# irq_ctrl_flat

Figure 1. Pin placement (irq_ctrl_flat).
The bar under the picture is 20 um long. Pins as bars across the die edge, other pins in grey.
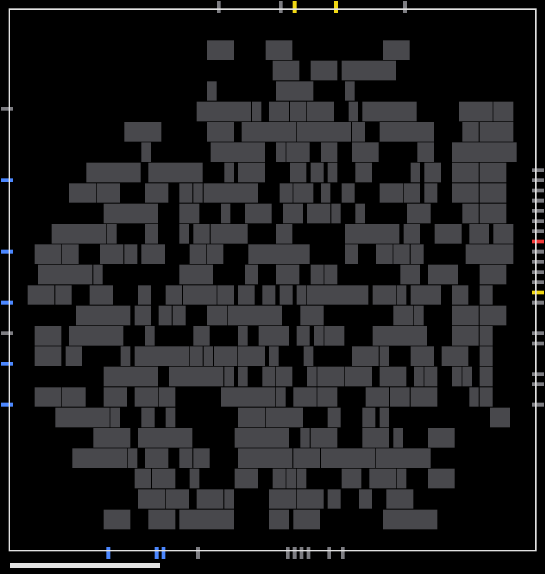
Figure 2. Where the registers sit (irq_ctrl_flat).
The bar under the picture is 20 um long.
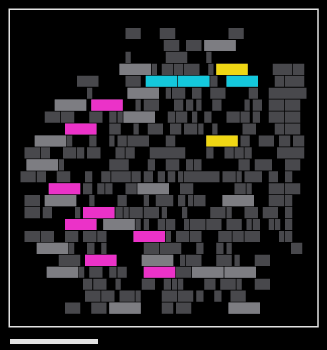
Figure 3. Clock nets (irq_ctrl_flat).
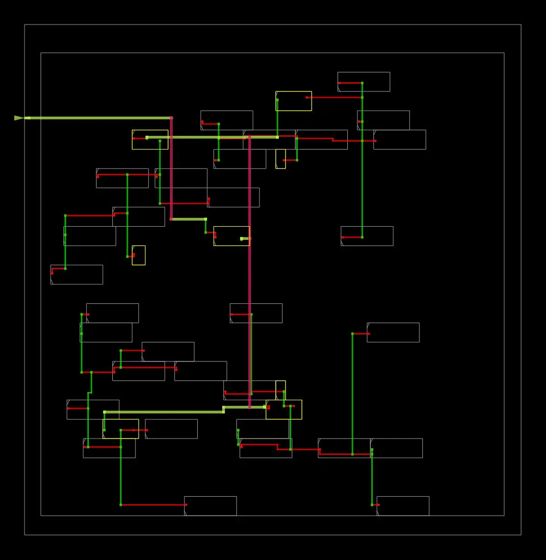
$ cat config.mk
export PLATFORM = sky130hd
export DESIGN_NAME = irq_ctrl_flat
export DESIGN_NICKNAME = d
export VERILOG_FILES = /design/src/rtl/irq_ctrl_pkg.sv /design/src/rtl/irq_ctrl_if.sv /design/src/rtl/irq_ctrl_prio_enc.sv /design/src/rtl/irq_ctrl.sv /design/src/flat_wrapper.sv
export SDC_FILE = /design/constraint.sdc
export NUM_CORES = 1
export LEC_CHECK = 0
export CAP_MARGIN = 40
export CORE_AREA = 2 2 68 70
export DETAILED_ROUTE_END_ITERATION = 16
export DIE_AREA = 0 0 70 72
export GPL_TIMING_DRIVEN = 0
export PLACE_DENSITY = 0.68
export SLEW_MARGIN = 15
export SYNTH_ARGS = -nofsm -noshare
export SYNTH_HDL_FRONTEND = slang
export SYNTH_SLANG_ARGS = --single-unit
$ cat constraint.sdc
create_clock -name clk_ip -period 2.47 [get_ports clk_ip]
set_clock_uncertainty 0.1 [all_clocks]
set_input_delay 0.494 -clock clk_ip [delete_from_list [all_inputs] [get_ports clk_ip]]
set_output_delay 0.494 -clock clk_ip [all_outputs]
set_load 0.02 [all_outputs]
$ cat src/rtl/irq_ctrl_pkg.sv
// rtl/irq_ctrl_pkg.sv - register offsets, CTRL bit indices and FSM encoding for irq_ctrl
package irq_ctrl_pkg;

  localparam logic [1:0] OFS_PEND = 2'd0;
  localparam logic [1:0] OFS_MASK = 2'd1;
  localparam logic [1:0] OFS_VECT = 2'd2;
  localparam logic [1:0] OFS_CTRL = 2'd3;

  localparam int CTRL_GIE = 0;
  localparam int CTRL_ACK = 1;
  localparam int CTRL_EOI = 2;

  typedef enum logic [1:0] {
    IDLE    = 2'd0,
    REQ     = 2'd1,
    SERVICE = 2'd2
  } irq_state_t;

endpackage

$ cat src/rtl/irq_ctrl_if.sv
// rtl/irq_ctrl_if.sv - 8-bit peripheral bus between CPU (master) and irq_ctrl (slave)
interface irq_ctrl_if;
  logic [7:0] bus_addr_ip;
  logic [7:0] bus_wdata_ip;
  logic       bus_wr_en_ip;
  logic       bus_rd_en_ip;
  logic [7:0] bus_rdata_op;
  logic       bus_sel_op;

  modport master (
    output bus_addr_ip, bus_wdata_ip, bus_wr_en_ip, bus_rd_en_ip,
    input  bus_rdata_op, bus_sel_op
  );

  modport slave (
    input  bus_addr_ip, bus_wdata_ip, bus_wr_en_ip, bus_rd_en_ip,
    output bus_rdata_op, bus_sel_op
  );
endinterface

$ cat src/rtl/irq_ctrl_prio_enc.sv
// rtl/irq_ctrl_prio_enc.sv - lowest-index-first priority encoder (index 0 wins)
module irq_prio_enc #(
  parameter int N_SRC = 8
) (
  input  logic [N_SRC-1:0] req,
  output logic             valid,
  output logic [2:0]       id
);

  always_comb begin
    valid = |req;
    id    = 3'd0;
    // Scan downwards so the lowest set index is the last to assign.
    for (int i = N_SRC - 1; i >= 0; i--) begin
      if (req[i]) id = 3'(i);
    end
  end

endmodule

$ cat src/rtl/irq_ctrl.sv
// rtl/irq_ctrl.sv - prioritising interrupt controller, request/ACK/service/EOI sequencing
// IRQ_CTRL_SYNC_EN: when defined, src_ip passes through a 2-flop synchronizer first.
module irq_ctrl
  import irq_ctrl_pkg::*;
#(
  parameter int         N_SRC     = 8,
  parameter logic [7:0] BASE_ADDR = 8'h10
) (
  input  logic             clk_ip,
  input  logic             reset,
  input  logic [N_SRC-1:0] src_ip,
  irq_ctrl_if.slave        bus,
  output logic             irq_op,
  output logic [2:0]       active_id_op
);

  localparam logic [7:0] SRC_MASK = 8'((16'd1 << N_SRC) - 16'd1);

  logic [7:0] src8, src_s, src_d, edge_det;
  logic [7:0] pend, pend_n, mask, pm, pend_w1c, eoi_clr;
  logic [7:0] offset, rd_mux;
  logic [1:0] ofs;
  logic       gie, in_win, wr_hit, ctrl_wr, ack, eoi;
  logic       cand_valid;
  logic [2:0] cand_id, id_q, id_n;
  irq_state_t state, state_n;

  always_comb begin
    src8           = '0;
    src8[N_SRC-1:0] = src_ip;
  end

`ifdef IRQ_CTRL_SYNC_EN
  logic [7:0] sync1, sync2;
  always_ff @(posedge clk_ip) begin
    if (reset) begin
      sync1 <= '0;
      sync2 <= '0;
    end else begin
      sync1 <= src8;
      sync2 <= sync1;
    end
  end
  assign src_s = sync2;
`else
  assign src_s = src8;
`endif

  assign edge_det = src_s & ~src_d & SRC_MASK;

  // Unsigned wrap makes addresses below BASE_ADDR fall outside the window too.
  assign offset  = bus.bus_addr_ip - BASE_ADDR;
  assign in_win  = (offset < 8'd4);
  assign ofs     = offset[1:0];
  assign wr_hit  = bus.bus_wr_en_ip && in_win;
  assign ctrl_wr = wr_hit && (ofs == OFS_CTRL);
  assign ack     = ctrl_wr && bus.bus_wdata_ip[CTRL_ACK];
  assign eoi     = ctrl_wr && bus.bus_wdata_ip[CTRL_EOI] && !bus.bus_wdata_ip[CTRL_ACK];

  assign pend_w1c = (wr_hit && (ofs == OFS_PEND)) ? (bus.bus_wdata_ip & SRC_MASK) : 8'h00;
  assign eoi_clr  = (state == SERVICE && eoi) ? (8'd1 << id_q) : 8'h00;
  // New edges are OR-ed in last so they survive a same-cycle clear.
  assign pend_n   = (pend & ~pend_w1c & ~eoi_clr) | edge_det;
  assign pm       = pend & mask;

  irq_prio_enc #(.N_SRC(N_SRC)) u_prio_enc (
    .req   (pm[N_SRC-1:0]),
    .valid (cand_valid),
    .id    (cand_id)
  );

  always_comb begin
    state_n = state;
    id_n    = id_q;
    case (state)
      IDLE: begin
        if (gie && cand_valid) begin
          state_n = REQ;
          id_n    = cand_id;
        end
      end
      REQ: begin
        if (!gie || !cand_valid) state_n = IDLE;
        else if (ack)            state_n = SERVICE;
        else                     id_n    = cand_id;
      end
      SERVICE: begin
        if (eoi) state_n = IDLE;
      end
      default: state_n = IDLE;
    endcase
  end

  always_ff @(posedge clk_ip) begin
    if (reset) begin
      src_d  <= '0;
      pend   <= '0;
      mask   <= '0;
      gie    <= 1'b0;
      state  <= IDLE;
      id_q   <= 3'd0;
      irq_op <= 1'b0;
    end else begin
      src_d  <= src_s;
      pend   <= pend_n;
      if (wr_hit && (ofs == OFS_MASK)) mask <= bus.bus_wdata_ip & SRC_MASK;
      if (ctrl_wr) gie <= bus.bus_wdata_ip[CTRL_GIE];
      state  <= state_n;
      id_q   <= id_n;
      irq_op <= (state_n == REQ);
    end
  end

  assign active_id_op = id_q;

  always_comb begin
    rd_mux = 8'h00;
    case (ofs)
      OFS_PEND: rd_mux = pend;
      OFS_MASK: rd_mux = mask;
      OFS_VECT: rd_mux = {(state == REQ), 4'b0000, id_q};
      OFS_CTRL: rd_mux = {6'b000000, (state == SERVICE), gie};
      default:  rd_mux = 8'h00;
    endcase
  end

  assign bus.bus_sel_op   = bus.bus_rd_en_ip && in_win;
  assign bus.bus_rdata_op = bus.bus_sel_op ? rd_mux : 8'h00;

endmodule
$ cat src/flat_wrapper.sv
// flat-port wrapper written by rule: the top's interface ports become plain ports
module irq_ctrl_flat import irq_ctrl_pkg::*;
#(
  parameter int         N_SRC     = 8,
  parameter logic [7:0] BASE_ADDR = 8'h10
)
  (clk_ip, reset, src_ip, irq_op, active_id_op, bus_bus_addr_ip, bus_bus_wdata_ip, bus_bus_wr_en_ip, bus_bus_rd_en_ip, bus_bus_rdata_op, bus_bus_sel_op);
  irq_ctrl_if bus_i ();
  input  logic clk_ip;
  input  logic reset;
  input  logic [N_SRC-1:0] src_ip;
  output logic irq_op;
  output logic [2:0] active_id_op;
  input wire logic [$bits(bus_i.bus_addr_ip)-1:0] bus_bus_addr_ip;
  input wire logic [$bits(bus_i.bus_wdata_ip)-1:0] bus_bus_wdata_ip;
  input wire logic [$bits(bus_i.bus_wr_en_ip)-1:0] bus_bus_wr_en_ip;
  input wire logic [$bits(bus_i.bus_rd_en_ip)-1:0] bus_bus_rd_en_ip;
  output wire logic [$bits(bus_i.bus_rdata_op)-1:0] bus_bus_rdata_op;
  output wire logic [$bits(bus_i.bus_sel_op)-1:0] bus_bus_sel_op;
  assign bus_i.bus_addr_ip = bus_bus_addr_ip;
  assign bus_i.bus_wdata_ip = bus_bus_wdata_ip;
  assign bus_i.bus_wr_en_ip = bus_bus_wr_en_ip;
  assign bus_i.bus_rd_en_ip = bus_bus_rd_en_ip;
  assign bus_bus_rdata_op = bus_i.bus_rdata_op;
  assign bus_bus_sel_op = bus_i.bus_sel_op;
  irq_ctrl #(.N_SRC(N_SRC), .BASE_ADDR(BASE_ADDR)) u_core (.clk_ip(clk_ip), .reset(reset), .src_ip(src_ip), .bus(bus_i), .irq_op(irq_op), .active_id_op(active_id_op));
endmodule
==> datasheet_impl.txt <==
Characteristics after synthesis and place and route

Parameter                              Value

Critical path
  Largest fanout of any net on the critical path .................. 5
  FF-to-FF setup slack .................. 0.87 ns
  Worst Path Required .................. 1.88 ns
  Origin of the critical flop-to-flop path .................. u_core.pend[6]

Floorplan
  Die Outline Area .................. 0.00504 mm2

Power
  Power spent charging and discharging nets .................. 0.000258 W
  Power dissipated in the clock network .................. 0.000381 W
  PD cells .................. 466 mW/mm2
  Clock group share of total power .................. 0.362

Final layout
  Most used logic cell in the final layout .................. sky130_fd_sc_hd__dfxtp_1
  Share of post-route cells with drive strength above 1 .................. 0.180
  Multi-input combinational cell count .................. 145
  Non-clock buffer share of cell area .................. 0.193

Run status
  Outcome .................. completed

Global routing
  Initial antenna violation count .................. 0
  Largest net degree at the start of global routing .................. 11

Drt
  Number of nets with antenna violations after detailed routing .................. 0
  Vias per std cell .................. 5.38

Clock tree
  Buffers inserted by post-CTS timing repair .................. 3

Synth
  Count of distinct cell types in the synthesized netlist .................. 38
  Post-synthesis mux area share .................. 0.130

Min path
  Worst hold start .................. u_core.src_d[5]

STA
  RSZ-0062 raised after global routing .................. true
## Picture notes: Figure 1
Key: src_ip = blue [pins 8, direction input, edge 5 left, 3 bottom]; bus_bus_wr_en_ip = red [pins 1, direction input, edge right]; active_id_op = yellow [pins 3, direction output, edge 2 top, 1 right]
All pins by edge: 19 right, 10 bottom, 7 left, 5 top.
vertical die size: 72 um
Die X: 70 um
tally of buffers added on design ports: 39

## Picture notes: Figure 2
Key: u_core.state = yellow [placed flops 2]; u_core.pend = magenta [placed flops 8]; u_core.active_id_op = cyan [placed flops 3]
seq pwr: 0.000538 W
post-layout util: 0.529
sequential cell area in the final layout: 621 um2
register fraction of the total cell area: 0.275

## Picture notes: Figure 3
number of clock buffers inserted by TritonCTS: 5
clock latency at the later pin of the worst-skew pair: 0.28 ns
flop count: 31
CTS sink count: 31

-- through the flow --
step / instance area (um2) / total power (W) / TNS, ns
after floorplan: 1660 / 0.000605 / 0
after global placement: 2120 / 0.000671 / -8.29
after detailed placement: 2120 / 0.000674 / -8.60
after CTS: 2230 / 0.00106 / -0.0549
after global routing: 2250 / 0.00110 / -0.0670
final: 2250 / 0.00105 / 0
-- per-layer routing --
metal,share of wire,routed length (um),track usage,vias up
li1,-,-,-,791
met4,0.012,52,0.0513,0
met2,0.47,2080,0.314,51
met5,0,0,0,-
met3,0.056,248,0.0389,5
met1,0.47,2080,0.250,744
-- worst max path at each step --
stage          slack, ns                  end  cells past startpoint                from
2_1_floorplan       0.20  bus_bus_rdata_op[3]                      3  bus_bus_addr_ip[6]
3_3_place_gp       -0.83  bus_bus_rdata_op[3]                      5  bus_bus_addr_ip[6]
3_5_place_dp       -0.82  bus_bus_rdata_op[1]                      5  bus_bus_addr_ip[0]
4_1_cts            -0.02  bus_bus_rdata_op[5]                      6  bus_bus_addr_ip[2]
5_1_grt            -0.03  bus_bus_rdata_op[5]                      6  bus_bus_addr_ip[6]
6_report            0.03  bus_bus_rdata_op[4]                      6  bus_bus_addr_ip[6]

# controle_busca

**config.mk**
```make
export PLATFORM = sky130hd
export DESIGN_NAME = controle_busca
export DESIGN_NICKNAME = d
export VERILOG_FILES = /design/src/rtl/controle_busca.sv
export SDC_FILE = /design/constraint.sdc
export NUM_CORES = 1
export LEC_CHECK = 0
export CORE_MARGIN = 1
export CORE_UTILIZATION = 50
export CTS_CLUSTER_SIZE = 12
export DETAILED_ROUTE_END_ITERATION = 6
export GPL_ROUTABILITY_DRIVEN = 0
export GPL_TIMING_DRIVEN = 0
export PLACE_DENSITY = 0.78
export SYNTH_ARGS = -nofsm -noshare
export SYNTH_HDL_FRONTEND = slang
export SYNTH_SLANG_ARGS = --single-unit
```
**constraint.sdc**
```tcl
create_clock -name clock -period 23.4 [get_ports clock]
set_input_delay 5.85 -clock clock [delete_from_list [all_inputs] [get_ports clock]]
set_output_delay 5.85 -clock clock [all_outputs]
set_load 0.005 [all_outputs]
```
**src/rtl/controle_busca.sv**
```systemverilog
// Instruction-fetch sequencer: owns the PC, reads the ROM, and buffers {pc, instrucao}
// pairs in a small in-order FIFO for decode. A redirect flushes the FIFO and restarts fetch.
//
//  state | meaning
//  RUN   | fetch one word per edge into the FIFO
//  STALL | FIFO filled with no pop; wait for decode to take an entry
//  HALT  | next PC would be past the ROM; only a redirect restarts fetch
module controle_busca #(
    parameter int              PC_W       = 64,
    parameter int              ROM_DEPTH  = 64,
    parameter int              FIFO_DEPTH = 2,
    parameter logic [PC_W-1:0] RESET_PC   = '0
) (
    input  logic            clock,
    input  logic            reset_n,
    output logic [PC_W-1:0] pc,
    input  logic [31:0]     instrucao,
    output logic            inst_valid,
    input  logic            inst_ready,
    output logic [31:0]     inst_out,
    output logic [PC_W-1:0] inst_pc,
    input  logic            redirect,
    input  logic [PC_W-1:0] redirect_pc,
    output logic            halt
);

    localparam int              PTR_W    = $clog2(FIFO_DEPTH);
    localparam int              CNT_W    = PTR_W + 1;
    localparam logic [PC_W-1:0] ROM_LIM  = PC_W'(ROM_DEPTH);
    localparam logic [CNT_W-1:0] CNT_FULL = CNT_W'(FIFO_DEPTH);

    typedef enum logic [1:0] {RUN, STALL, HALT} state_t;

    state_t            state, state_nxt;
    logic [PC_W-1:0]   mem_pc   [FIFO_DEPTH];
    logic [31:0]       mem_inst [FIFO_DEPTH];
    logic [PTR_W-1:0]  rd_ptr, wr_ptr;
    logic [CNT_W-1:0]  count;
    logic [PC_W-1:0]   pc_inc;
    logic              not_empty, pop, push;

    assign not_empty = (count != '0);
    assign pop       = not_empty & inst_ready;
    assign push      = (state == RUN) & ((count < CNT_FULL) | pop);
    assign pc_inc    = pc + PC_W'(1);

    always_ff @(posedge clock or negedge reset_n) begin
        if (!reset_n) state <= RUN;
        else          state <= state_nxt;
    end

    always_comb begin
        state_nxt = state;
        if (redirect) begin
            state_nxt = (redirect_pc < ROM_LIM) ? RUN : HALT;
        end else begin
            case (state)
                RUN: begin
                    if (!push)
                        state_nxt = STALL;
                    else if (pc_inc >= ROM_LIM)
                        state_nxt = HALT;
                    else if ((count == CNT_FULL - CNT_W'(1)) && !pop)
                        state_nxt = STALL;
                end
                STALL:   if (pop) state_nxt = RUN;
                HALT:    state_nxt = HALT;
                default: state_nxt = RUN;
            endcase
        end
    end

    // Head fields read as zero whenever the FIFO is empty, matching reset.
    always_comb begin
        halt       = (state == HALT);
        inst_valid = not_empty;
        inst_out   = not_empty ? mem_inst[rd_ptr] : '0;
        inst_pc    = not_empty ? mem_pc[rd_ptr]   : '0;
    end

    always_ff @(posedge clock or negedge reset_n) begin
        if (!reset_n) begin
            pc     <= RESET_PC;
            rd_ptr <= '0;
            wr_ptr <= '0;
            count  <= '0;
        end else if (redirect) begin
            pc     <= redirect_pc;
            rd_ptr <= '0;
            wr_ptr <= '0;
            count  <= '0;
        end else begin
            if (push) begin
                pc     <= pc_inc;
                wr_ptr <= wr_ptr + PTR_W'(1);
            end
            if (pop)
                rd_ptr <= rd_ptr + PTR_W'(1);
            case ({push, pop})
                2'b10:   count <= count + CNT_W'(1);
                2'b01:   count <= count - CNT_W'(1);
                default: count <= count;
            endcase
        end
    end

    always_ff @(posedge clock) begin
        if (push && !redirect) begin
            mem_pc[wr_ptr]   <= pc;
            mem_inst[wr_ptr] <= instrucao;
        end
    end

endmodule

```
==> datasheet_impl.txt <==
Characteristics after synthesis and place and route

Parameter                              Value

STA
  Worst-case headroom to the max-slew limit .................. 0.295
  Setup TNS .................. 0 ns
  Worst-case setup margin in the final layout .................. 14.00 ns
  Transition time of the tightest slew-check pin .................. 1.06 ns
  Share of the clock period used by the worst path .................. 0.402

Place
  Worst slack at placement .................. 14.52 ns

Synth
  Async set or reset register ratio after synthesis .................. 0.267
  Count of distinct cell types in the synthesized netlist .................. 59
  Number of nets in the synthesized netlist .................. 1213
  Sequential element share of the synthesized area .................. 0.594
  Synthesized area per cell .................. 11.4 um2
  Area fraction in and, or, nand and nor cells after synthesis .................. 0.182
  Fraction of synthesized cell area in xor and xnor cells .................. 0.0582
  Post-synthesis instance total .................. 1110

Clock tree
  Maximum buffer depth of the clock tree .................. 3
  Buffers inserted by post-CTS timing repair .................. 0

Drt
  Initial detailed-routing violation count .................. 928
  WL per Instance .................. 20.1 um
  Vias per std cell .................. 5.76
  Routed wire length .................. 35500 um
  TritonRoute pass-1 iters .................. 6

Global routing
  First-pass GRT wire length .................. 54900 um

Final layout
  Clock buf/inv share .................. 0.0465
  Buffer count excluding the clock tree in the final layout .................. 355
  Non-clock buffer share of cell area .................. 0.190
  Number of inserted diodes .................. 0
  Top cell class by occupied area .................. sequential cells

Critical path
  Worst Path Class, Setup .................. flop to output port
  Start point of the critical path .................. rd_ptr
  Buffers and inverters on the worst path .................. 4
  Delay of the slowest cell on the worst path .................. 0.83 ns
  Origin of the critical flop-to-flop path .................. pc[0]
  FF-to-FF setup slack .................. 19.28 ns
  Worst reg2reg path depth .................. 10
  Crit start category .................. flop
  Slowest cell on crit path .................. sky130_fd_sc_hd__buf_1
  Worst Path Required .................. 17.55 ns
  Cell-by-cell listing of the critical path .................. clkbuf_1 -> buf_1 -> buf_1 -> mux2i_1 -> nor2_1 -> clkdlybuf4s50_1
  Gate family responsible for the most delay along the worst path .................. buffers and inverters

Power
  Clock group share of total power .................. 0.322
  Share of total power in sequential cells .................. 0.446

Run status
  Outcome .................. completed

Floorplan
  Die Outline Area .................. 0.0259 mm2

Run
  Tool warnings .................. 27

Min path
  Path category of the worst min-delay check .................. flop to flop
[state kept, by name, summed over array words and instances (netlist names)]
register,count
count,2
mem_pc,128
wr_ptr,1
state,2
rd_ptr,1
pc,64
mem_inst,64
[power by group through the flow]
stage	Sequential (W)	Clock, W	Combinational [W]
finish	0.000537	0.000387	0.000279
global route	0.000539	0.000413	0.000302
CTS	0.000537	0.000394	0.000281
detailed placement	0.000546	0	0.000280
global placement	0.000545	0	0.000275
floorplan	0.000538	0	0.000126
[layer usage]
metal	up-vias	track usage	wire length [um]
met3	85	0.0470	3140
met1	4859	0.386	14900
li1	4669	-	-
met5	-	0	0
met2	557	0.431	16500
met4	0	0.0845	944
[stage by stage]
stage / utilization / total power (W) / hold slack [ns]
finish: 0.680 / 0.00120 / 0.492
CTS: 0.680 / 0.00121 / 0.495
detailed placement: 0.649 / 0.000826 / 0.482
global route: 0.680 / 0.00125 / 0.507
global placement: 0.638 / 0.000820 / 0.477
floorplan: - / 0.000664 / 0.481
[logic make-up after synthesis]
kind of cell / count (synthesis)
AOI/OAI and AO/OA: 102
xor gates and xnor gates: 84
adders and majority gates: 3
buffers and inverters: 83
DFF: 262
muxes: 109
and+or+nand+nor: 467
Figure 4. Clock nets (controle_busca).
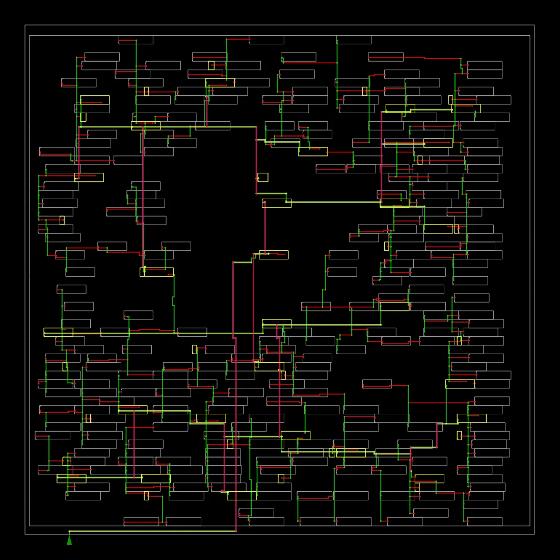
power dissipated in the clock network: 0.000387 W
clock latency at the later pin of the worst-skew pair: 0.54 ns
number of clock buffers inserted by TritonCTS: 27

Figure 5. Pin placement (controle_busca).
The bar under the picture is 50 um long. Pins as bars across the die edge, other pins in grey.
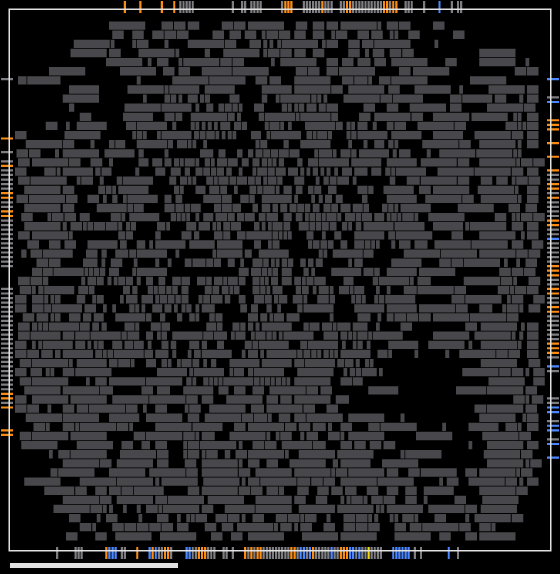
Key: inst_ready = yellow [pins 1, direction input, edge bottom]; inst_out = blue [pins 32, direction output, edge 21 bottom, 10 right, 1 top]; inst_pc = orange [pins 64, direction output, edge 21 right, 18 bottom, 14 top, 11 left]
tally of buffers added on design ports: 260
Die X: 161 um
vertical die size: 161 um

Figure 6. Zoomed window (controle_busca).
The bar under the picture is 20 um long. Window x 56 to 106, y 88 to 138 um. Cells in grey, sequential cells in the stronger grey; small squares are vias.
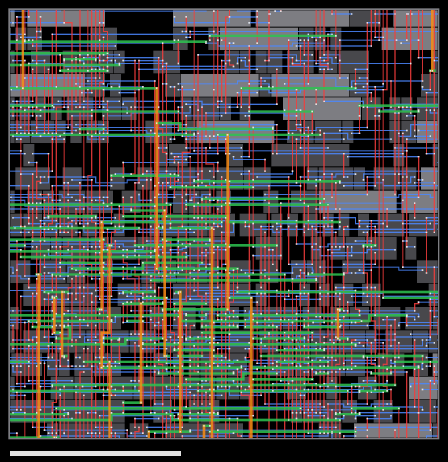
Key: metal 2 = red; metal 3 = green; metal 4 = orange; metal 1 = blue
Most frequent: nand2_1 (31), nand4_1 (24), nor2_1 (22). 238 logic cells have their middle in the window. Sequential cells in the window: 12. Netlist names of flops here include pc (9), mem_pc (3).


# cache_sa_lru

Figure 7. Clock nets (cache_sa_lru).
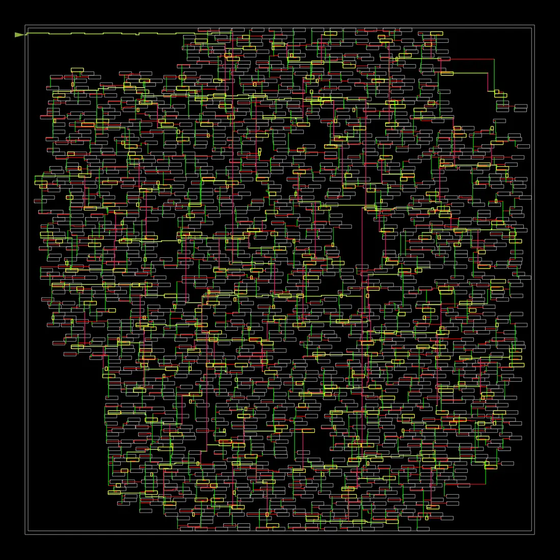
Figure 8. Signal wires on met1 (cache_sa_lru).
The bar under the picture is 100 um long.
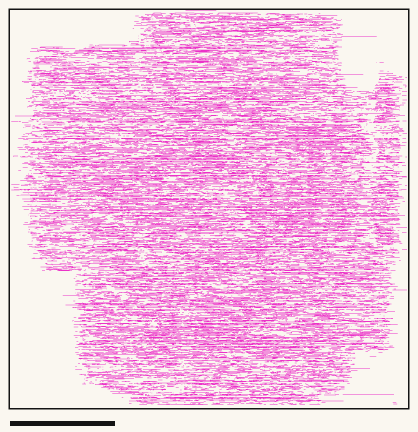
Figure 9. Pin placement (cache_sa_lru).
The bar under the picture is 100 um long. Pins as bars across the die edge, other pins in grey.
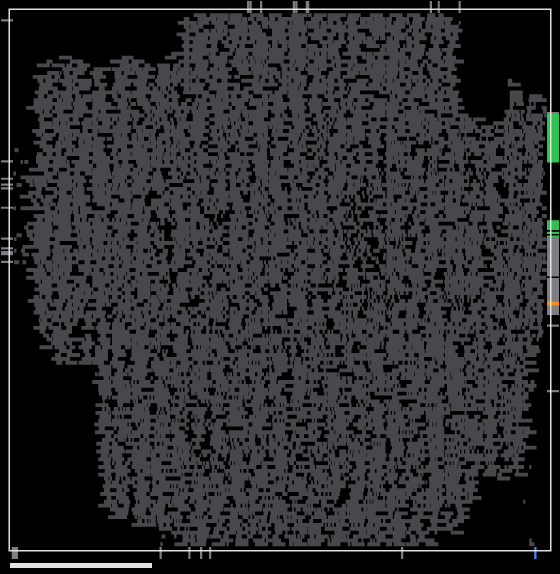
### src/rtl/cache_sa_lru.sv
// N-way set-associative tag-only cache model with true-LRU replacement,
// one lookup per cycle, 1-cycle response latency and saturating hit/miss counters.
module cache_sa_lru #(
    parameter int ADDR_W      = 32,
    parameter int SETS        = 16,
    parameter int WAYS        = 4,
    parameter int BLOCK_BYTES = 16,
    parameter int CNT_W       = 32
) (
    input  logic                     clk,
    input  logic                     rst,
    input  logic                     req_valid,
    input  logic [ADDR_W-1:0]        req_addr,
    input  logic                     flush,
    input  logic                     clr_stats,
    output logic                     resp_valid,
    output logic                     hit,
    output logic [$clog2(WAYS)-1:0]  hit_way,
    output logic [CNT_W-1:0]         hit_count,
    output logic [CNT_W-1:0]         miss_count
);

    localparam int OFF_W = $clog2(BLOCK_BYTES);
    localparam int IDX_W = $clog2(SETS);
    localparam int WAY_W = $clog2(WAYS);
    localparam int TAG_W = ADDR_W - OFF_W - IDX_W;
    localparam logic [CNT_W-1:0] CNT_MAX = '1;

    typedef logic [TAG_W-1:0] tag_t;
    typedef logic [WAY_W-1:0] way_t;

    logic line_valid [SETS][WAYS];
    tag_t line_tag   [SETS][WAYS];
    way_t line_age   [SETS][WAYS];

    logic [IDX_W-1:0] idx;
    tag_t             tag;
    logic             accept;

    assign idx    = req_addr[OFF_W +: IDX_W];
    assign tag    = req_addr[ADDR_W-1 -: TAG_W];
    assign accept = req_valid && !flush;

    logic lk_hit, inv_found;
    way_t lk_way, inv_way, lru_way, acc_way, acc_age;

    // NOTE: every always_comb output gets a default first so no path leaves it unassigned (no latch).
    always_comb begin
        lk_hit    = 1'b0;
        lk_way    = '0;
        inv_found = 1'b0;
        inv_way   = '0;
        lru_way   = '0;
        // Scan high to low so the lowest-index invalid way is the one kept.
        for (int w = WAYS-1; w >= 0; w--) begin
            if (line_valid[idx][w] && line_tag[idx][w] == tag) begin
                lk_hit = 1'b1;
                lk_way = way_t'(w);
            end
            if (!line_valid[idx][w]) begin
                inv_found = 1'b1;
                inv_way   = way_t'(w);
            end
            if (line_age[idx][w] == way_t'(WAYS-1)) lru_way = way_t'(w);
        end
        acc_way = lk_hit ? lk_way : (inv_found ? inv_way : lru_way);
        acc_age = line_age[idx][acc_way];
    end

    logic [CNT_W-1:0] hit_base, miss_base, hit_next, miss_next;

    // Clear happens first, so a same-cycle accepted request counts from zero.
    always_comb begin
        hit_base  = clr_stats ? '0 : hit_count;
        miss_base = clr_stats ? '0 : miss_count;
        hit_next  = hit_base;
        miss_next = miss_base;
        if (accept && lk_hit && hit_base != CNT_MAX)
            hit_next = hit_base + CNT_W'(1);
        if (accept && !lk_hit && miss_base != CNT_MAX)
            miss_next = miss_base + CNT_W'(1);
    end

    // NOTE: sequential state uses non-blocking assignments so every flop samples pre-edge values.
    always_ff @(posedge clk or posedge rst) begin
        if (rst) begin
            // NOTE: the line arrays are flops, not RAM, so they can and must be reset to a defined state.
            for (int s = 0; s < SETS; s++) begin
                for (int w = 0; w < WAYS; w++) begin
                    line_valid[s][w] <= 1'b0;
                    line_tag[s][w]   <= '0;
                    line_age[s][w]   <= way_t'(w);
                end
            end
            resp_valid <= 1'b0;
            hit        <= 1'b0;
            hit_way    <= '0;
            hit_count  <= '0;
            miss_count <= '0;
        end else begin
            resp_valid <= accept;
            hit_count  <= hit_next;
            miss_count <= miss_next;
            if (flush) begin
                for (int s = 0; s < SETS; s++) begin
                    for (int w = 0; w < WAYS; w++) begin
                        line_valid[s][w] <= 1'b0;
                        line_age[s][w]   <= way_t'(w);
                    end
                end
            end else if (req_valid) begin
                hit                      <= lk_hit;
                hit_way                  <= acc_way;
                line_valid[idx][acc_way] <= 1'b1;
                line_tag[idx][acc_way]   <= tag;
                for (int w = 0; w < WAYS; w++) begin
                    if (way_t'(w) == acc_way)
                        line_age[idx][w] <= '0;
                    else if (line_age[idx][w] < acc_age)
                        line_age[idx][w] <= line_age[idx][w] + way_t'(1);
                end
            end
        end
    end

endmodule

### config.mk
export PLATFORM = sky130hd
export DESIGN_NAME = cache_sa_lru
export DESIGN_NICKNAME = d
export VERILOG_FILES = /design/src/rtl/cache_sa_lru.sv
export SDC_FILE = /design/constraint.sdc
export NUM_CORES = 2
export LEC_CHECK = 0
export CAP_MARGIN = 0
export CORE_MARGIN = 2
export CORE_UTILIZATION = 60
export DETAILED_ROUTE_END_ITERATION = 10
export PLACE_DENSITY = 0.77
export RECOVER_POWER = 100
export SLEW_MARGIN = 5
export SYNTH_ARGS = -nofsm -noshare
export SYNTH_HDL_FRONTEND = slang
export SYNTH_SLANG_ARGS = --single-unit
### constraint.sdc
create_clock -name clk -period 79.5 [get_ports clk]
set_input_delay 15.9 -clock clk [delete_from_list [all_inputs] [get_ports clk]]
set_output_delay 15.9 -clock clk [all_outputs]
set_load 0.02 [all_outputs]
==> datasheet_impl.txt <==
Characteristics after synthesis and place and route

Parameter                              Value

Run status
  Outcome .................. complete, but fails checks
  Violations in the final reports .................. capacitance limit, slew limit

Synth
  Fraction of synthesized cell area in xor and xnor cells .................. 0.0156
  Commonest cells in the netlist .................. sky130_fd_sc_hd__dfrtp_1 (1732), sky130_fd_sc_hd__mux2_2 (1016), sky130_fd_sc_hd__nand2_1 (778)
  Area fraction in and, or, nand and nor cells after synthesis .................. 0.0687
  Register bit total from synthesis .................. 1796
  Library cell with the highest instance count after synthesis .................. sky130_fd_sc_hd__dfrtp_1
  Yosys synthesis warning count .................. 0
  Count of distinct cell types in the synthesized netlist .................. 96
  Post-synthesis mux area share .................. 0.267
  Leading register cell type out of synthesis .................. sky130_fd_sc_hd__dfrtp_1
  Largest area contributor in the synthesized netlist .................. sky130_fd_sc_hd__dfrtp_1

Drt
  Vias per std cell .................. 6.59
  WL per Instance .................. 27.1 um

Power
  Power spent charging and discharging nets .................. 0.000493 W
  Leakage power .................. 42.2 nW
  Internal power .................. 0.00154 W
  Combinational group power .................. 0.000180 W

Global routing
  Met3 usage in global routing .................. 0.0691
  Sum of overflow across all layers after global routing .................. 0
  Initial antenna violation count .................. 3
  Number of global-route vias before repair .................. 58200

Final layout
  Top cell class by occupied area .................. sequential cells
  Share of post-route cells with drive strength above 1 .................. 0.283
  Number of logic inverters in the finished layout .................. 87
  Gate Area .................. 0.0368 mm2

Place
  Number of placed instances with taps included .................. 8270
  Worst slack at placement .................. 54.95 ns

Critical path
  Delay of the slowest cell on the worst path .................. 6.31 ns
  Worst Path Class, Setup .................. input port to asynchronous set/reset pin
  Gate family responsible for the most delay along the worst path .................. buffers and inverters
  Type of destination of the critical path .................. asynchronous set/reset pin
  Slowest cell on crit path .................. sky130_fd_sc_hd__clkbuf_1

Run
  Tool warnings .................. 46
  Max cap viols .................. 92

STA
  Count of final max-slew check failures .................. 4244
  Transition time of the tightest slew-check pin .................. 9.71 ns
  Share of the clock period used by the worst path .................. 0.499
  Final Hold Vio Count .................. 0
  Setup TNS .................. 0 ns

Clock tree
  Count of H-tree levels built during CTS .................. 4
  Root Buffer .................. sky130_fd_sc_hd__clkbuf_16

Floorplan
  Number of tap cells inserted .................. 1890
## Picture notes: Figure 7
number of clock buffers inserted by TritonCTS: 182
power dissipated in the clock network: 0.000874 W
Clock Buffer Count: 273
worst clock skew on the final layout: 0.0466 ns
CTS sink count: 1796

## Picture notes: Figure 8
The wires run mostly horizontal. 6328 nets have wire on it. The layer holds 39% of the routed length.
routed wire length: 233000 um
DR vias: 56600
GRT met1 Usage: 0.444

## Picture notes: Figure 9
Key: rst = blue [pins 1, direction input, edge bottom]; hit_way = orange [pins 2, direction output, edge right]; miss_count = green [pins 32, direction output, edge right]
All pins by edge: 74 right, 11 left, 10 bottom, 10 top.
tally of buffers added on design ports: 100
vertical die size: 380 um
Die X: 380 um

[metrics by stage]
stage	util	power, W
after floorplan	-	0.00113
after global placement	0.616	0.00117
after detailed placement	0.616	0.00117
after CTS	0.660	0.00204
after global routing	0.656	0.00210
final	0.656	0.00203
[final timing paths]
path	start	to	cells after the start	slack (ns)
max	rst	line_tag[1418]	8	39.83
min	line_tag[771]	line_tag[771]	2	0.47
max reg2reg	line_tag[849]	line_age[109]	16	71.00
min reg2reg	line_tag[771]	line_tag[771]	2	0.47
max in group clk	req_addr[4]	line_age[109]	19	47.25
min in group asynchronous	rst	line_tag[1394]	2	17.25
[tightest hold or removal path: cells and delay by family, from the launching register on]
kind | cells | cell delay (ns)
simple gates | 1 | 0.04
compound gates | 1 | 0.06
flops | 1 | 0.34
[sequential cells by signal (all words and copies together), names as in the netlist]
signal      flops
line_age      128
hit_way         2
resp_valid      1
hit_count      32
miss_count     32
line_tag     1536
hit             1
line_valid     64

# bm_rng_sched

Figure 10. Clock nets (bm_rng_sched).
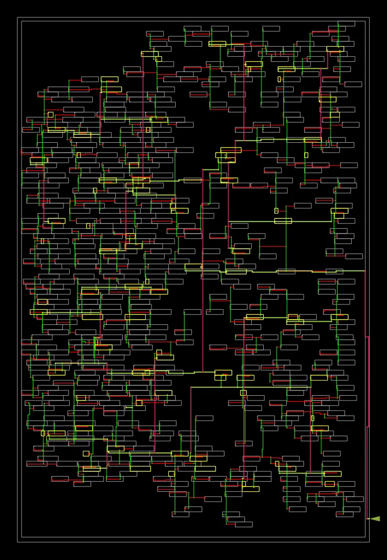
Figure 11. Pin placement (bm_rng_sched).
The bar under the picture is 50 um long. Pins as bars across the die edge, other pins in grey.
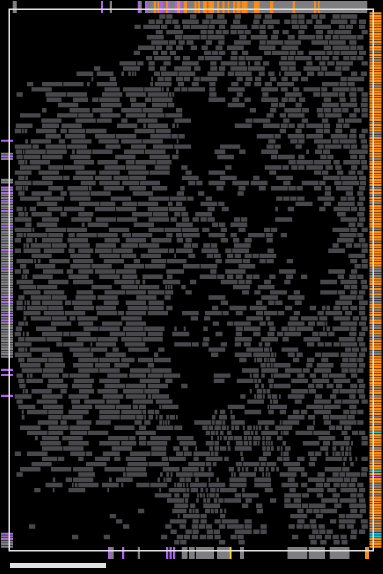
$ cat src/rtl/bm_rng_sched.sv
// Sequencing and sharing controller for the Box-Muller Gaussian RNG core.
// Handles reseed and warm-up, drops early samples, buffers pairs and hands them out round-robin.
module bm_rng_sched #(
    parameter int NUM_REQ    = 4,
    parameter int DEPTH      = 8,
    parameter int RST_CYCLES = 2,
    parameter int DISCARD    = 4,
    parameter int TIMEOUT    = 63
) (
    input  logic                       clk,
    input  logic                       reset,
    input  logic [191:0]               seed_in,
    input  logic                       reseed,
    output logic [191:0]               seed_out,
    output logic                       core_rst,
    input  logic                       core_valid,
    input  logic [15:0]                core_x0,
    input  logic [15:0]                core_x1,
    input  logic [NUM_REQ-1:0]         req,
    output logic [NUM_REQ-1:0]         gnt,
    output logic [31:0]                gnt_data,
    output logic                       running,
    output logic                       err_timeout,
    output logic [$clog2(DEPTH):0]     level,
    output logic [15:0]                drop_cnt,
    output logic [2:0]                 dbg_state
);

    // Handshake: req is a level held by the requester until it sees its gnt bit;
    // gnt is a one-cycle pulse carrying the popped FIFO head on gnt_data.

    localparam int AW = $clog2(DEPTH);
    localparam int LW = AW + 1;
    localparam int PW = (NUM_REQ > 1) ? $clog2(NUM_REQ) : 1;

    localparam logic [15:0]   RST_LAST  = 16'(RST_CYCLES - 1);
    localparam logic [15:0]   TO_LAST   = 16'(TIMEOUT - 1);
    localparam logic [15:0]   DISC_LAST = (DISCARD > 0) ? 16'(DISCARD - 1) : 16'd0;
    localparam logic [LW-1:0] FULL_LVL  = LW'(DEPTH);
    localparam logic [PW:0]   NREQ      = (PW + 1)'(NUM_REQ);
    localparam logic [PW-1:0] LAST_REQ  = PW'(NUM_REQ - 1);

    typedef enum logic [2:0] {
        ST_RESEED  = 3'd0,
        ST_WARMUP  = 3'd1,
        ST_DISCARD = 3'd2,
        ST_RUN     = 3'd3,
        ST_ERROR   = 3'd4
    } state_t;

    state_t          state;
    state_t          state_nxt;
    logic [15:0]     cnt;
    logic [15:0]     cnt_nxt;

    logic [31:0]     mem [DEPTH];
    logic [AW-1:0]   wr_ptr;
    logic [AW-1:0]   rd_ptr;
    logic [PW-1:0]   rr_ptr;

    logic            arb_hit;
    logic [PW-1:0]   arb_win;
    logic [PW:0]     idx;
    logic [PW-1:0]   rr_nxt;
    logic [NUM_REQ-1:0] gnt_vec;

    logic            do_pop;
    logic            do_push;
    logic            do_drop;

    // ---------------- FSM: state register ----------------
    always_ff @(posedge clk or posedge reset) begin
        if (reset) begin
            state <= ST_RESEED;
        end else begin
            state <= state_nxt;
        end
    end

    // ---------------- FSM: next-state logic ----------------
    always_comb begin
        state_nxt = state;
        if (reseed) begin
            state_nxt = ST_RESEED;
        end else begin
            case (state)
                ST_RESEED: begin
                    if (cnt == RST_LAST) state_nxt = ST_WARMUP;
                end
                ST_WARMUP: begin
                    if (core_valid) begin
                        state_nxt = (DISCARD == 0) ? ST_RUN : ST_DISCARD;
                    end else if (cnt == TO_LAST) begin
                        state_nxt = ST_ERROR;
                    end
                end
                ST_DISCARD: begin
                    if (core_valid && cnt == DISC_LAST) state_nxt = ST_RUN;
                end
                ST_RUN:   state_nxt = ST_RUN;
                ST_ERROR: state_nxt = ST_ERROR;
                default:  state_nxt = ST_RESEED;
            endcase
        end
    end

    // ---------------- FSM: outputs ----------------
    always_comb begin
        core_rst = 1'b0;
        running  = 1'b0;
        case (state)
            ST_RESEED: core_rst = 1'b1;
            ST_RUN:    running  = 1'b1;
            default:   ;
        endcase
    end

    assign dbg_state = state;

    // One counter serves every phase: it restarts on each state change.
    always_comb begin
        cnt_nxt = cnt;
        if (reseed || state_nxt != state) begin
            cnt_nxt = 16'd0;
        end else begin
            case (state)
                ST_RESEED, ST_WARMUP: cnt_nxt = cnt + 16'd1;
                ST_DISCARD:           if (core_valid) cnt_nxt = cnt + 16'd1;
                default:              cnt_nxt = cnt;
            endcase
        end
    end

    // Round-robin search starting at rr_ptr, wrapping at NUM_REQ.
    always_comb begin
        arb_hit = 1'b0;
        arb_win = '0;
        idx     = '0;
        for (int i = 0; i < NUM_REQ; i++) begin
            idx = {1'b0, rr_ptr} + (PW + 1)'(i);
            if (idx >= NREQ) idx = idx - NREQ;
            if (!arb_hit && req[idx[PW-1:0]]) begin
                arb_hit = 1'b1;
                arb_win = idx[PW-1:0];
            end
        end
    end

    assign rr_nxt  = (arb_win == LAST_REQ) ? '0 : arb_win + PW'(1);
    assign gnt_vec = NUM_REQ'(1) << arb_win;

    // A push into a full FIFO still fits when the head leaves in the same cycle.
    assign do_pop  = (state == ST_RUN) && !reseed && (level != '0) && arb_hit;
    assign do_push = (state == ST_RUN) && !reseed && core_valid &&
                     ((level != FULL_LVL) || do_pop);
    assign do_drop = (state == ST_RUN) && !reseed && core_valid && !do_push;

    always_ff @(posedge clk or posedge reset) begin
        if (reset) begin
            seed_out    <= '0;
            cnt         <= 16'd0;
            gnt         <= '0;
            gnt_data    <= 32'd0;
            err_timeout <= 1'b0;
            level       <= '0;
            wr_ptr      <= '0;
            rd_ptr      <= '0;
            rr_ptr      <= '0;
            drop_cnt    <= 16'd0;
        end else begin
            cnt <= cnt_nxt;
            if (reseed) begin
                seed_out    <= seed_in;
                gnt         <= '0;
                err_timeout <= 1'b0;
                level       <= '0;
                wr_ptr      <= '0;
                rd_ptr      <= '0;
            end else begin
                if (state == ST_WARMUP && state_nxt == ST_ERROR) err_timeout <= 1'b1;
                gnt <= do_pop ? gnt_vec : '0;
                if (do_pop) begin
                    gnt_data <= mem[rd_ptr];
                    rd_ptr   <= rd_ptr + AW'(1);
                    rr_ptr   <= rr_nxt;
                end
                if (do_push) wr_ptr <= wr_ptr + AW'(1);
                case ({do_push, do_pop})
                    2'b10:   level <= level + LW'(1);
                    2'b01:   level <= level - LW'(1);
                    default: level <= level;
                endcase
                if (do_drop && drop_cnt != 16'hFFFF) drop_cnt <= drop_cnt + 16'd1;
            end
        end
    end

    always_ff @(posedge clk) begin
        if (do_push) mem[wr_ptr] <= {core_x1, core_x0};
    end

endmodule
$ cat config.mk
export PLATFORM = sky130hd
export DESIGN_NAME = bm_rng_sched
export DESIGN_NICKNAME = d
export VERILOG_FILES = /design/src/rtl/bm_rng_sched.sv
export SDC_FILE = /design/constraint.sdc
export NUM_CORES = 1
export LEC_CHECK = 0
export CAP_MARGIN = 20
export CORE_ASPECT_RATIO = 1.5
export CORE_MARGIN = 2
export CORE_UTILIZATION = 40
export DETAILED_ROUTE_END_ITERATION = 8
export PLACE_DENSITY = 0.67
export SETUP_SLACK_MARGIN = 0.15
export SLEW_MARGIN = 10
export SYNTH_ARGS = -nofsm -noshare
export SYNTH_HDL_FRONTEND = slang
export SYNTH_SLANG_ARGS = --single-unit
$ cat constraint.sdc
create_clock -name clk -period 16.7 [get_ports clk]
set_input_delay 5.01 -clock clk [delete_from_list [all_inputs] [get_ports clk]]
set_output_delay 5.01 -clock clk [all_outputs]
set_load 0.005 [all_outputs]
==> datasheet_impl.txt <==
Characteristics after synthesis and place and route

Parameter                              Value

Synth
  Area fraction in and, or, nand and nor cells after synthesis .................. 0.0455
  Commonest cells in the netlist .................. sky130_fd_sc_hd__dfrtp_1 (276), sky130_fd_sc_hd__edfxtp_1 (256), sky130_fd_sc_hd__mux2_2 (195)
  Number of nets in the synthesized netlist .................. 1431
  Async set or reset register ratio after synthesis .................. 0.519
  Fraction of synthesized cell area in xor and xnor cells .................. 0.0149

Run status
  Outcome .................. completed

Final layout
  Filler Cells Inserted .................. 4133
  Share of post-route cells with drive strength above 1 .................. 0.222
  Gate Area .................. 0.00583 mm2

Floorplan
  FP Core Util .................. 0.402
  Number of standard-cell rows in the floorplan .................. 102

Global routing
  Most used routing layer .................. met2
  Global-route total usage across every layer .................. 0.215

STA
  Final Hold Vio Count .................. 0

Power
  Internal power .................. 0.00232 W
  Power spent charging and discharging nets .................. 0.000659 W
  Largest Pwr Group .................. sequential cells
  Power dissipated in the clock network .................. 0.00121 W
  PD cells .................. 106 mW/mm2

Drt
  TritonRoute pass-1 iters .................. 5
  Vias per std cell .................. 5.08
  WL per Instance .................. 24.4 um

Place
  Final GP Congestion .................. 0.839
  Post-place instance area .................. 0.0263 mm2

Critical path
  Delay of the slowest cell on the worst path .................. 0.92 ns
  Buffers and inverters on the worst path .................. 2
  Gate family responsible for the most delay along the worst path .................. simple AND/OR/NAND/NOR gates

Clock tree
  Maximum buffer depth of the clock tree .................. 3
Notes on Figure 10 above:
number of clock buffers inserted by TritonCTS: 50
CTS sink count: 532
worst clock skew on the final layout: 0.0193 ns

Notes on Figure 11 above:
Key: req = cyan [pins 4, direction input, edge right]; seed_in = orange [pins 192, direction input, edge 159 right, 31 top, 2 bottom]; gnt_data = purple [pins 32, direction output, edge 18 left, 8 top, 5 bottom, 1 right]; err_timeout = yellow [pins 1, direction output, edge bottom]
Die X: 189 um
vertical die size: 282 um
tally of buffers added on design ports: 485

## final timing paths
| check | from | depth (start not counted) | end |
|---|---|---|---|
| setup / recovery | core_valid | 5 | mem[6][23] |
| hold / removal | seed_out[50] | 1 | seed_out[50] |
| setup reg to reg | dbg_state[1] | 4 | mem[6][23] |
| hold reg to reg | seed_out[50] | 1 | seed_out[50] |
| max in group asynchronous | reset | 3 | gnt_data[17] |
| min in group asynchronous | reset | 2 | seed_out[0] |
## state kept, by name, indices dropped and copies added, names as in the netlist, 3 cells and up
signal / cells
gnt: 4
dbg_state: 3
wr_ptr: 3
cnt: 16
gnt_data: 32
rd_ptr: 3
drop_cnt: 16
seed_out: 192
level: 4
mem: 256
## through the flow
step                      hold slack (ns)  instances  worst slack, ns  total power (W)  utilization
final                               0.503       2405             8.90          0.00297        0.549
after global routing                0.514       2401             8.66          0.00308        0.549
after CTS                           0.508       2390             8.87          0.00301        0.546
after detailed placement            0.494       2299             8.28          0.00179        0.512
after global placement              0.488       2299             8.36          0.00179        0.512
after floorplan                     0.485       1186             4.08          0.00158            -

# uart_tx_fifo

Figure 12. Clock nets (uart_tx_fifo).
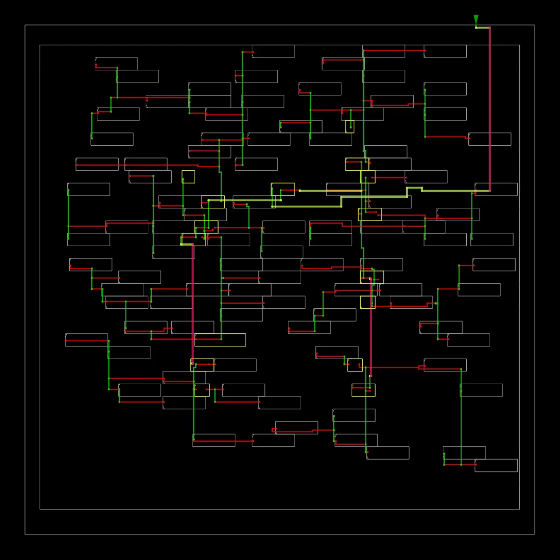
Figure 13. Zoomed window (uart_tx_fifo).
The bar under the picture is 20 um long. Window x 30 to 80, y 52 to 102 um. Cells in grey, sequential cells in the stronger grey; small squares are vias.
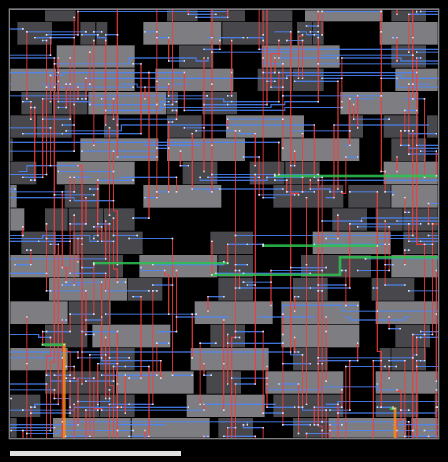
File: config.mk
export PLATFORM = sky130hd
export DESIGN_NAME = uart_tx_fifo
export DESIGN_NICKNAME = d
export VERILOG_FILES = /design/src/rtl/uart_tx_fifo.sv
export SDC_FILE = /design/constraint.sdc
export NUM_CORES = 1
export LEC_CHECK = 0
export CORE_MARGIN = 3
export CORE_UTILIZATION = 40
export DETAILED_ROUTE_END_ITERATION = 16
export PLACE_DENSITY = 0.65
export SLEW_MARGIN = 40
export SYNTH_ARGS = -nofsm -noshare
export SYNTH_HDL_FRONTEND = slang
export SYNTH_SLANG_ARGS = --single-unit
File: constraint.sdc
create_clock -name clock -period 3.1 [get_ports clock]
set_clock_uncertainty 0.2 [all_clocks]
set_input_delay 0.62 -clock clock [delete_from_list [all_inputs] [get_ports clock]]
set_output_delay 0.62 -clock clock [all_outputs]
set_load 0.03 [all_outputs]
File: src/rtl/uart_tx_fifo.sv
// uart_tx_fifo: circular FIFO feeding a UART transmitter one word at a time.
//
// Ports:
//   clock, reset        system clock; asynchronous active-high reset
//   wr_en, wr_data      producer write strobe and word
//   full, empty, count  occupancy status, all derived from the registered count
//   clear_status        clears the sticky overflow and lost flags
//   overflow            sticky: a write was dropped because the FIFO was full
//   lost                sticky: a launched word was not accepted by the transmitter
//   tx_send, tx_data    one-cycle launch pulse and its word
//   tx_ready            transmitter ready
module uart_tx_fifo #(
  parameter int unsigned DEPTH = 8,
  parameter int unsigned WIDTH = 9,
  localparam int unsigned CntW = $clog2(DEPTH + 1),
  localparam int unsigned PtrW = $clog2(DEPTH)
) (
  input  logic             clock,
  input  logic             reset,
  input  logic             wr_en,
  input  logic [WIDTH-1:0] wr_data,
  output logic             full,
  output logic             empty,
  output logic [CntW-1:0]  count,
  input  logic             clear_status,
  output logic             overflow,
  output logic             lost,
  output logic             tx_send,
  output logic [WIDTH-1:0] tx_data,
  input  logic             tx_ready
);

  typedef enum logic [1:0] {StIdle, StSend, StBusy} state_e;

  state_e                 state_q, state_d;
  logic [WIDTH-1:0]       mem_q [DEPTH];
  logic [PtrW-1:0]        wr_ptr_q, rd_ptr_q;
  logic [CntW-1:0]        count_q, count_d;
  logic                   ready_q;
  logic                   overflow_q, overflow_d;
  logic                   lost_q, lost_d;
  logic                   tx_send_q, tx_send_d;
  logic [WIDTH-1:0]       tx_data_q, tx_data_d;
  logic                   push, pop;

  assign full  = (count_q == CntW'(DEPTH));
  assign empty = (count_q == '0);

  // Full is sampled from the registered count, so a pop in the same cycle
  // never makes room for a write into a full FIFO.
  assign push = wr_en & ~full;
  assign pop  = (state_q == StSend);

  always_comb begin
    count_d = count_q;
    unique case ({push, pop})
      2'b10:   count_d = count_q + CntW'(1);
      2'b01:   count_d = count_q - CntW'(1);
      default: count_d = count_q;
    endcase
  end

  // Set wins over clear when both happen in one cycle.
  always_comb begin
    overflow_d = (wr_en & full) | (overflow_q & ~clear_status);
    lost_d     = ((state_q == StBusy) & tx_ready) | (lost_q & ~clear_status);
  end

  // Launch only after two consecutive ready cycles: a lone ready pulse is the
  // transmitter finishing a stop bit, not a truly idle transmitter.
  always_comb begin
    state_d   = state_q;
    tx_send_d = 1'b0;
    tx_data_d = tx_data_q;
    unique case (state_q)
      StIdle: begin
        if (!empty && tx_ready && ready_q) begin
          state_d   = StSend;
          tx_send_d = 1'b1;
          tx_data_d = mem_q[rd_ptr_q];
        end
      end
      StSend:  state_d = StBusy;
      StBusy:  state_d = StIdle;
      default: state_d = StIdle;
    endcase
  end

  always_ff @(posedge clock or posedge reset) begin
    if (reset) begin
      state_q    <= StIdle;
      wr_ptr_q   <= '0;
      rd_ptr_q   <= '0;
      count_q    <= '0;
      ready_q    <= 1'b0;
      overflow_q <= 1'b0;
      lost_q     <= 1'b0;
      tx_send_q  <= 1'b0;
      tx_data_q  <= '0;
      for (int i = 0; i < int'(DEPTH); i++) begin
        mem_q[i] <= '0;
      end
    end else begin
      state_q    <= state_d;
      count_q    <= count_d;
      ready_q    <= tx_ready;
      overflow_q <= overflow_d;
      lost_q     <= lost_d;
      tx_send_q  <= tx_send_d;
      tx_data_q  <= tx_data_d;
      if (push) begin
        mem_q[wr_ptr_q] <= wr_data;
        wr_ptr_q        <= wr_ptr_q + PtrW'(1);
      end
      if (pop) begin
        rd_ptr_q <= rd_ptr_q + PtrW'(1);
      end
    end
  end

  assign count    = count_q;
  assign overflow = overflow_q;
  assign lost     = lost_q;
  assign tx_send  = tx_send_q;
  assign tx_data  = tx_data_q;

endmodule
==> datasheet_impl.txt <==
Characteristics after synthesis and place and route

Parameter                              Value

Run status
  Outcome .................. completed

Critical path
  Critical register-to-register path endpoint .................. count[2]
  Worst reg2reg path depth .................. 10
  Crit path arrival time .................. 2.05 ns
  Largest fanout of any net on the critical path .................. 9

Final layout
  Number of logic inverters in the finished layout .................. 6
  Final net count .................. 339
  Number of inserted diodes .................. 0
  Growth of design area from synthesis to finish .................. 15.9%
  Final Non-Filler Cells .................. 461
  Top cell class by occupied area .................. sequential cells
  Share of post-route cells with drive strength above 1 .................. 0.394
  Fraction of area in multi-input gates .................. 0.364
  Total non-filler cell area in the finished layout .................. 0.00505 mm2
  Post-layout util .................. 0.483
  Most used logic cell in the final layout .................. sky130_fd_sc_hd__dfrtp_1

Global routing
  First-pass GRT wire length .................. 14100 um
  Largest net degree at the start of global routing .................. 52
  Global-route total usage across every layer .................. 0.145

Min path
  Worst min-delay path endpoint .................. tx_data[3]

Synth
  Count of library flops with an enable pin .................. 0
  Synthesized area per cell .................. 15.5 um2

Floorplan
  Boundary pin count .................. 32
  Number of tap cells inserted .................. 136

Clock tree
  Buffers inserted by post-CTS timing repair .................. 0
  Root Buffer .................. sky130_fd_sc_hd__clkbuf_8

Drt
  Initial detailed-routing violation count .................. 124

Power
  Clock group share of total power .................. 0.160
  Internal power .................. 0.00348 W

STA
  Worst-case setup margin in the final layout .................. 0.230 ns
  Total setup violations reported at the end of the flow .................. 0
  Share of the clock period used by the worst path .................. 0.926
About Figure 12:
Clock Buffer Count: 9
CTS sink count: 97
flop count: 97
power dissipated in the clock network: 0.000839 W

About Figure 13:
Key: metal 3 = green; metal 1 = blue; metal 4 = orange; metal 2 = red
Most frequent: dfrtp_1 (38), mux2_2 (33), clkbuf_8 (7). 98 logic cells have their middle in the window. Sequential cells in the window: 38. Netlist names of flops here include mem_q (35), tx_data (2).

## kinds of logic (layout without fill, tap and decap cells)
family | Yosys count | after routing | share of synthesized area
adders and majority gates | 5 | 5 | 0.0143
buffers and inverters | 17 | 60 | 0.0212
AOI/OAI and AO/OA | 15 | 15 | 0.0184
muxes | 102 | 102 | 0.307
and+or+nand+nor | 37 | 37 | 0.0643
DFF | 97 | 97 | 0.557
xor gates and xnor gates | 9 | 9 | 0.0181
## worst max-delay path by stage
stage                     slack (ns)  startpoint       end  depth (start not counted)
after floorplan                 0.18    count[1]  count[2]                         12
after global placement          0.34       wr_en  count[2]                         10
after detailed placement        0.31       wr_en  count[2]                         10
after CTS                       0.20    count[1]      full                          2
after global routing            0.10    count[1]     empty                          2
final                           0.23    count[1]      full                          2
## layer usage
metal  part of all wire  global-route usage
met5                  0                   0
met4             0.0099              0.0419
met3              0.024              0.0225
met2               0.47               0.231
met1               0.49               0.206
## state kept, by name, summed over array words and instances (netlist names)
signal and count:
mem_q 72, tx_data 9, count 4, lost 1, rd_ptr_q 3, ready_q 1
overflow 1, state_q 2, tx_send 1, wr_ptr_q 3

# rv_dbg_busmaster

Figure 14. Where the registers sit (rv_dbg_busmaster).
The bar under the picture is 20 um long.
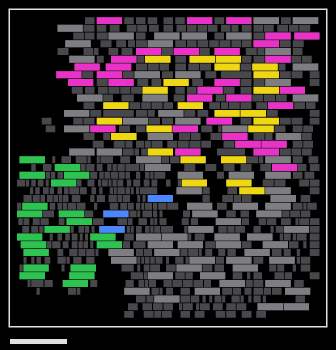
Figure 15. Zoomed window (rv_dbg_busmaster).
The bar under the picture is 20 um long. Window x 31 to 81, y 53 to 103 um. Cells in grey, sequential cells in the stronger grey; small squares are vias.
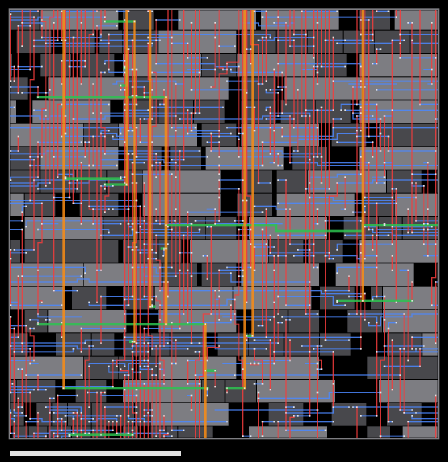
Figure 16. Clock nets (rv_dbg_busmaster).
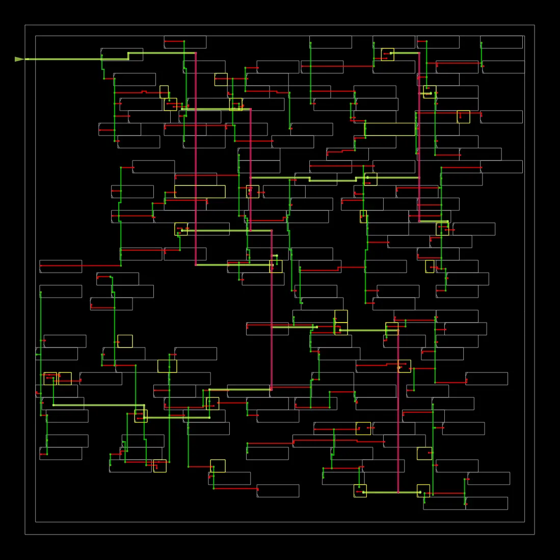
$ cat src/rtl/rv_dbg_pkg.sv
// Shared byte codes, word types and FSM state encoding for the debug bus initiator.
// Other files pick these up with import rv_dbg_pkg::*.
package rv_dbg_pkg;

    typedef logic [7:0]  u8_t;
    typedef logic [31:0] u32_t;

    localparam u8_t BYTE_WR  = 8'h57;
    localparam u8_t BYTE_RD  = 8'h52;
    localparam u8_t BYTE_ACK = 8'h06;
    localparam u8_t BYTE_NAK = 8'h15;

    typedef enum logic [2:0] {
        ST_IDLE,
        ST_ADDR,
        ST_DATA,
        ST_WR,
        ST_RD,
        ST_RDW,
        ST_RESP
    } state_t;

endpackage

$ cat src/rtl/rv_dbg_txser.sv
// Reply serializer: loads one byte (in the top lane) or a full word and streams it out MSB first.
// The done output pulses on the handshake of the final byte.
module rv_dbg_txser
    import rv_dbg_pkg::*;
(
    input  logic        clk,
    input  logic        reset,
    input  logic        load,
    input  logic        quad,
    input  logic [31:0] word,
    output logic [7:0]  tx_data,
    output logic        tx_valid,
    input  logic        tx_ready,
    output logic        done
);

    u32_t       data_reg;
    u32_t       data_shift;
    logic [2:0] left_reg;
    logic       accept;

    assign tx_valid = (left_reg != 3'd0);
    assign tx_data  = data_reg[31:24];
    assign accept   = tx_valid && tx_ready;
    assign done     = accept && (left_reg == 3'd1);

    // Each lane takes the one below it; the bottom lane fills with zero so tx_data idles at 0.
    genvar gi;
    generate
        for (gi = 0; gi < 4; gi++) begin : g_lane
            if (gi == 0) begin : g_bottom
                assign data_shift[7:0] = 8'h00;
            end else begin : g_upper
                assign data_shift[gi*8 +: 8] = data_reg[(gi-1)*8 +: 8];
            end
        end
    endgenerate

    always_ff @(posedge clk or posedge reset) begin
        if (reset) begin
            data_reg <= '0;
            left_reg <= 3'd0;
        end else if (load) begin
            data_reg <= word;
            left_reg <= quad ? 3'd4 : 3'd1;
        end else if (accept) begin
            data_reg <= data_shift;
            left_reg <= left_reg - 3'd1;
        end
    end

endmodule

$ cat src/rtl/rv_dbg_busmaster.sv
// Serial-command bus initiator: byte frames in, one 32-bit read or write on the core bus,
// ACK / read data / NAK bytes out.
module rv_dbg_busmaster
    import rv_dbg_pkg::*;
#(
    parameter int unsigned TMO_CYCLES = 1000000,
    parameter logic [7:0]  CMD_WR     = BYTE_WR,
    parameter logic [7:0]  CMD_RD     = BYTE_RD
) (
    input  logic        clk,
    input  logic        reset,
    input  logic [7:0]  rx_data,
    input  logic        rx_valid,
    output logic [7:0]  tx_data,
    output logic        tx_valid,
    input  logic        tx_ready,
    output logic [31:0] adr,
    output logic [31:0] dw,
    output logic [3:0]  we,
    output logic        re,
    input  logic        rdy,
    input  logic [31:0] dr,
    output logic        busy
);

    localparam int TMO_W = (TMO_CYCLES > 1) ? $clog2(TMO_CYCLES) : 1;
    localparam logic [TMO_W-1:0] TMO_LAST = TMO_W'(TMO_CYCLES - 1);
    localparam logic [TMO_W-1:0] TMO_ONE  = 1;

    state_t           state_reg, state_next;
    logic [1:0]       cnt_reg;
    u32_t             shift_reg;
    u32_t             assembled;
    logic             cmd_wr_reg;
    u32_t             adr_reg;
    u32_t             dw_reg;
    logic [3:0]       we_reg;
    logic             re_reg;
    logic [TMO_W-1:0] tmo_reg;

    logic             field_done;
    logic             in_frame;
    logic             tmo_hit;
    logic             tx_load;
    logic             tx_quad;
    u32_t             tx_word;
    logic             tx_done;

    assign assembled  = {shift_reg[23:0], rx_data};
    assign field_done = rx_valid && (cnt_reg == 2'd3);
    assign in_frame   = (state_reg == ST_ADDR) || (state_reg == ST_DATA);
    // A byte arriving on the terminal count keeps the frame alive.
    assign tmo_hit    = (tmo_reg == TMO_LAST) && !rx_valid;

    assign adr  = adr_reg;
    assign dw   = dw_reg;
    assign we   = we_reg;
    assign re   = re_reg;
    assign busy = (state_reg != ST_IDLE);

    always_comb begin
        state_next = state_reg;
        tx_load    = 1'b0;
        tx_quad    = 1'b0;
        tx_word    = '0;
        case (state_reg)
            ST_IDLE: begin
                if (rx_valid) begin
                    if (rx_data == CMD_WR || rx_data == CMD_RD) begin
                        state_next = ST_ADDR;
                    end else begin
                        tx_load    = 1'b1;
                        tx_word    = {BYTE_NAK, 24'h0};
                        state_next = ST_RESP;
                    end
                end
            end
            ST_ADDR: begin
                if (field_done)   state_next = cmd_wr_reg ? ST_DATA : ST_RD;
                else if (tmo_hit) state_next = ST_IDLE;
            end
            ST_DATA: begin
                if (field_done)   state_next = ST_WR;
                else if (tmo_hit) state_next = ST_IDLE;
            end
            ST_WR: begin
                if (rdy) begin
                    tx_load    = 1'b1;
                    tx_word    = {BYTE_ACK, 24'h0};
                    state_next = ST_RESP;
                end
            end
            ST_RD: begin
                if (rdy) state_next = ST_RDW;
            end
            ST_RDW: begin
                tx_load    = 1'b1;
                tx_quad    = 1'b1;
                tx_word    = dr;
                state_next = ST_RESP;
            end
            ST_RESP: begin
                if (tx_done) state_next = ST_IDLE;
            end
            default: state_next = ST_IDLE;
        endcase
    end

    always_ff @(posedge clk or posedge reset) begin
        if (reset) begin
            state_reg  <= ST_IDLE;
            cnt_reg    <= 2'd0;
            shift_reg  <= '0;
            cmd_wr_reg <= 1'b0;
            adr_reg    <= '0;
            dw_reg     <= '0;
            we_reg     <= 4'h0;
            re_reg     <= 1'b0;
            tmo_reg    <= '0;
        end else begin
            state_reg <= state_next;
            case (state_reg)
                ST_IDLE: begin
                    cnt_reg <= 2'd0;
                    if (rx_valid) cmd_wr_reg <= (rx_data == CMD_WR);
                end
                ST_ADDR, ST_DATA: begin
                    if (rx_valid) begin
                        shift_reg <= assembled;
                        cnt_reg   <= cnt_reg + 2'd1;
                    end else if (tmo_hit) begin
                        cnt_reg <= 2'd0;
                    end
                    // Strobes launch on the edge that takes the last byte of the frame.
                    if (field_done && state_reg == ST_ADDR) begin
                        adr_reg <= assembled;
                        if (!cmd_wr_reg) re_reg <= 1'b1;
                    end
                    if (field_done && state_reg == ST_DATA) begin
                        dw_reg <= assembled;
                        we_reg <= 4'hf;
                    end
                end
                ST_WR: if (rdy) we_reg <= 4'h0;
                ST_RD: if (rdy) re_reg <= 1'b0;
                default: ;
            endcase

            if (rx_valid || !in_frame || tmo_reg == TMO_LAST) tmo_reg <= '0;
            else                                               tmo_reg <= tmo_reg + TMO_ONE;
        end
    end

    rv_dbg_txser u_txser (
        .clk      (clk),
        .reset    (reset),
        .load     (tx_load),
        .quad     (tx_quad),
        .word     (tx_word),
        .tx_data  (tx_data),
        .tx_valid (tx_valid),
        .tx_ready (tx_ready),
        .done     (tx_done)
    );

endmodule

$ cat config.mk
export PLATFORM = sky130hd
export DESIGN_NAME = rv_dbg_busmaster
export DESIGN_NICKNAME = d
export VERILOG_FILES = /design/src/rtl/rv_dbg_pkg.sv /design/src/rtl/rv_dbg_txser.sv /design/src/rtl/rv_dbg_busmaster.sv
export SDC_FILE = /design/constraint.sdc
export NUM_CORES = 1
export LEC_CHECK = 0
export CAP_MARGIN = 20
export CORE_MARGIN = 2
export CORE_UTILIZATION = 58
export CTS_BUF_LIST = sky130_fd_sc_hd__clkbuf_4
export CTS_CLUSTER_DIAMETER = 30
export DETAILED_ROUTE_END_ITERATION = 10
export MAX_ROUTING_LAYER = met4
export PLACE_DENSITY = 0.95
export SETUP_SLACK_MARGIN = 0.05
export SYNTH_ARGS = -nofsm -noshare
export SYNTH_HDL_FRONTEND = slang
export SYNTH_SLANG_ARGS = --single-unit
$ cat constraint.sdc
create_clock -name clk -period 8.3 [get_ports clk]
set_input_delay 0.83 -clock clk [delete_from_list [all_inputs] [get_ports clk]]
set_output_delay 0.83 -clock clk [all_outputs]
set_load 0.1 [all_outputs]
==> datasheet_impl.txt <==
Characteristics after synthesis and place and route

Parameter                              Value

Place
  Tally of buffers added on design ports .................. 123

Floorplan
  Boundary pin count .................. 124

Run status
  Outcome .................. completed

Synth
  Yosys stat chip area .................. 0.00666 mm2
  Fraction of synthesized cell area taken by the top area cell type .................. 0.567
  Area share of fa/ha/maj cells after synthesis .................. 0.00939
  Number of nets in the synthesized netlist .................. 583

Critical path
  Buffers and inverters on the worst path .................. 2
  Origin of the critical flop-to-flop path .................. state_reg[1]
  FF-to-FF setup slack .................. 5.97 ns

Run
  Max cap viols .................. 0

STA
  Maximum achievable frequency .................. 284 MHz

Clock tree
  Clock transition at the registers of the reported paths .................. 0.13 ns
  Root Buffer .................. sky130_fd_sc_hd__clkbuf_4
About Figure 14:
Key: shift_reg = yellow [placed flops 24]; tmo_reg = green [placed flops 20]; state_reg = blue [placed flops 3]; adr = magenta [placed flops 32]
Another 72 sequential cells are not coloured.
post-layout util: 0.724
register fraction of the total cell area: 0.461
sequential cell area in the final layout: 0.00378 mm2

About Figure 15:
Key: metal 2 = red; metal 1 = blue; metal 3 = green; metal 4 = orange
Netlist names of flops here include adr (16), dw (15), shift_reg (15). 154 logic cells have their middle in the window. Most frequent: dfrtp_1 (48), mux2_2 (40), clkdlybuf4s50_1 (23). Sequential cells in the window: 48.

About Figure 16:
CTS sink count: 151
clock latency at the later pin of the worst-skew pair: 0.57 ns
worst clock skew on the final layout: 0.0152 ns
flop count: 151

## layer usage
layer  track usage  wire, um  vias up
met2         0.407      7440      118
met4         0.101       401        0
li1              -         -     2135
met5             -         0        -
met3        0.0623       570       29
met1         0.295      5920     2359
## per-stage QoR
step / utilization / cells
2_1_floorplan: - / 533
3_3_place_gp: 0.697 / 765
3_5_place_dp: 0.697 / 765
4_1_cts: 0.722 / 797
5_1_grt: 0.724 / 798
6_report: 0.724 / 798
## cells in the final DEF, fill, tap and decap left out, drive strengths merged, types with 2 or more instances in the layout
cell type,n
dfrtp,151
clkdlybuf4s50,123
mux2,89
nand2,37
nor2,24
mux2i,23
o31ai,21
clkbuf,18
o21ai,16
inv,16
nand3,12
a21oi,11
nor3,9
xnor2,8
a22o,8
or3,7
buf,6
nand2b,5
o211ai,5
nand4,5
xor2,5
ha,5
clkinvlp,4
clkinv,4
nor2b,3
a31oi,3
a211oi,3
and4,3
a22oi,3
and3,3
nand3b,2
or4,2
and2,2
o21a,2
bufinv,2

# fizzbuzz_gen_flat

Figure 17. Pin placement (fizzbuzz_gen_flat).
The bar under the picture is 20 um long. Pins as bars across the die edge, other pins in grey.
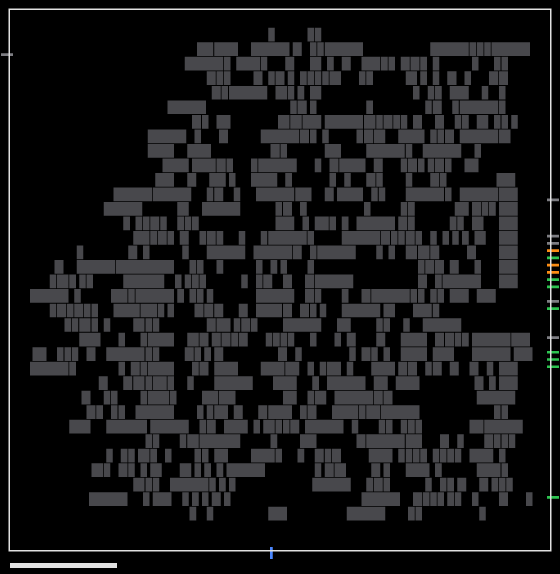
Figure 18. Clock nets (fizzbuzz_gen_flat).
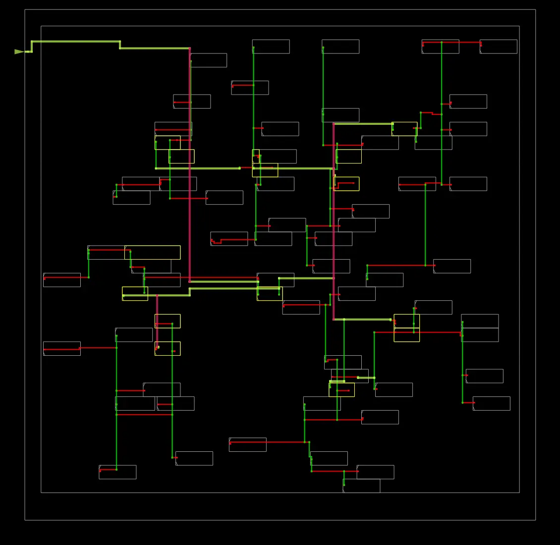
<file path="src/rtl/fizzbuzz_gen_pkg.sv">
// Shared types and ASCII constants for the FizzBuzz byte source.
package fizzbuzz_pkg;

    typedef enum logic [2:0] {
        ST_IDLE = 3'd0,
        ST_LOAD = 3'd1,
        ST_SEND = 3'd2,
        ST_WAIT = 3'd3,
        ST_NEXT = 3'd4,
        ST_DONE = 3'd5
    } state_t;

    typedef enum logic [1:0] {
        LT_NUM      = 2'd0,
        LT_FIZZ     = 2'd1,
        LT_BUZZ     = 2'd2,
        LT_FIZZBUZZ = 2'd3
    } line_t;

    localparam logic [7:0] CH_CR   = 8'h0D;
    localparam logic [7:0] CH_LF   = 8'h0A;
    localparam logic [7:0] CH_ZERO = 8'h30;

    localparam logic [7:0] FIZZ [4] = '{8'h46, 8'h69, 8'h7A, 8'h7A};
    localparam logic [7:0] BUZZ [4] = '{8'h42, 8'h75, 8'h7A, 8'h7A};

endpackage

</file>
<file path="src/rtl/fizzbuzz_gen_if.sv">
// Byte-offer channel between the FizzBuzz source and the UART transmitter.
interface fizzbuzz_gen_if;
    // Handshake: tx_valid is a one-cycle pulse carrying tx_data, which then
    // stays stable. The sink raises tx_busy while it serialises the byte; the
    // source ignores tx_busy for one guard cycle after the pulse, then offers
    // the next byte only after seeing tx_busy low, so one byte is in flight.
    logic       start;
    logic       tx_busy;
    logic [7:0] tx_data;
    logic       tx_valid;
    logic       busy;
    logic       done;

    modport master (
        input  start,
        input  tx_busy,
        output tx_data,
        output tx_valid,
        output busy,
        output done
    );

    modport slave (
        output start,
        output tx_busy,
        input  tx_data,
        input  tx_valid,
        input  busy,
        input  done
    );
endinterface

</file>
<file path="src/rtl/fizzbuzz_gen_bcd_counter.sv">
// Packed BCD counter that starts at 1 and reports its significant-digit count.
module bcd_counter #(
    parameter int N_DIG = 4
) (
    input  logic                       clk,
    input  logic                       rst,
    input  logic                       clr,
    input  logic                       inc,
    output logic [4*N_DIG-1:0]         digits,
    output logic [$clog2(N_DIG+1)-1:0] ndig
);
    localparam int NDW = $clog2(N_DIG + 1);
    localparam logic [4*N_DIG-1:0] ONE = (4*N_DIG)'(1);

    logic [4*N_DIG-1:0] digits_q;
    logic [4*N_DIG-1:0] digits_inc;
    logic               carry;

    always_ff @(posedge clk) begin
        if (rst || clr) begin
            digits_q <= ONE;
        end else if (inc) begin
            digits_q <= digits_inc;
        end
    end

    // Ripple carry: each 9 rolls to 0 and pushes the increment one digit up.
    always_comb begin
        digits_inc = digits_q;
        carry      = 1'b1;
        for (int i = 0; i < N_DIG; i++) begin
            if (carry) begin
                if (digits_q[4*i +: 4] == 4'd9) begin
                    digits_inc[4*i +: 4] = 4'd0;
                end else begin
                    digits_inc[4*i +: 4] = digits_q[4*i +: 4] + 4'd1;
                    carry = 1'b0;
                end
            end
        end
    end

    always_comb begin
        ndig = NDW'(1);
        for (int i = 1; i < N_DIG; i++) begin
            if (digits_q[4*i +: 4] != 4'd0) begin
                ndig = NDW'(i + 1);
            end
        end
    end

    assign digits = digits_q;
endmodule

</file>
<file path="src/rtl/fizzbuzz_gen.sv">
// FizzBuzz line generator for 1..MAX_N, paced one byte at a time by tx_busy.
module fizzbuzz_gen
    import fizzbuzz_pkg::*;
#(
    parameter int MAX_N = 100,
    parameter int N_DIG = 4
) (
    input  logic           clk,
    input  logic           rst,
    fizzbuzz_gen_if.master bus,
    output state_t         dbg_state
);
    localparam int NDW = $clog2(N_DIG + 1);
    localparam logic [13:0] LAST_N = 14'(MAX_N);

    state_t             state;
    state_t             state_nx;
    logic [13:0]        n;
    logic [1:0]         mod3;
    logic [2:0]         mod5;
    line_t              kind;
    logic [3:0]         idx;
    logic [3:0]         cnt;
    logic               first_wait;
    logic [4*N_DIG-1:0] digits;
    logic [NDW-1:0]     ndig;
    logic [3:0]         pos;
    logic [3:0]         digit;
    logic [7:0]         cur_char;
    logic               start_ok;
    logic               last_char;
    logic               at_last_n;

    logic       tx_valid_q, tx_valid_d;
    logic [7:0] tx_data_q, tx_data_d;
    logic       busy_q, busy_d;
    logic       done_q, done_d;

    // A start coinciding with the done pulse belongs to the finished run.
    assign start_ok  = (state == ST_IDLE) && bus.start && !done_q;
    assign last_char = (idx == cnt - 4'd1);
    assign at_last_n = (n == LAST_N);

    bcd_counter #(.N_DIG(N_DIG)) u_bcd (
        .clk    (clk),
        .rst    (rst),
        .clr    (state == ST_DONE),
        .inc    ((state == ST_NEXT) && !at_last_n),
        .digits (digits),
        .ndig   (ndig)
    );

    always_ff @(posedge clk) begin
        if (rst) begin
            state <= ST_IDLE;
        end else begin
            state <= state_nx;
        end
    end

    always_comb begin
        state_nx = state;
        case (state)
            ST_IDLE: if (start_ok) state_nx = ST_LOAD;
            ST_LOAD: state_nx = ST_SEND;
            ST_SEND: if (!bus.tx_busy) state_nx = ST_WAIT;
            ST_WAIT: if (!first_wait && !bus.tx_busy) state_nx = last_char ? ST_NEXT : ST_SEND;
            ST_NEXT: state_nx = at_last_n ? ST_DONE : ST_LOAD;
            ST_DONE: state_nx = ST_IDLE;
            default: state_nx = ST_IDLE;
        endcase
    end

    always_comb begin
        tx_valid_d = (state == ST_SEND) && !bus.tx_busy;
        tx_data_d  = tx_valid_d ? cur_char : tx_data_q;
        done_d     = (state == ST_DONE);
        busy_d     = busy_q;
        if (start_ok) busy_d = 1'b1;
        if (state == ST_DONE) busy_d = 1'b0;
    end

    always_ff @(posedge clk) begin
        if (rst) begin
            tx_valid_q <= 1'b0;
            tx_data_q  <= 8'h00;
            busy_q     <= 1'b0;
            done_q     <= 1'b0;
        end else begin
            tx_valid_q <= tx_valid_d;
            tx_data_q  <= tx_data_d;
            busy_q     <= busy_d;
            done_q     <= done_d;
        end
    end

    // Numbers are emitted MSB first, so the digit index counts down from ndig-1.
    always_comb begin
        pos      = 4'(ndig) - 4'd1 - idx;
        digit    = 4'(digits >> {pos, 2'b00});
        cur_char = CH_CR;
        if (last_char) begin
            cur_char = CH_LF;
        end else if (idx == cnt - 4'd2) begin
            cur_char = CH_CR;
        end else begin
            case (kind)
                LT_FIZZ:     cur_char = FIZZ[idx[1:0]];
                LT_BUZZ:     cur_char = BUZZ[idx[1:0]];
                LT_FIZZBUZZ: cur_char = idx[2] ? BUZZ[idx[1:0]] : FIZZ[idx[1:0]];
                default:     cur_char = CH_ZERO + {4'd0, digit};
            endcase
        end
    end

    always_ff @(posedge clk) begin
        if (rst) begin
            n          <= 14'd1;
            mod3       <= 2'd1;
            mod5       <= 3'd1;
            kind       <= LT_NUM;
            idx        <= 4'd0;
            cnt        <= 4'd0;
            first_wait <= 1'b0;
        end else begin
            case (state)
                ST_LOAD: begin
                    idx <= 4'd0;
                    if (mod3 == 2'd0 && mod5 == 3'd0) begin
                        kind <= LT_FIZZBUZZ;
                        cnt  <= 4'd10;
                    end else if (mod3 == 2'd0) begin
                        kind <= LT_FIZZ;
                        cnt  <= 4'd6;
                    end else if (mod5 == 3'd0) begin
                        kind <= LT_BUZZ;
                        cnt  <= 4'd6;
                    end else begin
                        kind <= LT_NUM;
                        cnt  <= 4'(ndig) + 4'd2;
                    end
                end
                ST_SEND: begin
                    if (!bus.tx_busy) first_wait <= 1'b1;
                end
                ST_WAIT: begin
                    first_wait <= 1'b0;
                    if (!first_wait && !bus.tx_busy) idx <= idx + 4'd1;
                end
                ST_NEXT: begin
                    if (!at_last_n) begin
                        n    <= n + 14'd1;
                        mod3 <= (mod3 == 2'd2) ? 2'd0 : mod3 + 2'd1;
                        mod5 <= (mod5 == 3'd4) ? 3'd0 : mod5 + 3'd1;
                    end
                end
                ST_DONE: begin
                    n    <= 14'd1;
                    mod3 <= 2'd1;
                    mod5 <= 3'd1;
                end
                default: ;
            endcase
        end
    end

    assign bus.tx_valid = tx_valid_q;
    assign bus.tx_data  = tx_data_q;
    assign bus.busy     = busy_q;
    assign bus.done     = done_q;
    assign dbg_state    = state;
endmodule

</file>
<file path="src/flat_wrapper.sv">
// flat-port wrapper written by rule: the top's interface ports become plain ports
module fizzbuzz_gen_flat import fizzbuzz_pkg::*;
#(
    parameter int MAX_N = 100,
    parameter int N_DIG = 4
)
  (clk, rst, dbg_state, bus_start, bus_tx_busy, bus_tx_data, bus_tx_valid, bus_busy, bus_done);
  fizzbuzz_gen_if bus_i ();
  input  logic clk;
  input  logic rst;
  output state_t dbg_state;
  input wire logic [$bits(bus_i.start)-1:0] bus_start;
  input wire logic [$bits(bus_i.tx_busy)-1:0] bus_tx_busy;
  output wire logic [$bits(bus_i.tx_data)-1:0] bus_tx_data;
  output wire logic [$bits(bus_i.tx_valid)-1:0] bus_tx_valid;
  output wire logic [$bits(bus_i.busy)-1:0] bus_busy;
  output wire logic [$bits(bus_i.done)-1:0] bus_done;
  assign bus_i.start = bus_start;
  assign bus_i.tx_busy = bus_tx_busy;
  assign bus_tx_data = bus_i.tx_data;
  assign bus_tx_valid = bus_i.tx_valid;
  assign bus_busy = bus_i.busy;
  assign bus_done = bus_i.done;
  fizzbuzz_gen #(.MAX_N(MAX_N), .N_DIG(N_DIG)) u_core (.clk(clk), .rst(rst), .bus(bus_i), .dbg_state(dbg_state));
endmodule
</file>
<file path="config.mk">
export PLATFORM = sky130hd
export DESIGN_NAME = fizzbuzz_gen_flat
export DESIGN_NICKNAME = d
export VERILOG_FILES = /design/src/rtl/fizzbuzz_gen_pkg.sv /design/src/rtl/fizzbuzz_gen_if.sv /design/src/rtl/fizzbuzz_gen_bcd_counter.sv /design/src/rtl/fizzbuzz_gen.sv /design/src/flat_wrapper.sv
export SDC_FILE = /design/constraint.sdc
export NUM_CORES = 1
export LEC_CHECK = 0
export ABC_AREA = 1
export ABC_CLOCK_PERIOD_IN_PS = 2950
export CORE_MARGIN = 3
export CORE_UTILIZATION = 41
export DETAILED_ROUTE_END_ITERATION = 6
export RECOVER_POWER = 100
export SETUP_SLACK_MARGIN = 0.3
export SLEW_MARGIN = 20
export SYNTH_ARGS = -nofsm -noshare
export SYNTH_HDL_FRONTEND = slang
export SYNTH_HIERARCHICAL = 1
export SYNTH_SLANG_ARGS = --single-unit
</file>
<file path="constraint.sdc">
create_clock -name clk -period 2.95 [get_ports clk]
set_clock_uncertainty 0.1 [all_clocks]
set_input_delay 0.59 -clock clk [delete_from_list [all_inputs] [get_ports clk]]
set_output_delay 0.59 -clock clk [all_outputs]
set_load 0.005 [all_outputs]
</file>
==> datasheet_impl.txt <==
Characteristics after synthesis and place and route

Parameter                              Value

Run status
  Outcome .................. completed

Place
  Final GP Congestion .................. 0.832
  Worst slack at placement .................. 0.408 ns
  Post-place instance area .................. 0.00398 mm2

STA
  Worst-case headroom to the max-slew limit .................. 0.450

Final layout
  Filler Cells Inserted .................. 942
  Number of inserted diodes .................. 0
  Share of post-route cells with drive strength above 1 .................. 0.0935

Critical path
  Worst Path Required .................. 3.12 ns
  FF-to-FF setup slack .................. 0.40 ns
  Gate family responsible for the most delay along the worst path .................. adder cells
  Critical register-to-register path endpoint .................. u_core/bus.tx_data[1]
  Delay of the slowest cell on the worst path .................. 0.66 ns

Min path
  Cell count of the worst hold path .................. 2
  Path category of the worst min-delay check .................. flop to flop

Power
  Internal power .................. 0.00148 W
  Power spent charging and discharging nets .................. 0.000628 W

Drt
  WL per Instance .................. 12.6 um

Synth
  Post-synthesis share of cell area spent on and-or and or-and gates .................. 0.125
  Count of distinct cell types in the synthesized netlist .................. 39
  Yosys stat chip area .................. 0.00371 mm2
  Yosys synthesis warning count .................. 6

Global routing
  First-pass GRT wire length .................. 14400 um
  Initial antenna violation count .................. 0
  Number of global-route vias before repair .................. 3063

Clock tree
  Number of hold buffers added after CTS .................. 0
About Figure 17:
Key: bus_tx_data = green [pins 8, direction output, edge right]; rst = blue [pins 1, direction input, edge bottom]; dbg_state = orange [pins 3, direction output, edge right]
vertical die size: 101 um
Die X: 101 um

About Figure 18:
power dissipated in the clock network: 0.000796 W
Clock Buffer Count: 14
clock latency at the later pin of the worst-skew pair: 0.34 ns
CTS sink count: 59

[sequential cells by signal, indices dropped and copies added (netlist names)]
signal	cells
u_core/bus.busy	1
u_core/bus.done	1
u_core/bus.tx_data	7
u_core/bus.tx_valid	1
u_core/cnt	4
u_core/dbg_state	3
u_core/first_wait	1
u_core/idx	4
u_core/kind	2
u_core/mod3	2
u_core/mod5	3
u_core/n	14
u_core/u_bcd/digits	16
[per-layer routing]
| layer | vias up | wire length, um | global-route usage |
|---|---|---|---|
| met5 | - | 0 | 0 |
| met1 | 1563 | 4450 | 0.246 |
| met4 | 0 | 95 | 0.0521 |
| li1 | 1843 | - | - |
| met2 | 63 | 3860 | 0.276 |
| met3 | 8 | 337 | 0.0434 |
[metrics by stage]
step	total power, W	hold slack [ns]
after floorplan	0.00122	0.330
after global placement	0.00134	0.339
after detailed placement	0.00135	0.338
after CTS	0.00215	0.349
after global routing	0.00224	0.371
final	0.00211	0.346
[area by class of cell]
type / count / area share
tap: 108 / 0.0327
sequential: 59 / 0.286
inverter: 86 / 0.0781
clock inverter: 1 / 0.00726
multi-input combinational: 405 / 0.501
clock buffer: 14 / 0.0442
timing repair buffer: 23 / 0.0505

# oam_dma_ctrl

Figure 19. Zoomed window (oam_dma_ctrl).
The bar under the picture is 20 um long. Window x 17 to 67, y 33 to 83 um. Cells in grey, sequential cells in the stronger grey; small squares are vias.
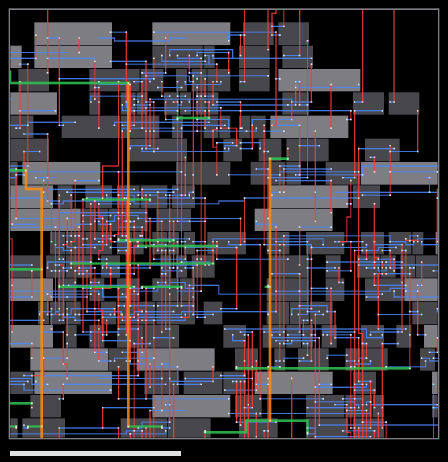
Figure 20. Signal wires on met1 (oam_dma_ctrl).
The bar under the picture is 20 um long.
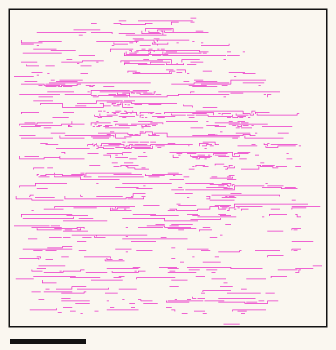
Figure 21. Where the registers sit (oam_dma_ctrl).
The bar under the picture is 20 um long.
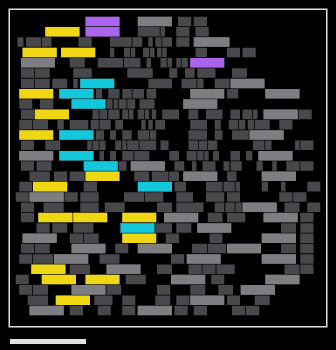
$ cat src/rtl/ppu_pkg.sv
// Shared PPU-side definitions: OAM DMA state encoding and register constants.
package ppu_pkg;

   typedef enum logic [2:0] {
      IDLE  = 3'd0,
      HALT  = 3'd1,
      ALIGN = 3'd2,
      READ  = 3'd3,
      WRITE = 3'd4
   } dma_state_t;

   localparam logic [15:0] OAM_DMA_REG = 16'h4014;
   localparam int          OAM_SIZE    = 256;

endpackage

$ cat src/rtl/oam_dma_ctrl.sv
// Sprite OAM DMA engine: halts the CPU and copies one page of CPU memory into PPU OAM,
// alternating get (read) and put (write) CPU cycles.
import ppu_pkg::*;

module oam_dma_ctrl #(
   parameter int DMA_LEN = OAM_SIZE
) (
   input  logic        clk,
   input  logic        reset_n,
   input  logic        cpu_ce,
   input  logic        reg_wr,
   input  logic [7:0]  cpu_data_in,
   input  logic [7:0]  oam_base,
   input  logic [7:0]  bus_data_in,
   output logic        cpu_halt,
   output logic        bus_rd,
   output logic [15:0] bus_addr,
   output logic        oam_dma,
   output logic [7:0]  oam_addr,
   output logic [7:0]  oam_data_in,
   output logic        dma_busy
);

   localparam logic [7:0] LAST_IDX = 8'(DMA_LEN - 1);

   dma_state_t  state_q, state_d;
   logic        get_cyc_q, get_cyc_d;
   logic [7:0]  page_q, page_d;
   logic [7:0]  base_q, base_d;
   logic [7:0]  idx_q, idx_d;
   logic        halt_q, halt_d;
   logic        bus_rd_q, bus_rd_d;
   logic [15:0] bus_addr_q, bus_addr_d;
   logic [7:0]  oam_addr_q, oam_addr_d;
   logic [7:0]  oam_data_q, oam_data_d;

   // Next-state, counters and registered-output values; nothing moves without cpu_ce.
   always_comb begin
      state_d    = state_q;
      get_cyc_d  = get_cyc_q;
      page_d     = page_q;
      base_d     = base_q;
      idx_d      = idx_q;
      oam_addr_d = oam_addr_q;
      oam_data_d = oam_data_q;

      if (cpu_ce) begin
         get_cyc_d = ~get_cyc_q;
         case (state_q)
            IDLE: begin
               if (reg_wr) begin
                  page_d  = cpu_data_in;
                  base_d  = oam_base;
                  idx_d   = 8'h00;
                  state_d = HALT;
               end else begin
                  state_d = IDLE;
               end
            end
            // A current get cycle means the next one is a put, so one extra dummy cycle is needed.
            HALT:  state_d = get_cyc_q ? ALIGN : READ;
            ALIGN: state_d = READ;
            READ: begin
               oam_data_d = bus_data_in;
               oam_addr_d = base_q + idx_q;
               state_d    = WRITE;
            end
            WRITE: begin
               if (idx_q == LAST_IDX) begin
                  state_d = IDLE;
               end else begin
                  idx_d   = idx_q + 8'd1;
                  state_d = READ;
               end
            end
            default: state_d = IDLE;
         endcase
      end else begin
         get_cyc_d = get_cyc_q;
      end

      halt_d   = (state_d != IDLE);
      bus_rd_d = (state_d == READ);
      if (state_d == READ) begin
         bus_addr_d = {page_d, idx_d};
      end else begin
         bus_addr_d = bus_addr_q;
      end
   end

   // State and output registers, cleared asynchronously.
   always_ff @(posedge clk or negedge reset_n) begin
      if (!reset_n) begin
         state_q    <= IDLE;
         get_cyc_q  <= 1'b1;
         page_q     <= 8'h00;
         base_q     <= 8'h00;
         idx_q      <= 8'h00;
         halt_q     <= 1'b0;
         bus_rd_q   <= 1'b0;
         bus_addr_q <= 16'h0000;
         oam_addr_q <= 8'h00;
         oam_data_q <= 8'h00;
      end else begin
         state_q    <= state_d;
         get_cyc_q  <= get_cyc_d;
         page_q     <= page_d;
         base_q     <= base_d;
         idx_q      <= idx_d;
         halt_q     <= halt_d;
         bus_rd_q   <= bus_rd_d;
         bus_addr_q <= bus_addr_d;
         oam_addr_q <= oam_addr_d;
         oam_data_q <= oam_data_d;
      end
   end

   assign cpu_halt    = halt_q;
   assign dma_busy    = halt_q;
   assign bus_rd      = bus_rd_q;
   assign bus_addr    = bus_addr_q;
   assign oam_addr    = oam_addr_q;
   assign oam_data_in = oam_data_q;
   // Strobe lasts only for the clk of the cpu_ce edge that ends the WRITE cycle.
   assign oam_dma     = (state_q == WRITE) & cpu_ce;

endmodule
$ cat config.mk
export PLATFORM = sky130hd
export DESIGN_NAME = oam_dma_ctrl
export DESIGN_NICKNAME = d
export VERILOG_FILES = /design/src/rtl/ppu_pkg.sv /design/src/rtl/oam_dma_ctrl.sv
export SDC_FILE = /design/constraint.sdc
export NUM_CORES = 1
export LEC_CHECK = 0
export ABC_CLOCK_PERIOD_IN_PS = 6000
export CORE_UTILIZATION = 45
export CTS_CLUSTER_SIZE = 20
export DETAILED_ROUTE_END_ITERATION = 8
export PLACE_DENSITY = 0.72
export SKIP_LAST_GASP = 1
export SLEW_MARGIN = 20
export SYNTH_ARGS = -nofsm -noshare
export SYNTH_HDL_FRONTEND = slang
export SYNTH_SLANG_ARGS = --single-unit
$ cat constraint.sdc
create_clock -name clk -period 6 [get_ports clk]
set_clock_uncertainty 0.1 [all_clocks]
set_input_delay 0.9 -clock clk [delete_from_list [all_inputs] [get_ports clk]]
set_output_delay 0.9 -clock clk [all_outputs]
set_load 0.01 [all_outputs]
==> datasheet_impl.txt <==
Characteristics after synthesis and place and route

Parameter                              Value

Clock tree
  Post-CTS sizing .................. 0
  Maximum buffer depth of the clock tree .................. 2
  Clock tree from TritonCTS .................. done
  Count of H-tree levels built during CTS .................. 3

Run
  Tool warnings .................. 26
  Max cap viols .................. 0

Drt
  DR DRC count .................. 0
  Routed metal-1 wire length .................. 2680 um
  Initial detailed-routing violation count .................. 75
  WL per Instance .................. 15.1 um

Synth
  Cell total in the yosys stat output .................. 230
  Library cell with the highest instance count after synthesis .................. sky130_fd_sc_hd__dfrtp_1
  Largest area contributor in the synthesized netlist .................. sky130_fd_sc_hd__dfrtp_1
  Number of nets in the synthesized netlist .................. 267
  Count of library flops with an enable pin .................. 0

Critical path
  Total stage count of the critical path .................. 5
  Worst Path Required .................. 5.00 ns
  Critical register-to-register path endpoint .................. bus_addr[7]
  Gate family responsible for the most delay along the worst path .................. buffers and inverters
  Buffers and inverters on the worst path .................. 3
  FF-to-FF setup slack .................. 3.46 ns
  Type of destination of the critical path .................. output port
  Worst reg2reg path depth .................. 6
  Cell-by-cell listing of the critical path .................. clkdlybuf4s50_1 -> nor3b_4 -> nand2_4 -> clkinv_4 -> clkdlybuf4s50_1
  Start point of the critical path .................. cpu_ce

STA
  Minimum period implied by the final worst setup slack .................. 3.80 ns
  Worst-case setup margin in the final layout .................. 2.20 ns
  Transition time of the tightest slew-check pin .................. 0.755 ns
  Setup TNS .................. 0 ns
  Final Hold Vio Count .................. 0

Power
  Combinational power share .................. 0.414
  Switching Fraction .................. 0.318
  Combinational group power .................. 0.000735 W
  Power spent charging and discharging nets .................. 0.000564 W

Global routing
  Sum of overflow across all layers after global routing .................. 0

Final layout
  Final net count .................. 333
  Filler Cells Inserted .................. 524
  Gate Area .................. 0.00132 mm2
  Final Non-Filler Cells .................. 378

Place
  Worst slack at placement .................. 2.21 ns
  Number of placed instances with taps included .................. 362
  Tally of buffers added on design ports .................. 63

Run status
  Outcome .................. completed

Floorplan
  Die X .................. 83.3 um
  Die Outline Area .................. 0.00693 mm2
Notes on Figure 19 above:
Key: metal 2 = red; metal 1 = blue; metal 3 = green; metal 4 = orange
Netlist names of flops here include idx_q (7), base_q (4), state_q (3). 153 logic cells have their middle in the window. Sequential cells in the window: 19. Most frequent: dfrtp_1 (18), a21oi_1 (11), nand2_1 (11).

Notes on Figure 20 above:
The layer carries 2680 um of wire. 288 nets have wire on it. The longest straight run is 26.7 um. The wires run mostly horizontal.
routed wire length: 5720 um
GRT met1 Usage: 0.253
DR vias: 2020

Notes on Figure 21 above:
Key: state_q = purple [placed flops 3]; bus_addr = yellow [placed flops 16]; idx_q = cyan [placed flops 8]
post-layout util: 0.602
seq pwr: 0.000697 W
sequential cell area in the final layout: 0.00155 mm2
register fraction of the total cell area: 0.406

state kept, by name (all words and copies together), names as in the netlist:
name         count
bus_addr        16
base_q           8
idx_q            8
oam_addr         8
oam_data_in      8
page_q           8
state_q          3
bus_rd           1
cpu_halt         1
get_cyc_q        1
final cells by class:
cell class                 instances  area share
timing repair buffer              65       0.168
clock inverter                     3     0.00459
sequential                        62       0.406
tap                               77      0.0252
multi-input combinational        154       0.347
clock buffer                      13      0.0442
inverter                           4     0.00524
per-layer routing:
| metal | vias to the layer above | track usage |
|---|---|---|
| met5 | - | 0 |
| met4 | 0 | 0.0987 |
| met3 | 10 | 0.0467 |
| met2 | 65 | 0.276 |
| met1 | 975 | 0.253 |
| li1 | 970 | - |
logic make-up (layout without fill, tap and decap cells):
family,Yosys count,in the layout,share of synthesized area
AND-OR/OR-AND,43,43,0.102
XOR/XNOR,5,5,0.0147
adder cells (fa/ha/maj),9,9,0.0404
buffers and inverters,14,85,0.0320
flip-flops,62,62,0.523
multiplexers,44,44,0.179
AND/OR/NAND/NOR,53,53,0.109

# mod_dac_stream

Figure 22. Signal wires on met1 (mod_dac_stream).
The bar under the picture is 20 um long.
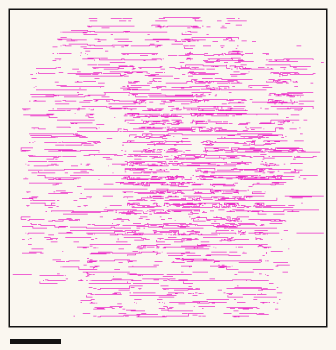
Figure 23. Zoomed window (mod_dac_stream).
The bar under the picture is 20 um long. Window x 37 to 87, y 62 to 112 um. Cells in grey, sequential cells in the stronger grey; small squares are vias.
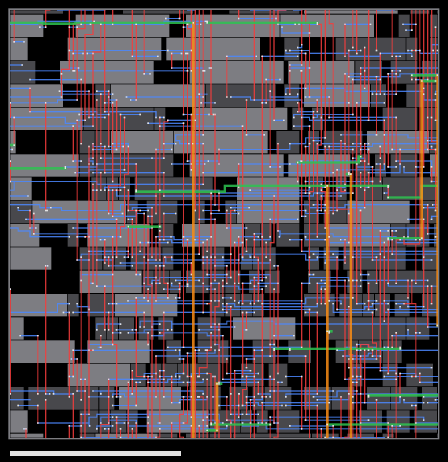
`config.mk`:
```
export PLATFORM = sky130hd
export DESIGN_NAME = mod_dac_stream
export DESIGN_NICKNAME = d
export VERILOG_FILES = /design/src/rtl/mod_dac_stream.sv
export SDC_FILE = /design/constraint.sdc
export NUM_CORES = 1
export LEC_CHECK = 0
export CAP_MARGIN = 20
export CORE_MARGIN = 1.5
export CORE_UTILIZATION = 53
export DETAILED_ROUTE_END_ITERATION = 8
export PLACE_DENSITY = 0.74
export REMOVE_ABC_BUFFERS = 1
export SKIP_CTS_REPAIR_TIMING = 1
export SLEW_MARGIN = 20
export SYNTH_ARGS = -nofsm -noshare
export SYNTH_HDL_FRONTEND = slang
export SYNTH_SLANG_ARGS = --single-unit
```
`constraint.sdc`:
```
create_clock -name i_clk -period 2.6 [get_ports i_clk]
set_input_delay 0.65 -clock i_clk [delete_from_list [all_inputs] [get_ports i_clk]]
set_output_delay 0.65 -clock i_clk [all_outputs]
set_load 0.01 [all_outputs]
```
`src/rtl/mod_dac_stream.sv`:
```
// Multi-channel PCM to serial DAC stream: frame FIFO, bclk-driven serialiser,
// I2S / left-justified / TDM framing and underrun accounting.
module mod_dac_stream #(
  parameter int SAMPLE_W   = 16,
  parameter int SLOT_W     = 32,
  parameter int CHANNELS   = 2,
  parameter int FIFO_DEPTH = 4,
  parameter int MODE       = 0
) (
  input  logic                          i_clk,
  input  logic                          i_rst,
  input  logic                          i_bclk,
  input  logic [CHANNELS*SAMPLE_W-1:0]  i_sample,
  input  logic                          i_valid,
  output logic                          o_ready,
  output logic                          o_dacdat,
  output logic                          o_lrck,
  output logic [$clog2(FIFO_DEPTH):0]   o_level,
  output logic                          o_underrun,
  output logic [7:0]                    o_underrun_count
);

  localparam int FW    = CHANNELS * SAMPLE_W;
  localparam int AW    = $clog2(FIFO_DEPTH);
  localparam int NSLOT = (CHANNELS == 1) ? 2 : CHANNELS;
  localparam int BW    = $clog2(SLOT_W);
  localparam int SW    = $clog2(NSLOT);
  localparam logic [BW-1:0] B_LAST = BW'(SLOT_W - 1);
  localparam logic [SW-1:0] S_LAST = SW'(NSLOT - 1);

  logic          bclk_s1, bclk_s2, bclk_d, fall;
  logic [FW-1:0] mem [FIFO_DEPTH];
  logic [AW:0]   wr_ptr, rd_ptr;
  logic          rst_q, full, empty, push, pop, boundary;
  logic [BW-1:0] bit_idx;
  logic [SW-1:0] slot_idx;
  logic [FW-1:0] frame_q, cur_frame, shifted;
  logic          cur_bit, cur_lrck;
  int            k, ch;

  always_ff @(posedge i_clk) begin
    if (i_rst) begin
      bclk_s1 <= 1'b0;
      bclk_s2 <= 1'b0;
      bclk_d  <= 1'b0;
    end else begin
      bclk_s1 <= i_bclk;
      bclk_s2 <= bclk_s1;
      bclk_d  <= bclk_s2;
    end
  end

  assign fall     = bclk_d & ~bclk_s2;
  assign full     = (wr_ptr[AW] != rd_ptr[AW]) && (wr_ptr[AW-1:0] == rd_ptr[AW-1:0]);
  assign empty    = (wr_ptr == rd_ptr);
  // rst_q holds o_ready low for the first cycle out of reset
  assign o_ready  = !full && !rst_q;
  assign push     = i_valid && o_ready;
  assign boundary = (bit_idx == '0) && (slot_idx == '0);
  assign pop      = fall && boundary && !empty;
  assign o_level  = wr_ptr - rd_ptr;

  always_ff @(posedge i_clk) begin
    if (push) mem[wr_ptr[AW-1:0]] <= i_sample;
  end

  always_ff @(posedge i_clk) begin
    if (i_rst) begin
      wr_ptr <= '0;
      rd_ptr <= '0;
    end else begin
      if (push) wr_ptr <= wr_ptr + 1'b1;
      if (pop)  rd_ptr <= rd_ptr + 1'b1;
    end
  end

  // At a frame boundary the bit is taken from the frame being loaded, so the
  // left-justified MSB can appear at b=0.
  always_comb begin
    cur_frame = frame_q;
    if (boundary) cur_frame = empty ? '0 : mem[rd_ptr[AW-1:0]];
    k       = int'(bit_idx) - ((MODE == 0) ? 1 : 0);
    ch      = (CHANNELS == 1) ? 0 : int'(slot_idx);
    shifted = '0;
    cur_bit = 1'b0;
    if (k >= 0 && k < SAMPLE_W) begin
      shifted = cur_frame >> (ch * SAMPLE_W + SAMPLE_W - 1 - k);
      cur_bit = shifted[0];
    end
    cur_lrck = (CHANNELS <= 2) ? (slot_idx == S_LAST) : boundary;
  end

  always_ff @(posedge i_clk) begin
    if (i_rst) begin
      rst_q            <= 1'b1;
      bit_idx          <= '0;
      slot_idx         <= '0;
      frame_q          <= '0;
      o_dacdat         <= 1'b0;
      o_lrck           <= 1'b0;
      o_underrun       <= 1'b0;
      o_underrun_count <= 8'd0;
    end else begin
      rst_q      <= 1'b0;
      o_underrun <= 1'b0;
      if (fall) begin
        o_dacdat <= cur_bit;
        o_lrck   <= cur_lrck;
        if (boundary) begin
          frame_q <= cur_frame;
          if (empty) begin
            o_underrun <= 1'b1;
            if (o_underrun_count != 8'hFF) o_underrun_count <= o_underrun_count + 8'd1;
          end
        end
        if (bit_idx == B_LAST) begin
          bit_idx  <= '0;
          slot_idx <= (slot_idx == S_LAST) ? '0 : slot_idx + 1'b1;
        end else begin
          bit_idx <= bit_idx + 1'b1;
        end
      end
    end
  end

endmodule

```
==> datasheet_impl.txt <==
Characteristics after synthesis and place and route

Parameter                              Value

Run status
  Outcome .................. completed

Clock tree
  Clock transition at the registers of the reported paths .................. 0.07 ns
  Number of clock buffers inserted by TritonCTS .................. 17
  CTS sink count .................. 189
  Count of H-tree levels built during CTS .................. 4
  Root Buffer .................. sky130_fd_sc_hd__clkbuf_16

Floorplan
  Boundary pin count .................. 51
  Number of standard-cell rows in the floorplan .................. 44
  FP Core Util .................. 0.540

Place
  Final GP Congestion .................. 0.870
  DPL Wire Length .................. 10300 um
  Post-place instance area .................. 0.00868 mm2

STA
  Total setup violations reported at the end of the flow .................. 0
  Count of final max-slew check failures .................. 0
  Maximum achievable frequency .................. 405 MHz
  Share of the clock period used by the worst path .................. 0.951
  RSZ-0062 raised after global routing .................. false
  Worst-case setup margin in the final layout .................. 0.128 ns

Final layout
  Non-clock buffer share of cell area .................. 0.0908
  Clock buf/inv share .................. 0.0601
  Final net count .................. 685
  Fraction of area in multi-input gates .................. 0.276
  Number of inserted diodes .................. 0
  Gate Area .................. 0.00256 mm2
  Sequential cell area in the final layout .................. 0.00507 mm2

Synth
  Count of library flops with an enable pin .................. 128
  Cell total in the yosys stat output .................. 563
  Post-synthesis instance total .................. 563
  Post-Synthesis Cell Area .................. 0.00782 mm2
  Area share of fa/ha/maj cells after synthesis .................. 0.0218
  Leading register cell type out of synthesis .................. sky130_fd_sc_hd__edfxtp_1
  Yosys synthesis warning count .................. 0

Critical path
  Worst Path Class, Setup .................. flop to output port
  Type of destination of the critical path .................. output port
  Crit start category .................. flop
  FF-to-FF setup slack .................. 0.15 ns
  Slowest cell on crit path .................. sky130_fd_sc_hd__clkdlybuf4s50_1

Global routing
  Global-route total usage across every layer .................. 0.216

Min path
  Path category of the worst min-delay check .................. flop to flop

Drt
  Number of nets with antenna violations after detailed routing .................. 0
Notes on Figure 22 above:
The layer carries 6640 um of wire. The longest straight run is 31.3 um.
routed wire length: 15700 um
DR vias: 4929
GRT met1 Usage: 0.276

Notes on Figure 23 above:
Key: metal 4 = orange; metal 3 = green; metal 1 = blue; metal 2 = red
Netlist names of flops here include mem (17), frame_q (13), rd_ptr (3). 171 logic cells have their middle in the window. Most frequent: nor2_1 (26), a21oi_1 (17), edfxtp_1 (17). Sequential cells in the window: 35.

[per-layer routing]
metal  vias up  track usage  share of wire
li1       2275            -              -
met5         -            0              0
met3        33       0.0588          0.051
met1      2467        0.276           0.42
met2       154        0.347           0.50
met4         0       0.0940          0.030
[critical path: cells and delay by family, from the launching register on]
family	cells	cell delay, ns
buffers and inverters	3	0.69
flip-flops	1	0.37
adder cells (fa/ha/maj)	1	0.34
[path summary, 6_finish.rpt]
check | end | cells past startpoint | from
worst max-delay path | o_level[0] | 4 | wr_ptr[0]
worst min-delay path | bclk_s2 | 1 | bclk_s1
worst max register to register | o_dacdat | 12 | bit_idx[0]
worst min register to register | bclk_s2 | 1 | bclk_s1
[registers in the layout, indices dropped and copies added, names as in the netlist, 3 cells and up, named ones only]
register and count:
rd_ptr 3, mem 128, o_underrun_count 8, wr_ptr 3, frame_q 32, bit_idx 5
[logic make-up after synthesis]
group	Yosys count
flip-flops	189
buffers and inverters	45
AND/OR/NAND/NOR	161
XOR/XNOR	20
adder cells (fa/ha/maj)	13
multiplexers	35
AND-OR/OR-AND	100
[power by group]
part	total (W)	internal (W)	switching [W]
registers	0.00328	0.00326	0.0000175
logic	0.000395	0.000178	0.000217
clock network	0.00244	0.00126	0.00118

# keypad_scanner

Figure 24. Signal wires on met1 (keypad_scanner).
The bar under the picture is 20 um long.
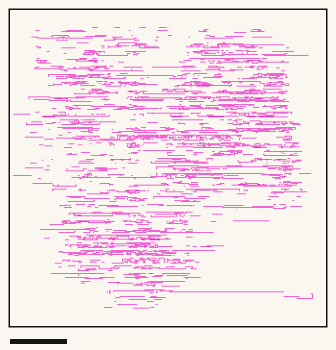
Figure 25. Zoomed window (keypad_scanner).
The bar under the picture is 20 um long. Window x 31 to 81, y 53 to 103 um. Cells in grey, sequential cells in the stronger grey; small squares are vias.
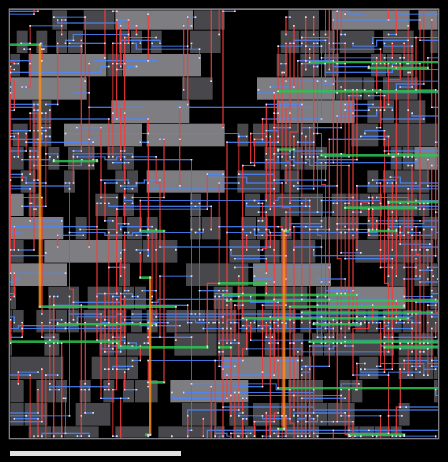
==> src/rtl/otp_pkg.sv <==
// Purpose: shared keypad/authenticator types: scanner states and the 4x4 key-code table.
// Latency: n/a (types, constants and a pure helper function only).
// Backpressure: n/a.
package otp_pkg;

    typedef enum logic [2:0] {
        SCAN,
        DEBOUNCE,
        EMIT,
        WAIT_RELEASE,
        RELEASE_DEBOUNCE
    } kp_state_t;

    localparam logic [3:0] KEY_STAR = 4'hE;
    localparam logic [3:0] KEY_HASH = 4'hF;

    // Indexed by {row, col}; rows top to bottom: 1 2 3 A / 4 5 6 B / 7 8 9 C / * 0 # D.
    localparam logic [3:0] KEY_CODE [16] = '{
        4'h1,     4'h2, 4'h3,     4'hA,
        4'h4,     4'h5, 4'h6,     4'hB,
        4'h7,     4'h8, 4'h9,     4'hC,
        KEY_STAR, 4'h0, KEY_HASH, 4'hD
    };

    // Index of the lowest active-low row; caller guarantees exactly one row is low.
    function automatic logic [1:0] low_row(input logic [3:0] rows);
        logic [1:0] idx;
        idx = 2'd0;
        for (int i = 3; i >= 0; i--) begin
            if (!rows[i]) idx = 2'(i);
        end
        return idx;
    endfunction

endpackage

==> src/rtl/kp_sync.sv <==
// Purpose: 4-bit two-flop synchronizer for the asynchronous keypad row inputs.
// Latency: 2 clk cycles.
// Backpressure: none; free-running, resets to all ones (no row pulled low).
module kp_sync (
    input  logic       clk,
    input  logic       reset,
    input  logic [3:0] d,
    output logic [3:0] q
);

    logic [3:0] meta;

    // Two back-to-back flops; the first may go metastable, the second filters it.
    always_ff @(posedge clk or negedge reset) begin
        if (!reset) begin
            meta <= 4'hF;
            q    <= 4'hF;
        end else begin
            meta <= d;
            q    <= meta;
        end
    end

endmodule

==> src/rtl/keypad_scanner.sv <==
// Purpose: 4x4 keypad scanner with press/release debounce; one code strobe per physical press.
// Latency: press-to-strobe 2 + 1 + DEBOUNCE_CYCLES + 1 cycles, plus up to 4*SCAN_DIV for column rotation.
// Backpressure: none; user_latch is a one-cycle strobe the consumer must take. Build option KEYPAD_DIGIT_ONLY_EN drops codes 0xA-0xF.
module keypad_scanner
    import otp_pkg::*;
#(
    parameter int unsigned SCAN_DIV        = 50_000,
    parameter int unsigned DEBOUNCE_CYCLES = 1_000_000
) (
    input  logic       clk,
    input  logic       reset,
    input  logic [3:0] row_n,
    output logic [3:0] col_n,
    output logic [3:0] user_digit,
    output logic       user_latch,
    output logic       key_busy
);

    localparam int SW = (SCAN_DIV > 1) ? $clog2(SCAN_DIV) : 1;
    localparam int DW = $clog2(DEBOUNCE_CYCLES + 1);
    localparam logic [SW-1:0] SCAN_LAST = SW'(SCAN_DIV - 1);
    localparam logic [DW-1:0] DBC_LAST  = DW'(DEBOUNCE_CYCLES - 1);
    localparam logic [DW-1:0] DBC_MAX   = '1;

    logic [3:0]    row_s;
    kp_state_t     state, state_nxt;
    logic [1:0]    col, col_nxt;
    logic [SW-1:0] scan_cnt, scan_nxt;
    logic [DW-1:0] dbc_cnt, dbc_nxt, dbc_inc;
    logic [3:0]    pat, pat_nxt;
    logic [1:0]    row_q, row_nxt;
    logic [3:0]    code;
    logic [3:0]    col_n_nxt, digit_nxt;
    logic          latch_nxt, busy_nxt;

    kp_sync u_sync (
        .clk   (clk),
        .reset (reset),
        .d     (row_n),
        .q     (row_s)
    );

    // Next state, counters and registered-output values; everything defaults to hold.
    always_comb begin
        state_nxt = state;
        col_nxt   = col;
        scan_nxt  = scan_cnt;
        dbc_nxt   = dbc_cnt;
        pat_nxt   = pat;
        row_nxt   = row_q;
        latch_nxt = 1'b0;
        digit_nxt = user_digit;
        code      = KEY_CODE[{row_q, col}];
        dbc_inc   = (dbc_cnt == DBC_MAX) ? dbc_cnt : dbc_cnt + 1'b1;

        case (state)
            SCAN: begin
                if (scan_cnt == SCAN_LAST) begin
                    scan_nxt = '0;
                    // Only a single low row is a key; ghosting/multi-press is ignored.
                    if ($countones(~row_s) == 1) begin
                        pat_nxt   = row_s;
                        row_nxt   = low_row(row_s);
                        dbc_nxt   = '0;
                        state_nxt = DEBOUNCE;
                    end else begin
                        col_nxt = col + 2'd1;
                    end
                end else begin
                    scan_nxt = scan_cnt + 1'b1;
                end
            end
            DEBOUNCE: begin
                if (row_s != pat) begin
                    state_nxt = SCAN;
                    col_nxt   = col + 2'd1;
                    dbc_nxt   = '0;
                end else if (dbc_cnt >= DBC_LAST) begin
                    state_nxt = EMIT;
                    dbc_nxt   = '0;
`ifdef KEYPAD_DIGIT_ONLY_EN
                    if (code <= 4'h9) begin
                        latch_nxt = 1'b1;
                        digit_nxt = code;
                    end
`else
                    latch_nxt = 1'b1;
                    digit_nxt = code;
`endif
                end else begin
                    dbc_nxt = dbc_inc;
                end
            end
            EMIT: begin
                state_nxt = WAIT_RELEASE;
            end
            WAIT_RELEASE: begin
                if (row_s == 4'hF) begin
                    state_nxt = RELEASE_DEBOUNCE;
                    dbc_nxt   = '0;
                end
            end
            RELEASE_DEBOUNCE: begin
                if (row_s != 4'hF) begin
                    dbc_nxt = '0;
                end else if (dbc_cnt >= DBC_LAST) begin
                    state_nxt = SCAN;
                    col_nxt   = col + 2'd1;
                    scan_nxt  = '0;
                    dbc_nxt   = '0;
                end else begin
                    dbc_nxt = dbc_inc;
                end
            end
            default: begin
                state_nxt = SCAN;
            end
        endcase

        col_n_nxt = ~(4'b0001 << col_nxt);
        busy_nxt  = (state_nxt != SCAN);
    end

    // State, counters and outputs; outputs are registered from their next values.
    always_ff @(posedge clk or negedge reset) begin
        if (!reset) begin
            state      <= SCAN;
            col        <= 2'd0;
            scan_cnt   <= '0;
            dbc_cnt    <= '0;
            pat        <= 4'hF;
            row_q      <= 2'd0;
            col_n      <= 4'b1110;
            user_digit <= 4'h0;
            user_latch <= 1'b0;
            key_busy   <= 1'b0;
        end else begin
            state      <= state_nxt;
            col        <= col_nxt;
            scan_cnt   <= scan_nxt;
            dbc_cnt    <= dbc_nxt;
            pat        <= pat_nxt;
            row_q      <= row_nxt;
            col_n      <= col_n_nxt;
            user_digit <= digit_nxt;
            user_latch <= latch_nxt;
            key_busy   <= busy_nxt;
        end
    end

endmodule

==> config.mk <==
export PLATFORM = sky130hd
export DESIGN_NAME = keypad_scanner
export DESIGN_NICKNAME = d
export VERILOG_FILES = /design/src/rtl/otp_pkg.sv /design/src/rtl/kp_sync.sv /design/src/rtl/keypad_scanner.sv
export SDC_FILE = /design/constraint.sdc
export NUM_CORES = 1
export LEC_CHECK = 0
export ABC_AREA = 1
export CAP_MARGIN = 5
export CORE_MARGIN = 5
export CORE_UTILIZATION = 40
export DETAILED_ROUTE_END_ITERATION = 12
export PLACE_DENSITY = 0.6
export SLEW_MARGIN = 20
export SYNTH_ARGS = -nofsm -noshare
export SYNTH_HDL_FRONTEND = slang
export SYNTH_HIERARCHICAL = 1
export SYNTH_SLANG_ARGS = --single-unit
==> constraint.sdc <==
create_clock -name clk -period 2.3 [get_ports clk]
set_input_delay 0.23 -clock clk [delete_from_list [all_inputs] [get_ports clk]]
set_output_delay 0.23 -clock clk [all_outputs]
set_load 0.005 [all_outputs]
==> datasheet_impl.txt <==
Characteristics after synthesis and place and route

Parameter                              Value

Power
  Share of total power in sequential cells .................. 0.490
  Largest Pwr Group .................. sequential cells
  Power dissipated in the clock network .................. 0.00111 W
  Internal power .................. 0.00184 W

Place
  Tally of buffers added on design ports .................. 15
  Final GP Congestion .................. 0.931

Run status
  Violations in the final reports .................. setup timing
  Outcome .................. complete, but fails checks

Critical path
  Delay of the slowest cell on the worst path .................. 0.55 ns
  Crit start category .................. flop

Global routing
  Met3 usage in global routing .................. 0.0353
  Global-route total usage across every layer .................. 0.169
  First-pass GRT wire length .................. 17600 um
  Largest net degree at the start of global routing .................. 31

Synth
  Area share of fa/ha/maj cells after synthesis .................. 0.0350
  Cell types with the largest area share after synthesis .................. sky130_fd_sc_hd__dfrtp_1 (30%), sky130_fd_sc_hd__nand2_1 (13%), sky130_fd_sc_hd__dfstp_2 (9.5%)

STA
  Final Hold Vio Count .................. 0
  Total setup violations reported at the end of the flow .................. 27
  Worst-case setup margin in the final layout .................. -0.112 ns
  Worst Hold Margin .................. 0.285 ns

Drt
  DR DRC count .................. 0
Notes on Figure 24 above:
The layer holds 45% of the routed length. 550 nets have wire on it. The layer carries 4700 um of wire.
DR vias: 3841
routed wire length: 10500 um
GRT met1 Usage: 0.216

Notes on Figure 25 above:
Key: metal 3 = green; metal 1 = blue; metal 4 = orange; metal 2 = red
Netlist names of flops here include dbc_cnt (7), user_digit (4), state (3). Sequential cells in the window: 18. Most frequent: nand2_1 (39), nor2_1 (24), inv_1 (18). 213 logic cells have their middle in the window.

[final timing paths]
check | from | to | slack [ns] | depth (start not counted)
worst max-delay path | u_sync/q[0] | dbc_cnt[10] | -0.11 | 11
worst min-delay path | row_n[1] | u_sync/meta[1] | 0.29 | 1
worst max register to register | u_sync/q[0] | dbc_cnt[10] | -0.11 | 11
worst min register to register | u_sync/meta[2] | u_sync/q[2] | 0.36 | 0
max in group asynchronous | reset | state[2] | 1.28 | 3
min in group asynchronous | reset | dbc_cnt[10] | 0.35 | 2
[routing by layer]
layer	vias to the layer above	part of all wire
met5	-	0
met2	96	0.49
met3	10	0.047
met1	1848	0.45
li1	1887	-
met4	0	0.014
[worst max-delay path, delay by kind of cell (launching register included)]
kind                       cells  cell delay [ns]
DFF                            1             0.55
buffers and inverters          2             0.29
adders and majority gates      3             0.74
and+or+nand+nor                6             0.72
[layout make-up]
type,count,area share
clock buffers,11,0.0277
clock inverters,5,0.0157
inverters,64,0.0483
multi-input cells,416,0.482
flip-flops and latches,65,0.322
well taps,136,0.0333
repair buffers,35,0.0704

# seq_wide_adder_flat

Figure 26. Where the registers sit (seq_wide_adder_flat).
The bar under the picture is 50 um long.
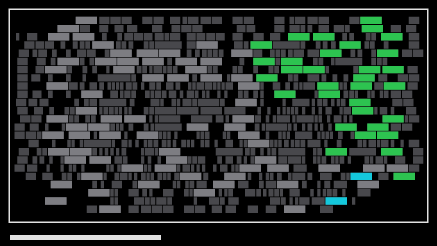
Figure 27. Signal wires on met1 (seq_wide_adder_flat).
The bar under the picture is 50 um long.
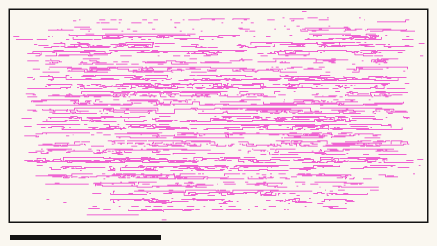
## src/rtl/seq_wide_adder_pkg.sv

```systemverilog
// rtl/seq_wide_adder_pkg.sv - shared types and constants for the sequential wide adder
// Purpose: FSM state encoding and the default operand width.
// Ports: none (package).
package seq_wide_adder_pkg;

   localparam int DEFAULT_NBYTES = 4;

   typedef enum logic [1:0] {
      ST_IDLE = 2'd0,
      ST_RUN  = 2'd1,
      ST_DONE = 2'd2
   } state_t;

endpackage

```

## src/rtl/seq_wide_adder_if.sv

```systemverilog
// rtl/seq_wide_adder_if.sv - request/result bundle for the sequential wide adder
// Purpose: groups the operation request and result signals.
// Ports (master drives): start, sub, a, b.
// Ports (slave drives):  busy, done, sum, cout, ovf.
interface seq_wide_adder_if
   import seq_wide_adder_pkg::*;
#(
   parameter int NBYTES = DEFAULT_NBYTES
) ();

   logic                  start;
   logic                  sub;
   logic [8*NBYTES-1:0]   a;
   logic [8*NBYTES-1:0]   b;
   logic                  busy;
   logic                  done;
   logic [8*NBYTES-1:0]   sum;
   logic                  cout;
   logic                  ovf;

   modport master (
      output start, sub, a, b,
      input  busy, done, sum, cout, ovf
   );

   modport slave (
      input  start, sub, a, b,
      output busy, done, sum, cout, ovf
   );

endinterface

```

## src/rtl/seq_wide_adder_rca.sv

```systemverilog
// rtl/seq_wide_adder_rca.sv - 8-bit ripple-carry adder
// Purpose: purely combinational byte adder shared by every byte of a wide operation.
// Ports: a, b (8-bit addends), cin (carry in), sum (8-bit result), cout (carry out).
module rca (
   input  logic [7:0] a,
   input  logic [7:0] b,
   input  logic       cin,
   output logic [7:0] sum,
   output logic       cout
);

   logic [8:0] c;

   always_comb begin
      c    = '0;
      sum  = '0;
      c[0] = cin;
      for (int i = 0; i < 8; i++) begin
         sum[i]   = a[i] ^ b[i] ^ c[i];
         c[i+1]   = (a[i] & b[i]) | (c[i] & (a[i] ^ b[i]));
      end
      cout = c[8];
   end

endmodule

```

## src/rtl/seq_wide_adder.sv

```systemverilog
// rtl/seq_wide_adder.sv - multi-cycle wide add/subtract over one 8-bit adder
// Purpose: latches an operand pair, feeds one byte per clock (LSB first) through
//          a single rca, and assembles the wide sum with carry and overflow flags.
// Ports: clk, rst_n (sync, active-low);
//        bus (slave): start/sub/a/b in; busy/done/sum/cout/ovf out.
module seq_wide_adder
   import seq_wide_adder_pkg::*;
#(
   parameter int NBYTES = DEFAULT_NBYTES
) (
   input  logic              clk,
   input  logic              rst_n,
   seq_wide_adder_if.slave   bus
);

   localparam int W     = 8 * NBYTES;
   localparam int IDX_W = $clog2(NBYTES);
   localparam logic [IDX_W-1:0] LAST_IDX = IDX_W'(NBYTES - 1);

   state_t             state_q, state_d;
   logic [W-1:0]       opa_q, opb_q, sum_q;
   logic [IDX_W-1:0]   idx_q;
   logic               carry_q, cout_q, ovf_q;

   logic [7:0]         byte_a, byte_b, add_sum;
   logic               add_cout;

   // Byte-select mux in front of the shared adder.
   always_comb begin
      byte_a = '0;
      byte_b = '0;
      for (int k = 0; k < NBYTES; k++) begin
         if (idx_q == IDX_W'(k)) begin
            byte_a = opa_q[8*k +: 8];
            byte_b = opb_q[8*k +: 8];
         end
      end
   end

   rca u_rca (
      .a    (byte_a),
      .b    (byte_b),
      .cin  (carry_q),
      .sum  (add_sum),
      .cout (add_cout)
   );

   always_ff @(posedge clk) begin
      if (!rst_n) begin
         state_q <= ST_IDLE;
      end else begin
         state_q <= state_d;
      end
   end

   always_comb begin
      state_d  = state_q;
      bus.busy = 1'b0;
      bus.done = 1'b0;
      case (state_q)
         ST_IDLE: begin
            if (bus.start) state_d = ST_RUN;
         end
         ST_RUN: begin
            bus.busy = 1'b1;
            if (idx_q == LAST_IDX) state_d = ST_DONE;
         end
         ST_DONE: begin
            bus.busy = 1'b1;
            bus.done = 1'b1;
            state_d  = ST_IDLE;
         end
         default: state_d = ST_IDLE;
      endcase
   end

   // Subtraction is A + ~B + 1: B is inverted at capture and the +1 enters
   // as the initial carry, so the byte loop is identical for both operations.
   always_ff @(posedge clk) begin
      if (!rst_n) begin
         opa_q   <= '0;
         opb_q   <= '0;
         sum_q   <= '0;
         idx_q   <= '0;
         carry_q <= 1'b0;
         cout_q  <= 1'b0;
         ovf_q   <= 1'b0;
      end else begin
         case (state_q)
            ST_IDLE: begin
               if (bus.start) begin
                  opa_q   <= bus.a;
                  opb_q   <= bus.sub ? ~bus.b : bus.b;
                  carry_q <= bus.sub;
                  idx_q   <= '0;
                  sum_q   <= '0;
                  cout_q  <= 1'b0;
                  ovf_q   <= 1'b0;
               end
            end
            ST_RUN: begin
               for (int k = 0; k < NBYTES; k++) begin
                  if (idx_q == IDX_W'(k)) sum_q[8*k +: 8] <= add_sum;
               end
               carry_q <= add_cout;
               if (idx_q == LAST_IDX) begin
                  // Wrap to zero instead of counting past the last byte.
                  idx_q  <= '0;
                  cout_q <= add_cout;
                  ovf_q  <= (byte_a[7] == byte_b[7]) && (add_sum[7] != byte_a[7]);
               end else begin
                  idx_q <= idx_q + 1'b1;
               end
            end
            default: ;
         endcase
      end
   end

   assign bus.sum  = sum_q;
   assign bus.cout = cout_q;
   assign bus.ovf  = ovf_q;

endmodule

```

## src/flat_wrapper.sv

```systemverilog
// flat-port wrapper written by rule: the top's interface ports become plain ports
module seq_wide_adder_flat import seq_wide_adder_pkg::*;
#(
   parameter int NBYTES = DEFAULT_NBYTES
)
  (clk, rst_n, bus_start, bus_sub, bus_a, bus_b, bus_busy, bus_done, bus_sum, bus_cout, bus_ovf);
  seq_wide_adder_if #(.NBYTES(NBYTES)) bus_i ();
  input  logic clk;
  input  logic rst_n;
  input wire logic [$bits(bus_i.start)-1:0] bus_start;
  input wire logic [$bits(bus_i.sub)-1:0] bus_sub;
  input wire logic [$bits(bus_i.a)-1:0] bus_a;
  input wire logic [$bits(bus_i.b)-1:0] bus_b;
  output wire logic [$bits(bus_i.busy)-1:0] bus_busy;
  output wire logic [$bits(bus_i.done)-1:0] bus_done;
  output wire logic [$bits(bus_i.sum)-1:0] bus_sum;
  output wire logic [$bits(bus_i.cout)-1:0] bus_cout;
  output wire logic [$bits(bus_i.ovf)-1:0] bus_ovf;
  assign bus_i.start = bus_start;
  assign bus_i.sub = bus_sub;
  assign bus_i.a = bus_a;
  assign bus_i.b = bus_b;
  assign bus_busy = bus_i.busy;
  assign bus_done = bus_i.done;
  assign bus_sum = bus_i.sum;
  assign bus_cout = bus_i.cout;
  assign bus_ovf = bus_i.ovf;
  seq_wide_adder #(.NBYTES(NBYTES)) u_core (.clk(clk), .rst_n(rst_n), .bus(bus_i));
endmodule
```

## config.mk

```make
export PLATFORM = sky130hd
export DESIGN_NAME = seq_wide_adder_flat
export DESIGN_NICKNAME = d
export VERILOG_FILES = /design/src/rtl/seq_wide_adder_pkg.sv /design/src/rtl/seq_wide_adder_if.sv /design/src/rtl/seq_wide_adder_rca.sv /design/src/rtl/seq_wide_adder.sv /design/src/flat_wrapper.sv
export SDC_FILE = /design/constraint.sdc
export NUM_CORES = 1
export LEC_CHECK = 0
export ABC_AREA = 1
export CORE_ASPECT_RATIO = 0.5
export CORE_UTILIZATION = 50
export CTS_CLUSTER_DIAMETER = 80
export DETAILED_ROUTE_END_ITERATION = 6
export GPL_TIMING_DRIVEN = 0
export PLACE_DENSITY = 0.78
export SLEW_MARGIN = 20
export SYNTH_ARGS = -nofsm -noshare
export SYNTH_HDL_FRONTEND = slang
export SYNTH_SLANG_ARGS = --single-unit
export TNS_END_PERCENT = 10
```

## constraint.sdc

```tcl
create_clock -name clk -period 6.6 [get_ports clk]
set_input_delay 1.32 -clock clk [delete_from_list [all_inputs] [get_ports clk]]
set_output_delay 1.32 -clock clk [all_outputs]
set_load 0.05 [all_outputs]
```

==> datasheet_impl.txt <==
Characteristics after synthesis and place and route

Parameter                              Value

Clock tree
  CTS sink count .................. 103

STA
  Maximum achievable frequency .................. 193 MHz

Global routing
  Largest net degree at the start of global routing .................. 18
  Global-route total usage across every layer .................. 0.280
  Initial antenna violation count .................. 0

Final layout
  Total non-filler cell area in the finished layout .................. 0.00610 mm2
  Number of inserted diodes .................. 0
  Final Non-Filler Cells .................. 815

Synth
  Async set or reset register ratio after synthesis .................. 0
  Largest area contributor in the synthesized netlist .................. sky130_fd_sc_hd__dfxtp_1
  Post-Synthesis Cell Area .................. 0.00464 mm2
  Fraction of synthesized cell area taken by the top area cell type .................. 0.445

Run status
  Violations in the final reports .................. DRC
  Outcome .................. complete, but fails checks

Power
  Overall Power .................. 0.00269 W
  Clock group share of total power .................. 0.199

Critical path
  Type of destination of the critical path .................. flop
  Crit start category .................. flop

Drt
  DR DRC count .................. 10
  TritonRoute pass-1 iters .................. 7

Min path
  Worst min-delay path endpoint .................. u_core.opa_q[23]
About Figure 26:
Key: u_core.state_q = cyan [placed flops 2]; u_core.bus.sum = green [placed flops 32]
sequential cell area in the final layout: 0.00206 mm2
register fraction of the total cell area: 0.338
seq pwr: 0.000904 W
post-layout util: 0.688

About Figure 27:
The wires run mostly horizontal. The layer holds 46% of the routed length. The layer carries 5790 um of wire. 701 nets have wire on it. The longest straight run is 41.4 um.
routed wire length: 12600 um
DR vias: 4438
GRT met1 Usage: 0.395

cell families (layout without fill, tap and decap cells):
group,Yosys count,after routing,share of synthesized area
and+or+nand+nor,164,164,0.137
DFF,103,103,0.445
AOI/OAI and AO/OA,198,198,0.237
buffers and inverters,67,184,0.0621
xor gates and xnor gates,32,32,0.0605
adders and majority gates,17,17,0.0588
layer usage:
metal	up-vias	global-route usage	part of all wire	routed length, um
li1	2156	-	-	-
met1	2088	0.395	0.46	5790
met2	178	0.426	0.44	5580
met3	16	0.0741	0.085	1080
met4	0	0.0712	0.012	154
met5	-	0	0	0
worst max-delay path, delay by kind of cell, from the launching register on:
kind	cells	cell delay, ns
AND-OR/OR-AND	2	0.34
adder cells (fa/ha/maj)	9	3.08
buffers and inverters	6	1.02
flip-flops	1	0.41
AND/OR/NAND/NOR	3	0.22
final cells by class:
| cell class | instances | area, um2 |
|---|---|---|
| fillers | 767 | 2760 |
| plain buffers | 41 | 190 |
| clock inverters | 6 | 68.8 |
| flip-flops and latches | 103 | 2060 |
| repair buffers | 102 | 1020 |
| well taps | 117 | 146 |
| clock buffers | 9 | 225 |
| multi-input cells | 411 | 2290 |
| inverters | 26 | 97.6 |

# fb_pixel_writer

File: config.mk
export PLATFORM = sky130hd
export DESIGN_NAME = fb_pixel_writer
export DESIGN_NICKNAME = d
export VERILOG_FILES = /design/src/rtl/fb_pixel_writer.sv
export SDC_FILE = /design/constraint.sdc
export NUM_CORES = 1
export LEC_CHECK = 0
export CAP_MARGIN = 20
export CORE_MARGIN = 4
export CORE_UTILIZATION = 56
export CTS_CLUSTER_DIAMETER = 120
export DETAILED_ROUTE_END_ITERATION = 12
export PLACE_DENSITY = 0.85
export RECOVER_POWER = 25
export SLEW_MARGIN = 5
export SYNTH_ARGS = -nofsm -noshare
export SYNTH_HDL_FRONTEND = slang
export SYNTH_SLANG_ARGS = --single-unit
File: constraint.sdc
create_clock -name clk -period 5.09 [get_ports clk]
set_clock_uncertainty 0.1 [all_clocks]
set_input_delay 1.2725 -clock clk [delete_from_list [all_inputs] [get_ports clk]]
set_output_delay 1.2725 -clock clk [all_outputs]
set_load 0.01 [all_outputs]
File: src/rtl/fb_pixel_writer.sv
// fb_pixel_writer
// ---------------
// Write-side counterpart of the VGA scan counters. Accepts a valid/ready byte
// stream of decrypted pixels and writes it in raster order into the
// framebuffer RAM that the VGA read side scans. Produces the linear write
// address plus the x/y coordinate of the next pixel, and reports busy/done
// once per frame.
//
// Optional feature: define FB_WRITER_CLEAR_EN to add a 'clear' input and the
// CLEAR_VALUE parameter. A clear fills the whole framebuffer with CLEAR_VALUE,
// one write per cycle, and then returns to IDLE.
//
// Ports:
//   clk       rising-edge clock
//   reset     asynchronous, active-high reset
//   start     begin a frame (sampled in IDLE or DONE only)
//   clear     (FB_WRITER_CLEAR_EN only) fill the frame with CLEAR_VALUE
//   in_valid  in_data is valid
//   in_data   pixel byte
//   in_ready  block accepts in_data this cycle (high only in WRITE)
//   we        framebuffer write enable (registered)
//   waddr     framebuffer write address (registered)
//   wdata     framebuffer write data (registered)
//   x, y      column / line of the next pixel to accept
//   busy      high in WRITE (and CLEAR)
//   done      high in DONE

module fb_pixel_writer #(
  parameter int WIDTH  = 320,
  parameter int HEIGHT = 320,
  parameter int DATA_W = 8,
  parameter int ADDR_W = $clog2(WIDTH*HEIGHT)
`ifdef FB_WRITER_CLEAR_EN
  ,
  parameter logic [DATA_W-1:0] CLEAR_VALUE = '0
`endif
) (
  input  logic                      clk,
  input  logic                      reset,
  input  logic                      start,
`ifdef FB_WRITER_CLEAR_EN
  input  logic                      clear,
`endif
  input  logic                      in_valid,
  input  logic [DATA_W-1:0]         in_data,
  output logic                      in_ready,
  output logic                      we,
  output logic [ADDR_W-1:0]         waddr,
  output logic [DATA_W-1:0]         wdata,
  output logic [$clog2(WIDTH)-1:0]  x,
  output logic [$clog2(HEIGHT)-1:0] y,
  output logic                      busy,
  output logic                      done
);

  localparam int XW = $clog2(WIDTH);
  localparam int YW = $clog2(HEIGHT);

  // The last-address compare uses the real frame size, so a non power-of-two
  // frame ends exactly at WIDTH*HEIGHT-1 rather than at the counter wrap.
  localparam logic [ADDR_W-1:0] ADDR_LAST = ADDR_W'(WIDTH*HEIGHT - 1);
  localparam logic [XW-1:0]     X_LAST    = XW'(WIDTH - 1);

`ifdef FB_WRITER_CLEAR_EN
  typedef enum logic [1:0] {IDLE, WRITE, DONE, CLEAR} state_t;
`else
  typedef enum logic [1:0] {IDLE, WRITE, DONE} state_t;
`endif

  state_t state, state_next;

  logic [ADDR_W-1:0] addr;
  logic accept;
  logic load_zero;
  logic advance;
  logic clear_write;

  // State register.
  always_ff @(posedge clk or posedge reset) begin
    if (reset) begin
      state <= IDLE;
    end else begin
      state <= state_next;
    end
  end

  // Next-state and counter control. 'advance' steps the address/coordinate
  // counters and 'load_zero' rewinds them when a new frame or clear begins.
  always_comb begin
    state_next  = state;
    accept      = 1'b0;
    load_zero   = 1'b0;
    advance     = 1'b0;
    clear_write = 1'b0;
    case (state)
      IDLE, DONE: begin
`ifdef FB_WRITER_CLEAR_EN
        if (clear) begin
          state_next = CLEAR;
          load_zero  = 1'b1;
        end else
`endif
        if (start) begin
          state_next = WRITE;
          load_zero  = 1'b1;
        end
      end
      WRITE: begin
        accept = in_valid;
        if (in_valid) begin
          advance = 1'b1;
          if (addr == ADDR_LAST) begin
            state_next = DONE;
          end
        end
      end
`ifdef FB_WRITER_CLEAR_EN
      CLEAR: begin
        clear_write = 1'b1;
        advance     = 1'b1;
        if (addr == ADDR_LAST) begin
          state_next = IDLE;
        end
      end
`endif
      default: begin
        state_next = IDLE;
      end
    endcase
  end

  // Address and coordinate counters. The last pixel wraps everything to zero
  // so x/y already point at the start of the next frame.
  always_ff @(posedge clk or posedge reset) begin
    if (reset) begin
      addr <= '0;
      x    <= '0;
      y    <= '0;
    end else if (load_zero) begin
      addr <= '0;
      x    <= '0;
      y    <= '0;
    end else if (advance) begin
      if (addr == ADDR_LAST) begin
        addr <= '0;
        x    <= '0;
        y    <= '0;
      end else begin
        addr <= addr + ADDR_W'(1);
        if (x == X_LAST) begin
          x <= '0;
          y <= y + YW'(1);
        end else begin
          x <= x + XW'(1);
        end
      end
    end
  end

  // Registered write port: one cycle from accept to the framebuffer write.
  always_ff @(posedge clk or posedge reset) begin
    if (reset) begin
      we    <= 1'b0;
      waddr <= '0;
      wdata <= '0;
    end else begin
      we <= accept | clear_write;
      if (accept) begin
        waddr <= addr;
        wdata <= in_data;
      end
`ifdef FB_WRITER_CLEAR_EN
      else if (clear_write) begin
        waddr <= addr;
        wdata <= CLEAR_VALUE;
      end
`endif
    end
  end

  // in_ready depends on state only, never on in_valid.
  assign in_ready = (state == WRITE);
  assign done     = (state == DONE);
`ifdef FB_WRITER_CLEAR_EN
  assign busy     = (state == WRITE) || (state == CLEAR);
`else
  assign busy     = (state == WRITE);
`endif

endmodule

Figure 28. Where the registers sit (fb_pixel_writer).
The bar under the picture is 20 um long.
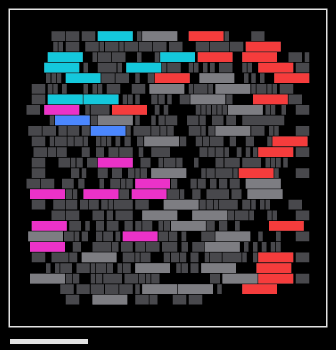
Key: y = magenta [placed flops 9]; waddr = red [placed flops 17]; wdata = cyan [placed flops 8, where upper left]; state = blue [placed flops 2]
sequential cell area in the final layout: 0.00158 mm2
register fraction of the total cell area: 0.412
seq pwr: 0.000652 W
post-layout util: 0.740

Figure 29. Pin placement (fb_pixel_writer).
The bar under the picture is 20 um long. Pins as bars across the die edge, other pins in grey.
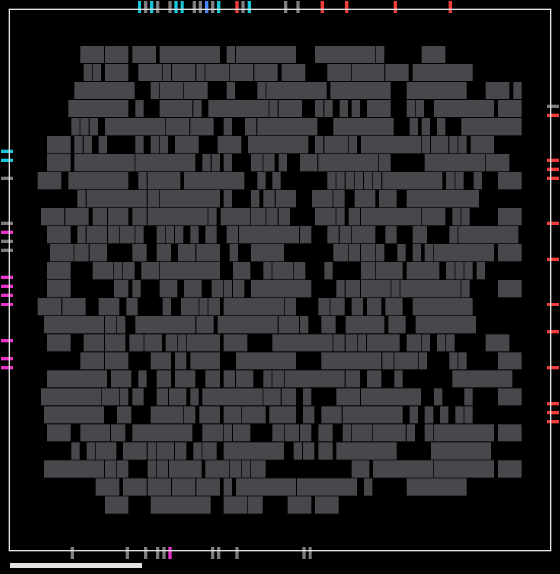
Key: in_data = cyan [pins 8, direction input, edge 6 top, 2 left]; busy = blue [pins 1, direction output, edge top]; y = magenta [pins 9, direction output, edge 8 left, 1 bottom]; waddr = red [pins 17, direction output, edge 12 right, 5 top]
All pins by edge: 21 top, 14 left, 13 right, 11 bottom.
tally of buffers added on design ports: 58
vertical die size: 81.5 um
Die X: 81.5 um

==> datasheet_impl.txt <==
Characteristics after synthesis and place and route

Parameter                              Value

Final layout
  Total non-filler cell area in the finished layout .................. 0.00383 mm2
  Number of logic inverters in the finished layout .................. 7
  Number of inserted diodes .................. 0
  Gate Area .................. 0.00134 mm2

Synth
  Yosys synthesis warning count .................. 0
  Largest area contributor in the synthesized netlist .................. sky130_fd_sc_hd__dfrtp_1
  Commonest cells in the netlist .................. sky130_fd_sc_hd__nand2_1 (104), sky130_fd_sc_hd__dfrtp_1 (63), sky130_fd_sc_hd__nand3_1 (16)
  Count of library flops with an enable pin .................. 0
  Post-synthesis share of cell area spent on and-or and or-and gates .................. 0.137
  Post-synthesis instance total .................. 328
  Library cell with the highest instance count after synthesis .................. sky130_fd_sc_hd__nand2_1

Drt
  WL per Instance .................. 16.2 um
  Length of routed met2 wiring .................. 3560 um
  Routed wire length .................. 7470 um
  Number of nets with antenna violations after detailed routing .................. 0

Place
  Worst slack at placement .................. 1.37 ns

Critical path
  Worst Path Class, Setup .................. input port to flop
  Crit start category .................. input port
  Slowest cell on crit path .................. sky130_fd_sc_hd__a21oi_1
  Cell-by-cell listing of the critical path .................. dlygate4sd3_1 -> nand3b_1 -> a21oi_1 -> a41oi_1 -> a31oi_1
  Gate family responsible for the most delay along the worst path .................. AND-OR/OR-AND gates
  Crit path arrival time .................. 4.05 ns
  Delay of the slowest cell on the worst path .................. 1.08 ns

Clock tree
  Post-CTS sizing .................. 0
  Number of clock buffers inserted by TritonCTS .................. 9
  Clock tree from TritonCTS .................. done

Run
  Tool warnings .................. 26

Power
  Power dissipated in the clock network .................. 0.000429 W

Run status
  Outcome .................. completed

Floorplan
  Core footprint .................. 0.00517 mm2

Global routing
  Most used routing layer .................. met2
  Number of global-route vias before repair .................. 2594
-- sequential cells by signal, indices dropped and copies added (netlist names) --
register,count
waddr,17
y,9
x,9
we,1
wdata,8
state,2
addr,17
-- placed cells by master (no fill, tap or decap), types with 4 or more instances in the layout --
master and n:
sky130_fd_sc_hd__dfrtp_1 63, sky130_fd_sc_hd__nor3_1 4, sky130_fd_sc_hd__nand4_1 7, sky130_fd_sc_hd__nand2_1 104
sky130_fd_sc_hd__a21oi_1 9, sky130_fd_sc_hd__o31ai_1 4, sky130_fd_sc_hd__nand3_1 16, sky130_fd_sc_hd__inv_1 7
sky130_fd_sc_hd__clkbuf_8 10, sky130_fd_sc_hd__nor2_1 8, sky130_fd_sc_hd__a31oi_1 11, sky130_fd_sc_hd__clkdlybuf4s50_1 55
sky130_fd_sc_hd__o21ai_0 11, sky130_fd_sc_hd__o21ai_1 6
-- worst min path at each step --
stage	startpoint	to	slack (ns)	cells after the start
global placement	wdata[6]	wdata[6]	0.36	2
floorplan	addr[15]	addr[15]	0.39	1
finish	waddr[6]	waddr[6]	0.37	2
detailed placement	wdata[3]	wdata[3]	0.36	2
global route	wdata[4]	wdata[4]	0.40	2
CTS	wdata[3]	wdata[3]	0.38	2

# mem_port_arbiter

Figure 30. Pin placement (mem_port_arbiter).
The bar under the picture is 20 um long. Pins as bars across the die edge, other pins in grey.
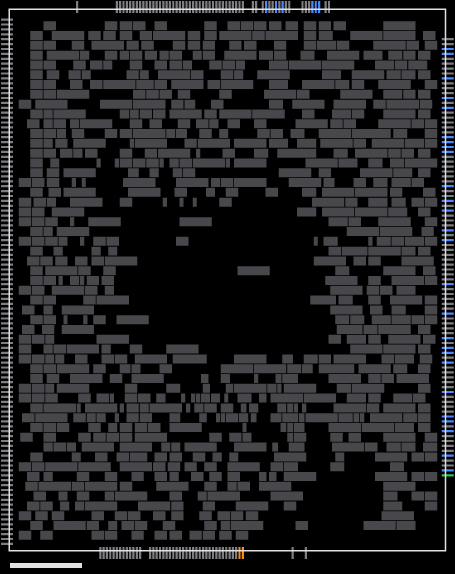
Figure 31. Where the registers sit (mem_port_arbiter).
The bar under the picture is 20 um long.
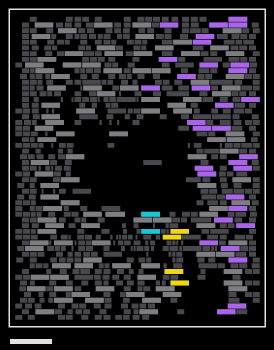
Figure 32. Signal wires on met1 (mem_port_arbiter).
The bar under the picture is 20 um long.
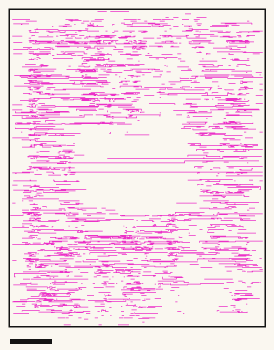
File: src/rtl/mem_port_arbiter.sv
// Round-robin arbiter sharing one fixed-latency memory between the core port (0) and the
// loader/debug port (1). Each grant runs one access and returns a single-cycle ack.
module mem_port_arbiter #(
  parameter int unsigned AW  = 32,
  parameter int unsigned DW  = 32,
  parameter int unsigned LAT = 2
) (
  input  logic          clk,
  input  logic          rst,
  input  logic          req0,
  input  logic          req1,
  input  logic          we0,
  input  logic          we1,
  input  logic [AW-1:0] addr0,
  input  logic [AW-1:0] addr1,
  input  logic [DW-1:0] wdata0,
  input  logic [DW-1:0] wdata1,
  output logic          ack0,
  output logic          ack1,
  output logic [DW-1:0] rdata0,
  output logic [DW-1:0] rdata1,
  output logic          mem_en,
  output logic          mem_we,
  output logic [AW-1:0] mem_addr,
  output logic [DW-1:0] mem_wdata,
  input  logic [DW-1:0] mem_rdata,
  output logic [1:0]    grant,
  output logic          busy
);

  typedef enum logic [1:0] {StIdle, StBusy, StResp} state_e;

  localparam logic [3:0] CntLoad = 4'(LAT - 1);

  state_e        state_q, state_d;
  logic [3:0]    cnt_q, cnt_d;
  logic [AW-1:0] addr_q, addr_d;
  logic [DW-1:0] wdata_q, wdata_d;
  logic [DW-1:0] rdata0_q, rdata0_d;
  logic [DW-1:0] rdata1_q, rdata1_d;
  logic [1:0]    grant_q, grant_d;
  logic          last_q, last_d;
  logic          ack0_q, ack0_d;
  logic          ack1_q, ack1_d;
  logic          mem_en_q, mem_en_d;
  logic          mem_we_q, mem_we_d;
  logic          sel1;

  always_comb begin
    state_d  = state_q;
    cnt_d    = cnt_q;
    addr_d   = addr_q;
    wdata_d  = wdata_q;
    rdata0_d = rdata0_q;
    rdata1_d = rdata1_q;
    grant_d  = grant_q;
    last_d   = last_q;
    ack0_d   = 1'b0;
    ack1_d   = 1'b0;
    mem_en_d = mem_en_q;
    mem_we_d = mem_we_q;
    // On a tie, port 1 wins only if port 0 was served last (last_q == 0).
    sel1     = req1 && !(req0 && last_q);

    unique case (state_q)
      StIdle: begin
        if (req0 || req1) begin
          grant_d  = sel1 ? 2'b10 : 2'b01;
          last_d   = sel1;
          mem_we_d = sel1 ? we1 : we0;
          addr_d   = sel1 ? addr1 : addr0;
          wdata_d  = sel1 ? wdata1 : wdata0;
          cnt_d    = CntLoad;
          mem_en_d = 1'b1;
          state_d  = StBusy;
        end
      end
      StBusy: begin
        if (cnt_q == 4'd0) begin
          // mem_we_q doubles as the latched direction of the access in flight.
          if (!mem_we_q) begin
            if (grant_q[1]) rdata1_d = mem_rdata;
            else            rdata0_d = mem_rdata;
          end
          ack0_d   = grant_q[0];
          ack1_d   = grant_q[1];
          mem_en_d = 1'b0;
          mem_we_d = 1'b0;
          state_d  = StResp;
        end else begin
          cnt_d = cnt_q - 4'd1;
        end
      end
      StResp: begin
        grant_d = 2'b00;
        state_d = StIdle;
      end
      default: state_d = StIdle;
    endcase
  end

  always_ff @(posedge clk or negedge rst) begin
    if (!rst) begin
      state_q  <= StIdle;
      cnt_q    <= 4'd0;
      addr_q   <= '0;
      wdata_q  <= '0;
      rdata0_q <= '0;
      rdata1_q <= '0;
      grant_q  <= 2'b00;
      last_q   <= 1'b1;
      ack0_q   <= 1'b0;
      ack1_q   <= 1'b0;
      mem_en_q <= 1'b0;
      mem_we_q <= 1'b0;
    end else begin
      state_q  <= state_d;
      cnt_q    <= cnt_d;
      addr_q   <= addr_d;
      wdata_q  <= wdata_d;
      rdata0_q <= rdata0_d;
      rdata1_q <= rdata1_d;
      grant_q  <= grant_d;
      last_q   <= last_d;
      ack0_q   <= ack0_d;
      ack1_q   <= ack1_d;
      mem_en_q <= mem_en_d;
      mem_we_q <= mem_we_d;
    end
  end

  assign ack0      = ack0_q;
  assign ack1      = ack1_q;
  assign rdata0    = rdata0_q;
  assign rdata1    = rdata1_q;
  assign mem_en    = mem_en_q;
  assign mem_we    = mem_we_q;
  assign mem_addr  = addr_q;
  assign mem_wdata = wdata_q;
  assign grant     = grant_q;
  assign busy      = (state_q != StIdle);

endmodule

File: config.mk
export PLATFORM = sky130hd
export DESIGN_NAME = mem_port_arbiter
export DESIGN_NICKNAME = d
export VERILOG_FILES = /design/src/rtl/mem_port_arbiter.sv
export SDC_FILE = /design/constraint.sdc
export NUM_CORES = 1
export LEC_CHECK = 0
export CAP_MARGIN = 5
export CORE_ASPECT_RATIO = 1.25
export CORE_MARGIN = 2
export CORE_UTILIZATION = 35
export CTS_CLUSTER_SIZE = 16
export DETAILED_ROUTE_END_ITERATION = 8
export GPL_TIMING_DRIVEN = 0
export PLACE_DENSITY = 0.71
export SLEW_MARGIN = 10
export SYNTH_ARGS = -nofsm -noshare
export SYNTH_HDL_FRONTEND = slang
export SYNTH_SLANG_ARGS = --single-unit
File: constraint.sdc
create_clock -name clk -period 2.5 [get_ports clk]
set_input_delay 0.625 -clock clk [delete_from_list [all_inputs] [get_ports clk]]
set_output_delay 0.625 -clock clk [all_outputs]
set_load 0.05 [all_outputs]
==> datasheet_impl.txt <==
Characteristics after synthesis and place and route

Parameter                              Value

Synth
  Leading register cell type out of synthesis .................. sky130_fd_sc_hd__dfrtp_1
  Async set or reset register ratio after synthesis .................. 1.00
  Count of distinct cell types in the synthesized netlist .................. 34
  Count of library flops with an enable pin .................. 0
  Largest area contributor in the synthesized netlist .................. sky130_fd_sc_hd__dfrtp_1

STA
  Minimum period implied by the final worst setup slack .................. 2.39 ns

Drt
  Number of nets with antenna violations after detailed routing .................. 0

Floorplan
  FP Core Util .................. 0.355
  Number of tap cells inserted .................. 220

Critical path
  Slowest cell on crit path .................. sky130_fd_sc_hd__dfrtp_1
  Gate family responsible for the most delay along the worst path .................. buffers and inverters
  Worst Path Required .................. 1.88 ns
  Worst Path Class, Setup .................. flop to output port
  Origin of the critical flop-to-flop path .................. cnt_q[0]
  Crit start category .................. flop
  Buffers and inverters on the worst path .................. 3
  Cell-by-cell listing of the critical path .................. nor2_4 -> clkbuf_4 -> inv_1 -> clkdlybuf4s15_2

Global routing
  Global-route total usage across every layer .................. 0.214
  First-pass GRT wire length .................. 29600 um

Clock tree
  Clock latency at the later pin of the worst-skew pair .................. 0.42 ns

Run status
  Outcome .................. completed

Place
  Worst slack at placement .................. -0.502 ns

Final layout
  Final net count .................. 898
  Most used logic cell in the final layout .................. sky130_fd_sc_hd__clkdlybuf4s50_1
  Top cell class by occupied area .................. sequential cells
  Multi-input combinational cell count .................. 232
About Figure 30:
Key: grant = orange [pins 2, direction output, edge bottom]; rdata1 = blue [pins 32, direction output, edge 26 right, 6 top]; busy = green [pins 1, direction output, edge right]
Die X: 121 um
tally of buffers added on design ports: 300
vertical die size: 150 um

About Figure 31:
Key: state_q = cyan [placed flops 2]; cnt_q = yellow [placed flops 4]; rdata0 = purple [placed flops 32, where a vertical strip on the right]
Another 103 sequential cells are not coloured.
post-layout util: 0.589
seq pwr: 0.00404 W

About Figure 32:
772 nets have wire on it. The longest straight run is 78.7 um. The layer carries 7460 um of wire.
DR vias: 4963
routed wire length: 19100 um
GRT met1 Usage: 0.246

[synth_stat cells (2+ instances only)]
cell type	n
sky130_fd_sc_hd__dfrtp_1	140
sky130_fd_sc_hd__a21boi_0	65
sky130_fd_sc_hd__a221o_1	64
sky130_fd_sc_hd__mux2_2	34
sky130_fd_sc_hd__mux2_4	30
sky130_fd_sc_hd__clkbuf_1	25
sky130_fd_sc_hd__buf_1	6
sky130_fd_sc_hd__a21o_1	4
sky130_fd_sc_hd__o21ai_0	4
sky130_fd_sc_hd__and3_1	3
sky130_fd_sc_hd__buf_12	3
sky130_fd_sc_hd__inv_1	3
sky130_fd_sc_hd__mux2i_1	3
sky130_fd_sc_hd__nor2_1	3
sky130_fd_sc_hd__ha_1	2
sky130_fd_sc_hd__nand2_1	2
sky130_fd_sc_hd__nand3_1	2
sky130_fd_sc_hd__nor3_1	2
[power breakdown]
group | total (W) | internal [W] | switching (W)
Clock | 0.00260 | 0.00155 | 0.00105
Combinational | 0.00881 | 0.00343 | 0.00538
Sequential | 0.00404 | 0.00340 | 0.000640
Total | 0.0155 | 0.00838 | 0.00707

# pipeline_hazard_ctrl

Figure 33. Pin placement (pipeline_hazard_ctrl).
The bar under the picture is 20 um long. Pins as bars across the die edge, other pins in grey.
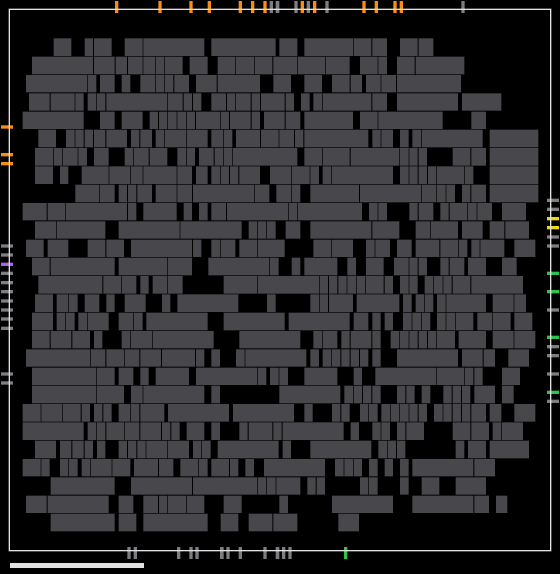
Figure 34. Signal wires on met1 (pipeline_hazard_ctrl).
The bar under the picture is 20 um long.
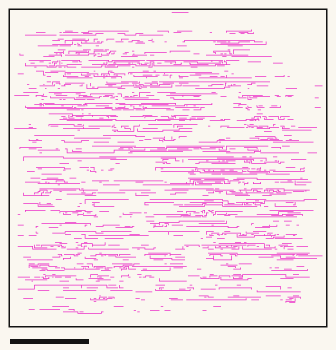
==> src/rtl/pipeline_hazard_ctrl.sv <==
// Hazard controller for an in-order pipeline: tracks in-flight destinations
// after ID and produces load-use stalls, redirect flushes and forwarding selects.
module pipeline_hazard_ctrl #(
    parameter int unsigned DEPTH      = 3,
    parameter int unsigned RAW        = 5,
    parameter int unsigned LOAD_STAGE = 3,
    parameter int unsigned RED_STAGE  = 2,
    parameter int unsigned CNT_W      = 16
) (
    input  logic                       clk,
    input  logic                       rst,
    input  logic                       id_valid,
    input  logic [RAW-1:0]             id_rs1,
    input  logic [RAW-1:0]             id_rs2,
    input  logic                       id_rs1_used,
    input  logic                       id_rs2_used,
    input  logic [RAW-1:0]             id_rd,
    input  logic                       id_regWrite,
    input  logic                       id_memRead,
    input  logic                       redirect,
    output logic                       stall,
    output logic                       flush_if_id,
    output logic                       flush_id_ex,
    output logic [$clog2(DEPTH+1)-1:0] fwd_sel1,
    output logic [$clog2(DEPTH+1)-1:0] fwd_sel2,
    output logic [CNT_W-1:0]           stall_cnt,
    output logic [CNT_W-1:0]           flush_cnt
);

    localparam int unsigned SW = $clog2(DEPTH + 1);

    typedef struct packed {
        logic           valid;
        logic [RAW-1:0] rd;
        logic           wr;
        logic           ld;
    } entry_t;

    typedef struct packed {
        logic [SW-1:0] sel;
        logic          late;
    } lookup_t;

    entry_t  trk [1:DEPTH];
    entry_t  id_entry;
    lookup_t lk1;
    lookup_t lk2;
    logic    load_id;

    // Only the youngest producer decides both the select and availability,
    // so an older ready copy can never hide a younger pending load.
    function automatic lookup_t youngest(input logic [RAW-1:0] rs,
                                         input logic           used,
                                         input entry_t         t [1:DEPTH]);
        lookup_t r;
        logic    found;
        r     = '0;
        found = 1'b0;
        for (int unsigned k = 1; k <= DEPTH; k++) begin
            if (!found && used && (rs != '0) && t[k].valid && t[k].wr && (t[k].rd == rs)) begin
                found  = 1'b1;
                r.sel  = SW'(k);
                r.late = t[k].ld && (k < LOAD_STAGE);
            end
        end
        return r;
    endfunction

    always_comb begin
        lk1         = youngest(id_rs1, id_rs1_used, trk);
        lk2         = youngest(id_rs2, id_rs2_used, trk);
        stall       = id_valid && !redirect && (lk1.late || lk2.late);
        flush_if_id = redirect;
        flush_id_ex = redirect || stall;
        fwd_sel1    = lk1.sel;
        fwd_sel2    = lk2.sel;
        load_id     = id_valid && !stall && !redirect;
        id_entry    = '{valid: 1'b1, rd: id_rd, wr: id_regWrite, ld: id_memRead};
    end

    // Stages up to RED_STAGE hold wrong-path work on redirect; older stages,
    // including the redirecting instruction itself, keep advancing.
    always_ff @(posedge clk or posedge rst) begin
        if (rst) begin
            for (int unsigned k = 1; k <= DEPTH; k++) begin
                trk[k] <= '0;
            end
        end else begin
            trk[1] <= load_id ? id_entry : '0;
            for (int unsigned k = 2; k <= DEPTH; k++) begin
                trk[k] <= (redirect && (k <= RED_STAGE)) ? '0 : trk[k-1];
            end
        end
    end

    always_ff @(posedge clk or posedge rst) begin
        if (rst) begin
            stall_cnt <= '0;
            flush_cnt <= '0;
        end else begin
            if (stall && (stall_cnt != '1)) begin
                stall_cnt <= stall_cnt + 1'b1;
            end
            if (redirect && (flush_cnt != '1)) begin
                flush_cnt <= flush_cnt + 1'b1;
            end
        end
    end

endmodule

==> config.mk <==
export PLATFORM = sky130hd
export DESIGN_NAME = pipeline_hazard_ctrl
export DESIGN_NICKNAME = d
export VERILOG_FILES = /design/src/rtl/pipeline_hazard_ctrl.sv
export SDC_FILE = /design/constraint.sdc
export NUM_CORES = 1
export LEC_CHECK = 0
export ABC_AREA = 1
export CAP_MARGIN = 15
export CORE_MARGIN = 1.5
export CORE_UTILIZATION = 52
export DETAILED_ROUTE_END_ITERATION = 16
export PLACE_DENSITY = 0.91
export SETUP_SLACK_MARGIN = 0.15
export SYNTH_ARGS = -nofsm -noshare
export SYNTH_HDL_FRONTEND = slang
export SYNTH_SLANG_ARGS = --single-unit
==> constraint.sdc <==
create_clock -name clk -period 1.9 [get_ports clk]
set_input_delay 0.38 -clock clk [delete_from_list [all_inputs] [get_ports clk]]
set_output_delay 0.38 -clock clk [all_outputs]
set_load 0.05 [all_outputs]
==> datasheet_impl.txt <==
Characteristics after synthesis and place and route

Parameter                              Value

Run status
  Outcome .................. complete, but fails checks
  Violations in the final reports .................. setup timing

Synth
  Synthesized area per cell .................. 7.47 um2
  Largest area contributor in the synthesized netlist .................. sky130_fd_sc_hd__dfrtp_1
  Yosys stat chip area .................. 0.00311 mm2
  Area fraction in and, or, nand and nor cells after synthesis .................. 0.341
  Fraction of synthesized cell area taken by the top area cell type .................. 0.443
  Count of distinct cell types in the synthesized netlist .................. 28
  Leading register cell type out of synthesis .................. sky130_fd_sc_hd__dfrtp_1
  Area share of fa/ha/maj cells after synthesis .................. 0.00805
  Number of nets in the synthesized netlist .................. 441

Final layout
  Number of logic inverters in the finished layout .................. 68
  Multi-input combinational cell count .................. 287
  Final net count .................. 542
  Growth of design area from synthesis to finish .................. 43.2%
  Flop count .................. 55
  Total non-filler cell area in the finished layout .................. 0.00445 mm2
  Final Non-Filler Cells .................. 590
  Top cell class by occupied area .................. logic gates

Floorplan
  Core footprint .................. 0.00564 mm2
  Die Outline Area .................. 0.00645 mm2

STA
  Worst-case setup margin in the final layout .................. -0.336 ns
  Total setup violations reported at the end of the flow .................. 22
  Worst clock skew on the final layout .................. 0.00744 ns

Clock tree
  Post-CTS sizing .................. 25
  Number of hold buffers added after CTS .................. 0
  Count of H-tree levels built during CTS .................. 2

Place
  Final GP Congestion .................. 0.949

Power
  Switching Fraction .................. 0.348
  Share of total power in sequential cells .................. 0.463
  Overall Power .................. 0.00295 W

Global routing
  Number of global-route vias before repair .................. 2957

Drt
  Routed metal-1 wire length .................. 3520 um
  WL per Instance .................. 14.5 um
  Initial detailed-routing violation count .................. 171

Critical path
  Start point of the critical path .................. trk[21]
  Crit path to .................. stall
Notes on Figure 33 above:
Key: stall_cnt = orange [pins 16, direction output, edge 13 top, 3 left]; flush_if_id = purple [pins 1, direction output, edge left]; fwd_sel2 = yellow [pins 2, direction output, edge right]; id_rs2 = green [pins 5, direction input, edge 4 right, 1 bottom]
tally of buffers added on design ports: 61
Die X: 80.3 um

Notes on Figure 34 above:
The wires run mostly horizontal. The layer holds 41% of the routed length. The longest straight run is 34.0 um.
DR vias: 3094
routed wire length: 8580 um
GRT met1 Usage: 0.337

layer usage:
layer  GRT usage  vias up
met2       0.492      130
li1            -     1492
met5           0        -
met1       0.337     1454
met4      0.0914        0
met3      0.0534       18
worst max-delay path: stages (launching register included):
cell and delay, ns:
sky130_fd_sc_hd__dfrtp_1 0.42, sky130_fd_sc_hd__inv_2 0.08, sky130_fd_sc_hd__nand2_2 0.06, sky130_fd_sc_hd__nand2_1 0.08
sky130_fd_sc_hd__nor2_2 0.13, sky130_fd_sc_hd__nand3_2 0.12, sky130_fd_sc_hd__nand4_1 0.11, sky130_fd_sc_hd__nand2_1 0.07
sky130_fd_sc_hd__inv_2 0.10, sky130_fd_sc_hd__nand2_8 0.07, sky130_fd_sc_hd__nand2_8 0.07, sky130_fd_sc_hd__clkinvlp_4 0.09
sky130_fd_sc_hd__buf_12 0.15
state kept, by name (all words and copies together) (netlist names):
name       cells
flush_cnt     16
stall_cnt     16
trk           23
power by group through the flow:
stage,logic (W),clock network (W),registers [W]
floorplan,0.000264,0,0.00164
global placement,0.000812,0,0.00139
detailed placement,0.000830,0,0.00139
CTS,0.000826,0.000726,0.00137
global route,0.000941,0.000788,0.00138
finish,0.000872,0.000711,0.00136

# cnn_result_tx

Figure 35. Signal wires on met1 (cnn_result_tx).
The bar under the picture is 20 um long.
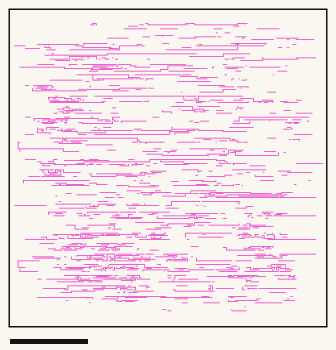
Figure 36. Pin placement (cnn_result_tx).
The bar under the picture is 20 um long. Pins as bars across the die edge, other pins in grey.
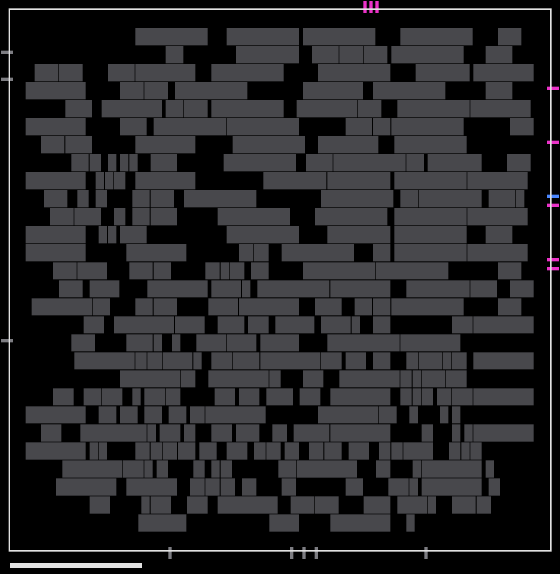
Figure 37. Clock nets (cnn_result_tx).
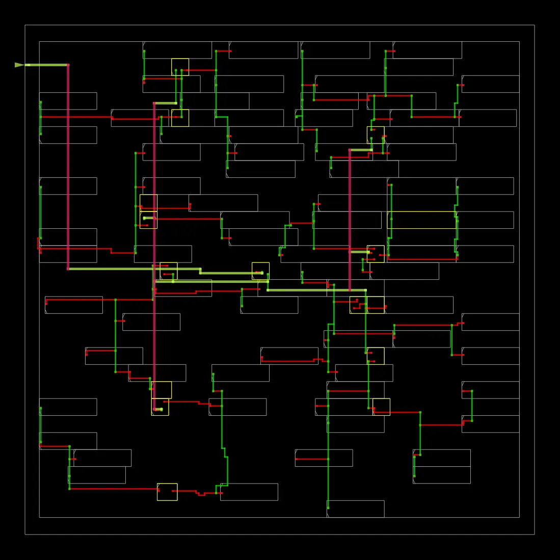
--- config.mk ---
export PLATFORM = sky130hd
export DESIGN_NAME = cnn_result_tx
export DESIGN_NICKNAME = d
export VERILOG_FILES = /design/src/rtl/cnn_pkg.sv /design/src/rtl/cnn_byte_fifo.sv /design/src/rtl/cnn_result_tx.sv
export SDC_FILE = /design/constraint.sdc
export NUM_CORES = 1
export LEC_CHECK = 0
export ABC_CLOCK_PERIOD_IN_PS = 3000
export CAP_MARGIN = 20
export CORE_MARGIN = 2
export CORE_UTILIZATION = 61
export CTS_BUF_LIST = sky130_fd_sc_hd__clkbuf_4
export CTS_CLUSTER_SIZE = 8
export DETAILED_ROUTE_END_ITERATION = 6
export PLACE_DENSITY_LB_ADDON = 0.1
export SYNTH_ARGS = -nofsm -noshare
export SYNTH_HDL_FRONTEND = slang
export SYNTH_SLANG_ARGS = --single-unit
export TNS_END_PERCENT = 100
--- constraint.sdc ---
create_clock -name clk -period 3 [get_ports clk]
set_input_delay 0.3 -clock clk [delete_from_list [all_inputs] [get_ports clk]]
set_output_delay 0.3 -clock clk [all_outputs]
set_load 0.05 [all_outputs]
--- src/rtl/cnn_pkg.sv ---
// Shared definitions for the CNN result transmitter: TX sequencer states and
// frame geometry defaults.
package cnn_pkg;

    localparam int N_BITS_DEFAULT     = 676;
    localparam int FIFO_DEPTH_DEFAULT = 4;

    typedef enum logic [1:0] {
        TX_IDLE = 2'd0,
        TX_LOAD = 2'd1,
        TX_WAIT = 2'd2
    } tx_state_t;

    // Bytes needed to carry one frame; the last byte may be partial.
    function automatic int bytes_per_frame(input int n_bits);
        return (n_bits + 7) / 8;
    endfunction

endpackage

--- src/rtl/cnn_byte_fifo.sv ---
// Small byte FIFO with a combinational head; simultaneous push and pop both
// succeed even when full.
module cnn_byte_fifo
    import cnn_pkg::*;
#(
    parameter int DEPTH = FIFO_DEPTH_DEFAULT
) (
    input  logic       clk,
    input  logic       rst,
    input  logic       push,
    input  logic       pop,
    input  logic [7:0] din,
    output logic [7:0] dout,
    output logic       full,
    output logic       empty
);

    localparam int AW = $clog2(DEPTH);
    localparam logic [AW:0] PTR_ONE = (AW + 1)'(1);

    logic [7:0]  mem [DEPTH];
    logic [AW:0] wr_ptr_reg;
    logic [AW:0] rd_ptr_reg;
    logic        do_push;
    logic        do_pop;

    // Pointers carry one extra wrap bit so full and empty are distinguishable.
    assign empty   = (wr_ptr_reg == rd_ptr_reg);
    assign full    = (wr_ptr_reg[AW] != rd_ptr_reg[AW]) &&
                     (wr_ptr_reg[AW-1:0] == rd_ptr_reg[AW-1:0]);
    assign do_pop  = pop && !empty;
    assign do_push = push && (!full || do_pop);
    assign dout    = mem[rd_ptr_reg[AW-1:0]];

    always_ff @(posedge clk) begin
        if (do_push) begin
            mem[wr_ptr_reg[AW-1:0]] <= din;
        end
    end

    always_ff @(posedge clk or posedge rst) begin
        if (rst) begin
            wr_ptr_reg <= '0;
            rd_ptr_reg <= '0;
        end else begin
            if (do_push) wr_ptr_reg <= wr_ptr_reg + PTR_ONE;
            if (do_pop)  rd_ptr_reg <= rd_ptr_reg + PTR_ONE;
        end
    end

endmodule

--- src/rtl/cnn_result_tx.sv ---
// Packs the CNN core's serial result bits LSB-first into bytes, buffers them
// and hands them one at a time to the UART transmitter.
module cnn_result_tx
    import cnn_pkg::*;
#(
    parameter int N_BITS     = N_BITS_DEFAULT,
    parameter int FIFO_DEPTH = FIFO_DEPTH_DEFAULT
) (
    input  logic       clk,
    input  logic       rst,
    input  logic       din_vld,
    input  logic       din,
    output logic       din_rdy,
    output logic       trmt,
    output logic [7:0] tx_data,
    input  logic       tx_done,
    output logic       bsy,
    output logic       frm_done
);

    localparam int         N_BYTES   = bytes_per_frame(N_BITS);
    localparam logic [9:0] LAST_BIT  = 10'(N_BITS - 1);
    localparam logic [7:0] LAST_BYTE = 8'(N_BYTES - 1);

    logic [2:0] pos_reg;
    logic [9:0] bit_cnt_reg;
    logic [7:0] shift_reg;
    logic [7:0] byte_next;
    logic       last_bit;
    logic       byte_full;
    logic       accept;
    logic       fifo_push;
    logic       fifo_pop;
    logic       fifo_full;
    logic       fifo_empty;
    logic [7:0] fifo_dout;
    tx_state_t  state_reg;
    tx_state_t  state_next;
    logic [7:0] tx_data_reg;
    logic [7:0] tx_byte_cnt_reg;
    logic       frm_done_reg;

    // A byte closes on its 8th bit or on the last bit of the frame.
    assign last_bit  = (bit_cnt_reg == LAST_BIT);
    assign byte_full = (pos_reg == 3'd7) || last_bit;
    assign din_rdy   = !(fifo_full && byte_full);
    assign accept    = din_vld && din_rdy;
    assign fifo_push = accept && byte_full;

    always_comb begin
        byte_next          = shift_reg;
        byte_next[pos_reg] = din;
    end

    always_ff @(posedge clk or posedge rst) begin
        if (rst) begin
            pos_reg     <= 3'd0;
            bit_cnt_reg <= 10'd0;
            shift_reg   <= 8'h00;
        end else if (accept) begin
            bit_cnt_reg <= last_bit ? 10'd0 : bit_cnt_reg + 10'd1;
            if (byte_full) begin
                pos_reg   <= 3'd0;
                shift_reg <= 8'h00;
            end else begin
                pos_reg   <= pos_reg + 3'd1;
                shift_reg <= byte_next;
            end
        end
    end

    cnn_byte_fifo #(
        .DEPTH (FIFO_DEPTH)
    ) u_fifo (
        .clk   (clk),
        .rst   (rst),
        .push  (fifo_push),
        .pop   (fifo_pop),
        .din   (byte_next),
        .dout  (fifo_dout),
        .full  (fifo_full),
        .empty (fifo_empty)
    );

    always_ff @(posedge clk or posedge rst) begin
        if (rst) state_reg <= TX_IDLE;
        else     state_reg <= state_next;
    end

    always_comb begin
        state_next = state_reg;
        fifo_pop   = 1'b0;
        trmt       = 1'b0;
        case (state_reg)
            TX_IDLE: begin
                if (!fifo_empty) begin
                    fifo_pop   = 1'b1;
                    state_next = TX_LOAD;
                end
            end
            TX_LOAD: begin
                trmt       = 1'b1;
                state_next = TX_WAIT;
            end
            TX_WAIT: begin
                if (tx_done) begin
                    fifo_pop   = !fifo_empty;
                    state_next = fifo_empty ? TX_IDLE : TX_LOAD;
                end
            end
            default: state_next = TX_IDLE;
        endcase
    end

    // Byte count of the frame on the wire, so frm_done follows its last byte.
    always_ff @(posedge clk or posedge rst) begin
        if (rst) begin
            tx_data_reg     <= 8'h00;
            tx_byte_cnt_reg <= 8'd0;
            frm_done_reg    <= 1'b0;
        end else begin
            frm_done_reg <= 1'b0;
            if (fifo_pop) tx_data_reg <= fifo_dout;
            if (state_reg == TX_WAIT && tx_done) begin
                if (tx_byte_cnt_reg == LAST_BYTE) begin
                    tx_byte_cnt_reg <= 8'd0;
                    frm_done_reg    <= 1'b1;
                end else begin
                    tx_byte_cnt_reg <= tx_byte_cnt_reg + 8'd1;
                end
            end
        end
    end

    assign tx_data  = tx_data_reg;
    assign frm_done = frm_done_reg;
    assign bsy      = (bit_cnt_reg != 10'd0) || !fifo_empty || (state_reg != TX_IDLE);

endmodule

==> datasheet_impl.txt <==
Characteristics after synthesis and place and route

Parameter                              Value

Global routing
  Number of global-route vias before repair .................. 2106
  First-pass GRT wire length .................. 10100 um

STA
  Count of final max-slew check failures .................. 0
  RSZ-0062 raised after global routing .................. false
  Share of the clock period used by the worst path .................. 0.887
  Setup TNS .................. 0 ns
  Worst-case headroom to the max-slew limit .................. 0.663
  Total setup violations reported at the end of the flow .................. 0
  Worst Hold Margin .................. 0.118 ns

Place
  DPL Wire Length .................. 4340 um

Critical path
  Origin of the critical flop-to-flop path .................. pos_reg[1]
  Crit path to .................. din_rdy
  Critical register-to-register path endpoint .................. u_fifo.mem[0][5]
  Worst Path Required .................. 2.70 ns
  Delay of the slowest cell on the worst path .................. 0.51 ns
  Largest fanout of any net on the critical path .................. 14
  Worst Path Class, Setup .................. flop to output port
  Gate family responsible for the most delay along the worst path .................. adder cells
  Crit path arrival time .................. 2.36 ns
  Slowest cell on crit path .................. sky130_fd_sc_hd__dfrtp_1

Synth
  Register bit total from synthesis .................. 78
  Yosys synthesis warning count .................. 0
  Post-synthesis mux area share .................. 0.125
  Sequential element share of the synthesized area .................. 0.576
  Commonest cells in the netlist .................. sky130_fd_sc_hd__dfrtp_1 (46), sky130_fd_sc_hd__edfxtp_1 (32), sky130_fd_sc_hd__mux2_2 (13), sky130_fd_sc_hd__nand2_1 (13)
  Cell total in the yosys stat output .................. 262
  Largest area contributor in the synthesized netlist .................. sky130_fd_sc_hd__dfrtp_1
  Async set or reset register ratio after synthesis .................. 0.590
  Count of library flops with an enable pin .................. 32

Run
  Tool warnings .................. 31

Power
  Overall Power .................. 0.00395 W
  Worst-case vdd ir drop .................. 0.582 mV
  Combinational power share .................. 0.398
  Switching Fraction .................. 0.386
  Internal power .................. 0.00243 W
  Power dissipated in the clock network .................. 0.000639 W

Run status
  Outcome .................. completed

Floorplan
  Die X .................. 81.5 um
  Number of standard-cell rows in the floorplan .................. 28

Final layout
  Final net count .................. 301

Clock tree
  Maximum buffer depth of the clock tree .................. 2
## Picture notes: Figure 35
The wires run mostly horizontal. The layer holds 47% of the routed length. 275 nets have wire on it. The longest straight run is 25.8 um.
GRT met1 Usage: 0.279
DR vias: 2216
routed wire length: 6270 um

## Picture notes: Figure 36
Key: tx_data = magenta [pins 8, direction output, edge 5 right, 3 top]; rst = blue [pins 1, direction input, edge right]
All pins by edge: 6 right, 5 bottom, 3 left, 3 top.
tally of buffers added on design ports: 16
vertical die size: 81.5 um

## Picture notes: Figure 37
worst clock skew on the final layout: 0.00721 ns
number of clock buffers inserted by TritonCTS: 9
clock latency at the later pin of the worst-skew pair: 0.41 ns
flop count: 78
Clock Buffer Count: 10

==> routing by layer <==
| layer | share of wire | GRT usage | wire, um | vias to the layer above |
|---|---|---|---|---|
| met4 | 0.018 | 0.0915 | 114 | 0 |
| met3 | 0.034 | 0.0374 | 211 | 11 |
| met2 | 0.48 | 0.330 | 2990 | 55 |
| met5 | 0 | 0 | 0 | - |
| met1 | 0.47 | 0.279 | 2950 | 1100 |
| li1 | - | - | - | 1050 |
==> cell type report <==
cell class | count | area, um2
tap | 75 | 93.8
inverter | 11 | 41.3
fill | 409 | 1790
clock inverter | 6 | 70.1
multi-input combinational | 162 | 1450
sequential | 78 | 2110
clock buffer | 10 | 75.1
timing repair buffer | 23 | 225
==> cell usage in the layout (no fill, tap or decap), drive strengths merged, types with 2 or more instances in the layout <==
master / n
nand4: 7
nand3b: 2
edfxtp: 32
mux2: 21
dfrtp: 46
and4: 3
nand2b: 2
a32o: 10
clkinvlp: 3
ha: 11
inv: 13
nand3: 8
o21ai: 6
nand2: 13
buf: 8
xnor2: 9
a21oi: 6
mux2i: 2
nor2: 11
clkdlybuf4s50: 14
xor2: 6
nor2b: 2
nor3: 4
clkbuf: 10
mux4: 8
a211oi: 3
and3: 5
and2: 5

# router_fifo_flat

File: src/rtl/router_pkg.sv
// rtl/router_pkg.sv - shared constants and header decode for the router output buffers
package router_pkg;

   localparam int ROUTER_DATA_W     = 8;
   localparam int ROUTER_FIFO_DEPTH = 16;
   localparam int ROUTER_LEN_W      = 6;

   // The payload length occupies the upper six bits of the header byte.
   function automatic logic [ROUTER_LEN_W-1:0] hdr_len(input logic [7:0] hdr);
      return hdr[7:2];
   endfunction

endpackage

File: src/rtl/router_fifo_if.sv
// rtl/router_fifo_if.sv - write/read handshake bundle between the router core and one output buffer
interface router_fifo_if
   import router_pkg::*;
#(
   parameter int WIDTH = ROUTER_DATA_W
);

   logic             write_enb;
   logic             read_enb;
   logic             lfd_state;
   logic [WIDTH-1:0] data_in;
   logic [WIDTH-1:0] data_out;
   logic             rd_valid;
   logic             pkt_last;
   logic             full;
   logic             empty;

   modport master (
      output write_enb, read_enb, lfd_state, data_in,
      input  data_out, rd_valid, pkt_last, full, empty
   );

   modport slave (
      input  write_enb, read_enb, lfd_state, data_in,
      output data_out, rd_valid, pkt_last, full, empty
   );

endinterface

File: src/rtl/router_fifo_ptr.sv
// rtl/router_fifo_ptr.sv - wrap-bit pointers, full/empty flags and qualified read/write strobes
module router_fifo_ptr
   import router_pkg::*;
#(
   parameter int DEPTH = ROUTER_FIFO_DEPTH
) (
   input  logic                     clk,
   input  logic                     resetn,
   input  logic                     soft_reset,
   input  logic                     write_enb,
   input  logic                     read_enb,
   output logic                     wr_fire,
   output logic                     rd_fire,
   output logic [$clog2(DEPTH)-1:0] wr_addr,
   output logic [$clog2(DEPTH)-1:0] rd_addr,
   output logic                     full,
   output logic                     empty
);

   localparam int         AW      = $clog2(DEPTH);
   localparam logic [AW:0] PTR_ONE = (AW+1)'(1);

   logic [AW:0] wr_ptr;
   logic [AW:0] rd_ptr;

   assign empty = (wr_ptr == rd_ptr);
   assign full  = (wr_ptr[AW] != rd_ptr[AW]) && (wr_ptr[AW-1:0] == rd_ptr[AW-1:0]);

   // A flush wins over any transfer in the same cycle.
   assign wr_fire = write_enb && !full && !soft_reset;
   assign rd_fire = read_enb && !empty && !soft_reset;

   assign wr_addr = wr_ptr[AW-1:0];
   assign rd_addr = rd_ptr[AW-1:0];

   always_ff @(posedge clk or negedge resetn) begin
      if (!resetn) begin
         wr_ptr <= '0;
         rd_ptr <= '0;
      end else if (soft_reset) begin
         wr_ptr <= '0;
         rd_ptr <= '0;
      end else begin
         if (wr_fire) wr_ptr <= wr_ptr + PTR_ONE;
         if (rd_fire) rd_ptr <= rd_ptr + PTR_ONE;
      end
   end

endmodule

File: src/rtl/router_fifo.sv
// rtl/router_fifo.sv - per-destination output buffer with header marking and packet-end detection
module router_fifo
   import router_pkg::*;
#(
   parameter int WIDTH = ROUTER_DATA_W,
   parameter int DEPTH = ROUTER_FIFO_DEPTH
) (
   input  logic           clk,
   input  logic           resetn,
   input  logic           soft_reset,
   router_fifo_if.slave   bus
);

   localparam int AW    = $clog2(DEPTH);
   localparam int CNT_W = ROUTER_LEN_W + 1;

   logic [WIDTH-1:0] mem_data [DEPTH];
   logic             mem_mark [DEPTH];

   logic             wr_fire;
   logic             rd_fire;
   logic [AW-1:0]    wr_addr;
   logic [AW-1:0]    rd_addr;
   logic [WIDTH-1:0] rd_byte;
   logic             rd_mark;
   logic [CNT_W-1:0] count;

   router_fifo_ptr #(.DEPTH(DEPTH)) u_ptr (
      .clk        (clk),
      .resetn     (resetn),
      .soft_reset (soft_reset),
      .write_enb  (bus.write_enb),
      .read_enb   (bus.read_enb),
      .wr_fire    (wr_fire),
      .rd_fire    (rd_fire),
      .wr_addr    (wr_addr),
      .rd_addr    (rd_addr),
      .full       (bus.full),
      .empty      (bus.empty)
   );

   always_ff @(posedge clk) begin
      if (wr_fire) mem_data[wr_addr] <= bus.data_in;
   end

   // Marker bits are cleared on flush so a stale header can never restart length tracking.
   always_ff @(posedge clk or negedge resetn) begin
      if (!resetn) begin
         for (int i = 0; i < DEPTH; i++) mem_mark[i] <= 1'b0;
      end else if (soft_reset) begin
         for (int i = 0; i < DEPTH; i++) mem_mark[i] <= 1'b0;
      end else if (wr_fire) begin
         mem_mark[wr_addr] <= bus.lfd_state;
      end
   end

   assign rd_byte = mem_data[rd_addr];
   assign rd_mark = mem_mark[rd_addr];

   always_ff @(posedge clk or negedge resetn) begin
      if (!resetn) begin
         bus.data_out <= '0;
         bus.rd_valid <= 1'b0;
         bus.pkt_last <= 1'b0;
         count        <= '0;
      end else if (soft_reset) begin
         bus.data_out <= '0;
         bus.rd_valid <= 1'b0;
         bus.pkt_last <= 1'b0;
         count        <= '0;
      end else begin
         bus.rd_valid <= rd_fire;
         bus.pkt_last <= 1'b0;
         if (rd_fire) begin
            bus.data_out <= rd_byte;
            // Header loads payload length plus one for the trailing parity byte.
            if (rd_mark) begin
               count <= CNT_W'(hdr_len(rd_byte[7:0])) + CNT_W'(1);
            end else if (count != '0) begin
               bus.pkt_last <= (count == CNT_W'(1));
               count        <= count - CNT_W'(1);
            end
         end
      end
   end

endmodule

File: src/flat_wrapper.sv
// flat-port wrapper written by rule: the top's interface ports become plain ports
module router_fifo_flat import router_pkg::*;
#(
   parameter int WIDTH = ROUTER_DATA_W,
   parameter int DEPTH = ROUTER_FIFO_DEPTH
)
  (clk, resetn, soft_reset, bus_write_enb, bus_read_enb, bus_lfd_state, bus_data_in, bus_data_out, bus_rd_valid, bus_pkt_last, bus_full, bus_empty);
  router_fifo_if #(.WIDTH(WIDTH)) bus_i ();
  input  logic clk;
  input  logic resetn;
  input  logic soft_reset;
  input wire logic [$bits(bus_i.write_enb)-1:0] bus_write_enb;
  input wire logic [$bits(bus_i.read_enb)-1:0] bus_read_enb;
  input wire logic [$bits(bus_i.lfd_state)-1:0] bus_lfd_state;
  input wire logic [$bits(bus_i.data_in)-1:0] bus_data_in;
  output wire logic [$bits(bus_i.data_out)-1:0] bus_data_out;
  output wire logic [$bits(bus_i.rd_valid)-1:0] bus_rd_valid;
  output wire logic [$bits(bus_i.pkt_last)-1:0] bus_pkt_last;
  output wire logic [$bits(bus_i.full)-1:0] bus_full;
  output wire logic [$bits(bus_i.empty)-1:0] bus_empty;
  assign bus_i.write_enb = bus_write_enb;
  assign bus_i.read_enb = bus_read_enb;
  assign bus_i.lfd_state = bus_lfd_state;
  assign bus_i.data_in = bus_data_in;
  assign bus_data_out = bus_i.data_out;
  assign bus_rd_valid = bus_i.rd_valid;
  assign bus_pkt_last = bus_i.pkt_last;
  assign bus_full = bus_i.full;
  assign bus_empty = bus_i.empty;
  router_fifo #(.WIDTH(WIDTH), .DEPTH(DEPTH)) u_core (.clk(clk), .resetn(resetn), .soft_reset(soft_reset), .bus(bus_i));
endmodule
File: config.mk
export PLATFORM = sky130hd
export DESIGN_NAME = router_fifo_flat
export DESIGN_NICKNAME = d
export VERILOG_FILES = /design/src/rtl/router_pkg.sv /design/src/rtl/router_fifo_if.sv /design/src/rtl/router_fifo_ptr.sv /design/src/rtl/router_fifo.sv /design/src/flat_wrapper.sv
export SDC_FILE = /design/constraint.sdc
export NUM_CORES = 1
export LEC_CHECK = 0
export ABC_AREA = 1
export CORE_MARGIN = 2
export CORE_UTILIZATION = 45
export CTS_CLUSTER_SIZE = 8
export DETAILED_ROUTE_END_ITERATION = 10
export PLACE_DENSITY = 0.68
export SETUP_SLACK_MARGIN = 0.5
export SLEW_MARGIN = 20
export SYNTH_ARGS = -nofsm -noshare
export SYNTH_HDL_FRONTEND = slang
export SYNTH_SLANG_ARGS = --single-unit
File: constraint.sdc
create_clock -name clk -period 2.77 [get_ports clk]
set_input_delay 0.4155 -clock clk [delete_from_list [all_inputs] [get_ports clk]]
set_output_delay 0.4155 -clock clk [all_outputs]
set_load 0.03 [all_outputs]
Figure 38. Clock nets (router_fifo_flat).
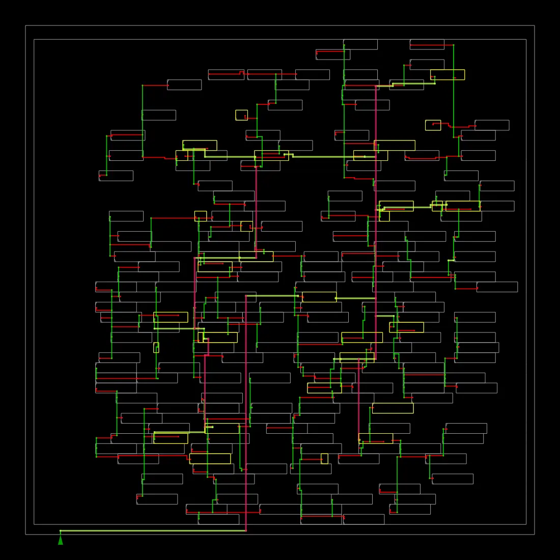
clock latency at the later pin of the worst-skew pair: 0.44 ns
CTS sink count: 171
power dissipated in the clock network: 0.00251 W
worst clock skew on the final layout: 0.00986 ns

Figure 39. Pin placement (router_fifo_flat).
The bar under the picture is 50 um long. Pins as bars across the die edge, other pins in grey.
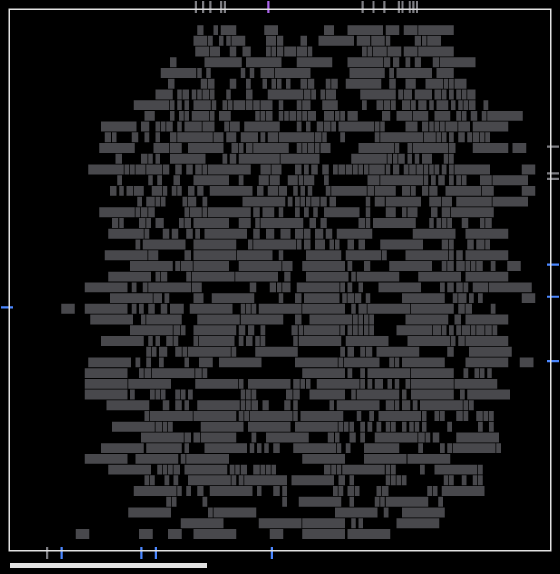
Key: soft_reset = purple [pins 1, direction input, edge top]; bus_data_in = blue [pins 8, direction input, edge 4 bottom, 3 right, 1 left]
tally of buffers added on design ports: 25
Die X: 137 um
vertical die size: 137 um

Figure 40. Where the registers sit (router_fifo_flat).
The bar under the picture is 50 um long.
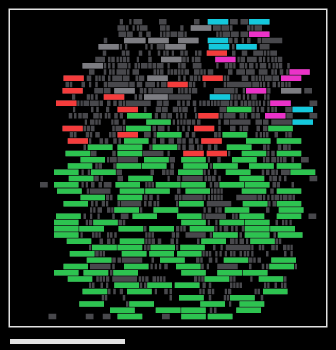
Key: u_core.mem_mark = red [placed flops 16]; u_core.count = magenta [placed flops 7, where upper right]; u_core.bus.data_out = cyan [placed flops 8]; u_core.mem_data = green [placed flops 128]
Another 12 sequential cells are not coloured.
seq pwr: 0.00293 W
sequential cell area in the final layout: 0.00492 mm2
register fraction of the total cell area: 0.535

==> datasheet_impl.txt <==
Characteristics after synthesis and place and route

Parameter                              Value

Synth
  Register bit total from synthesis .................. 171
  Area fraction in and, or, nand and nor cells after synthesis .................. 0.198
  Async set or reset register ratio after synthesis .................. 0.251
  Fraction of synthesized cell area taken by the top area cell type .................. 0.483

Clock tree
  Root Buffer .................. sky130_fd_sc_hd__clkbuf_16
  Number of clock buffers inserted by TritonCTS .................. 17
  Clock transition at the registers of the reported paths .................. 0.06 ns
  Number of hold buffers added after CTS .................. 1

Critical path
  Worst Path Required .................. 2.84 ns
  Worst Path Class, Setup .................. flop to flop
  Delay of the slowest cell on the worst path .................. 0.50 ns
  Gate family responsible for the most delay along the worst path .................. simple AND/OR/NAND/NOR gates

STA
  RSZ-0062 raised after global routing .................. true
  Worst-case setup margin in the final layout .................. 0.554 ns

Final layout
  Final Non-Filler Cells .................. 1099
  Most numerous logic cells after layout .................. sky130_fd_sc_hd__nand2_1 (204), sky130_fd_sc_hd__edfxtp_1 (128), sky130_fd_sc_hd__inv_1 (101)

Power
  Combinational power share .................. 0.209
  Switching Fraction .................. 0.292

Floorplan
  Die Outline Area .................. 0.0188 mm2
  Boundary pin count .................. 26
  Core footprint .................. 0.0173 mm2

Place
  DPL Wire Length .................. 11300 um
  Final GP Congestion .................. 0.826
  Worst slack at placement .................. 0.435 ns

Global routing
  Most used routing layer .................. met2
  First-pass GRT wire length .................. 28700 um
  Global-route total usage across every layer .................. 0.207

Drt
  WL per Instance .................. 16.7 um
  Routed metal-1 wire length .................. 7960 um
  WL met3 .................. 886 um
  TritonRoute pass-1 iters .................. 6

Run status
  Outcome .................. completed
-- cell type report --
cell class | instances | area (um2)
fillers | 1506 | 8090
flip-flops and latches | 171 | 4920
multi-input cells | 506 | 2420
repair buffers | 55 | 510
inverters | 111 | 449
clock buffers | 18 | 429
well taps | 225 | 282
clock inverters | 13 | 190
-- path summary, 6_finish.rpt --
path | depth (start not counted) | endpoint | startpoint | slack [ns]
worst max register to register | 7 | u_core.mem_data[10][5] | u_core.u_ptr.rd_ptr[0] | 0.55
worst min register to register | 2 | u_core.bus.data_out[4] | u_core.bus.data_out[4] | 0.48
max in group asynchronous | 3 | u_core.u_ptr.wr_ptr[3] | resetn | 1.62
min in group asynchronous | 2 | u_core.count[0] | resetn | 0.53
worst max-delay path | 7 | u_core.mem_data[10][5] | u_core.u_ptr.rd_ptr[0] | 0.55
worst min-delay path | 2 | u_core.bus.data_out[4] | u_core.bus.data_out[4] | 0.48
-- power by group through the flow --
stage               Clock (W)  Sequential (W)  Combinational, W
global placement            0         0.00298           0.00132
global route          0.00266         0.00293           0.00159
floorplan                   0         0.00300          0.000964
detailed placement          0         0.00298           0.00133
CTS                   0.00254         0.00293           0.00134
finish                0.00251         0.00293           0.00143

# cond_exec_ctrl_flat

Figure 41. Pin placement (cond_exec_ctrl_flat).
The bar under the picture is 10 um long. Pins as bars across the die edge, other pins in grey.
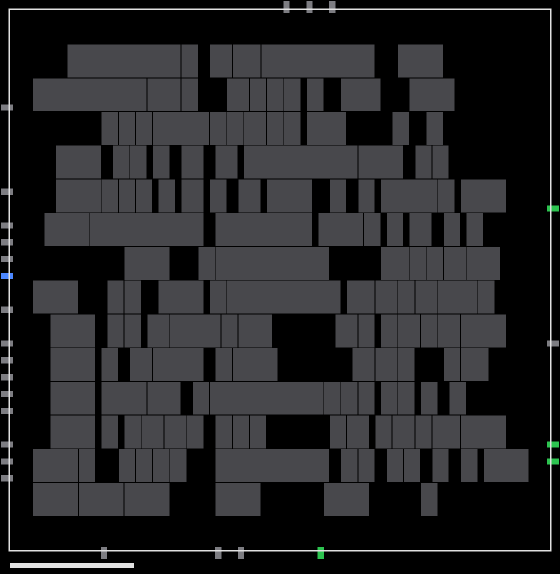
Figure 42. Clock network drawn from the DEF (cond_exec_ctrl_flat).
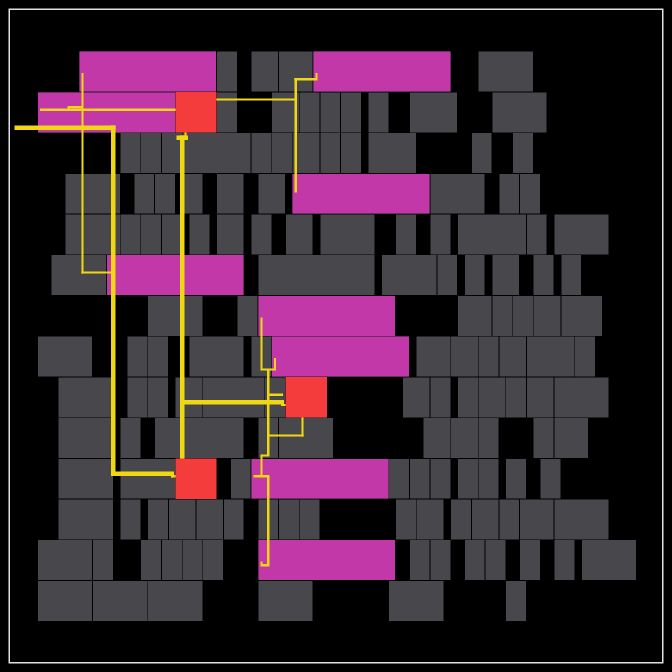
`src/rtl/cond_exec_ctrl_if.sv`:
```
// rtl/cond_exec_ctrl_if.sv - EXE-stage condition/flag bus between pipeline and cond_exec_ctrl
// With COND_PERF_CNT_EN defined the exec_cnt/skip_cnt counters are carried here too.
interface cond_exec_ctrl_if;
    logic        stall;
    logic        ex_valid;
    logic [3:0]  ex_cond;
    logic        ex_s;
    logic        ex_is_branch;
    logic [3:0]  alu_status;
    logic        sr_wr_en;
    logic [3:0]  sr_wr_data;
    logic [3:0]  status;
    logic        ex_exec;
    logic        branch_taken;
    logic        flush;
`ifdef COND_PERF_CNT_EN
    logic [15:0] exec_cnt;
    logic [15:0] skip_cnt;

    modport master (
        output stall, ex_valid, ex_cond, ex_s, ex_is_branch, alu_status, sr_wr_en, sr_wr_data,
        input  status, ex_exec, branch_taken, flush, exec_cnt, skip_cnt
    );
    modport slave (
        input  stall, ex_valid, ex_cond, ex_s, ex_is_branch, alu_status, sr_wr_en, sr_wr_data,
        output status, ex_exec, branch_taken, flush, exec_cnt, skip_cnt
    );
`else
    modport master (
        output stall, ex_valid, ex_cond, ex_s, ex_is_branch, alu_status, sr_wr_en, sr_wr_data,
        input  status, ex_exec, branch_taken, flush
    );
    modport slave (
        input  stall, ex_valid, ex_cond, ex_s, ex_is_branch, alu_status, sr_wr_en, sr_wr_data,
        output status, ex_exec, branch_taken, flush
    );
`endif
endinterface

```
`src/rtl/cond_exec_ctrl.sv`:
```
// rtl/cond_exec_ctrl.sv - NZCV owner, condition evaluation and post-branch flush sequencer
// Optional COND_PERF_CNT_EN adds 16-bit executed/skipped instruction counters.
module cond_exec_ctrl #(
    parameter int FLUSH_DEPTH = 2
) (
    input logic            clk,
    input logic            rst,
    cond_exec_ctrl_if.slave bus
);
    typedef enum logic {IDLE, FLUSH} state_e;

    localparam logic [3:0] FLUSH_LOAD = 4'(FLUSH_DEPTH - 1);

    state_e     state_q, state_d;
    logic [3:0] cnt_q, cnt_d;
    logic [3:0] status_q, status_d;
    logic       pass;
    logic       exec;
    logic       taken;

    always_ff @(posedge clk or posedge rst) begin
        if (rst) begin
            state_q  <= IDLE;
            cnt_q    <= 4'd0;
            status_q <= 4'd0;
        end else begin
            state_q  <= state_d;
            cnt_q    <= cnt_d;
            status_q <= status_d;
        end
    end

    always_comb begin
        logic n, z, c, v;
        n = status_q[3];
        z = status_q[2];
        c = status_q[1];
        v = status_q[0];
        pass = 1'b0;
        case (bus.ex_cond)
            4'b0000: pass = z;
            4'b0001: pass = ~z;
            4'b0010: pass = c;
            4'b0011: pass = ~c;
            4'b0100: pass = n;
            4'b0101: pass = ~n;
            4'b0110: pass = v;
            4'b0111: pass = ~v;
            4'b1000: pass = c & ~z;
            4'b1001: pass = ~c | z;
            4'b1010: pass = (n == v);
            4'b1011: pass = (n != v);
            4'b1100: pass = ~z & (n == v);
            4'b1101: pass = z | (n != v);
            4'b1110: pass = 1'b1;
            default: pass = 1'b0;
        endcase
    end

    always_comb begin
        state_d  = state_q;
        cnt_d    = cnt_q;
        status_d = status_q;
        // Instructions in EXE during FLUSH are wrong-path and must never execute.
        exec     = bus.ex_valid & pass & (state_q == IDLE);
        taken    = exec & bus.ex_is_branch & ~bus.stall;

        if (!bus.stall) begin
            if (bus.sr_wr_en) begin
                status_d = bus.sr_wr_data;
            end else if (exec && bus.ex_s) begin
                status_d = bus.alu_status;
            end
        end

        case (state_q)
            IDLE: begin
                if (taken) begin
                    state_d = FLUSH;
                    cnt_d   = FLUSH_LOAD;
                end
            end
            FLUSH: begin
                if (!bus.stall) begin
                    if (cnt_q == 4'd0) begin
                        state_d = IDLE;
                    end else begin
                        cnt_d = cnt_q - 4'd1;
                    end
                end
            end
            default: state_d = IDLE;
        endcase
    end

    assign bus.status       = status_q;
    assign bus.ex_exec      = exec;
    assign bus.branch_taken = taken;
    assign bus.flush        = (state_q == FLUSH);

`ifdef COND_PERF_CNT_EN
    logic [15:0] exec_cnt_q, exec_cnt_d;
    logic [15:0] skip_cnt_q, skip_cnt_d;

    always_ff @(posedge clk or posedge rst) begin
        if (rst) begin
            exec_cnt_q <= 16'd0;
            skip_cnt_q <= 16'd0;
        end else begin
            exec_cnt_q <= exec_cnt_d;
            skip_cnt_q <= skip_cnt_d;
        end
    end

    always_comb begin
        exec_cnt_d = exec_cnt_q;
        skip_cnt_d = skip_cnt_q;
        if (!bus.stall) begin
            if (exec) begin
                exec_cnt_d = exec_cnt_q + 16'd1;
            end else if (bus.ex_valid) begin
                skip_cnt_d = skip_cnt_q + 16'd1;
            end
        end
    end

    assign bus.exec_cnt = exec_cnt_q;
    assign bus.skip_cnt = skip_cnt_q;
`endif
endmodule

```
`src/flat_wrapper.sv`:
```
// flat-port wrapper written by rule: the top's interface ports become plain ports
module cond_exec_ctrl_flat 
#(
    parameter int FLUSH_DEPTH = 2
)
  (clk, rst, bus_stall, bus_ex_valid, bus_ex_cond, bus_ex_s, bus_ex_is_branch, bus_alu_status, bus_sr_wr_en, bus_sr_wr_data, bus_status, bus_ex_exec, bus_branch_taken, bus_flush);
  cond_exec_ctrl_if bus_i ();
  input logic clk;
  input logic rst;
  input wire logic [$bits(bus_i.stall)-1:0] bus_stall;
  input wire logic [$bits(bus_i.ex_valid)-1:0] bus_ex_valid;
  input wire logic [$bits(bus_i.ex_cond)-1:0] bus_ex_cond;
  input wire logic [$bits(bus_i.ex_s)-1:0] bus_ex_s;
  input wire logic [$bits(bus_i.ex_is_branch)-1:0] bus_ex_is_branch;
  input wire logic [$bits(bus_i.alu_status)-1:0] bus_alu_status;
  input wire logic [$bits(bus_i.sr_wr_en)-1:0] bus_sr_wr_en;
  input wire logic [$bits(bus_i.sr_wr_data)-1:0] bus_sr_wr_data;
  output wire logic [$bits(bus_i.status)-1:0] bus_status;
  output wire logic [$bits(bus_i.ex_exec)-1:0] bus_ex_exec;
  output wire logic [$bits(bus_i.branch_taken)-1:0] bus_branch_taken;
  output wire logic [$bits(bus_i.flush)-1:0] bus_flush;
  assign bus_i.stall = bus_stall;
  assign bus_i.ex_valid = bus_ex_valid;
  assign bus_i.ex_cond = bus_ex_cond;
  assign bus_i.ex_s = bus_ex_s;
  assign bus_i.ex_is_branch = bus_ex_is_branch;
  assign bus_i.alu_status = bus_alu_status;
  assign bus_i.sr_wr_en = bus_sr_wr_en;
  assign bus_i.sr_wr_data = bus_sr_wr_data;
  assign bus_status = bus_i.status;
  assign bus_ex_exec = bus_i.ex_exec;
  assign bus_branch_taken = bus_i.branch_taken;
  assign bus_flush = bus_i.flush;
  cond_exec_ctrl #(.FLUSH_DEPTH(FLUSH_DEPTH)) u_core (.clk(clk), .rst(rst), .bus(bus_i));
endmodule
```
`config.mk`:
```
export PLATFORM = sky130hd
export DESIGN_NAME = cond_exec_ctrl_flat
export DESIGN_NICKNAME = d
export VERILOG_FILES = /design/src/rtl/cond_exec_ctrl_if.sv /design/src/rtl/cond_exec_ctrl.sv /design/src/flat_wrapper.sv
export SDC_FILE = /design/constraint.sdc
export NUM_CORES = 1
export LEC_CHECK = 0
export ABC_AREA = 1
export CAP_MARGIN = 30
export CORE_MARGIN = 1.5
export CORE_UTILIZATION = 48
export DETAILED_ROUTE_END_ITERATION = 7
export PLACE_DENSITY_LB_ADDON = 0.12
export SLEW_MARGIN = 20
export SYNTH_ARGS = -nofsm -noshare
export SYNTH_HDL_FRONTEND = slang
export SYNTH_SLANG_ARGS = --single-unit
```
`constraint.sdc`:
```
create_clock -name clk -period 3.5 [get_ports clk]
set_input_delay 0.7 -clock clk [delete_from_list [all_inputs] [get_ports clk]]
set_output_delay 0.7 -clock clk [all_outputs]
set_load 0.005 [all_outputs]
```
==> datasheet_impl.txt <==
Characteristics after synthesis and place and route

Parameter                              Value

Clock tree
  Clock transition at the registers of the reported paths .................. 0.05 ns
  Clock tree from TritonCTS .................. done
  CTS sink count .................. 9
  Root Buffer .................. sky130_fd_sc_hd__clkbuf_4
  Number of hold buffers added after CTS .................. 0

Final layout
  Most used logic cell in the final layout .................. sky130_fd_sc_hd__nand2_1
  Clock buf/inv share .................. 0.0244
  Sequential cell area in the final layout .................. 225 um2
  Final net count .................. 175
  Fraction of area in multi-input gates .................. 0.457
  Buffer count excluding the clock tree in the final layout .................. 25
  Gate Area .................. 493 um2

Floorplan
  Core footprint .................. 0.00152 mm2
  Boundary pin count .................. 26

Synth
  Post-synthesis mux area share .................. 0
  Area fraction in and, or, nand and nor cells after synthesis .................. 0.547
  Main kind of combinational logic by area .................. simple AND/OR/NAND/NOR gates
  Yosys stat chip area .................. 790 um2
  Yosys synthesis warning count .................. 0

Drt
  Vias per std cell .................. 5.13
  Routed metal-1 wire length .................. 773 um
  Length of routed met2 wiring .................. 860 um

Critical path
  Worst Path Required .................. 2.80 ns
  Worst reg2reg path depth .................. 11
  Crit path to .................. bus_branch_taken
  Origin of the critical flop-to-flop path .................. u_core.bus.status[3]
  Total stage count of the critical path .................. 11

Place
  Final GP Congestion .................. 0.921
  DPL Wire Length .................. 1470 um

Global routing
  Met3 usage in global routing .................. 0.0250
  Most used routing layer .................. met2
  Number of global-route vias before repair .................. 774
  Global Route met2 Usage .................. 0.368
  Largest net degree at the start of global routing .................. 10

Run status
  Outcome .................. completed

Min path
  Worst min-delay path endpoint .................. u_core.bus.status[1]
  Path category of the worst min-delay check .................. flop to flop

Power
  Combinational power share .................. 0.502
  Internal power .................. 0.000298 W

STA
  Final Hold Vio Count .................. 0

Run
  Max cap viols .................. 0
Notes on Figure 41 above:
Key: bus_ex_s = blue [pins 1, direction input, edge left]; bus_ex_cond = green [pins 4, direction input, edge 3 right, 1 bottom]
All pins by edge: 15 left, 4 bottom, 4 right, 3 top.
vertical die size: 43.6 um
Die X: 43.6 um
tally of buffers added on design ports: 25

Notes on Figure 42 above:
Key: clock wires = yellow [length 139 um]; clock drivers = red [count 3]; flip-flops = magenta [count 9]
There are 4 routed clock nets.
power dissipated in the clock network: 0.0000798 W
worst clock skew on the final layout: 0.00561 ns
clock latency at the later pin of the worst-skew pair: 0.26 ns

-- cell usage after synthesis --
master	instances
sky130_fd_sc_hd__ha_1	1
sky130_fd_sc_hd__clkinv_1	3
sky130_fd_sc_hd__a31oi_2	1
sky130_fd_sc_hd__nand4_4	1
sky130_fd_sc_hd__inv_2	3
sky130_fd_sc_hd__dfrtp_1	9
sky130_fd_sc_hd__a21oi_1	1
sky130_fd_sc_hd__nand2_2	3
sky130_fd_sc_hd__nor3_1	1
sky130_fd_sc_hd__nand2_4	2
sky130_fd_sc_hd__nand3b_1	1
sky130_fd_sc_hd__buf_4	1
sky130_fd_sc_hd__nor2_2	2
sky130_fd_sc_hd__nor2_1	8
sky130_fd_sc_hd__a21oi_2	1
sky130_fd_sc_hd__nand2_1	53
sky130_fd_sc_hd__nand3_2	2
sky130_fd_sc_hd__nand3_1	19
sky130_fd_sc_hd__o21ai_0	1
sky130_fd_sc_hd__xnor2_1	2
sky130_fd_sc_hd__inv_1	11

# pwm_fade_sequencer

Figure 43. Pin placement (pwm_fade_sequencer).
The bar under the picture is 50 um long. Pins as bars across the die edge, other pins in grey.
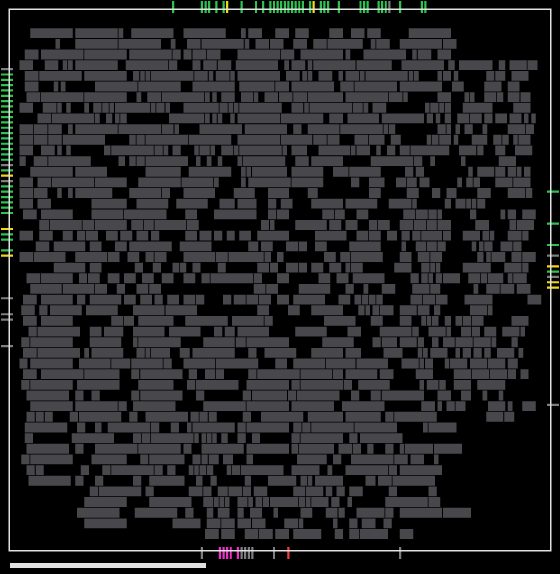
<file path="src/rtl/pwm_fade_sequencer.sv">
// Eight-channel PWM brightness register bank. On each frame tick, one shared
// step/compare datapath moves one channel per cycle toward its programmed target.
module pwm_fade_sequencer #(
    parameter int NCH    = 8,
    parameter int DW     = 8,
    parameter int STEP_W = 4
) (
    input  logic              clk,
    input  logic              rst,
    input  logic              tick,
    input  logic              wr_en,
    input  logic [4:0]        wr_addr,
    input  logic [7:0]        wr_data,
    input  logic [4:0]        rd_addr,
    output logic [7:0]        rd_data,
    output logic [NCH*DW-1:0] pwm_val,
    output logic              busy,
    output logic              done
);

    localparam int IW = $clog2(NCH);

    typedef enum logic {IDLE, SCAN} state_t;

    state_t            state_q;
    logic [IW-1:0]     idx_q;
    logic [DW-1:0]     target_q  [NCH];
    logic [DW-1:0]     current_q [NCH];
    logic [STEP_W-1:0] step_q;
    logic              en_q;
    logic              overrun_q;
    logic              done_q;

    logic [DW-1:0]     sel_cur_d;
    logic [DW-1:0]     sel_tgt_d;
    logic [DW-1:0]     step_ext_d;
    logic [DW:0]       sum_d;
    logic [DW:0]       floor_d;
    logic [DW-1:0]     upd_val_d;
    logic [NCH-1:0]    match_d;
    logic              settled_d;
    logic              last_ch_d;

    // Step/compare datapath, shared by all channels through idx_q
    always_comb begin
        sel_cur_d  = current_q[idx_q];
        sel_tgt_d  = target_q[idx_q];
        step_ext_d = {{(DW-STEP_W){1'b0}}, step_q};
        sum_d      = {1'b0, sel_cur_d} + {1'b0, step_ext_d};
        floor_d    = {1'b0, sel_tgt_d} + {1'b0, step_ext_d};
        upd_val_d  = sel_cur_d;
        if (step_q == '0) begin
            upd_val_d = sel_tgt_d;
        end else if (sel_cur_d < sel_tgt_d) begin
            upd_val_d = (sum_d > {1'b0, sel_tgt_d}) ? sel_tgt_d : sum_d[DW-1:0];
        end else if (sel_cur_d > sel_tgt_d) begin
            // cur - step would land below target (or underflow): clamp to target
            upd_val_d = ({1'b0, sel_cur_d} < floor_d) ? sel_tgt_d : (sel_cur_d - step_ext_d);
        end
        last_ch_d = (idx_q == IW'(NCH - 1));
    end

    genvar gi;
    generate
        for (gi = 0; gi < NCH; gi++) begin : g_lane
            assign pwm_val[gi*DW +: DW] = current_q[gi];
            assign match_d[gi]          = (current_q[gi] == target_q[gi]);
        end
    endgenerate

    assign settled_d = &match_d;
    assign busy      = (state_q == SCAN);
    assign done      = done_q;

    always_comb begin
        rd_data = '0;
        if (rd_addr[4:3] == 2'b00) begin
            rd_data = target_q[rd_addr[2:0]];
        end else if (rd_addr[4:3] == 2'b01) begin
            rd_data = current_q[rd_addr[2:0]];
        end else begin
            case (rd_addr)
                5'h10:   rd_data = {{(8-STEP_W){1'b0}}, step_q};
                5'h11:   rd_data = {7'b0, en_q};
                5'h12:   rd_data = {5'b0, settled_d, overrun_q, busy};
                default: rd_data = '0;
            endcase
        end
    end

    always_ff @(posedge clk) begin
        if (rst) begin
            state_q   <= IDLE;
            idx_q     <= '0;
            step_q    <= STEP_W'(1);
            en_q      <= 1'b0;
            overrun_q <= 1'b0;
            done_q    <= 1'b0;
            for (int i = 0; i < NCH; i++) begin
                target_q[i]  <= '0;
                current_q[i] <= '0;
            end
        end else begin
            done_q <= 1'b0;

            if (wr_en) begin
                if (wr_addr[4:3] == 2'b00) begin
                    target_q[wr_addr[2:0]] <= wr_data;
                end else if (wr_addr[4:3] == 2'b01) begin
                    current_q[wr_addr[2:0]] <= wr_data;
                end else begin
                    case (wr_addr)
                        5'h10:   step_q <= wr_data[STEP_W-1:0];
                        5'h11:   en_q   <= wr_data[0];
                        5'h12:   if (wr_data[1]) overrun_q <= 1'b0;
                        default: ;
                    endcase
                end
            end

            // Placed after the clear so a dropped tick wins over a same-edge clear
            if (state_q == SCAN && tick) begin
                overrun_q <= 1'b1;
            end

            case (state_q)
                IDLE: begin
                    if (tick && en_q) begin
                        state_q <= SCAN;
                        idx_q   <= '0;
                    end
                end
                SCAN: begin
                    if (!en_q) begin
                        state_q <= IDLE;
                        idx_q   <= '0;
                    end else if (!wr_en) begin
                        current_q[idx_q] <= upd_val_d;
                        if (last_ch_d) begin
                            state_q <= IDLE;
                            idx_q   <= '0;
                            done_q  <= 1'b1;
                        end else begin
                            idx_q <= idx_q + IW'(1);
                        end
                    end
                end
                default: state_q <= IDLE;
            endcase
        end
    end

endmodule
</file>
<file path="config.mk">
export PLATFORM = sky130hd
export DESIGN_NAME = pwm_fade_sequencer
export DESIGN_NICKNAME = d
export VERILOG_FILES = /design/src/rtl/pwm_fade_sequencer.sv
export SDC_FILE = /design/constraint.sdc
export NUM_CORES = 1
export LEC_CHECK = 0
export CORE_MARGIN = 2
export CORE_UTILIZATION = 55
export DETAILED_ROUTE_END_ITERATION = 8
export GPL_ROUTABILITY_DRIVEN = 1
export PLACE_DENSITY = 0.77
export SLEW_MARGIN = 25
export SYNTH_ARGS = -nofsm -noshare
export SYNTH_HDL_FRONTEND = slang
export SYNTH_SLANG_ARGS = --single-unit
</file>
<file path="constraint.sdc">
create_clock -name clk -period 6.05 [get_ports clk]
set_input_delay 1.21 -clock clk [delete_from_list [all_inputs] [get_ports clk]]
set_output_delay 1.21 -clock clk [all_outputs]
set_load 0.01 [all_outputs]
</file>
==> datasheet_impl.txt <==
Characteristics after synthesis and place and route

Parameter                              Value

Run status
  Outcome .................. completed

Synth
  Count of library flops with an enable pin .................. 128
  Post-Synthesis Cell Area .................. 0.00985 mm2

Clock tree
  Root Buffer .................. sky130_fd_sc_hd__clkbuf_16
  Clock latency at the later pin of the worst-skew pair .................. 0.43 ns
  Number of clock buffers inserted by TritonCTS .................. 17

Place
  DPL Wire Length .................. 25900 um
  Worst slack at placement .................. 0.418 ns

Final layout
  Post-layout util .................. 0.670
  Share of post-route cells with drive strength above 1 .................. 0.178
  Number of inserted diodes .................. 0

STA
  Worst-case setup margin in the final layout .................. 0.443 ns
  Minimum period implied by the final worst setup slack .................. 5.61 ns
  Count of final max-slew check failures .................. 0
  Final Hold Vio Count .................. 0

Min path
  Cell count of the worst hold path .................. 2

Drt
  DR DRC count .................. 0
  Routed wire length .................. 33900 um
  Initial detailed-routing violation count .................. 816

Power
  Worst-case vdd ir drop .................. 0.203 mV
  Leakage power .................. 4.18 nW

Floorplan
  Boundary pin count .................. 96
  Number of standard-cell rows in the floorplan .................. 48

Critical path
  Largest fanout of any net on the critical path .................. 15
Notes on Figure 43 above:
Key: pwm_val = green [pins 64, direction output, edge 33 top, 27 left, 4 right]; busy = red [pins 1, direction output, edge bottom]; rd_data = yellow [pins 8, direction output, edge 3 right, 3 left, 2 top]; wr_addr = magenta [pins 5, direction input, edge bottom]
All pins by edge: 37 left, 36 top, 13 bottom, 10 right.
Die X: 138 um
tally of buffers added on design ports: 95

## path summary, 6_finish.rpt
check                 start               to  slack [ns]
setup / recovery       flop  current_q[4][1]        0.44
hold / removal    overrun_q        overrun_q        0.51
setup reg to reg       flop  current_q[4][1]        0.44
hold reg to reg   overrun_q        overrun_q        0.51
## power by group
| part | switching (W) | internal (W) |
|---|---|---|
| combinational | 0.000208 | 0.000183 |
| clock | 0.000416 | 0.000626 |
| sequential | 0.0000632 | 0.00111 |
| total | 0.000687 | 0.00192 |
## per-layer routing
metal / vias up / track usage / wire length (um)
met5: - / 0 / 0
met4: 0 / 0.204 / 2010
met3: 155 / 0.109 / 3950
met2: 652 / 0.583 / 15700
met1: 3833 / 0.473 / 12200
li1: 3309 / - / -
## final cells by class
type | count | area share
Inverter | 23 | 0.00740
Multi-Input combinational cell | 625 | 0.470
Clock buffer | 23 | 0.0457
Tap cell | 225 | 0.0241
Sequential cell | 142 | 0.354
Clock inverter | 9 | 0.00558
Timing Repair Buffer | 115 | 0.0935
## registers in the layout, summed over array words and instances, names as in the netlist, named ones only
signal / cells
step_q: 4
current_q: 64
idx_q: 3
en_q: 1
target_q: 64
overrun_q: 1
busy: 1
done: 1

# ssd_display_scheduler

<file path="config.mk">
export PLATFORM = sky130hd
export DESIGN_NAME = ssd_display_scheduler
export DESIGN_NICKNAME = d
export VERILOG_FILES = /design/src/rtl/ssd_display_scheduler.sv
export SDC_FILE = /design/constraint.sdc
export NUM_CORES = 1
export LEC_CHECK = 0
export ABC_AREA = 1
export CORE_MARGIN = 3
export CORE_UTILIZATION = 54
export CTS_CLUSTER_DIAMETER = 40
export CTS_CLUSTER_SIZE = 12
export DETAILED_ROUTE_END_ITERATION = 6
export MAX_ROUTING_LAYER = met4
export PLACE_DENSITY_LB_ADDON = 0.2
export RECOVER_POWER = 25
export SYNTH_ARGS = -nofsm -noshare
export SYNTH_HDL_FRONTEND = slang
export SYNTH_SLANG_ARGS = --single-unit
</file>
<file path="constraint.sdc">
create_clock -name i_clk_20mhz -period 3.42 [get_ports i_clk_20mhz]
set_input_delay 1.026 -clock i_clk_20mhz [delete_from_list [all_inputs] [get_ports i_clk_20mhz]]
set_output_delay 1.026 -clock i_clk_20mhz [all_outputs]
set_load 0.005 [all_outputs]
</file>
<file path="src/rtl/ssd_display_scheduler.sv">
`default_nettype none
// ============================================================================
// Module   : ssd_display_scheduler
// Brief    : Round-robin time-sharing of a two-digit SSD among requesters,
//            with a fixed dwell per grant and a blank gap between requesters.
// Revision : 1.0
// ============================================================================
module ssd_display_scheduler #(
    parameter int par_num_req      = 4,
    parameter int par_dwell_cycles = 20000000,
    parameter int par_blank_cycles = 2000000
) (
    input  logic                           i_clk_20mhz,
    input  logic                           i_rst_20mhz,
    input  logic [par_num_req-1:0]         i_req,
    input  logic [8*par_num_req-1:0]       i_value,
    output logic [par_num_req-1:0]         o_grant,
    output logic [$clog2(par_num_req)-1:0] o_grant_idx,
    output logic [7:0]                     o_value,
    output logic                           o_blank,
    output logic                           o_dwell_done
);
    localparam int c_idx_w   = $clog2(par_num_req);
    localparam int c_cnt_max = (par_dwell_cycles > par_blank_cycles) ? par_dwell_cycles
                                                                     : par_blank_cycles;
    localparam int c_cnt_w   = $clog2(c_cnt_max);

    localparam logic [c_cnt_w-1:0] c_dwell_load = c_cnt_w'(par_dwell_cycles - 1);
    localparam logic [c_cnt_w-1:0] c_blank_load = c_cnt_w'(par_blank_cycles - 1);
    localparam logic [c_idx_w-1:0] c_last_rst   = c_idx_w'(par_num_req - 1);

    localparam logic [1:0] c_st_idle  = 2'd0;
    localparam logic [1:0] c_st_show  = 2'd1;
    localparam logic [1:0] c_st_blank = 2'd2;

    logic [1:0]             r_state, w_state_nxt;
    logic [par_num_req-1:0] r_grant, w_grant_nxt;
    logic [c_idx_w-1:0]     r_grant_idx, w_grant_idx_nxt;
    logic [c_idx_w-1:0]     r_last, w_last_nxt;
    logic [7:0]             r_value, w_value_nxt;
    logic                   r_blank, w_blank_nxt;
    logic [c_cnt_w-1:0]     r_cnt, w_cnt_nxt;

    logic                   w_any;
    logic                   w_found;
    logic [c_idx_w-1:0]     w_winner;
    logic                   w_hold;
    logic                   w_expire;
    logic                   w_enter_show;

    // Round-robin search starting just after the last granted requester.
    always_comb begin
        w_any    = |i_req;
        w_found  = 1'b0;
        w_winner = '0;
        for (int i = 1; i <= par_num_req; i++) begin
            if (!w_found && i_req[(int'(r_last) + i) % par_num_req]) begin
                w_found  = 1'b1;
                w_winner = c_idx_w'((int'(r_last) + i) % par_num_req);
            end
        end
    end

    assign w_hold   = i_req[r_grant_idx];
    assign w_expire = (r_state == c_st_show) && w_hold && (r_cnt == '0);

    always_ff @(posedge i_clk_20mhz or posedge i_rst_20mhz) begin
        if (i_rst_20mhz) begin
            r_state     <= c_st_idle;
            r_grant     <= '0;
            r_grant_idx <= '0;
            r_last      <= c_last_rst;
            r_value     <= 8'h00;
            r_blank     <= 1'b1;
            r_cnt       <= '0;
        end else begin
            r_state     <= w_state_nxt;
            r_grant     <= w_grant_nxt;
            r_grant_idx <= w_grant_idx_nxt;
            r_last      <= w_last_nxt;
            r_value     <= w_value_nxt;
            r_blank     <= w_blank_nxt;
            r_cnt       <= w_cnt_nxt;
        end
    end

    always_comb begin
        w_state_nxt = r_state;
        case (r_state)
            c_st_idle: begin
                if (w_any) w_state_nxt = c_st_show;
            end
            c_st_show: begin
                // A grantee that withdraws leaves at once; others never pre-empt.
                if (!w_hold)
                    w_state_nxt = w_any ? c_st_blank : c_st_idle;
                else if (r_cnt == '0 && w_winner != r_grant_idx)
                    w_state_nxt = c_st_blank;
            end
            c_st_blank: begin
                if (r_cnt == '0) w_state_nxt = w_any ? c_st_show : c_st_idle;
            end
            default: w_state_nxt = c_st_idle;
        endcase
    end

    assign w_enter_show = (w_state_nxt == c_st_show) && (r_state != c_st_show);

    always_comb begin
        w_grant_nxt     = r_grant;
        w_grant_idx_nxt = r_grant_idx;
        w_last_nxt      = r_last;
        w_value_nxt     = r_value;
        w_blank_nxt     = r_blank;
        w_cnt_nxt       = r_cnt;
        o_dwell_done    = w_expire;

        if (r_state == c_st_show)
            w_value_nxt = i_value[{r_grant_idx, 3'b000} +: 8];

        if (w_enter_show) begin
            w_grant_nxt           = '0;
            w_grant_nxt[w_winner] = 1'b1;
            w_grant_idx_nxt       = w_winner;
            w_last_nxt            = w_winner;
            w_value_nxt           = i_value[{w_winner, 3'b000} +: 8];
            w_blank_nxt           = 1'b0;
            w_cnt_nxt             = c_dwell_load;
        end else if (w_state_nxt == c_st_show) begin
            w_cnt_nxt = w_expire ? c_dwell_load : r_cnt - 1'b1;
        end else if (w_state_nxt == c_st_blank) begin
            w_grant_nxt = '0;
            w_blank_nxt = 1'b1;
            w_cnt_nxt   = (r_state == c_st_blank) ? r_cnt - 1'b1 : c_blank_load;
        end else begin
            w_grant_nxt = '0;
            w_blank_nxt = 1'b1;
            w_cnt_nxt   = '0;
        end
    end

    assign o_grant     = r_grant;
    assign o_grant_idx = r_grant_idx;
    assign o_value     = r_value;
    assign o_blank     = r_blank;

endmodule
`default_nettype wire
</file>
Figure 44. Pin placement (ssd_display_scheduler).
The bar under the picture is 20 um long. Pins as bars across the die edge, other pins in grey.
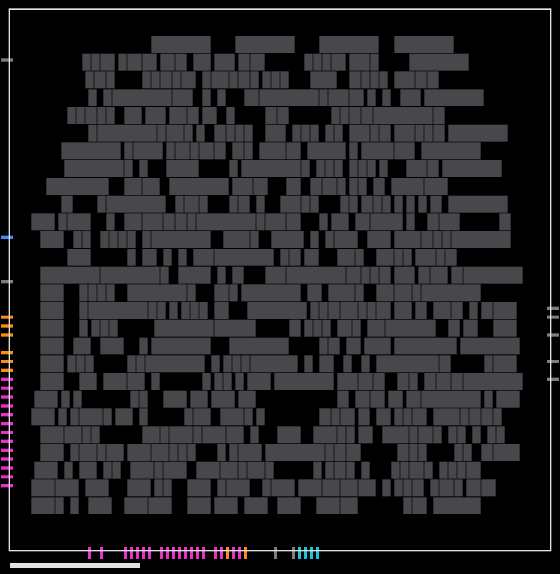
Key: i_rst_20mhz = blue [pins 1, direction input, edge left]; i_req = cyan [pins 4, direction input, edge bottom]; i_value = magenta [pins 32, direction input, edge 19 bottom, 13 left]; o_value = orange [pins 8, direction output, edge 6 left, 2 bottom]
All pins by edge: 27 bottom, 22 left, 5 right.
tally of buffers added on design ports: 53
Die X: 82.8 um
vertical die size: 82.8 um

Figure 45. Zoomed window (ssd_display_scheduler).
The bar under the picture is 20 um long. Window x 16 to 66, y 33 to 83 um. Cells in grey, sequential cells in the stronger grey; small squares are vias.
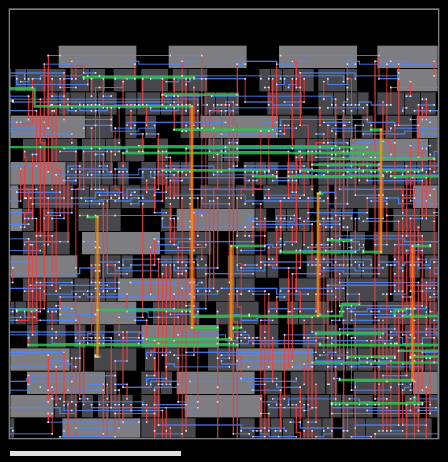
Key: metal 3 = green; metal 4 = orange; metal 2 = red; metal 1 = blue
Netlist names of flops here include r_cnt (16), o_value (4), r_state (2). 249 logic cells have their middle in the window. Sequential cells in the window: 22. Most frequent: nand2_1 (51), nor2_1 (38), nand3_1 (24).

==> datasheet_impl.txt <==
Characteristics after synthesis and place and route

Parameter                              Value

Run status
  Outcome .................. completed

STA
  Transition time of the tightest slew-check pin .................. 1.07 ns
  Count of final max-slew check failures .................. 0
  Setup TNS .................. 0 ns
  Worst clock skew on the final layout .................. 0.00489 ns

Synth
  Largest area contributor in the synthesized netlist .................. sky130_fd_sc_hd__dfrtp_1
  Cell types with the largest area share after synthesis .................. sky130_fd_sc_hd__dfrtp_1 (32%), sky130_fd_sc_hd__nand2_1 (17%), sky130_fd_sc_hd__nand3_1 (6.4%)
  Leading register cell type out of synthesis .................. sky130_fd_sc_hd__dfrtp_1
  Register bit total from synthesis .................. 44
  Post-Synthesis Cell Area .................. 0.00319 mm2
  Number of nets in the synthesized netlist .................. 488

Critical path
  Worst Path Class, Setup .................. flop to output port
  Crit path arrival time .................. 2.33 ns
  Crit start category .................. flop
  Start point of the critical path .................. r_cnt[0]
  Cell-by-cell listing of the critical path .................. inv_1 -> ha_1 -> nand3_1 -> or2_4 -> nor3_4 -> nand2_1 -> nor2_2 -> nand3_2 -> nor3_2 -> nand2_1 -> nor2_2 -> clkbuf_2

Final layout
  Final net count .................. 559

Clock tree
  Clock tree from TritonCTS .................. done
  Number of hold buffers added after CTS .................. 0
  Clock transition at the registers of the reported paths .................. 0.08 ns

Drt
  Initial detailed-routing violation count .................. 215
  WL per Instance .................. 13.6 um

Power
  Combinational power share .................. 0.111
  PD cells .................. 246 mW/mm2
  Leakage power .................. 1.87 nW
  Worst-case vdd ir drop .................. 0.232 mV

Floorplan
  Core footprint .................. 0.00561 mm2
  Boundary pin count .................. 54

Place
  DPL Wire Length .................. 6020 um

Global routing
  Global-route total usage across every layer .................. 0.244

Min path
  Worst hold start .................. o_value[2]
[what timing repair did]
action,4_1_cts,5_1_grt
pin swaps,2,4
gates resized,4,4
endpoints found under the setup margin,1,1
setup buffers,1,1
[sequential cells by signal, indices dropped and copies added, names as in the netlist]
register and count:
r_last 2, o_grant_idx 2, o_value 8, o_grant 4, r_cnt 25, o_blank 1, r_state 2
[layout make-up]
class	count	area [um2]
Timing Repair Buffer	73	686
Tap cell	72	90.1
Clock inverter	1	7.51
Clock buffer	7	86.3
Fill cell	481	1620
Sequential cell	44	1100
Multi-Input combinational cell	347	1830
Inverter	49	189
[layer usage]
metal,track usage,wire (um),up-vias
met3,0.0407,524,15
met5,-,0,-
met2,0.396,3950,112
met4,0.0475,110,0
met1,0.327,3470,1474
li1,-,-,1575
[kinds of logic after synthesis]
kind of cell / Yosys count / share of synthesized area
buffers and inverters: 58 / 0.0864
AND/OR/NAND/NOR: 288 / 0.430
AND-OR/OR-AND: 38 / 0.0778
XOR/XNOR: 20 / 0.0550
flip-flops: 44 / 0.347
adder cells (fa/ha/maj): 1 / 0.00393

# quiz_round_ctrl_flat

Figure 46. Pin placement (quiz_round_ctrl_flat).
The bar under the picture is 20 um long. Pins as bars across the die edge, other pins in grey.
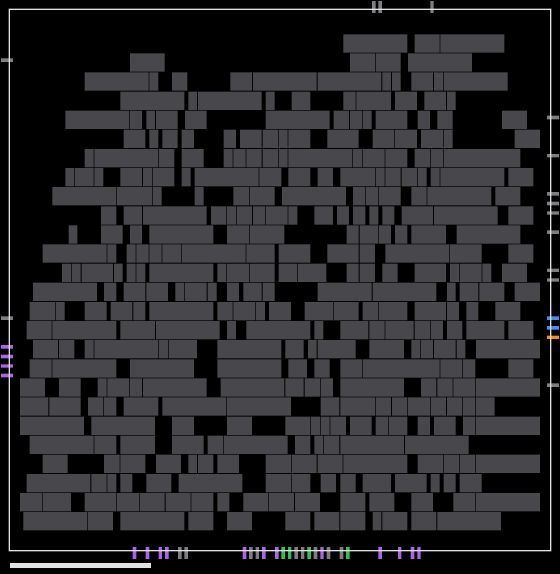
Figure 47. Zoomed window (quiz_round_ctrl_flat).
The bar under the picture is 20 um long. Window x 13 to 63, y 27 to 77 um. Cells in grey, sequential cells in the stronger grey; small squares are vias.
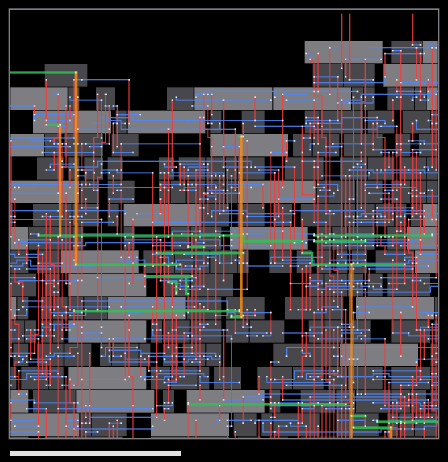
[src/rtl/quiz_pkg.sv]
// Shared types and constants for the buzzer round controller.
// Latency: n/a (declarations only).
// Backpressure: n/a.
package quiz_pkg;

    // Round state, 2-bit encoding visible on the state output.
    typedef enum logic [1:0] {
        ST_IDLE   = 2'd0,
        ST_ARMED  = 2'd1,
        ST_ANSWER = 2'd2,
        ST_DONE   = 2'd3
    } state_t;

    localparam int N_DEFAULT = 4;    // contestants on this board
    localparam int SCORE_W   = 4;    // bits per contestant score
    localparam int SCORE_MAX = 15;   // saturation value of a score

endpackage

[src/rtl/quiz_round_ctrl_if.sv]
// Bundle of contestant/host pulses and round status between the front end and the controller.
// Latency: n/a (wires only).
// Backpressure: none; all signals are single-cycle pulses or registered status.
// Ports: master drives buzz/host_* and observes status; slave is the controller.
interface quiz_round_ctrl_if import quiz_pkg::*; #(parameter int N = N_DEFAULT);

    logic [N-1:0]         buzz;
    logic                 host_start;
    logic                 host_correct;
    logic                 host_wrong;
    logic                 host_clear;
    state_t               state;
    logic [N-1:0]         winner;
    logic [N-1:0]         lockout;
    logic [7:0]           time_left;
    logic                 timeout;
    logic                 round_over;
    logic [SCORE_W*N-1:0] score;

    modport master (
        output buzz, host_start, host_correct, host_wrong, host_clear,
        input  state, winner, lockout, time_left, timeout, round_over, score
    );

    modport slave (
        input  buzz, host_start, host_correct, host_wrong, host_clear,
        output state, winner, lockout, time_left, timeout, round_over, score
    );

endinterface

[src/rtl/quiz_round_ctrl_answer_timer.sv]
// Answer countdown: prescaler divides clk into ticks, time_left counts ticks down from ANSWER_TICKS.
// Latency: load/clear take effect on the next edge; expire is asserted combinationally in the final-tick cycle.
// Backpressure: none; counting runs only while en is high, otherwise both counters sit at zero.
// Ports: clk, rst, load (start countdown), en (count this cycle), time_left, expire.
module answer_timer #(
    parameter int TICK_DIV     = 5_000_000,
    parameter int ANSWER_TICKS = 100
) (
    input  logic       clk,
    input  logic       rst,
    input  logic       load,
    input  logic       en,
    output logic [7:0] time_left,
    output logic       expire
);

    localparam int PW = $clog2(TICK_DIV);

    logic [PW-1:0] pre_q;
    logic [7:0]    tl_q;
    logic          tick;

    assign tick      = en && (pre_q == PW'(TICK_DIV - 1));
    assign expire    = tick && (tl_q == 8'd1);
    assign time_left = tl_q;

    // Dropping en zeroes the counter in the same edge the controller leaves ANSWER,
    // so time_left reads 0 as soon as the answer is resolved.
    always_ff @(posedge clk or posedge rst) begin
        if (rst) begin
            pre_q <= '0;
            tl_q  <= '0;
        end else if (load) begin
            pre_q <= '0;
            tl_q  <= 8'(ANSWER_TICKS);
        end else if (!en) begin
            pre_q <= '0;
            tl_q  <= '0;
        end else if (tick) begin
            pre_q <= '0;
            tl_q  <= tl_q - 8'd1;
        end else begin
            pre_q <= pre_q + PW'(1);
        end
    end

endmodule

[src/rtl/quiz_round_ctrl.sv]
// Buzzer round controller: arbitrates buzzes, runs the answer timer, tracks lockouts and scores.
// Latency: one cycle from buzz/host pulse to registered outputs.
// Backpressure: none; buzzes outside ARMED and host pulses invalid for the state are dropped.
// Ports: clk, rst (async, active-high), bus (slave side of quiz_round_ctrl_if).
module quiz_round_ctrl import quiz_pkg::*; #(
    parameter int N            = N_DEFAULT,
    parameter int TICK_DIV     = 5_000_000,
    parameter int ANSWER_TICKS = 100
) (
    input  logic            clk,
    input  logic            rst,
    quiz_round_ctrl_if.slave bus
);

    state_t               state_q, state_d;
    logic [N-1:0]         winner_q, winner_d;
    logic [N-1:0]         lockout_q, lockout_d;
    logic                 timeout_q, timeout_d;
    logic                 round_over_q, round_over_d;
    logic [SCORE_W*N-1:0] score_q, score_d;

    logic [N-1:0] eligible;
    logic [N-1:0] pick;
    logic [N-1:0] lock_after;
    logic         tmr_load;
    logic         tmr_en;
    logic         tmr_expire;
    logic [7:0]   tmr_left;

    // Isolate the lowest set bit: lowest-index eligible contestant wins ties.
    assign eligible   = bus.buzz & ~lockout_q;
    assign pick       = eligible & (~eligible + N'(1));
    assign lock_after = lockout_q | winner_q;

    assign tmr_load = (state_q == ST_ARMED) && (eligible != '0) && !bus.host_clear;
    // Any host decision ends the answer this edge, so the timer must stop counting now.
    assign tmr_en   = (state_q == ST_ANSWER) && !bus.host_clear
                      && !bus.host_correct && !bus.host_wrong;

    answer_timer #(
        .TICK_DIV     (TICK_DIV),
        .ANSWER_TICKS (ANSWER_TICKS)
    ) u_timer (
        .clk       (clk),
        .rst       (rst),
        .load      (tmr_load),
        .en        (tmr_en),
        .time_left (tmr_left),
        .expire    (tmr_expire)
    );

    always_comb begin
        state_d      = state_q;
        winner_d     = winner_q;
        lockout_d    = lockout_q;
        timeout_d    = 1'b0;
        round_over_d = 1'b0;
        score_d      = score_q;

        if (bus.host_clear) begin
            state_d   = ST_IDLE;
            winner_d  = '0;
            lockout_d = '0;
        end else begin
            case (state_q)
                ST_IDLE: begin
                    if (bus.host_start) begin
                        lockout_d = '0;
                        state_d   = ST_ARMED;
                    end
                end
                ST_ARMED: begin
                    if (eligible != '0) begin
                        winner_d = pick;
                        state_d  = ST_ANSWER;
                    end
                end
                ST_ANSWER: begin
                    if (bus.host_correct) begin
                        for (int i = 0; i < N; i++) begin
                            if (winner_q[i] && (score_q[i*SCORE_W +: SCORE_W] != SCORE_W'(SCORE_MAX)))
                                score_d[i*SCORE_W +: SCORE_W] = score_q[i*SCORE_W +: SCORE_W] + SCORE_W'(1);
                        end
                        state_d = ST_DONE;
                    end else if (bus.host_wrong || tmr_expire) begin
                        lockout_d = lock_after;
                        winner_d  = '0;
                        timeout_d = !bus.host_wrong;
                        if (&lock_after) begin
                            round_over_d = 1'b1;
                            state_d      = ST_IDLE;
                        end else begin
                            state_d = ST_ARMED;
                        end
                    end
                end
                ST_DONE: begin
                    if (bus.host_start) begin
                        lockout_d = '0;
                        winner_d  = '0;
                        state_d   = ST_ARMED;
                    end
                end
                default: state_d = ST_IDLE;
            endcase
        end
    end

    always_ff @(posedge clk or posedge rst) begin
        if (rst) begin
            state_q      <= ST_IDLE;
            winner_q     <= '0;
            lockout_q    <= '0;
            timeout_q    <= 1'b0;
            round_over_q <= 1'b0;
            score_q      <= '0;
        end else begin
            state_q      <= state_d;
            winner_q     <= winner_d;
            lockout_q    <= lockout_d;
            timeout_q    <= timeout_d;
            round_over_q <= round_over_d;
            score_q      <= score_d;
        end
    end

    assign bus.state      = state_q;
    assign bus.winner     = winner_q;
    assign bus.lockout    = lockout_q;
    assign bus.time_left  = tmr_left;
    assign bus.timeout    = timeout_q;
    assign bus.round_over = round_over_q;
    assign bus.score      = score_q;

endmodule

[src/flat_wrapper.sv]
// flat-port wrapper written by rule: the top's interface ports become plain ports
module quiz_round_ctrl_flat import quiz_pkg::*;
#(
    parameter int N            = N_DEFAULT,
    parameter int TICK_DIV     = 5_000_000,
    parameter int ANSWER_TICKS = 100
)
  (clk, rst, bus_buzz, bus_host_start, bus_host_correct, bus_host_wrong, bus_host_clear, bus_state, bus_winner, bus_lockout, bus_time_left, bus_timeout, bus_round_over, bus_score);
  quiz_round_ctrl_if #(.N(N)) bus_i ();
  input  logic clk;
  input  logic rst;
  input wire logic [$bits(bus_i.buzz)-1:0] bus_buzz;
  input wire logic [$bits(bus_i.host_start)-1:0] bus_host_start;
  input wire logic [$bits(bus_i.host_correct)-1:0] bus_host_correct;
  input wire logic [$bits(bus_i.host_wrong)-1:0] bus_host_wrong;
  input wire logic [$bits(bus_i.host_clear)-1:0] bus_host_clear;
  output wire logic [$bits(bus_i.state)-1:0] bus_state;
  output wire logic [$bits(bus_i.winner)-1:0] bus_winner;
  output wire logic [$bits(bus_i.lockout)-1:0] bus_lockout;
  output wire logic [$bits(bus_i.time_left)-1:0] bus_time_left;
  output wire logic [$bits(bus_i.timeout)-1:0] bus_timeout;
  output wire logic [$bits(bus_i.round_over)-1:0] bus_round_over;
  output wire logic [$bits(bus_i.score)-1:0] bus_score;
  assign bus_i.buzz = bus_buzz;
  assign bus_i.host_start = bus_host_start;
  assign bus_i.host_correct = bus_host_correct;
  assign bus_i.host_wrong = bus_host_wrong;
  assign bus_i.host_clear = bus_host_clear;
  assign bus_state = bus_i.state;
  assign bus_winner = bus_i.winner;
  assign bus_lockout = bus_i.lockout;
  assign bus_time_left = bus_i.time_left;
  assign bus_timeout = bus_i.timeout;
  assign bus_round_over = bus_i.round_over;
  assign bus_score = bus_i.score;
  quiz_round_ctrl #(.N(N), .TICK_DIV(TICK_DIV), .ANSWER_TICKS(ANSWER_TICKS)) u_core (.clk(clk), .rst(rst), .bus(bus_i));
endmodule
[config.mk]
export PLATFORM = sky130hd
export DESIGN_NAME = quiz_round_ctrl_flat
export DESIGN_NICKNAME = d
export VERILOG_FILES = /design/src/rtl/quiz_pkg.sv /design/src/rtl/quiz_round_ctrl_if.sv /design/src/rtl/quiz_round_ctrl_answer_timer.sv /design/src/rtl/quiz_round_ctrl.sv /design/src/flat_wrapper.sv
export SDC_FILE = /design/constraint.sdc
export NUM_CORES = 1
export LEC_CHECK = 0
export CAP_MARGIN = 10
export CORE_UTILIZATION = 55
export CTS_BUF_LIST = sky130_fd_sc_hd__clkbuf_8
export CTS_CLUSTER_DIAMETER = 100
export DETAILED_ROUTE_END_ITERATION = 8
export GPL_TIMING_DRIVEN = 1
export PLACE_DENSITY = 0.86
export SLEW_MARGIN = 25
export SYNTH_ARGS = -nofsm -noshare
export SYNTH_HDL_FRONTEND = slang
export SYNTH_SLANG_ARGS = --single-unit
[constraint.sdc]
create_clock -name clk -period 2.72 [get_ports clk]
set_input_delay 0.272 -clock clk [delete_from_list [all_inputs] [get_ports clk]]
set_output_delay 0.272 -clock clk [all_outputs]
set_load 0.02 [all_outputs]
==> datasheet_impl.txt <==
Characteristics after synthesis and place and route

Parameter                              Value

Run status
  Outcome .................. completed

Clock tree
  Maximum buffer depth of the clock tree .................. 2
  Number of hold buffers added after CTS .................. 0
  Clock transition at the registers of the reported paths .................. 0.06 ns
  CTS sink count .................. 59
  Clock tree from TritonCTS .................. done
  Number of clock buffers inserted by TritonCTS .................. 9

Place
  Post-place instance area .................. 0.00363 mm2

Final layout
  Total non-filler cell area in the finished layout .................. 0.00386 mm2
  Growth of design area from synthesis to finish .................. 25.3%
  Filler Cells Inserted .................. 360
  Register ranked first by flip-flop count .................. u_core.u_timer.pre_q

Synth
  Post-synthesis instance total .................. 298
  Count of library flops with an enable pin .................. 0
  Synthesized area per cell .................. 10.3 um2
  Async set or reset register ratio after synthesis .................. 1.00
  Library cell with the highest instance count after synthesis .................. sky130_fd_sc_hd__dfrtp_1
  Post-Synthesis Cell Area .................. 0.00308 mm2
  Leading register cell type out of synthesis .................. sky130_fd_sc_hd__dfrtp_1
  Fraction of synthesized cell area taken by the top area cell type .................. 0.479

Power
  Switching Fraction .................. 0.316
  Internal power .................. 0.00187 W
  PD cells .................. 707 mW/mm2

Global routing
  Largest net degree at the start of global routing .................. 29
  First-pass GRT wire length .................. 11100 um
  Number of global-route vias before repair .................. 2361

STA
  Setup TNS .................. 0 ns
  Transition time of the tightest slew-check pin .................. 0.771 ns
  Total setup violations reported at the end of the flow .................. 0
  Final Hold Vio Count .................. 0
  Share of the clock period used by the worst path .................. 0.911

Run
  Max cap viols .................. 0
  Tool warnings .................. 30

Critical path
  Largest fanout of any net on the critical path .................. 8
  Origin of the critical flop-to-flop path .................. u_core.bus.state[0]
  Delay of the slowest cell on the worst path .................. 0.59 ns
  Type of destination of the critical path .................. flop
  Slowest cell on crit path .................. sky130_fd_sc_hd__or3b_2
  Worst Path Required .................. 2.94 ns

Floorplan
  FP Core Util .................. 0.588

Drt
  TritonRoute pass-1 iters .................. 4
  Initial detailed-routing violation count .................. 189
  DR DRC count .................. 0
  Vias per std cell .................. 5.73
About Figure 46:
Key: bus_score = purple [pins 16, direction output, edge 12 bottom, 4 left]; bus_lockout = green [pins 4, direction output, edge bottom]; bus_state = blue [pins 2, direction output, edge right]; bus_host_start = orange [pins 1, direction input, edge right]
All pins by edge: 25 bottom, 12 right, 6 left, 3 top.
Die X: 76.8 um
vertical die size: 76.8 um
tally of buffers added on design ports: 45

About Figure 47:
Key: metal 2 = red; metal 3 = green; metal 1 = blue; metal 4 = orange
Netlist names of flops here include u_core.u_timer.pre_q (18), u_core.u_timer.time_left (3), u_core.bus.state (2). Most frequent: nor2_1 (29), dfrtp_1 (23), xor2_1 (21). 183 logic cells have their middle in the window. Sequential cells in the window: 23.

## metrics by stage
| step | instances | utilization |
|---|---|---|
| CTS | 428 | 0.737 |
| global route | 428 | 0.737 |
| finish | 428 | 0.737 |
| global placement | 412 | 0.693 |
| floorplan | 298 | - |
| detailed placement | 412 | 0.693 |
## area by class of cell
class / instances / area (um2) / share of cell area
sequential: 59 / 1480 / 0.383
inverter: 7 / 26.3 / 0.00681
multi-input combinational: 224 / 1540 / 0.399
timing repair buffer: 52 / 503 / 0.130
clock inverter: 5 / 76.3 / 0.0198
tap: 70 / 87.6 / 0.0227
clock buffer: 11 / 151 / 0.0392
## metal layers
layer	GRT usage	wire [um]
met1	0.324	2980
met2	0.377	3140
met3	0.0607	359
met4	0.0846	120
met5	0	0
## logic make-up after synthesis
group | count (synthesis) | synth area share
flops | 59 | 0.479
simple gates | 139 | 0.257
buf+inv | 15 | 0.0211
xor+xnor | 40 | 0.114
compound gates | 27 | 0.0573
mux | 7 | 0.0268
fa+ha+maj | 11 | 0.0447

# round_robin_arb4_flat

===== config.mk =====
export PLATFORM = sky130hd
export DESIGN_NAME = round_robin_arb4_flat
export DESIGN_NICKNAME = d
export VERILOG_FILES = /design/src/rtl/round_robin_arb4_pkg.sv /design/src/rtl/round_robin_arb4_if.sv /design/src/rtl/round_robin_arb4_onehot0_check.sv /design/src/rtl/round_robin_arb4.sv /design/src/flat_wrapper.sv
export SDC_FILE = /design/constraint.sdc
export NUM_CORES = 1
export LEC_CHECK = 0
export ABC_AREA = 0
export ABC_CLOCK_PERIOD_IN_PS = 1700
export CAP_MARGIN = 20
export CORE_MARGIN = 2
export CORE_UTILIZATION = 40
export CTS_CLUSTER_SIZE = 14
export DETAILED_ROUTE_END_ITERATION = 8
export GPL_TIMING_DRIVEN = 1
export HOLD_SLACK_MARGIN = 0.15
export PLACE_DENSITY = 0.67
export SYNTH_ARGS = -nofsm -noshare
export SYNTH_HDL_FRONTEND = slang
export SYNTH_HIERARCHICAL = 1
export SYNTH_SLANG_ARGS = --single-unit
export TNS_END_PERCENT = 30

===== constraint.sdc =====
create_clock -name clk -period 1.7 [get_ports clk]
set_input_delay 0.34 -clock clk [delete_from_list [all_inputs] [get_ports clk]]
set_output_delay 0.34 -clock clk [all_outputs]
set_load 0.005 [all_outputs]

===== src/rtl/round_robin_arb4_pkg.sv =====
// ============================================================================
// arb_pkg : shared types, sizes and helpers for the 4-way round-robin arbiter
// Revision: 1.0
// ============================================================================
`default_nettype none

package arb_pkg;

   localparam int unsigned NUM_REQ = 4;
   localparam int unsigned ID_W    = 2;

   typedef enum logic [0:0] {
      ST_IDLE = 1'b0,
      ST_HOLD = 1'b1
   } state_t;

   // First requester at or after (last+1) mod NUM_REQ; last itself is checked last.
   function automatic logic [ID_W-1:0] rr_pick(input logic [NUM_REQ-1:0] req,
                                               input logic [ID_W-1:0]    last);
      logic [ID_W-1:0] idx;
      rr_pick = last;
      for (int k = NUM_REQ; k >= 1; k--) begin
         idx = last + ID_W'(k);
         if (req[idx]) rr_pick = idx;
      end
   endfunction

   function automatic logic [ID_W-1:0] onehot_enc(input logic [NUM_REQ-1:0] vec);
      onehot_enc = '0;
      for (int i = 0; i < NUM_REQ; i++) begin
         if (vec[i]) onehot_enc = ID_W'(i);
      end
   endfunction

endpackage

`default_nettype wire


===== src/rtl/round_robin_arb4_if.sv =====
// ============================================================================
// round_robin_arb4_if : request/grant bundle between requesters and arbiter
// Revision: 1.0
// ============================================================================
`default_nettype none

interface round_robin_arb4_if;
   import arb_pkg::*;

   logic [NUM_REQ-1:0] req;
   logic [NUM_REQ-1:0] rel;
   logic [NUM_REQ-1:0] gnt;
   logic [ID_W-1:0]    gnt_id;
   logic               busy;
   logic               timeout;
   logic               err;

   modport master (
      output req, rel,
      input  gnt, gnt_id, busy, timeout, err
   );

   modport slave (
      input  req, rel,
      output gnt, gnt_id, busy, timeout, err
   );

endinterface

`default_nettype wire


===== src/rtl/round_robin_arb4_onehot0_check.sv =====
// ============================================================================
// onehot0_check : combinational zero-or-one-hot test of a 4-bit vector
// Revision: 1.0
// ============================================================================
`default_nettype none

module onehot0_check
   import arb_pkg::*;
(
   input  logic [NUM_REQ-1:0] vec_i,
   output logic               ok_o
);

   assign ok_o = ((vec_i & (vec_i - NUM_REQ'(1))) == '0);

endmodule

`default_nettype wire


===== src/rtl/round_robin_arb4.sv =====
// ============================================================================
// round_robin_arb4 : 4-way round-robin arbiter with hold timeout and grant check
// Revision: 1.0
// ============================================================================
`default_nettype none

module round_robin_arb4
   import arb_pkg::*;
#(
   parameter int unsigned MAX_HOLD = 15,
   parameter int unsigned CNT_W    = 8
) (
   input  logic                clk,
   input  logic                rst,
   round_robin_arb4_if.slave   bus
);

   localparam logic [CNT_W-1:0] C_LAST_CNT = CNT_W'(MAX_HOLD - 1);
   localparam logic [CNT_W-1:0] C_MAX_CNT  = {CNT_W{1'b1}};

   state_t             state_q, state_d;
   logic [NUM_REQ-1:0] gnt_q, gnt_d;
   logic [ID_W-1:0]    last_id_q, last_id_d;
   logic [CNT_W-1:0]   hold_cnt_q, hold_cnt_d;
   logic               timeout_q, timeout_d;
   logic               err_q, err_d;
   logic [ID_W-1:0]    pick_id;
   logic               owner_done;
   logic               gnt_ok;

   // The check observes the grant as seen on the bus, not the internal register.
   onehot0_check u_onehot0_check (
      .vec_i (bus.gnt),
      .ok_o  (gnt_ok)
   );

   assign pick_id    = rr_pick(bus.req, last_id_q);
   assign owner_done = bus.rel[last_id_q] | ~bus.req[last_id_q];

   always_comb begin
      state_d    = state_q;
      gnt_d      = gnt_q;
      last_id_d  = last_id_q;
      hold_cnt_d = hold_cnt_q;
      timeout_d  = 1'b0;
      err_d      = err_q | ~gnt_ok;
      case (state_q)
         ST_IDLE: begin
            if (|bus.req) begin
               state_d    = ST_HOLD;
               gnt_d      = NUM_REQ'(1) << pick_id;
               last_id_d  = pick_id;
               hold_cnt_d = '0;
            end
         end
         ST_HOLD: begin
            // Normal release takes precedence over a coincident timeout.
            if (owner_done) begin
               state_d = ST_IDLE;
               gnt_d   = '0;
            end else if (hold_cnt_q == C_LAST_CNT) begin
               state_d   = ST_IDLE;
               gnt_d     = '0;
               timeout_d = 1'b1;
            end else if (hold_cnt_q != C_MAX_CNT) begin
               hold_cnt_d = hold_cnt_q + CNT_W'(1);
            end
         end
         default: begin
            state_d = ST_IDLE;
            gnt_d   = '0;
         end
      endcase
   end

   always_ff @(posedge clk) begin
      if (rst) begin
         state_q    <= ST_IDLE;
         gnt_q      <= '0;
         last_id_q  <= ID_W'(NUM_REQ - 1);
         hold_cnt_q <= '0;
         timeout_q  <= 1'b0;
         err_q      <= 1'b0;
      end else begin
         state_q    <= state_d;
         gnt_q      <= gnt_d;
         last_id_q  <= last_id_d;
         hold_cnt_q <= hold_cnt_d;
         timeout_q  <= timeout_d;
         err_q      <= err_d;
      end
   end

   assign bus.gnt     = gnt_q;
   assign bus.gnt_id  = onehot_enc(gnt_q);
   assign bus.busy    = |gnt_q;
   assign bus.timeout = timeout_q;
   assign bus.err     = err_q;

endmodule

`default_nettype wire


===== src/flat_wrapper.sv =====
// flat-port wrapper written by rule: the top's interface ports become plain ports
module round_robin_arb4_flat import arb_pkg::*;
#(
   parameter int unsigned MAX_HOLD = 15,
   parameter int unsigned CNT_W    = 8
)
  (clk, rst, bus_req, bus_rel, bus_gnt, bus_gnt_id, bus_busy, bus_timeout, bus_err);
  round_robin_arb4_if bus_i ();
  input  logic clk;
  input  logic rst;
  input wire logic [$bits(bus_i.req)-1:0] bus_req;
  input wire logic [$bits(bus_i.rel)-1:0] bus_rel;
  output wire logic [$bits(bus_i.gnt)-1:0] bus_gnt;
  output wire logic [$bits(bus_i.gnt_id)-1:0] bus_gnt_id;
  output wire logic [$bits(bus_i.busy)-1:0] bus_busy;
  output wire logic [$bits(bus_i.timeout)-1:0] bus_timeout;
  output wire logic [$bits(bus_i.err)-1:0] bus_err;
  assign bus_i.req = bus_req;
  assign bus_i.rel = bus_rel;
  assign bus_gnt = bus_i.gnt;
  assign bus_gnt_id = bus_i.gnt_id;
  assign bus_busy = bus_i.busy;
  assign bus_timeout = bus_i.timeout;
  assign bus_err = bus_i.err;
  round_robin_arb4 #(.MAX_HOLD(MAX_HOLD), .CNT_W(CNT_W)) u_core (.clk(clk), .rst(rst), .bus(bus_i));
endmodule

Figure 48. Where the registers sit (round_robin_arb4_flat).
The bar under the picture is 20 um long.
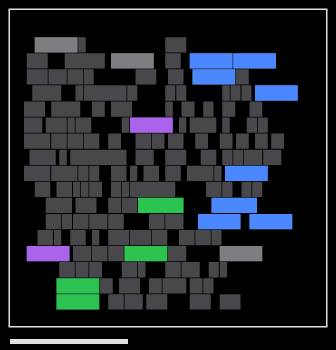
Key: u_core/bus.gnt = green [placed flops 4]; u_core/last_id_q = purple [placed flops 2]; u_core/hold_cnt_q = blue [placed flops 8]
Another 3 sequential cells are not coloured.
post-layout util: 0.607
seq pwr: 0.000441 W
register fraction of the total cell area: 0.250
sequential cell area in the final layout: 343 um2

==> datasheet_impl.txt <==
Characteristics after synthesis and place and route

Parameter                              Value

Drt
  Number of nets with antenna violations after detailed routing .................. 0
  WL per Instance .................. 13.4 um

Final layout
  Final net count .................. 160

Floorplan
  Number of standard-cell rows in the floorplan .................. 17
  Vertical die size .................. 53.5 um
  FP Core Util .................. 0.435

Critical path
  Start point of the critical path .................. u_core/bus.gnt[3]
  Crit path to .................. bus_busy

Run status
  Outcome .................. completed

Place
  Final GP Congestion .................. 0.751

STA
  Final Hold Vio Count .................. 0
  Count of final max-slew check failures .................. 0
  Total setup violations reported at the end of the flow .................. 0

Global routing
  Global Route met2 Usage .................. 0.323
  Initial antenna violation count .................. 0
  Largest net degree at the start of global routing .................. 13

Synth
  Yosys synthesis warning count .................. 6
  Number of nets in the synthesized netlist .................. 124
  Library cell with the highest instance count after synthesis .................. sky130_fd_sc_hd__dfxtp_1
  Yosys stat chip area .................. 980 um2

Power
  Leakage power .................. 0.554 nW

Run
  Max cap viols .................. 0

Clock tree
  Root Buffer .................. sky130_fd_sc_hd__clkbuf_4
  Maximum buffer depth of the clock tree .................. 2
[repair_timing]
item / CTS / global route
pin swaps: 1 / 2
resized: 10 / 13
endpoints found under the setup margin: 12 / 10
endpoints found under the hold margin: 0 / 0
hold buffers: 0 / 0
[registers in the layout (all words and copies together) (netlist names)]
register            flops
u_core/hold_cnt_q       8
u_core/bus.gnt          4
u_core/last_id_q        2
u_core/bus.err          1
u_core/bus.timeout      1
u_core/state_q          1
[report_power, final]
group | leakage, nW | internal (W) | switching [W] | total (W)
registers | 0.139 | 0.000420 | 0.0000206 | 0.000441
clock network | 0.0150 | 0.0000908 | 0.000119 | 0.000210
logic | 0.400 | 0.000171 | 0.000143 | 0.000315
total | 0.554 | 0.000682 | 0.000283 | 0.000966
[cell type report]
type                       instances  area, um2
sequential                        17        343
clock buffer                       4       26.3
timing repair buffer              34        299
multi-input combinational         85        639
fill                             211        886
inverter                           7       26.3
tap                               28       35.0
[critical path, delay by kind of cell (launching register included)]
kind                   cells  cell delay (ns)
AND/OR/NAND/NOR            2             0.54
buffers and inverters      1             0.13
flip-flops                 1             0.33

# ahb_apb_bridge_mp

`src/rtl/ahb_apb_bridge_mp.sv`:
```
// ahb_apb_bridge_mp: AHB-lite slave to multi-slave APB bridge with error response and access timeout
module ahb_apb_bridge_mp #(
  parameter int ADDR_WIDTH     = 32,
  parameter int DATA_WIDTH     = 32,
  parameter int NUM_SLAVES     = 4,
  parameter int SLV_SEL_LSB    = 12,
  parameter int TIMEOUT_CYCLES = 16
) (
  input  logic                             HCLK,
  input  logic                             HRESET,
  input  logic                             HSEL,
  input  logic [ADDR_WIDTH-1:0]            HADDR,
  input  logic [1:0]                       HTRANS,
  input  logic                             HWRITE,
  input  logic [DATA_WIDTH-1:0]            HWDATA,
  output logic [DATA_WIDTH-1:0]            HRDATA,
  output logic [1:0]                       HRESP,
  output logic                             HREADY_OUT,
  output logic [NUM_SLAVES-1:0]            PSEL,
  output logic                             PENABLE,
  output logic [ADDR_WIDTH-1:0]            PADDR,
  output logic                             PWRITE,
  output logic [DATA_WIDTH-1:0]            PWDATA,
  input  logic [NUM_SLAVES*DATA_WIDTH-1:0] PRDATA,
  input  logic [NUM_SLAVES-1:0]            PREADY,
  input  logic [NUM_SLAVES-1:0]            PSLVERR
);
  localparam int SW  = NUM_SLAVES > 1 ? $clog2(NUM_SLAVES) : 1;
  localparam int NS2 = 1 << SW;
  localparam int CW  = $clog2(TIMEOUT_CYCLES + 2);
  typedef enum logic [2:0] {IDLE, WDATA, SETUP, ACCESS, ERR1, ERR2} state_t;
  state_t                    r_state;
  logic [SW-1:0]             r_idx;
  logic [CW-1:0]             r_cnt;
  logic [DATA_WIDTH-1:0]     r_hrdata;
  logic [1:0]                r_hresp;
  logic                      r_hready;
  logic [NUM_SLAVES-1:0]     r_psel;
  logic                      r_penable;
  logic [ADDR_WIDTH-1:0]     r_paddr;
  logic                      r_pwrite;
  logic [DATA_WIDTH-1:0]     r_pwdata;
  logic [SW-1:0]             w_idx;
  logic                      w_start, w_bad, w_rdy, w_err, w_tmo;
  logic [NS2-1:0]            w_prdy, w_perr, w_oh_new, w_oh_cur;
  logic [NS2*DATA_WIDTH-1:0] w_prdata;
  logic [DATA_WIDTH-1:0]     w_rd;
  // Slave-side inputs are zero-padded to a power of two so any index value selects safely
  assign w_idx    = HADDR[SLV_SEL_LSB +: SW];
  assign w_start  = HSEL && HTRANS[1];
  assign w_bad    = 32'(w_idx) >= NUM_SLAVES;
  assign w_prdy   = NS2'(PREADY);
  assign w_perr   = NS2'(PSLVERR);
  assign w_prdata = (NS2 * DATA_WIDTH)'(PRDATA);
  assign w_rdy    = w_prdy[r_idx];
  assign w_err    = w_perr[r_idx];
  assign w_rd     = w_prdata[32'(r_idx) * DATA_WIDTH +: DATA_WIDTH];
  assign w_oh_new = NS2'(1) << w_idx;
  assign w_oh_cur = NS2'(1) << r_idx;
  assign w_tmo    = (TIMEOUT_CYCLES != 0) && (r_cnt + 1'b1 == CW'(TIMEOUT_CYCLES));
  assign HRDATA     = r_hrdata;
  assign HRESP      = r_hresp;
  assign HREADY_OUT = r_hready;
  assign PSEL       = r_psel;
  assign PENABLE    = r_penable;
  assign PADDR      = r_paddr;
  assign PWRITE     = r_pwrite;
  assign PWDATA     = r_pwdata;
  // Bridge FSM with all AHB and APB outputs registered alongside the state
  always_ff @(posedge HCLK or posedge HRESET) begin
    if (HRESET) begin
      r_state   <= IDLE;
      r_idx     <= '0;
      r_cnt     <= '0;
      r_hrdata  <= '0;
      r_hresp   <= 2'b00;
      r_hready  <= 1'b1;
      r_psel    <= '0;
      r_penable <= 1'b0;
      r_paddr   <= '0;
      r_pwrite  <= 1'b0;
      r_pwdata  <= '0;
    end else begin
      case (r_state)
        IDLE: if (w_start) begin
          r_paddr  <= HADDR;
          r_pwrite <= HWRITE;
          r_idx    <= w_idx;
          r_hready <= 1'b0;
          if (w_bad) begin
            r_state <= ERR1;
            r_hresp <= 2'b01;
          end else if (HWRITE) begin
            r_state <= WDATA;
          end else begin
            r_state <= SETUP;
            r_psel  <= w_oh_new[NUM_SLAVES-1:0];
          end
        end
        WDATA: begin
          r_pwdata <= HWDATA;
          r_state  <= SETUP;
          r_psel   <= w_oh_cur[NUM_SLAVES-1:0];
        end
        SETUP: begin
          r_state   <= ACCESS;
          r_penable <= 1'b1;
          r_cnt     <= '0;
        end
        ACCESS: if (w_rdy || w_tmo) begin
          r_psel    <= '0;
          r_penable <= 1'b0;
          if (w_rdy && !w_err) begin
            r_state  <= IDLE;
            r_hready <= 1'b1;
            if (!r_pwrite) r_hrdata <= w_rd;
          end else begin
            r_state <= ERR1;
            r_hresp <= 2'b01;
          end
        end else begin
          r_cnt <= r_cnt + 1'b1;
        end
        ERR1: begin
          r_state  <= ERR2;
          r_hready <= 1'b1;
        end
        ERR2: begin
          r_state <= IDLE;
          r_hresp <= 2'b00;
        end
        default: r_state <= IDLE;
      endcase
    end
  end
endmodule

```
`config.mk`:
```
export PLATFORM = sky130hd
export DESIGN_NAME = ahb_apb_bridge_mp
export DESIGN_NICKNAME = d
export VERILOG_FILES = /design/src/rtl/ahb_apb_bridge_mp.sv
export SDC_FILE = /design/constraint.sdc
export NUM_CORES = 1
export LEC_CHECK = 0
export ABC_AREA = 0
export CAP_MARGIN = 25
export CORE_AREA = 2 2 121 123
export CTS_CLUSTER_DIAMETER = 80
export DETAILED_ROUTE_END_ITERATION = 8
export DIE_AREA = 0 0 123 125
export DONT_BUFFER_PORTS = 1
export RECOVER_POWER = 50
export REMOVE_ABC_BUFFERS = 1
export SYNTH_ARGS = -nofsm -noshare
export SYNTH_HDL_FRONTEND = slang
export SYNTH_SLANG_ARGS = --single-unit
```
`constraint.sdc`:
```
create_clock -name HCLK -period 6 [get_ports HCLK]
set_input_delay 1.5 -clock HCLK [delete_from_list [all_inputs] [get_ports HCLK]]
set_output_delay 1.5 -clock HCLK [all_outputs]
set_load 0.01 [all_outputs]
```
Figure 49. Signal wires on met1 (ahb_apb_bridge_mp).
The bar under the picture is 20 um long.
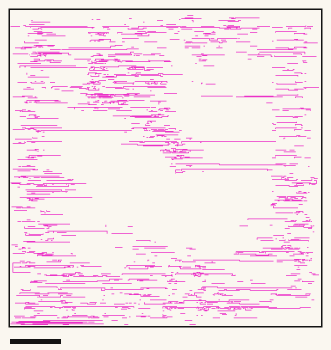
The layer carries 4510 um of wire. 527 nets have wire on it.
routed wire length: 13300 um
DR vias: 3239
GRT met1 Usage: 0.178

Figure 50. Where the registers sit (ahb_apb_bridge_mp).
The bar under the picture is 20 um long.
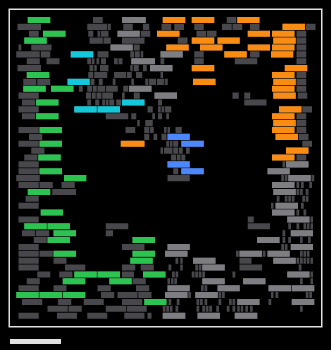
Key: PADDR = orange [placed flops 31, where upper right]; r_cnt = cyan [placed flops 5]; HRDATA = green [placed flops 32]; PSEL = blue [placed flops 4, where centre]
post-layout util: 0.412
sequential cell area in the final layout: 0.00281 mm2
register fraction of the total cell area: 0.479
seq pwr: 0.00163 W

## cell usage in the layout (no fill, tap or decap), types with 3 or more instances in the layout
master                      count
sky130_fd_sc_hd__mux2_1        11
sky130_fd_sc_hd__o21ai_0        5
sky130_fd_sc_hd__nand3_1        5
sky130_fd_sc_hd__clkbuf_16      9
sky130_fd_sc_hd__mux2_4        30
sky130_fd_sc_hd__diode_2        3
sky130_fd_sc_hd__a31oi_1        3
sky130_fd_sc_hd__mux4_2        28
sky130_fd_sc_hd__dfrtp_1      109
sky130_fd_sc_hd__mux4_1         5
sky130_fd_sc_hd__nand2_1      111
sky130_fd_sc_hd__nand2b_1       4
sky130_fd_sc_hd__mux2_2        24
sky130_fd_sc_hd__buf_4          3
sky130_fd_sc_hd__o21ai_1        9
sky130_fd_sc_hd__nor2_1         8
sky130_fd_sc_hd__clkbuf_8       4
sky130_fd_sc_hd__o22ai_1        4
## power breakdown
| group | internal [W] | total (W) | switching (W) |
|---|---|---|---|
| Sequential | 0.00112 | 0.00163 | 0.000506 |
| Clock | 0.000328 | 0.000599 | 0.000270 |
| Combinational | 0.000610 | 0.00106 | 0.000446 |
==> datasheet_impl.txt <==
Characteristics after synthesis and place and route

Parameter                              Value

Run status
  Outcome .................. complete, but fails checks
  Violations in the final reports .................. capacitance limit, slew limit

Power
  Leakage power .................. 2.62 nW
  Worst-case vdd ir drop .................. 0.222 mV
  Overall Power .................. 0.00328 W

Critical path
  Total stage count of the critical path .................. 2
  Cell-by-cell listing of the critical path .................. clkinvlp_2 -> buf_4
  Slowest cell on crit path .................. sky130_fd_sc_hd__clkinvlp_2

Final layout
  Filler Cells Inserted .................. 1330
  Buffer count excluding the clock tree in the final layout .................. 5
  Total non-filler cell area in the finished layout .................. 0.00585 mm2
  Number of inserted diodes .................. 3

Floorplan
  Number of tap cells inserted .................. 184
  FP Core Util .................. 0.385

Drt
  WL met3 .................. 1590 um
  Initial detailed-routing violation count .................. 81
  Routed metal-1 wire length .................. 4510 um

STA
  Count of final max-slew check failures .................. 104
  Worst Hold Margin .................. 0.494 ns
  Minimum period implied by the final worst setup slack .................. 3.49 ns

Place
  Worst slack at placement .................. 2.50 ns
  Final GP Congestion .................. 0.814

Synth
  Fraction of synthesized cell area in xor and xnor cells .................. 0
  Count of distinct cell types in the synthesized netlist .................. 47

Run
  Max cap viols .................. 2


==> notes/layouts.md <==
Pictures saved along the way, in no particular order.

Where the registers sit.
Plate I
The bar under the picture is 50 um long.
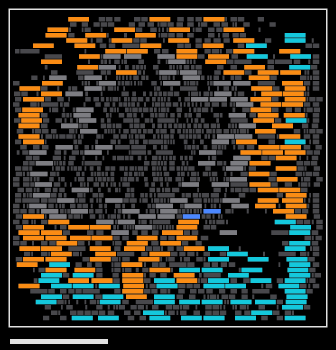
Plate II
The bar under the picture is 20 um long.
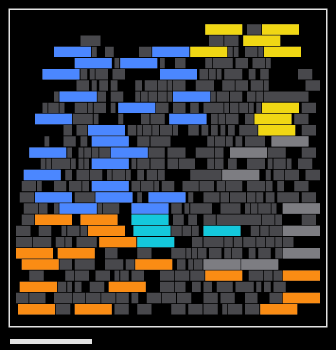
Plate III
The bar under the picture is 50 um long.
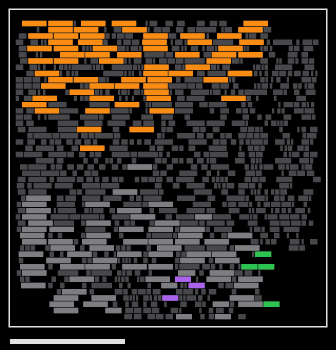
Plate IV
The bar under the picture is 100 um long.
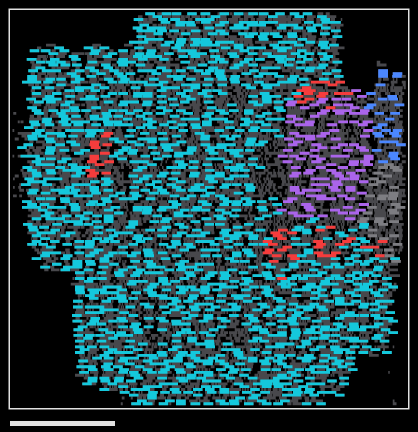
Plate V
The bar under the picture is 50 um long.
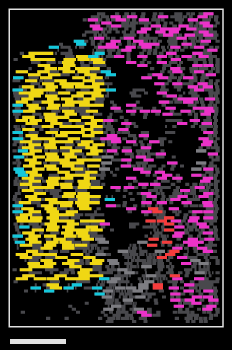
Plate VI
The bar under the picture is 20 um long.
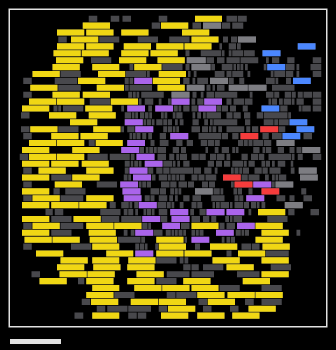
Of these, largest die: Plate IV
quiz_round_ctrl_flat: Plate II
cache_sa_lru: Plate IV
mod_dac_stream: Plate VI
bm_rng_sched: Plate V
pwm_fade_sequencer: Plate III
controle_busca: Plate I

Key to Plate VI:
Key: o_underrun_count = blue [placed flops 8, where upper right]; frame_q = purple [placed flops 32]; mem = yellow [placed flops 128, where widely spread]; bit_idx = red [placed flops 5, where middle right]
Another 16 sequential cells are not coloured.


## Gallery

Pin placement.
panel A
The bar under the picture is 20 um long. Pins as bars across the die edge, other pins in grey.
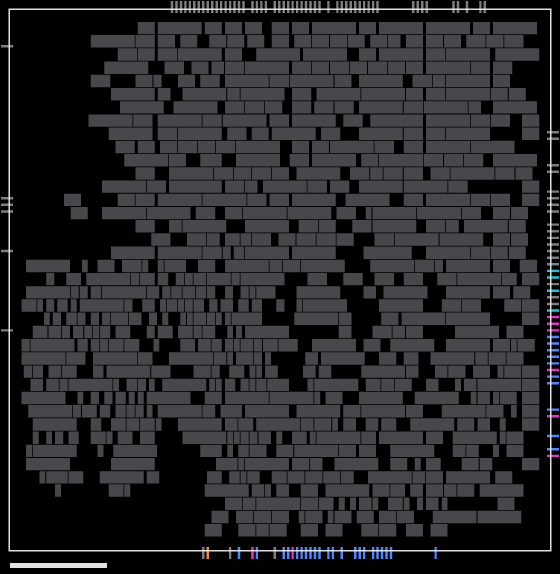
panel B
The bar under the picture is 50 um long. Pins as bars across the die edge, other pins in grey.
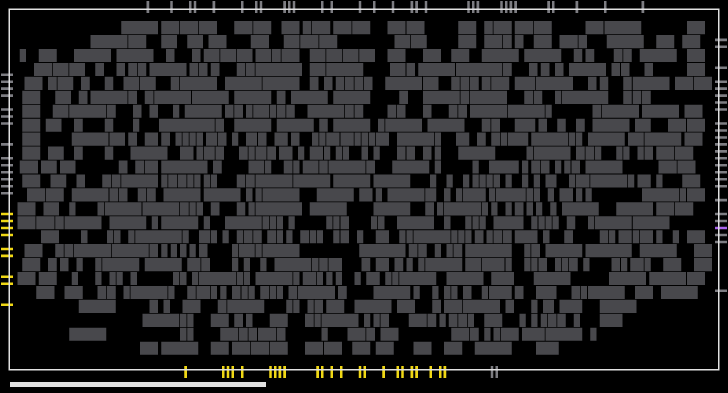
panel C
The bar under the picture is 20 um long. Pins as bars across the die edge, other pins in grey.
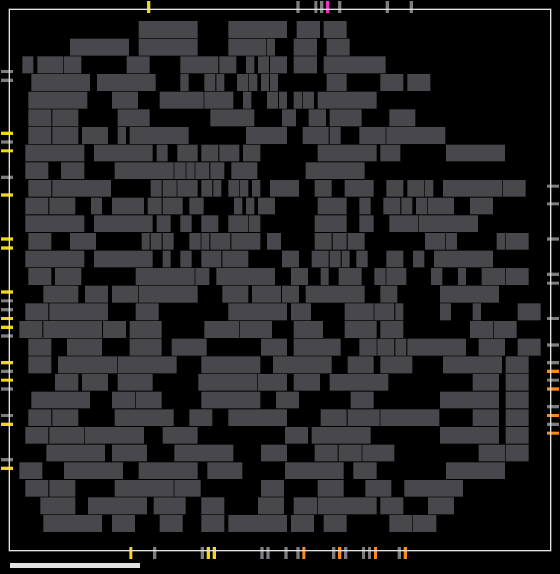
panel D
The bar under the picture is 20 um long. Pins as bars across the die edge, other pins in grey.
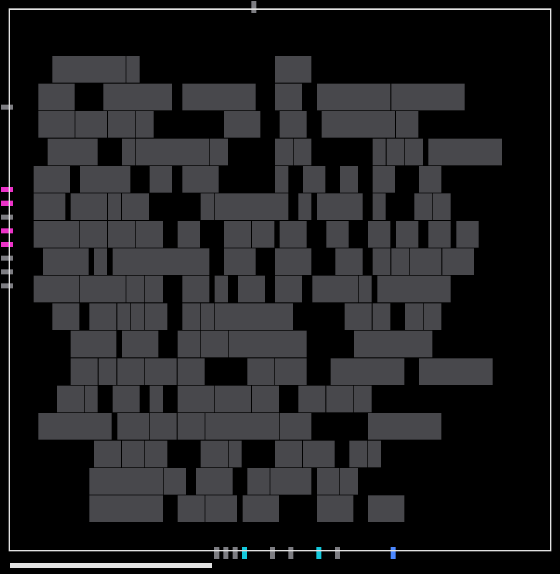
panel E
The bar under the picture is 20 um long. Pins as bars across the die edge, other pins in grey.
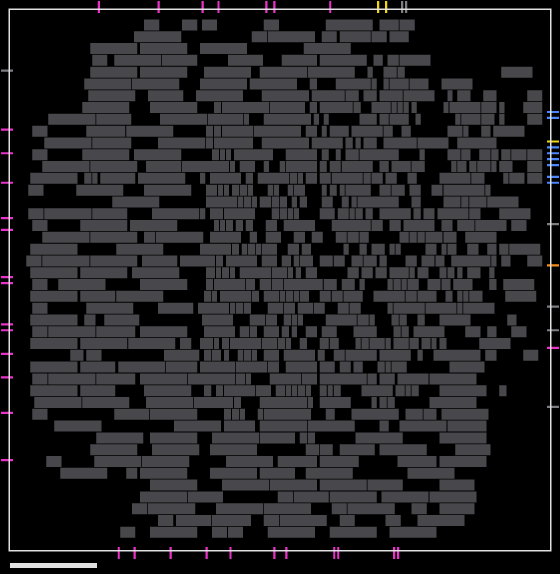
panel F
The bar under the picture is 20 um long. Pins as bars across the die edge, other pins in grey.
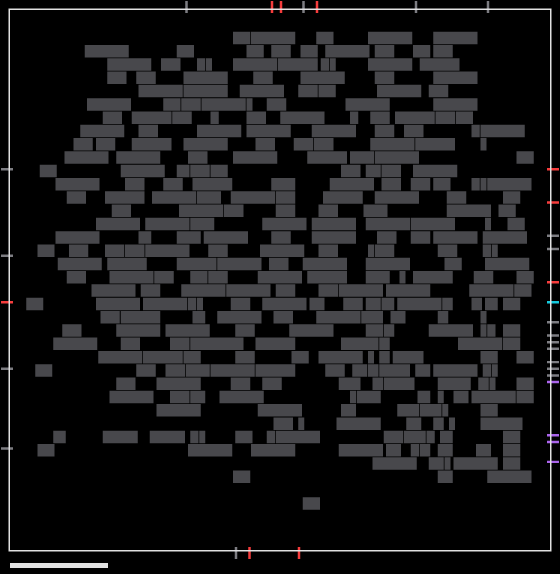
Panel C comes from oam_dma_ctrl.
Panel F comes from uart_tx_fifo.
Panel D comes from round_robin_arb4_flat.
Panel B comes from seq_wide_adder_flat.
Panel E comes from mod_dac_stream.
Panel A comes from rv_dbg_busmaster.
- smallest die: panel D
- most pins: panel A

Power is estimated from default activity; no workload was simulated.
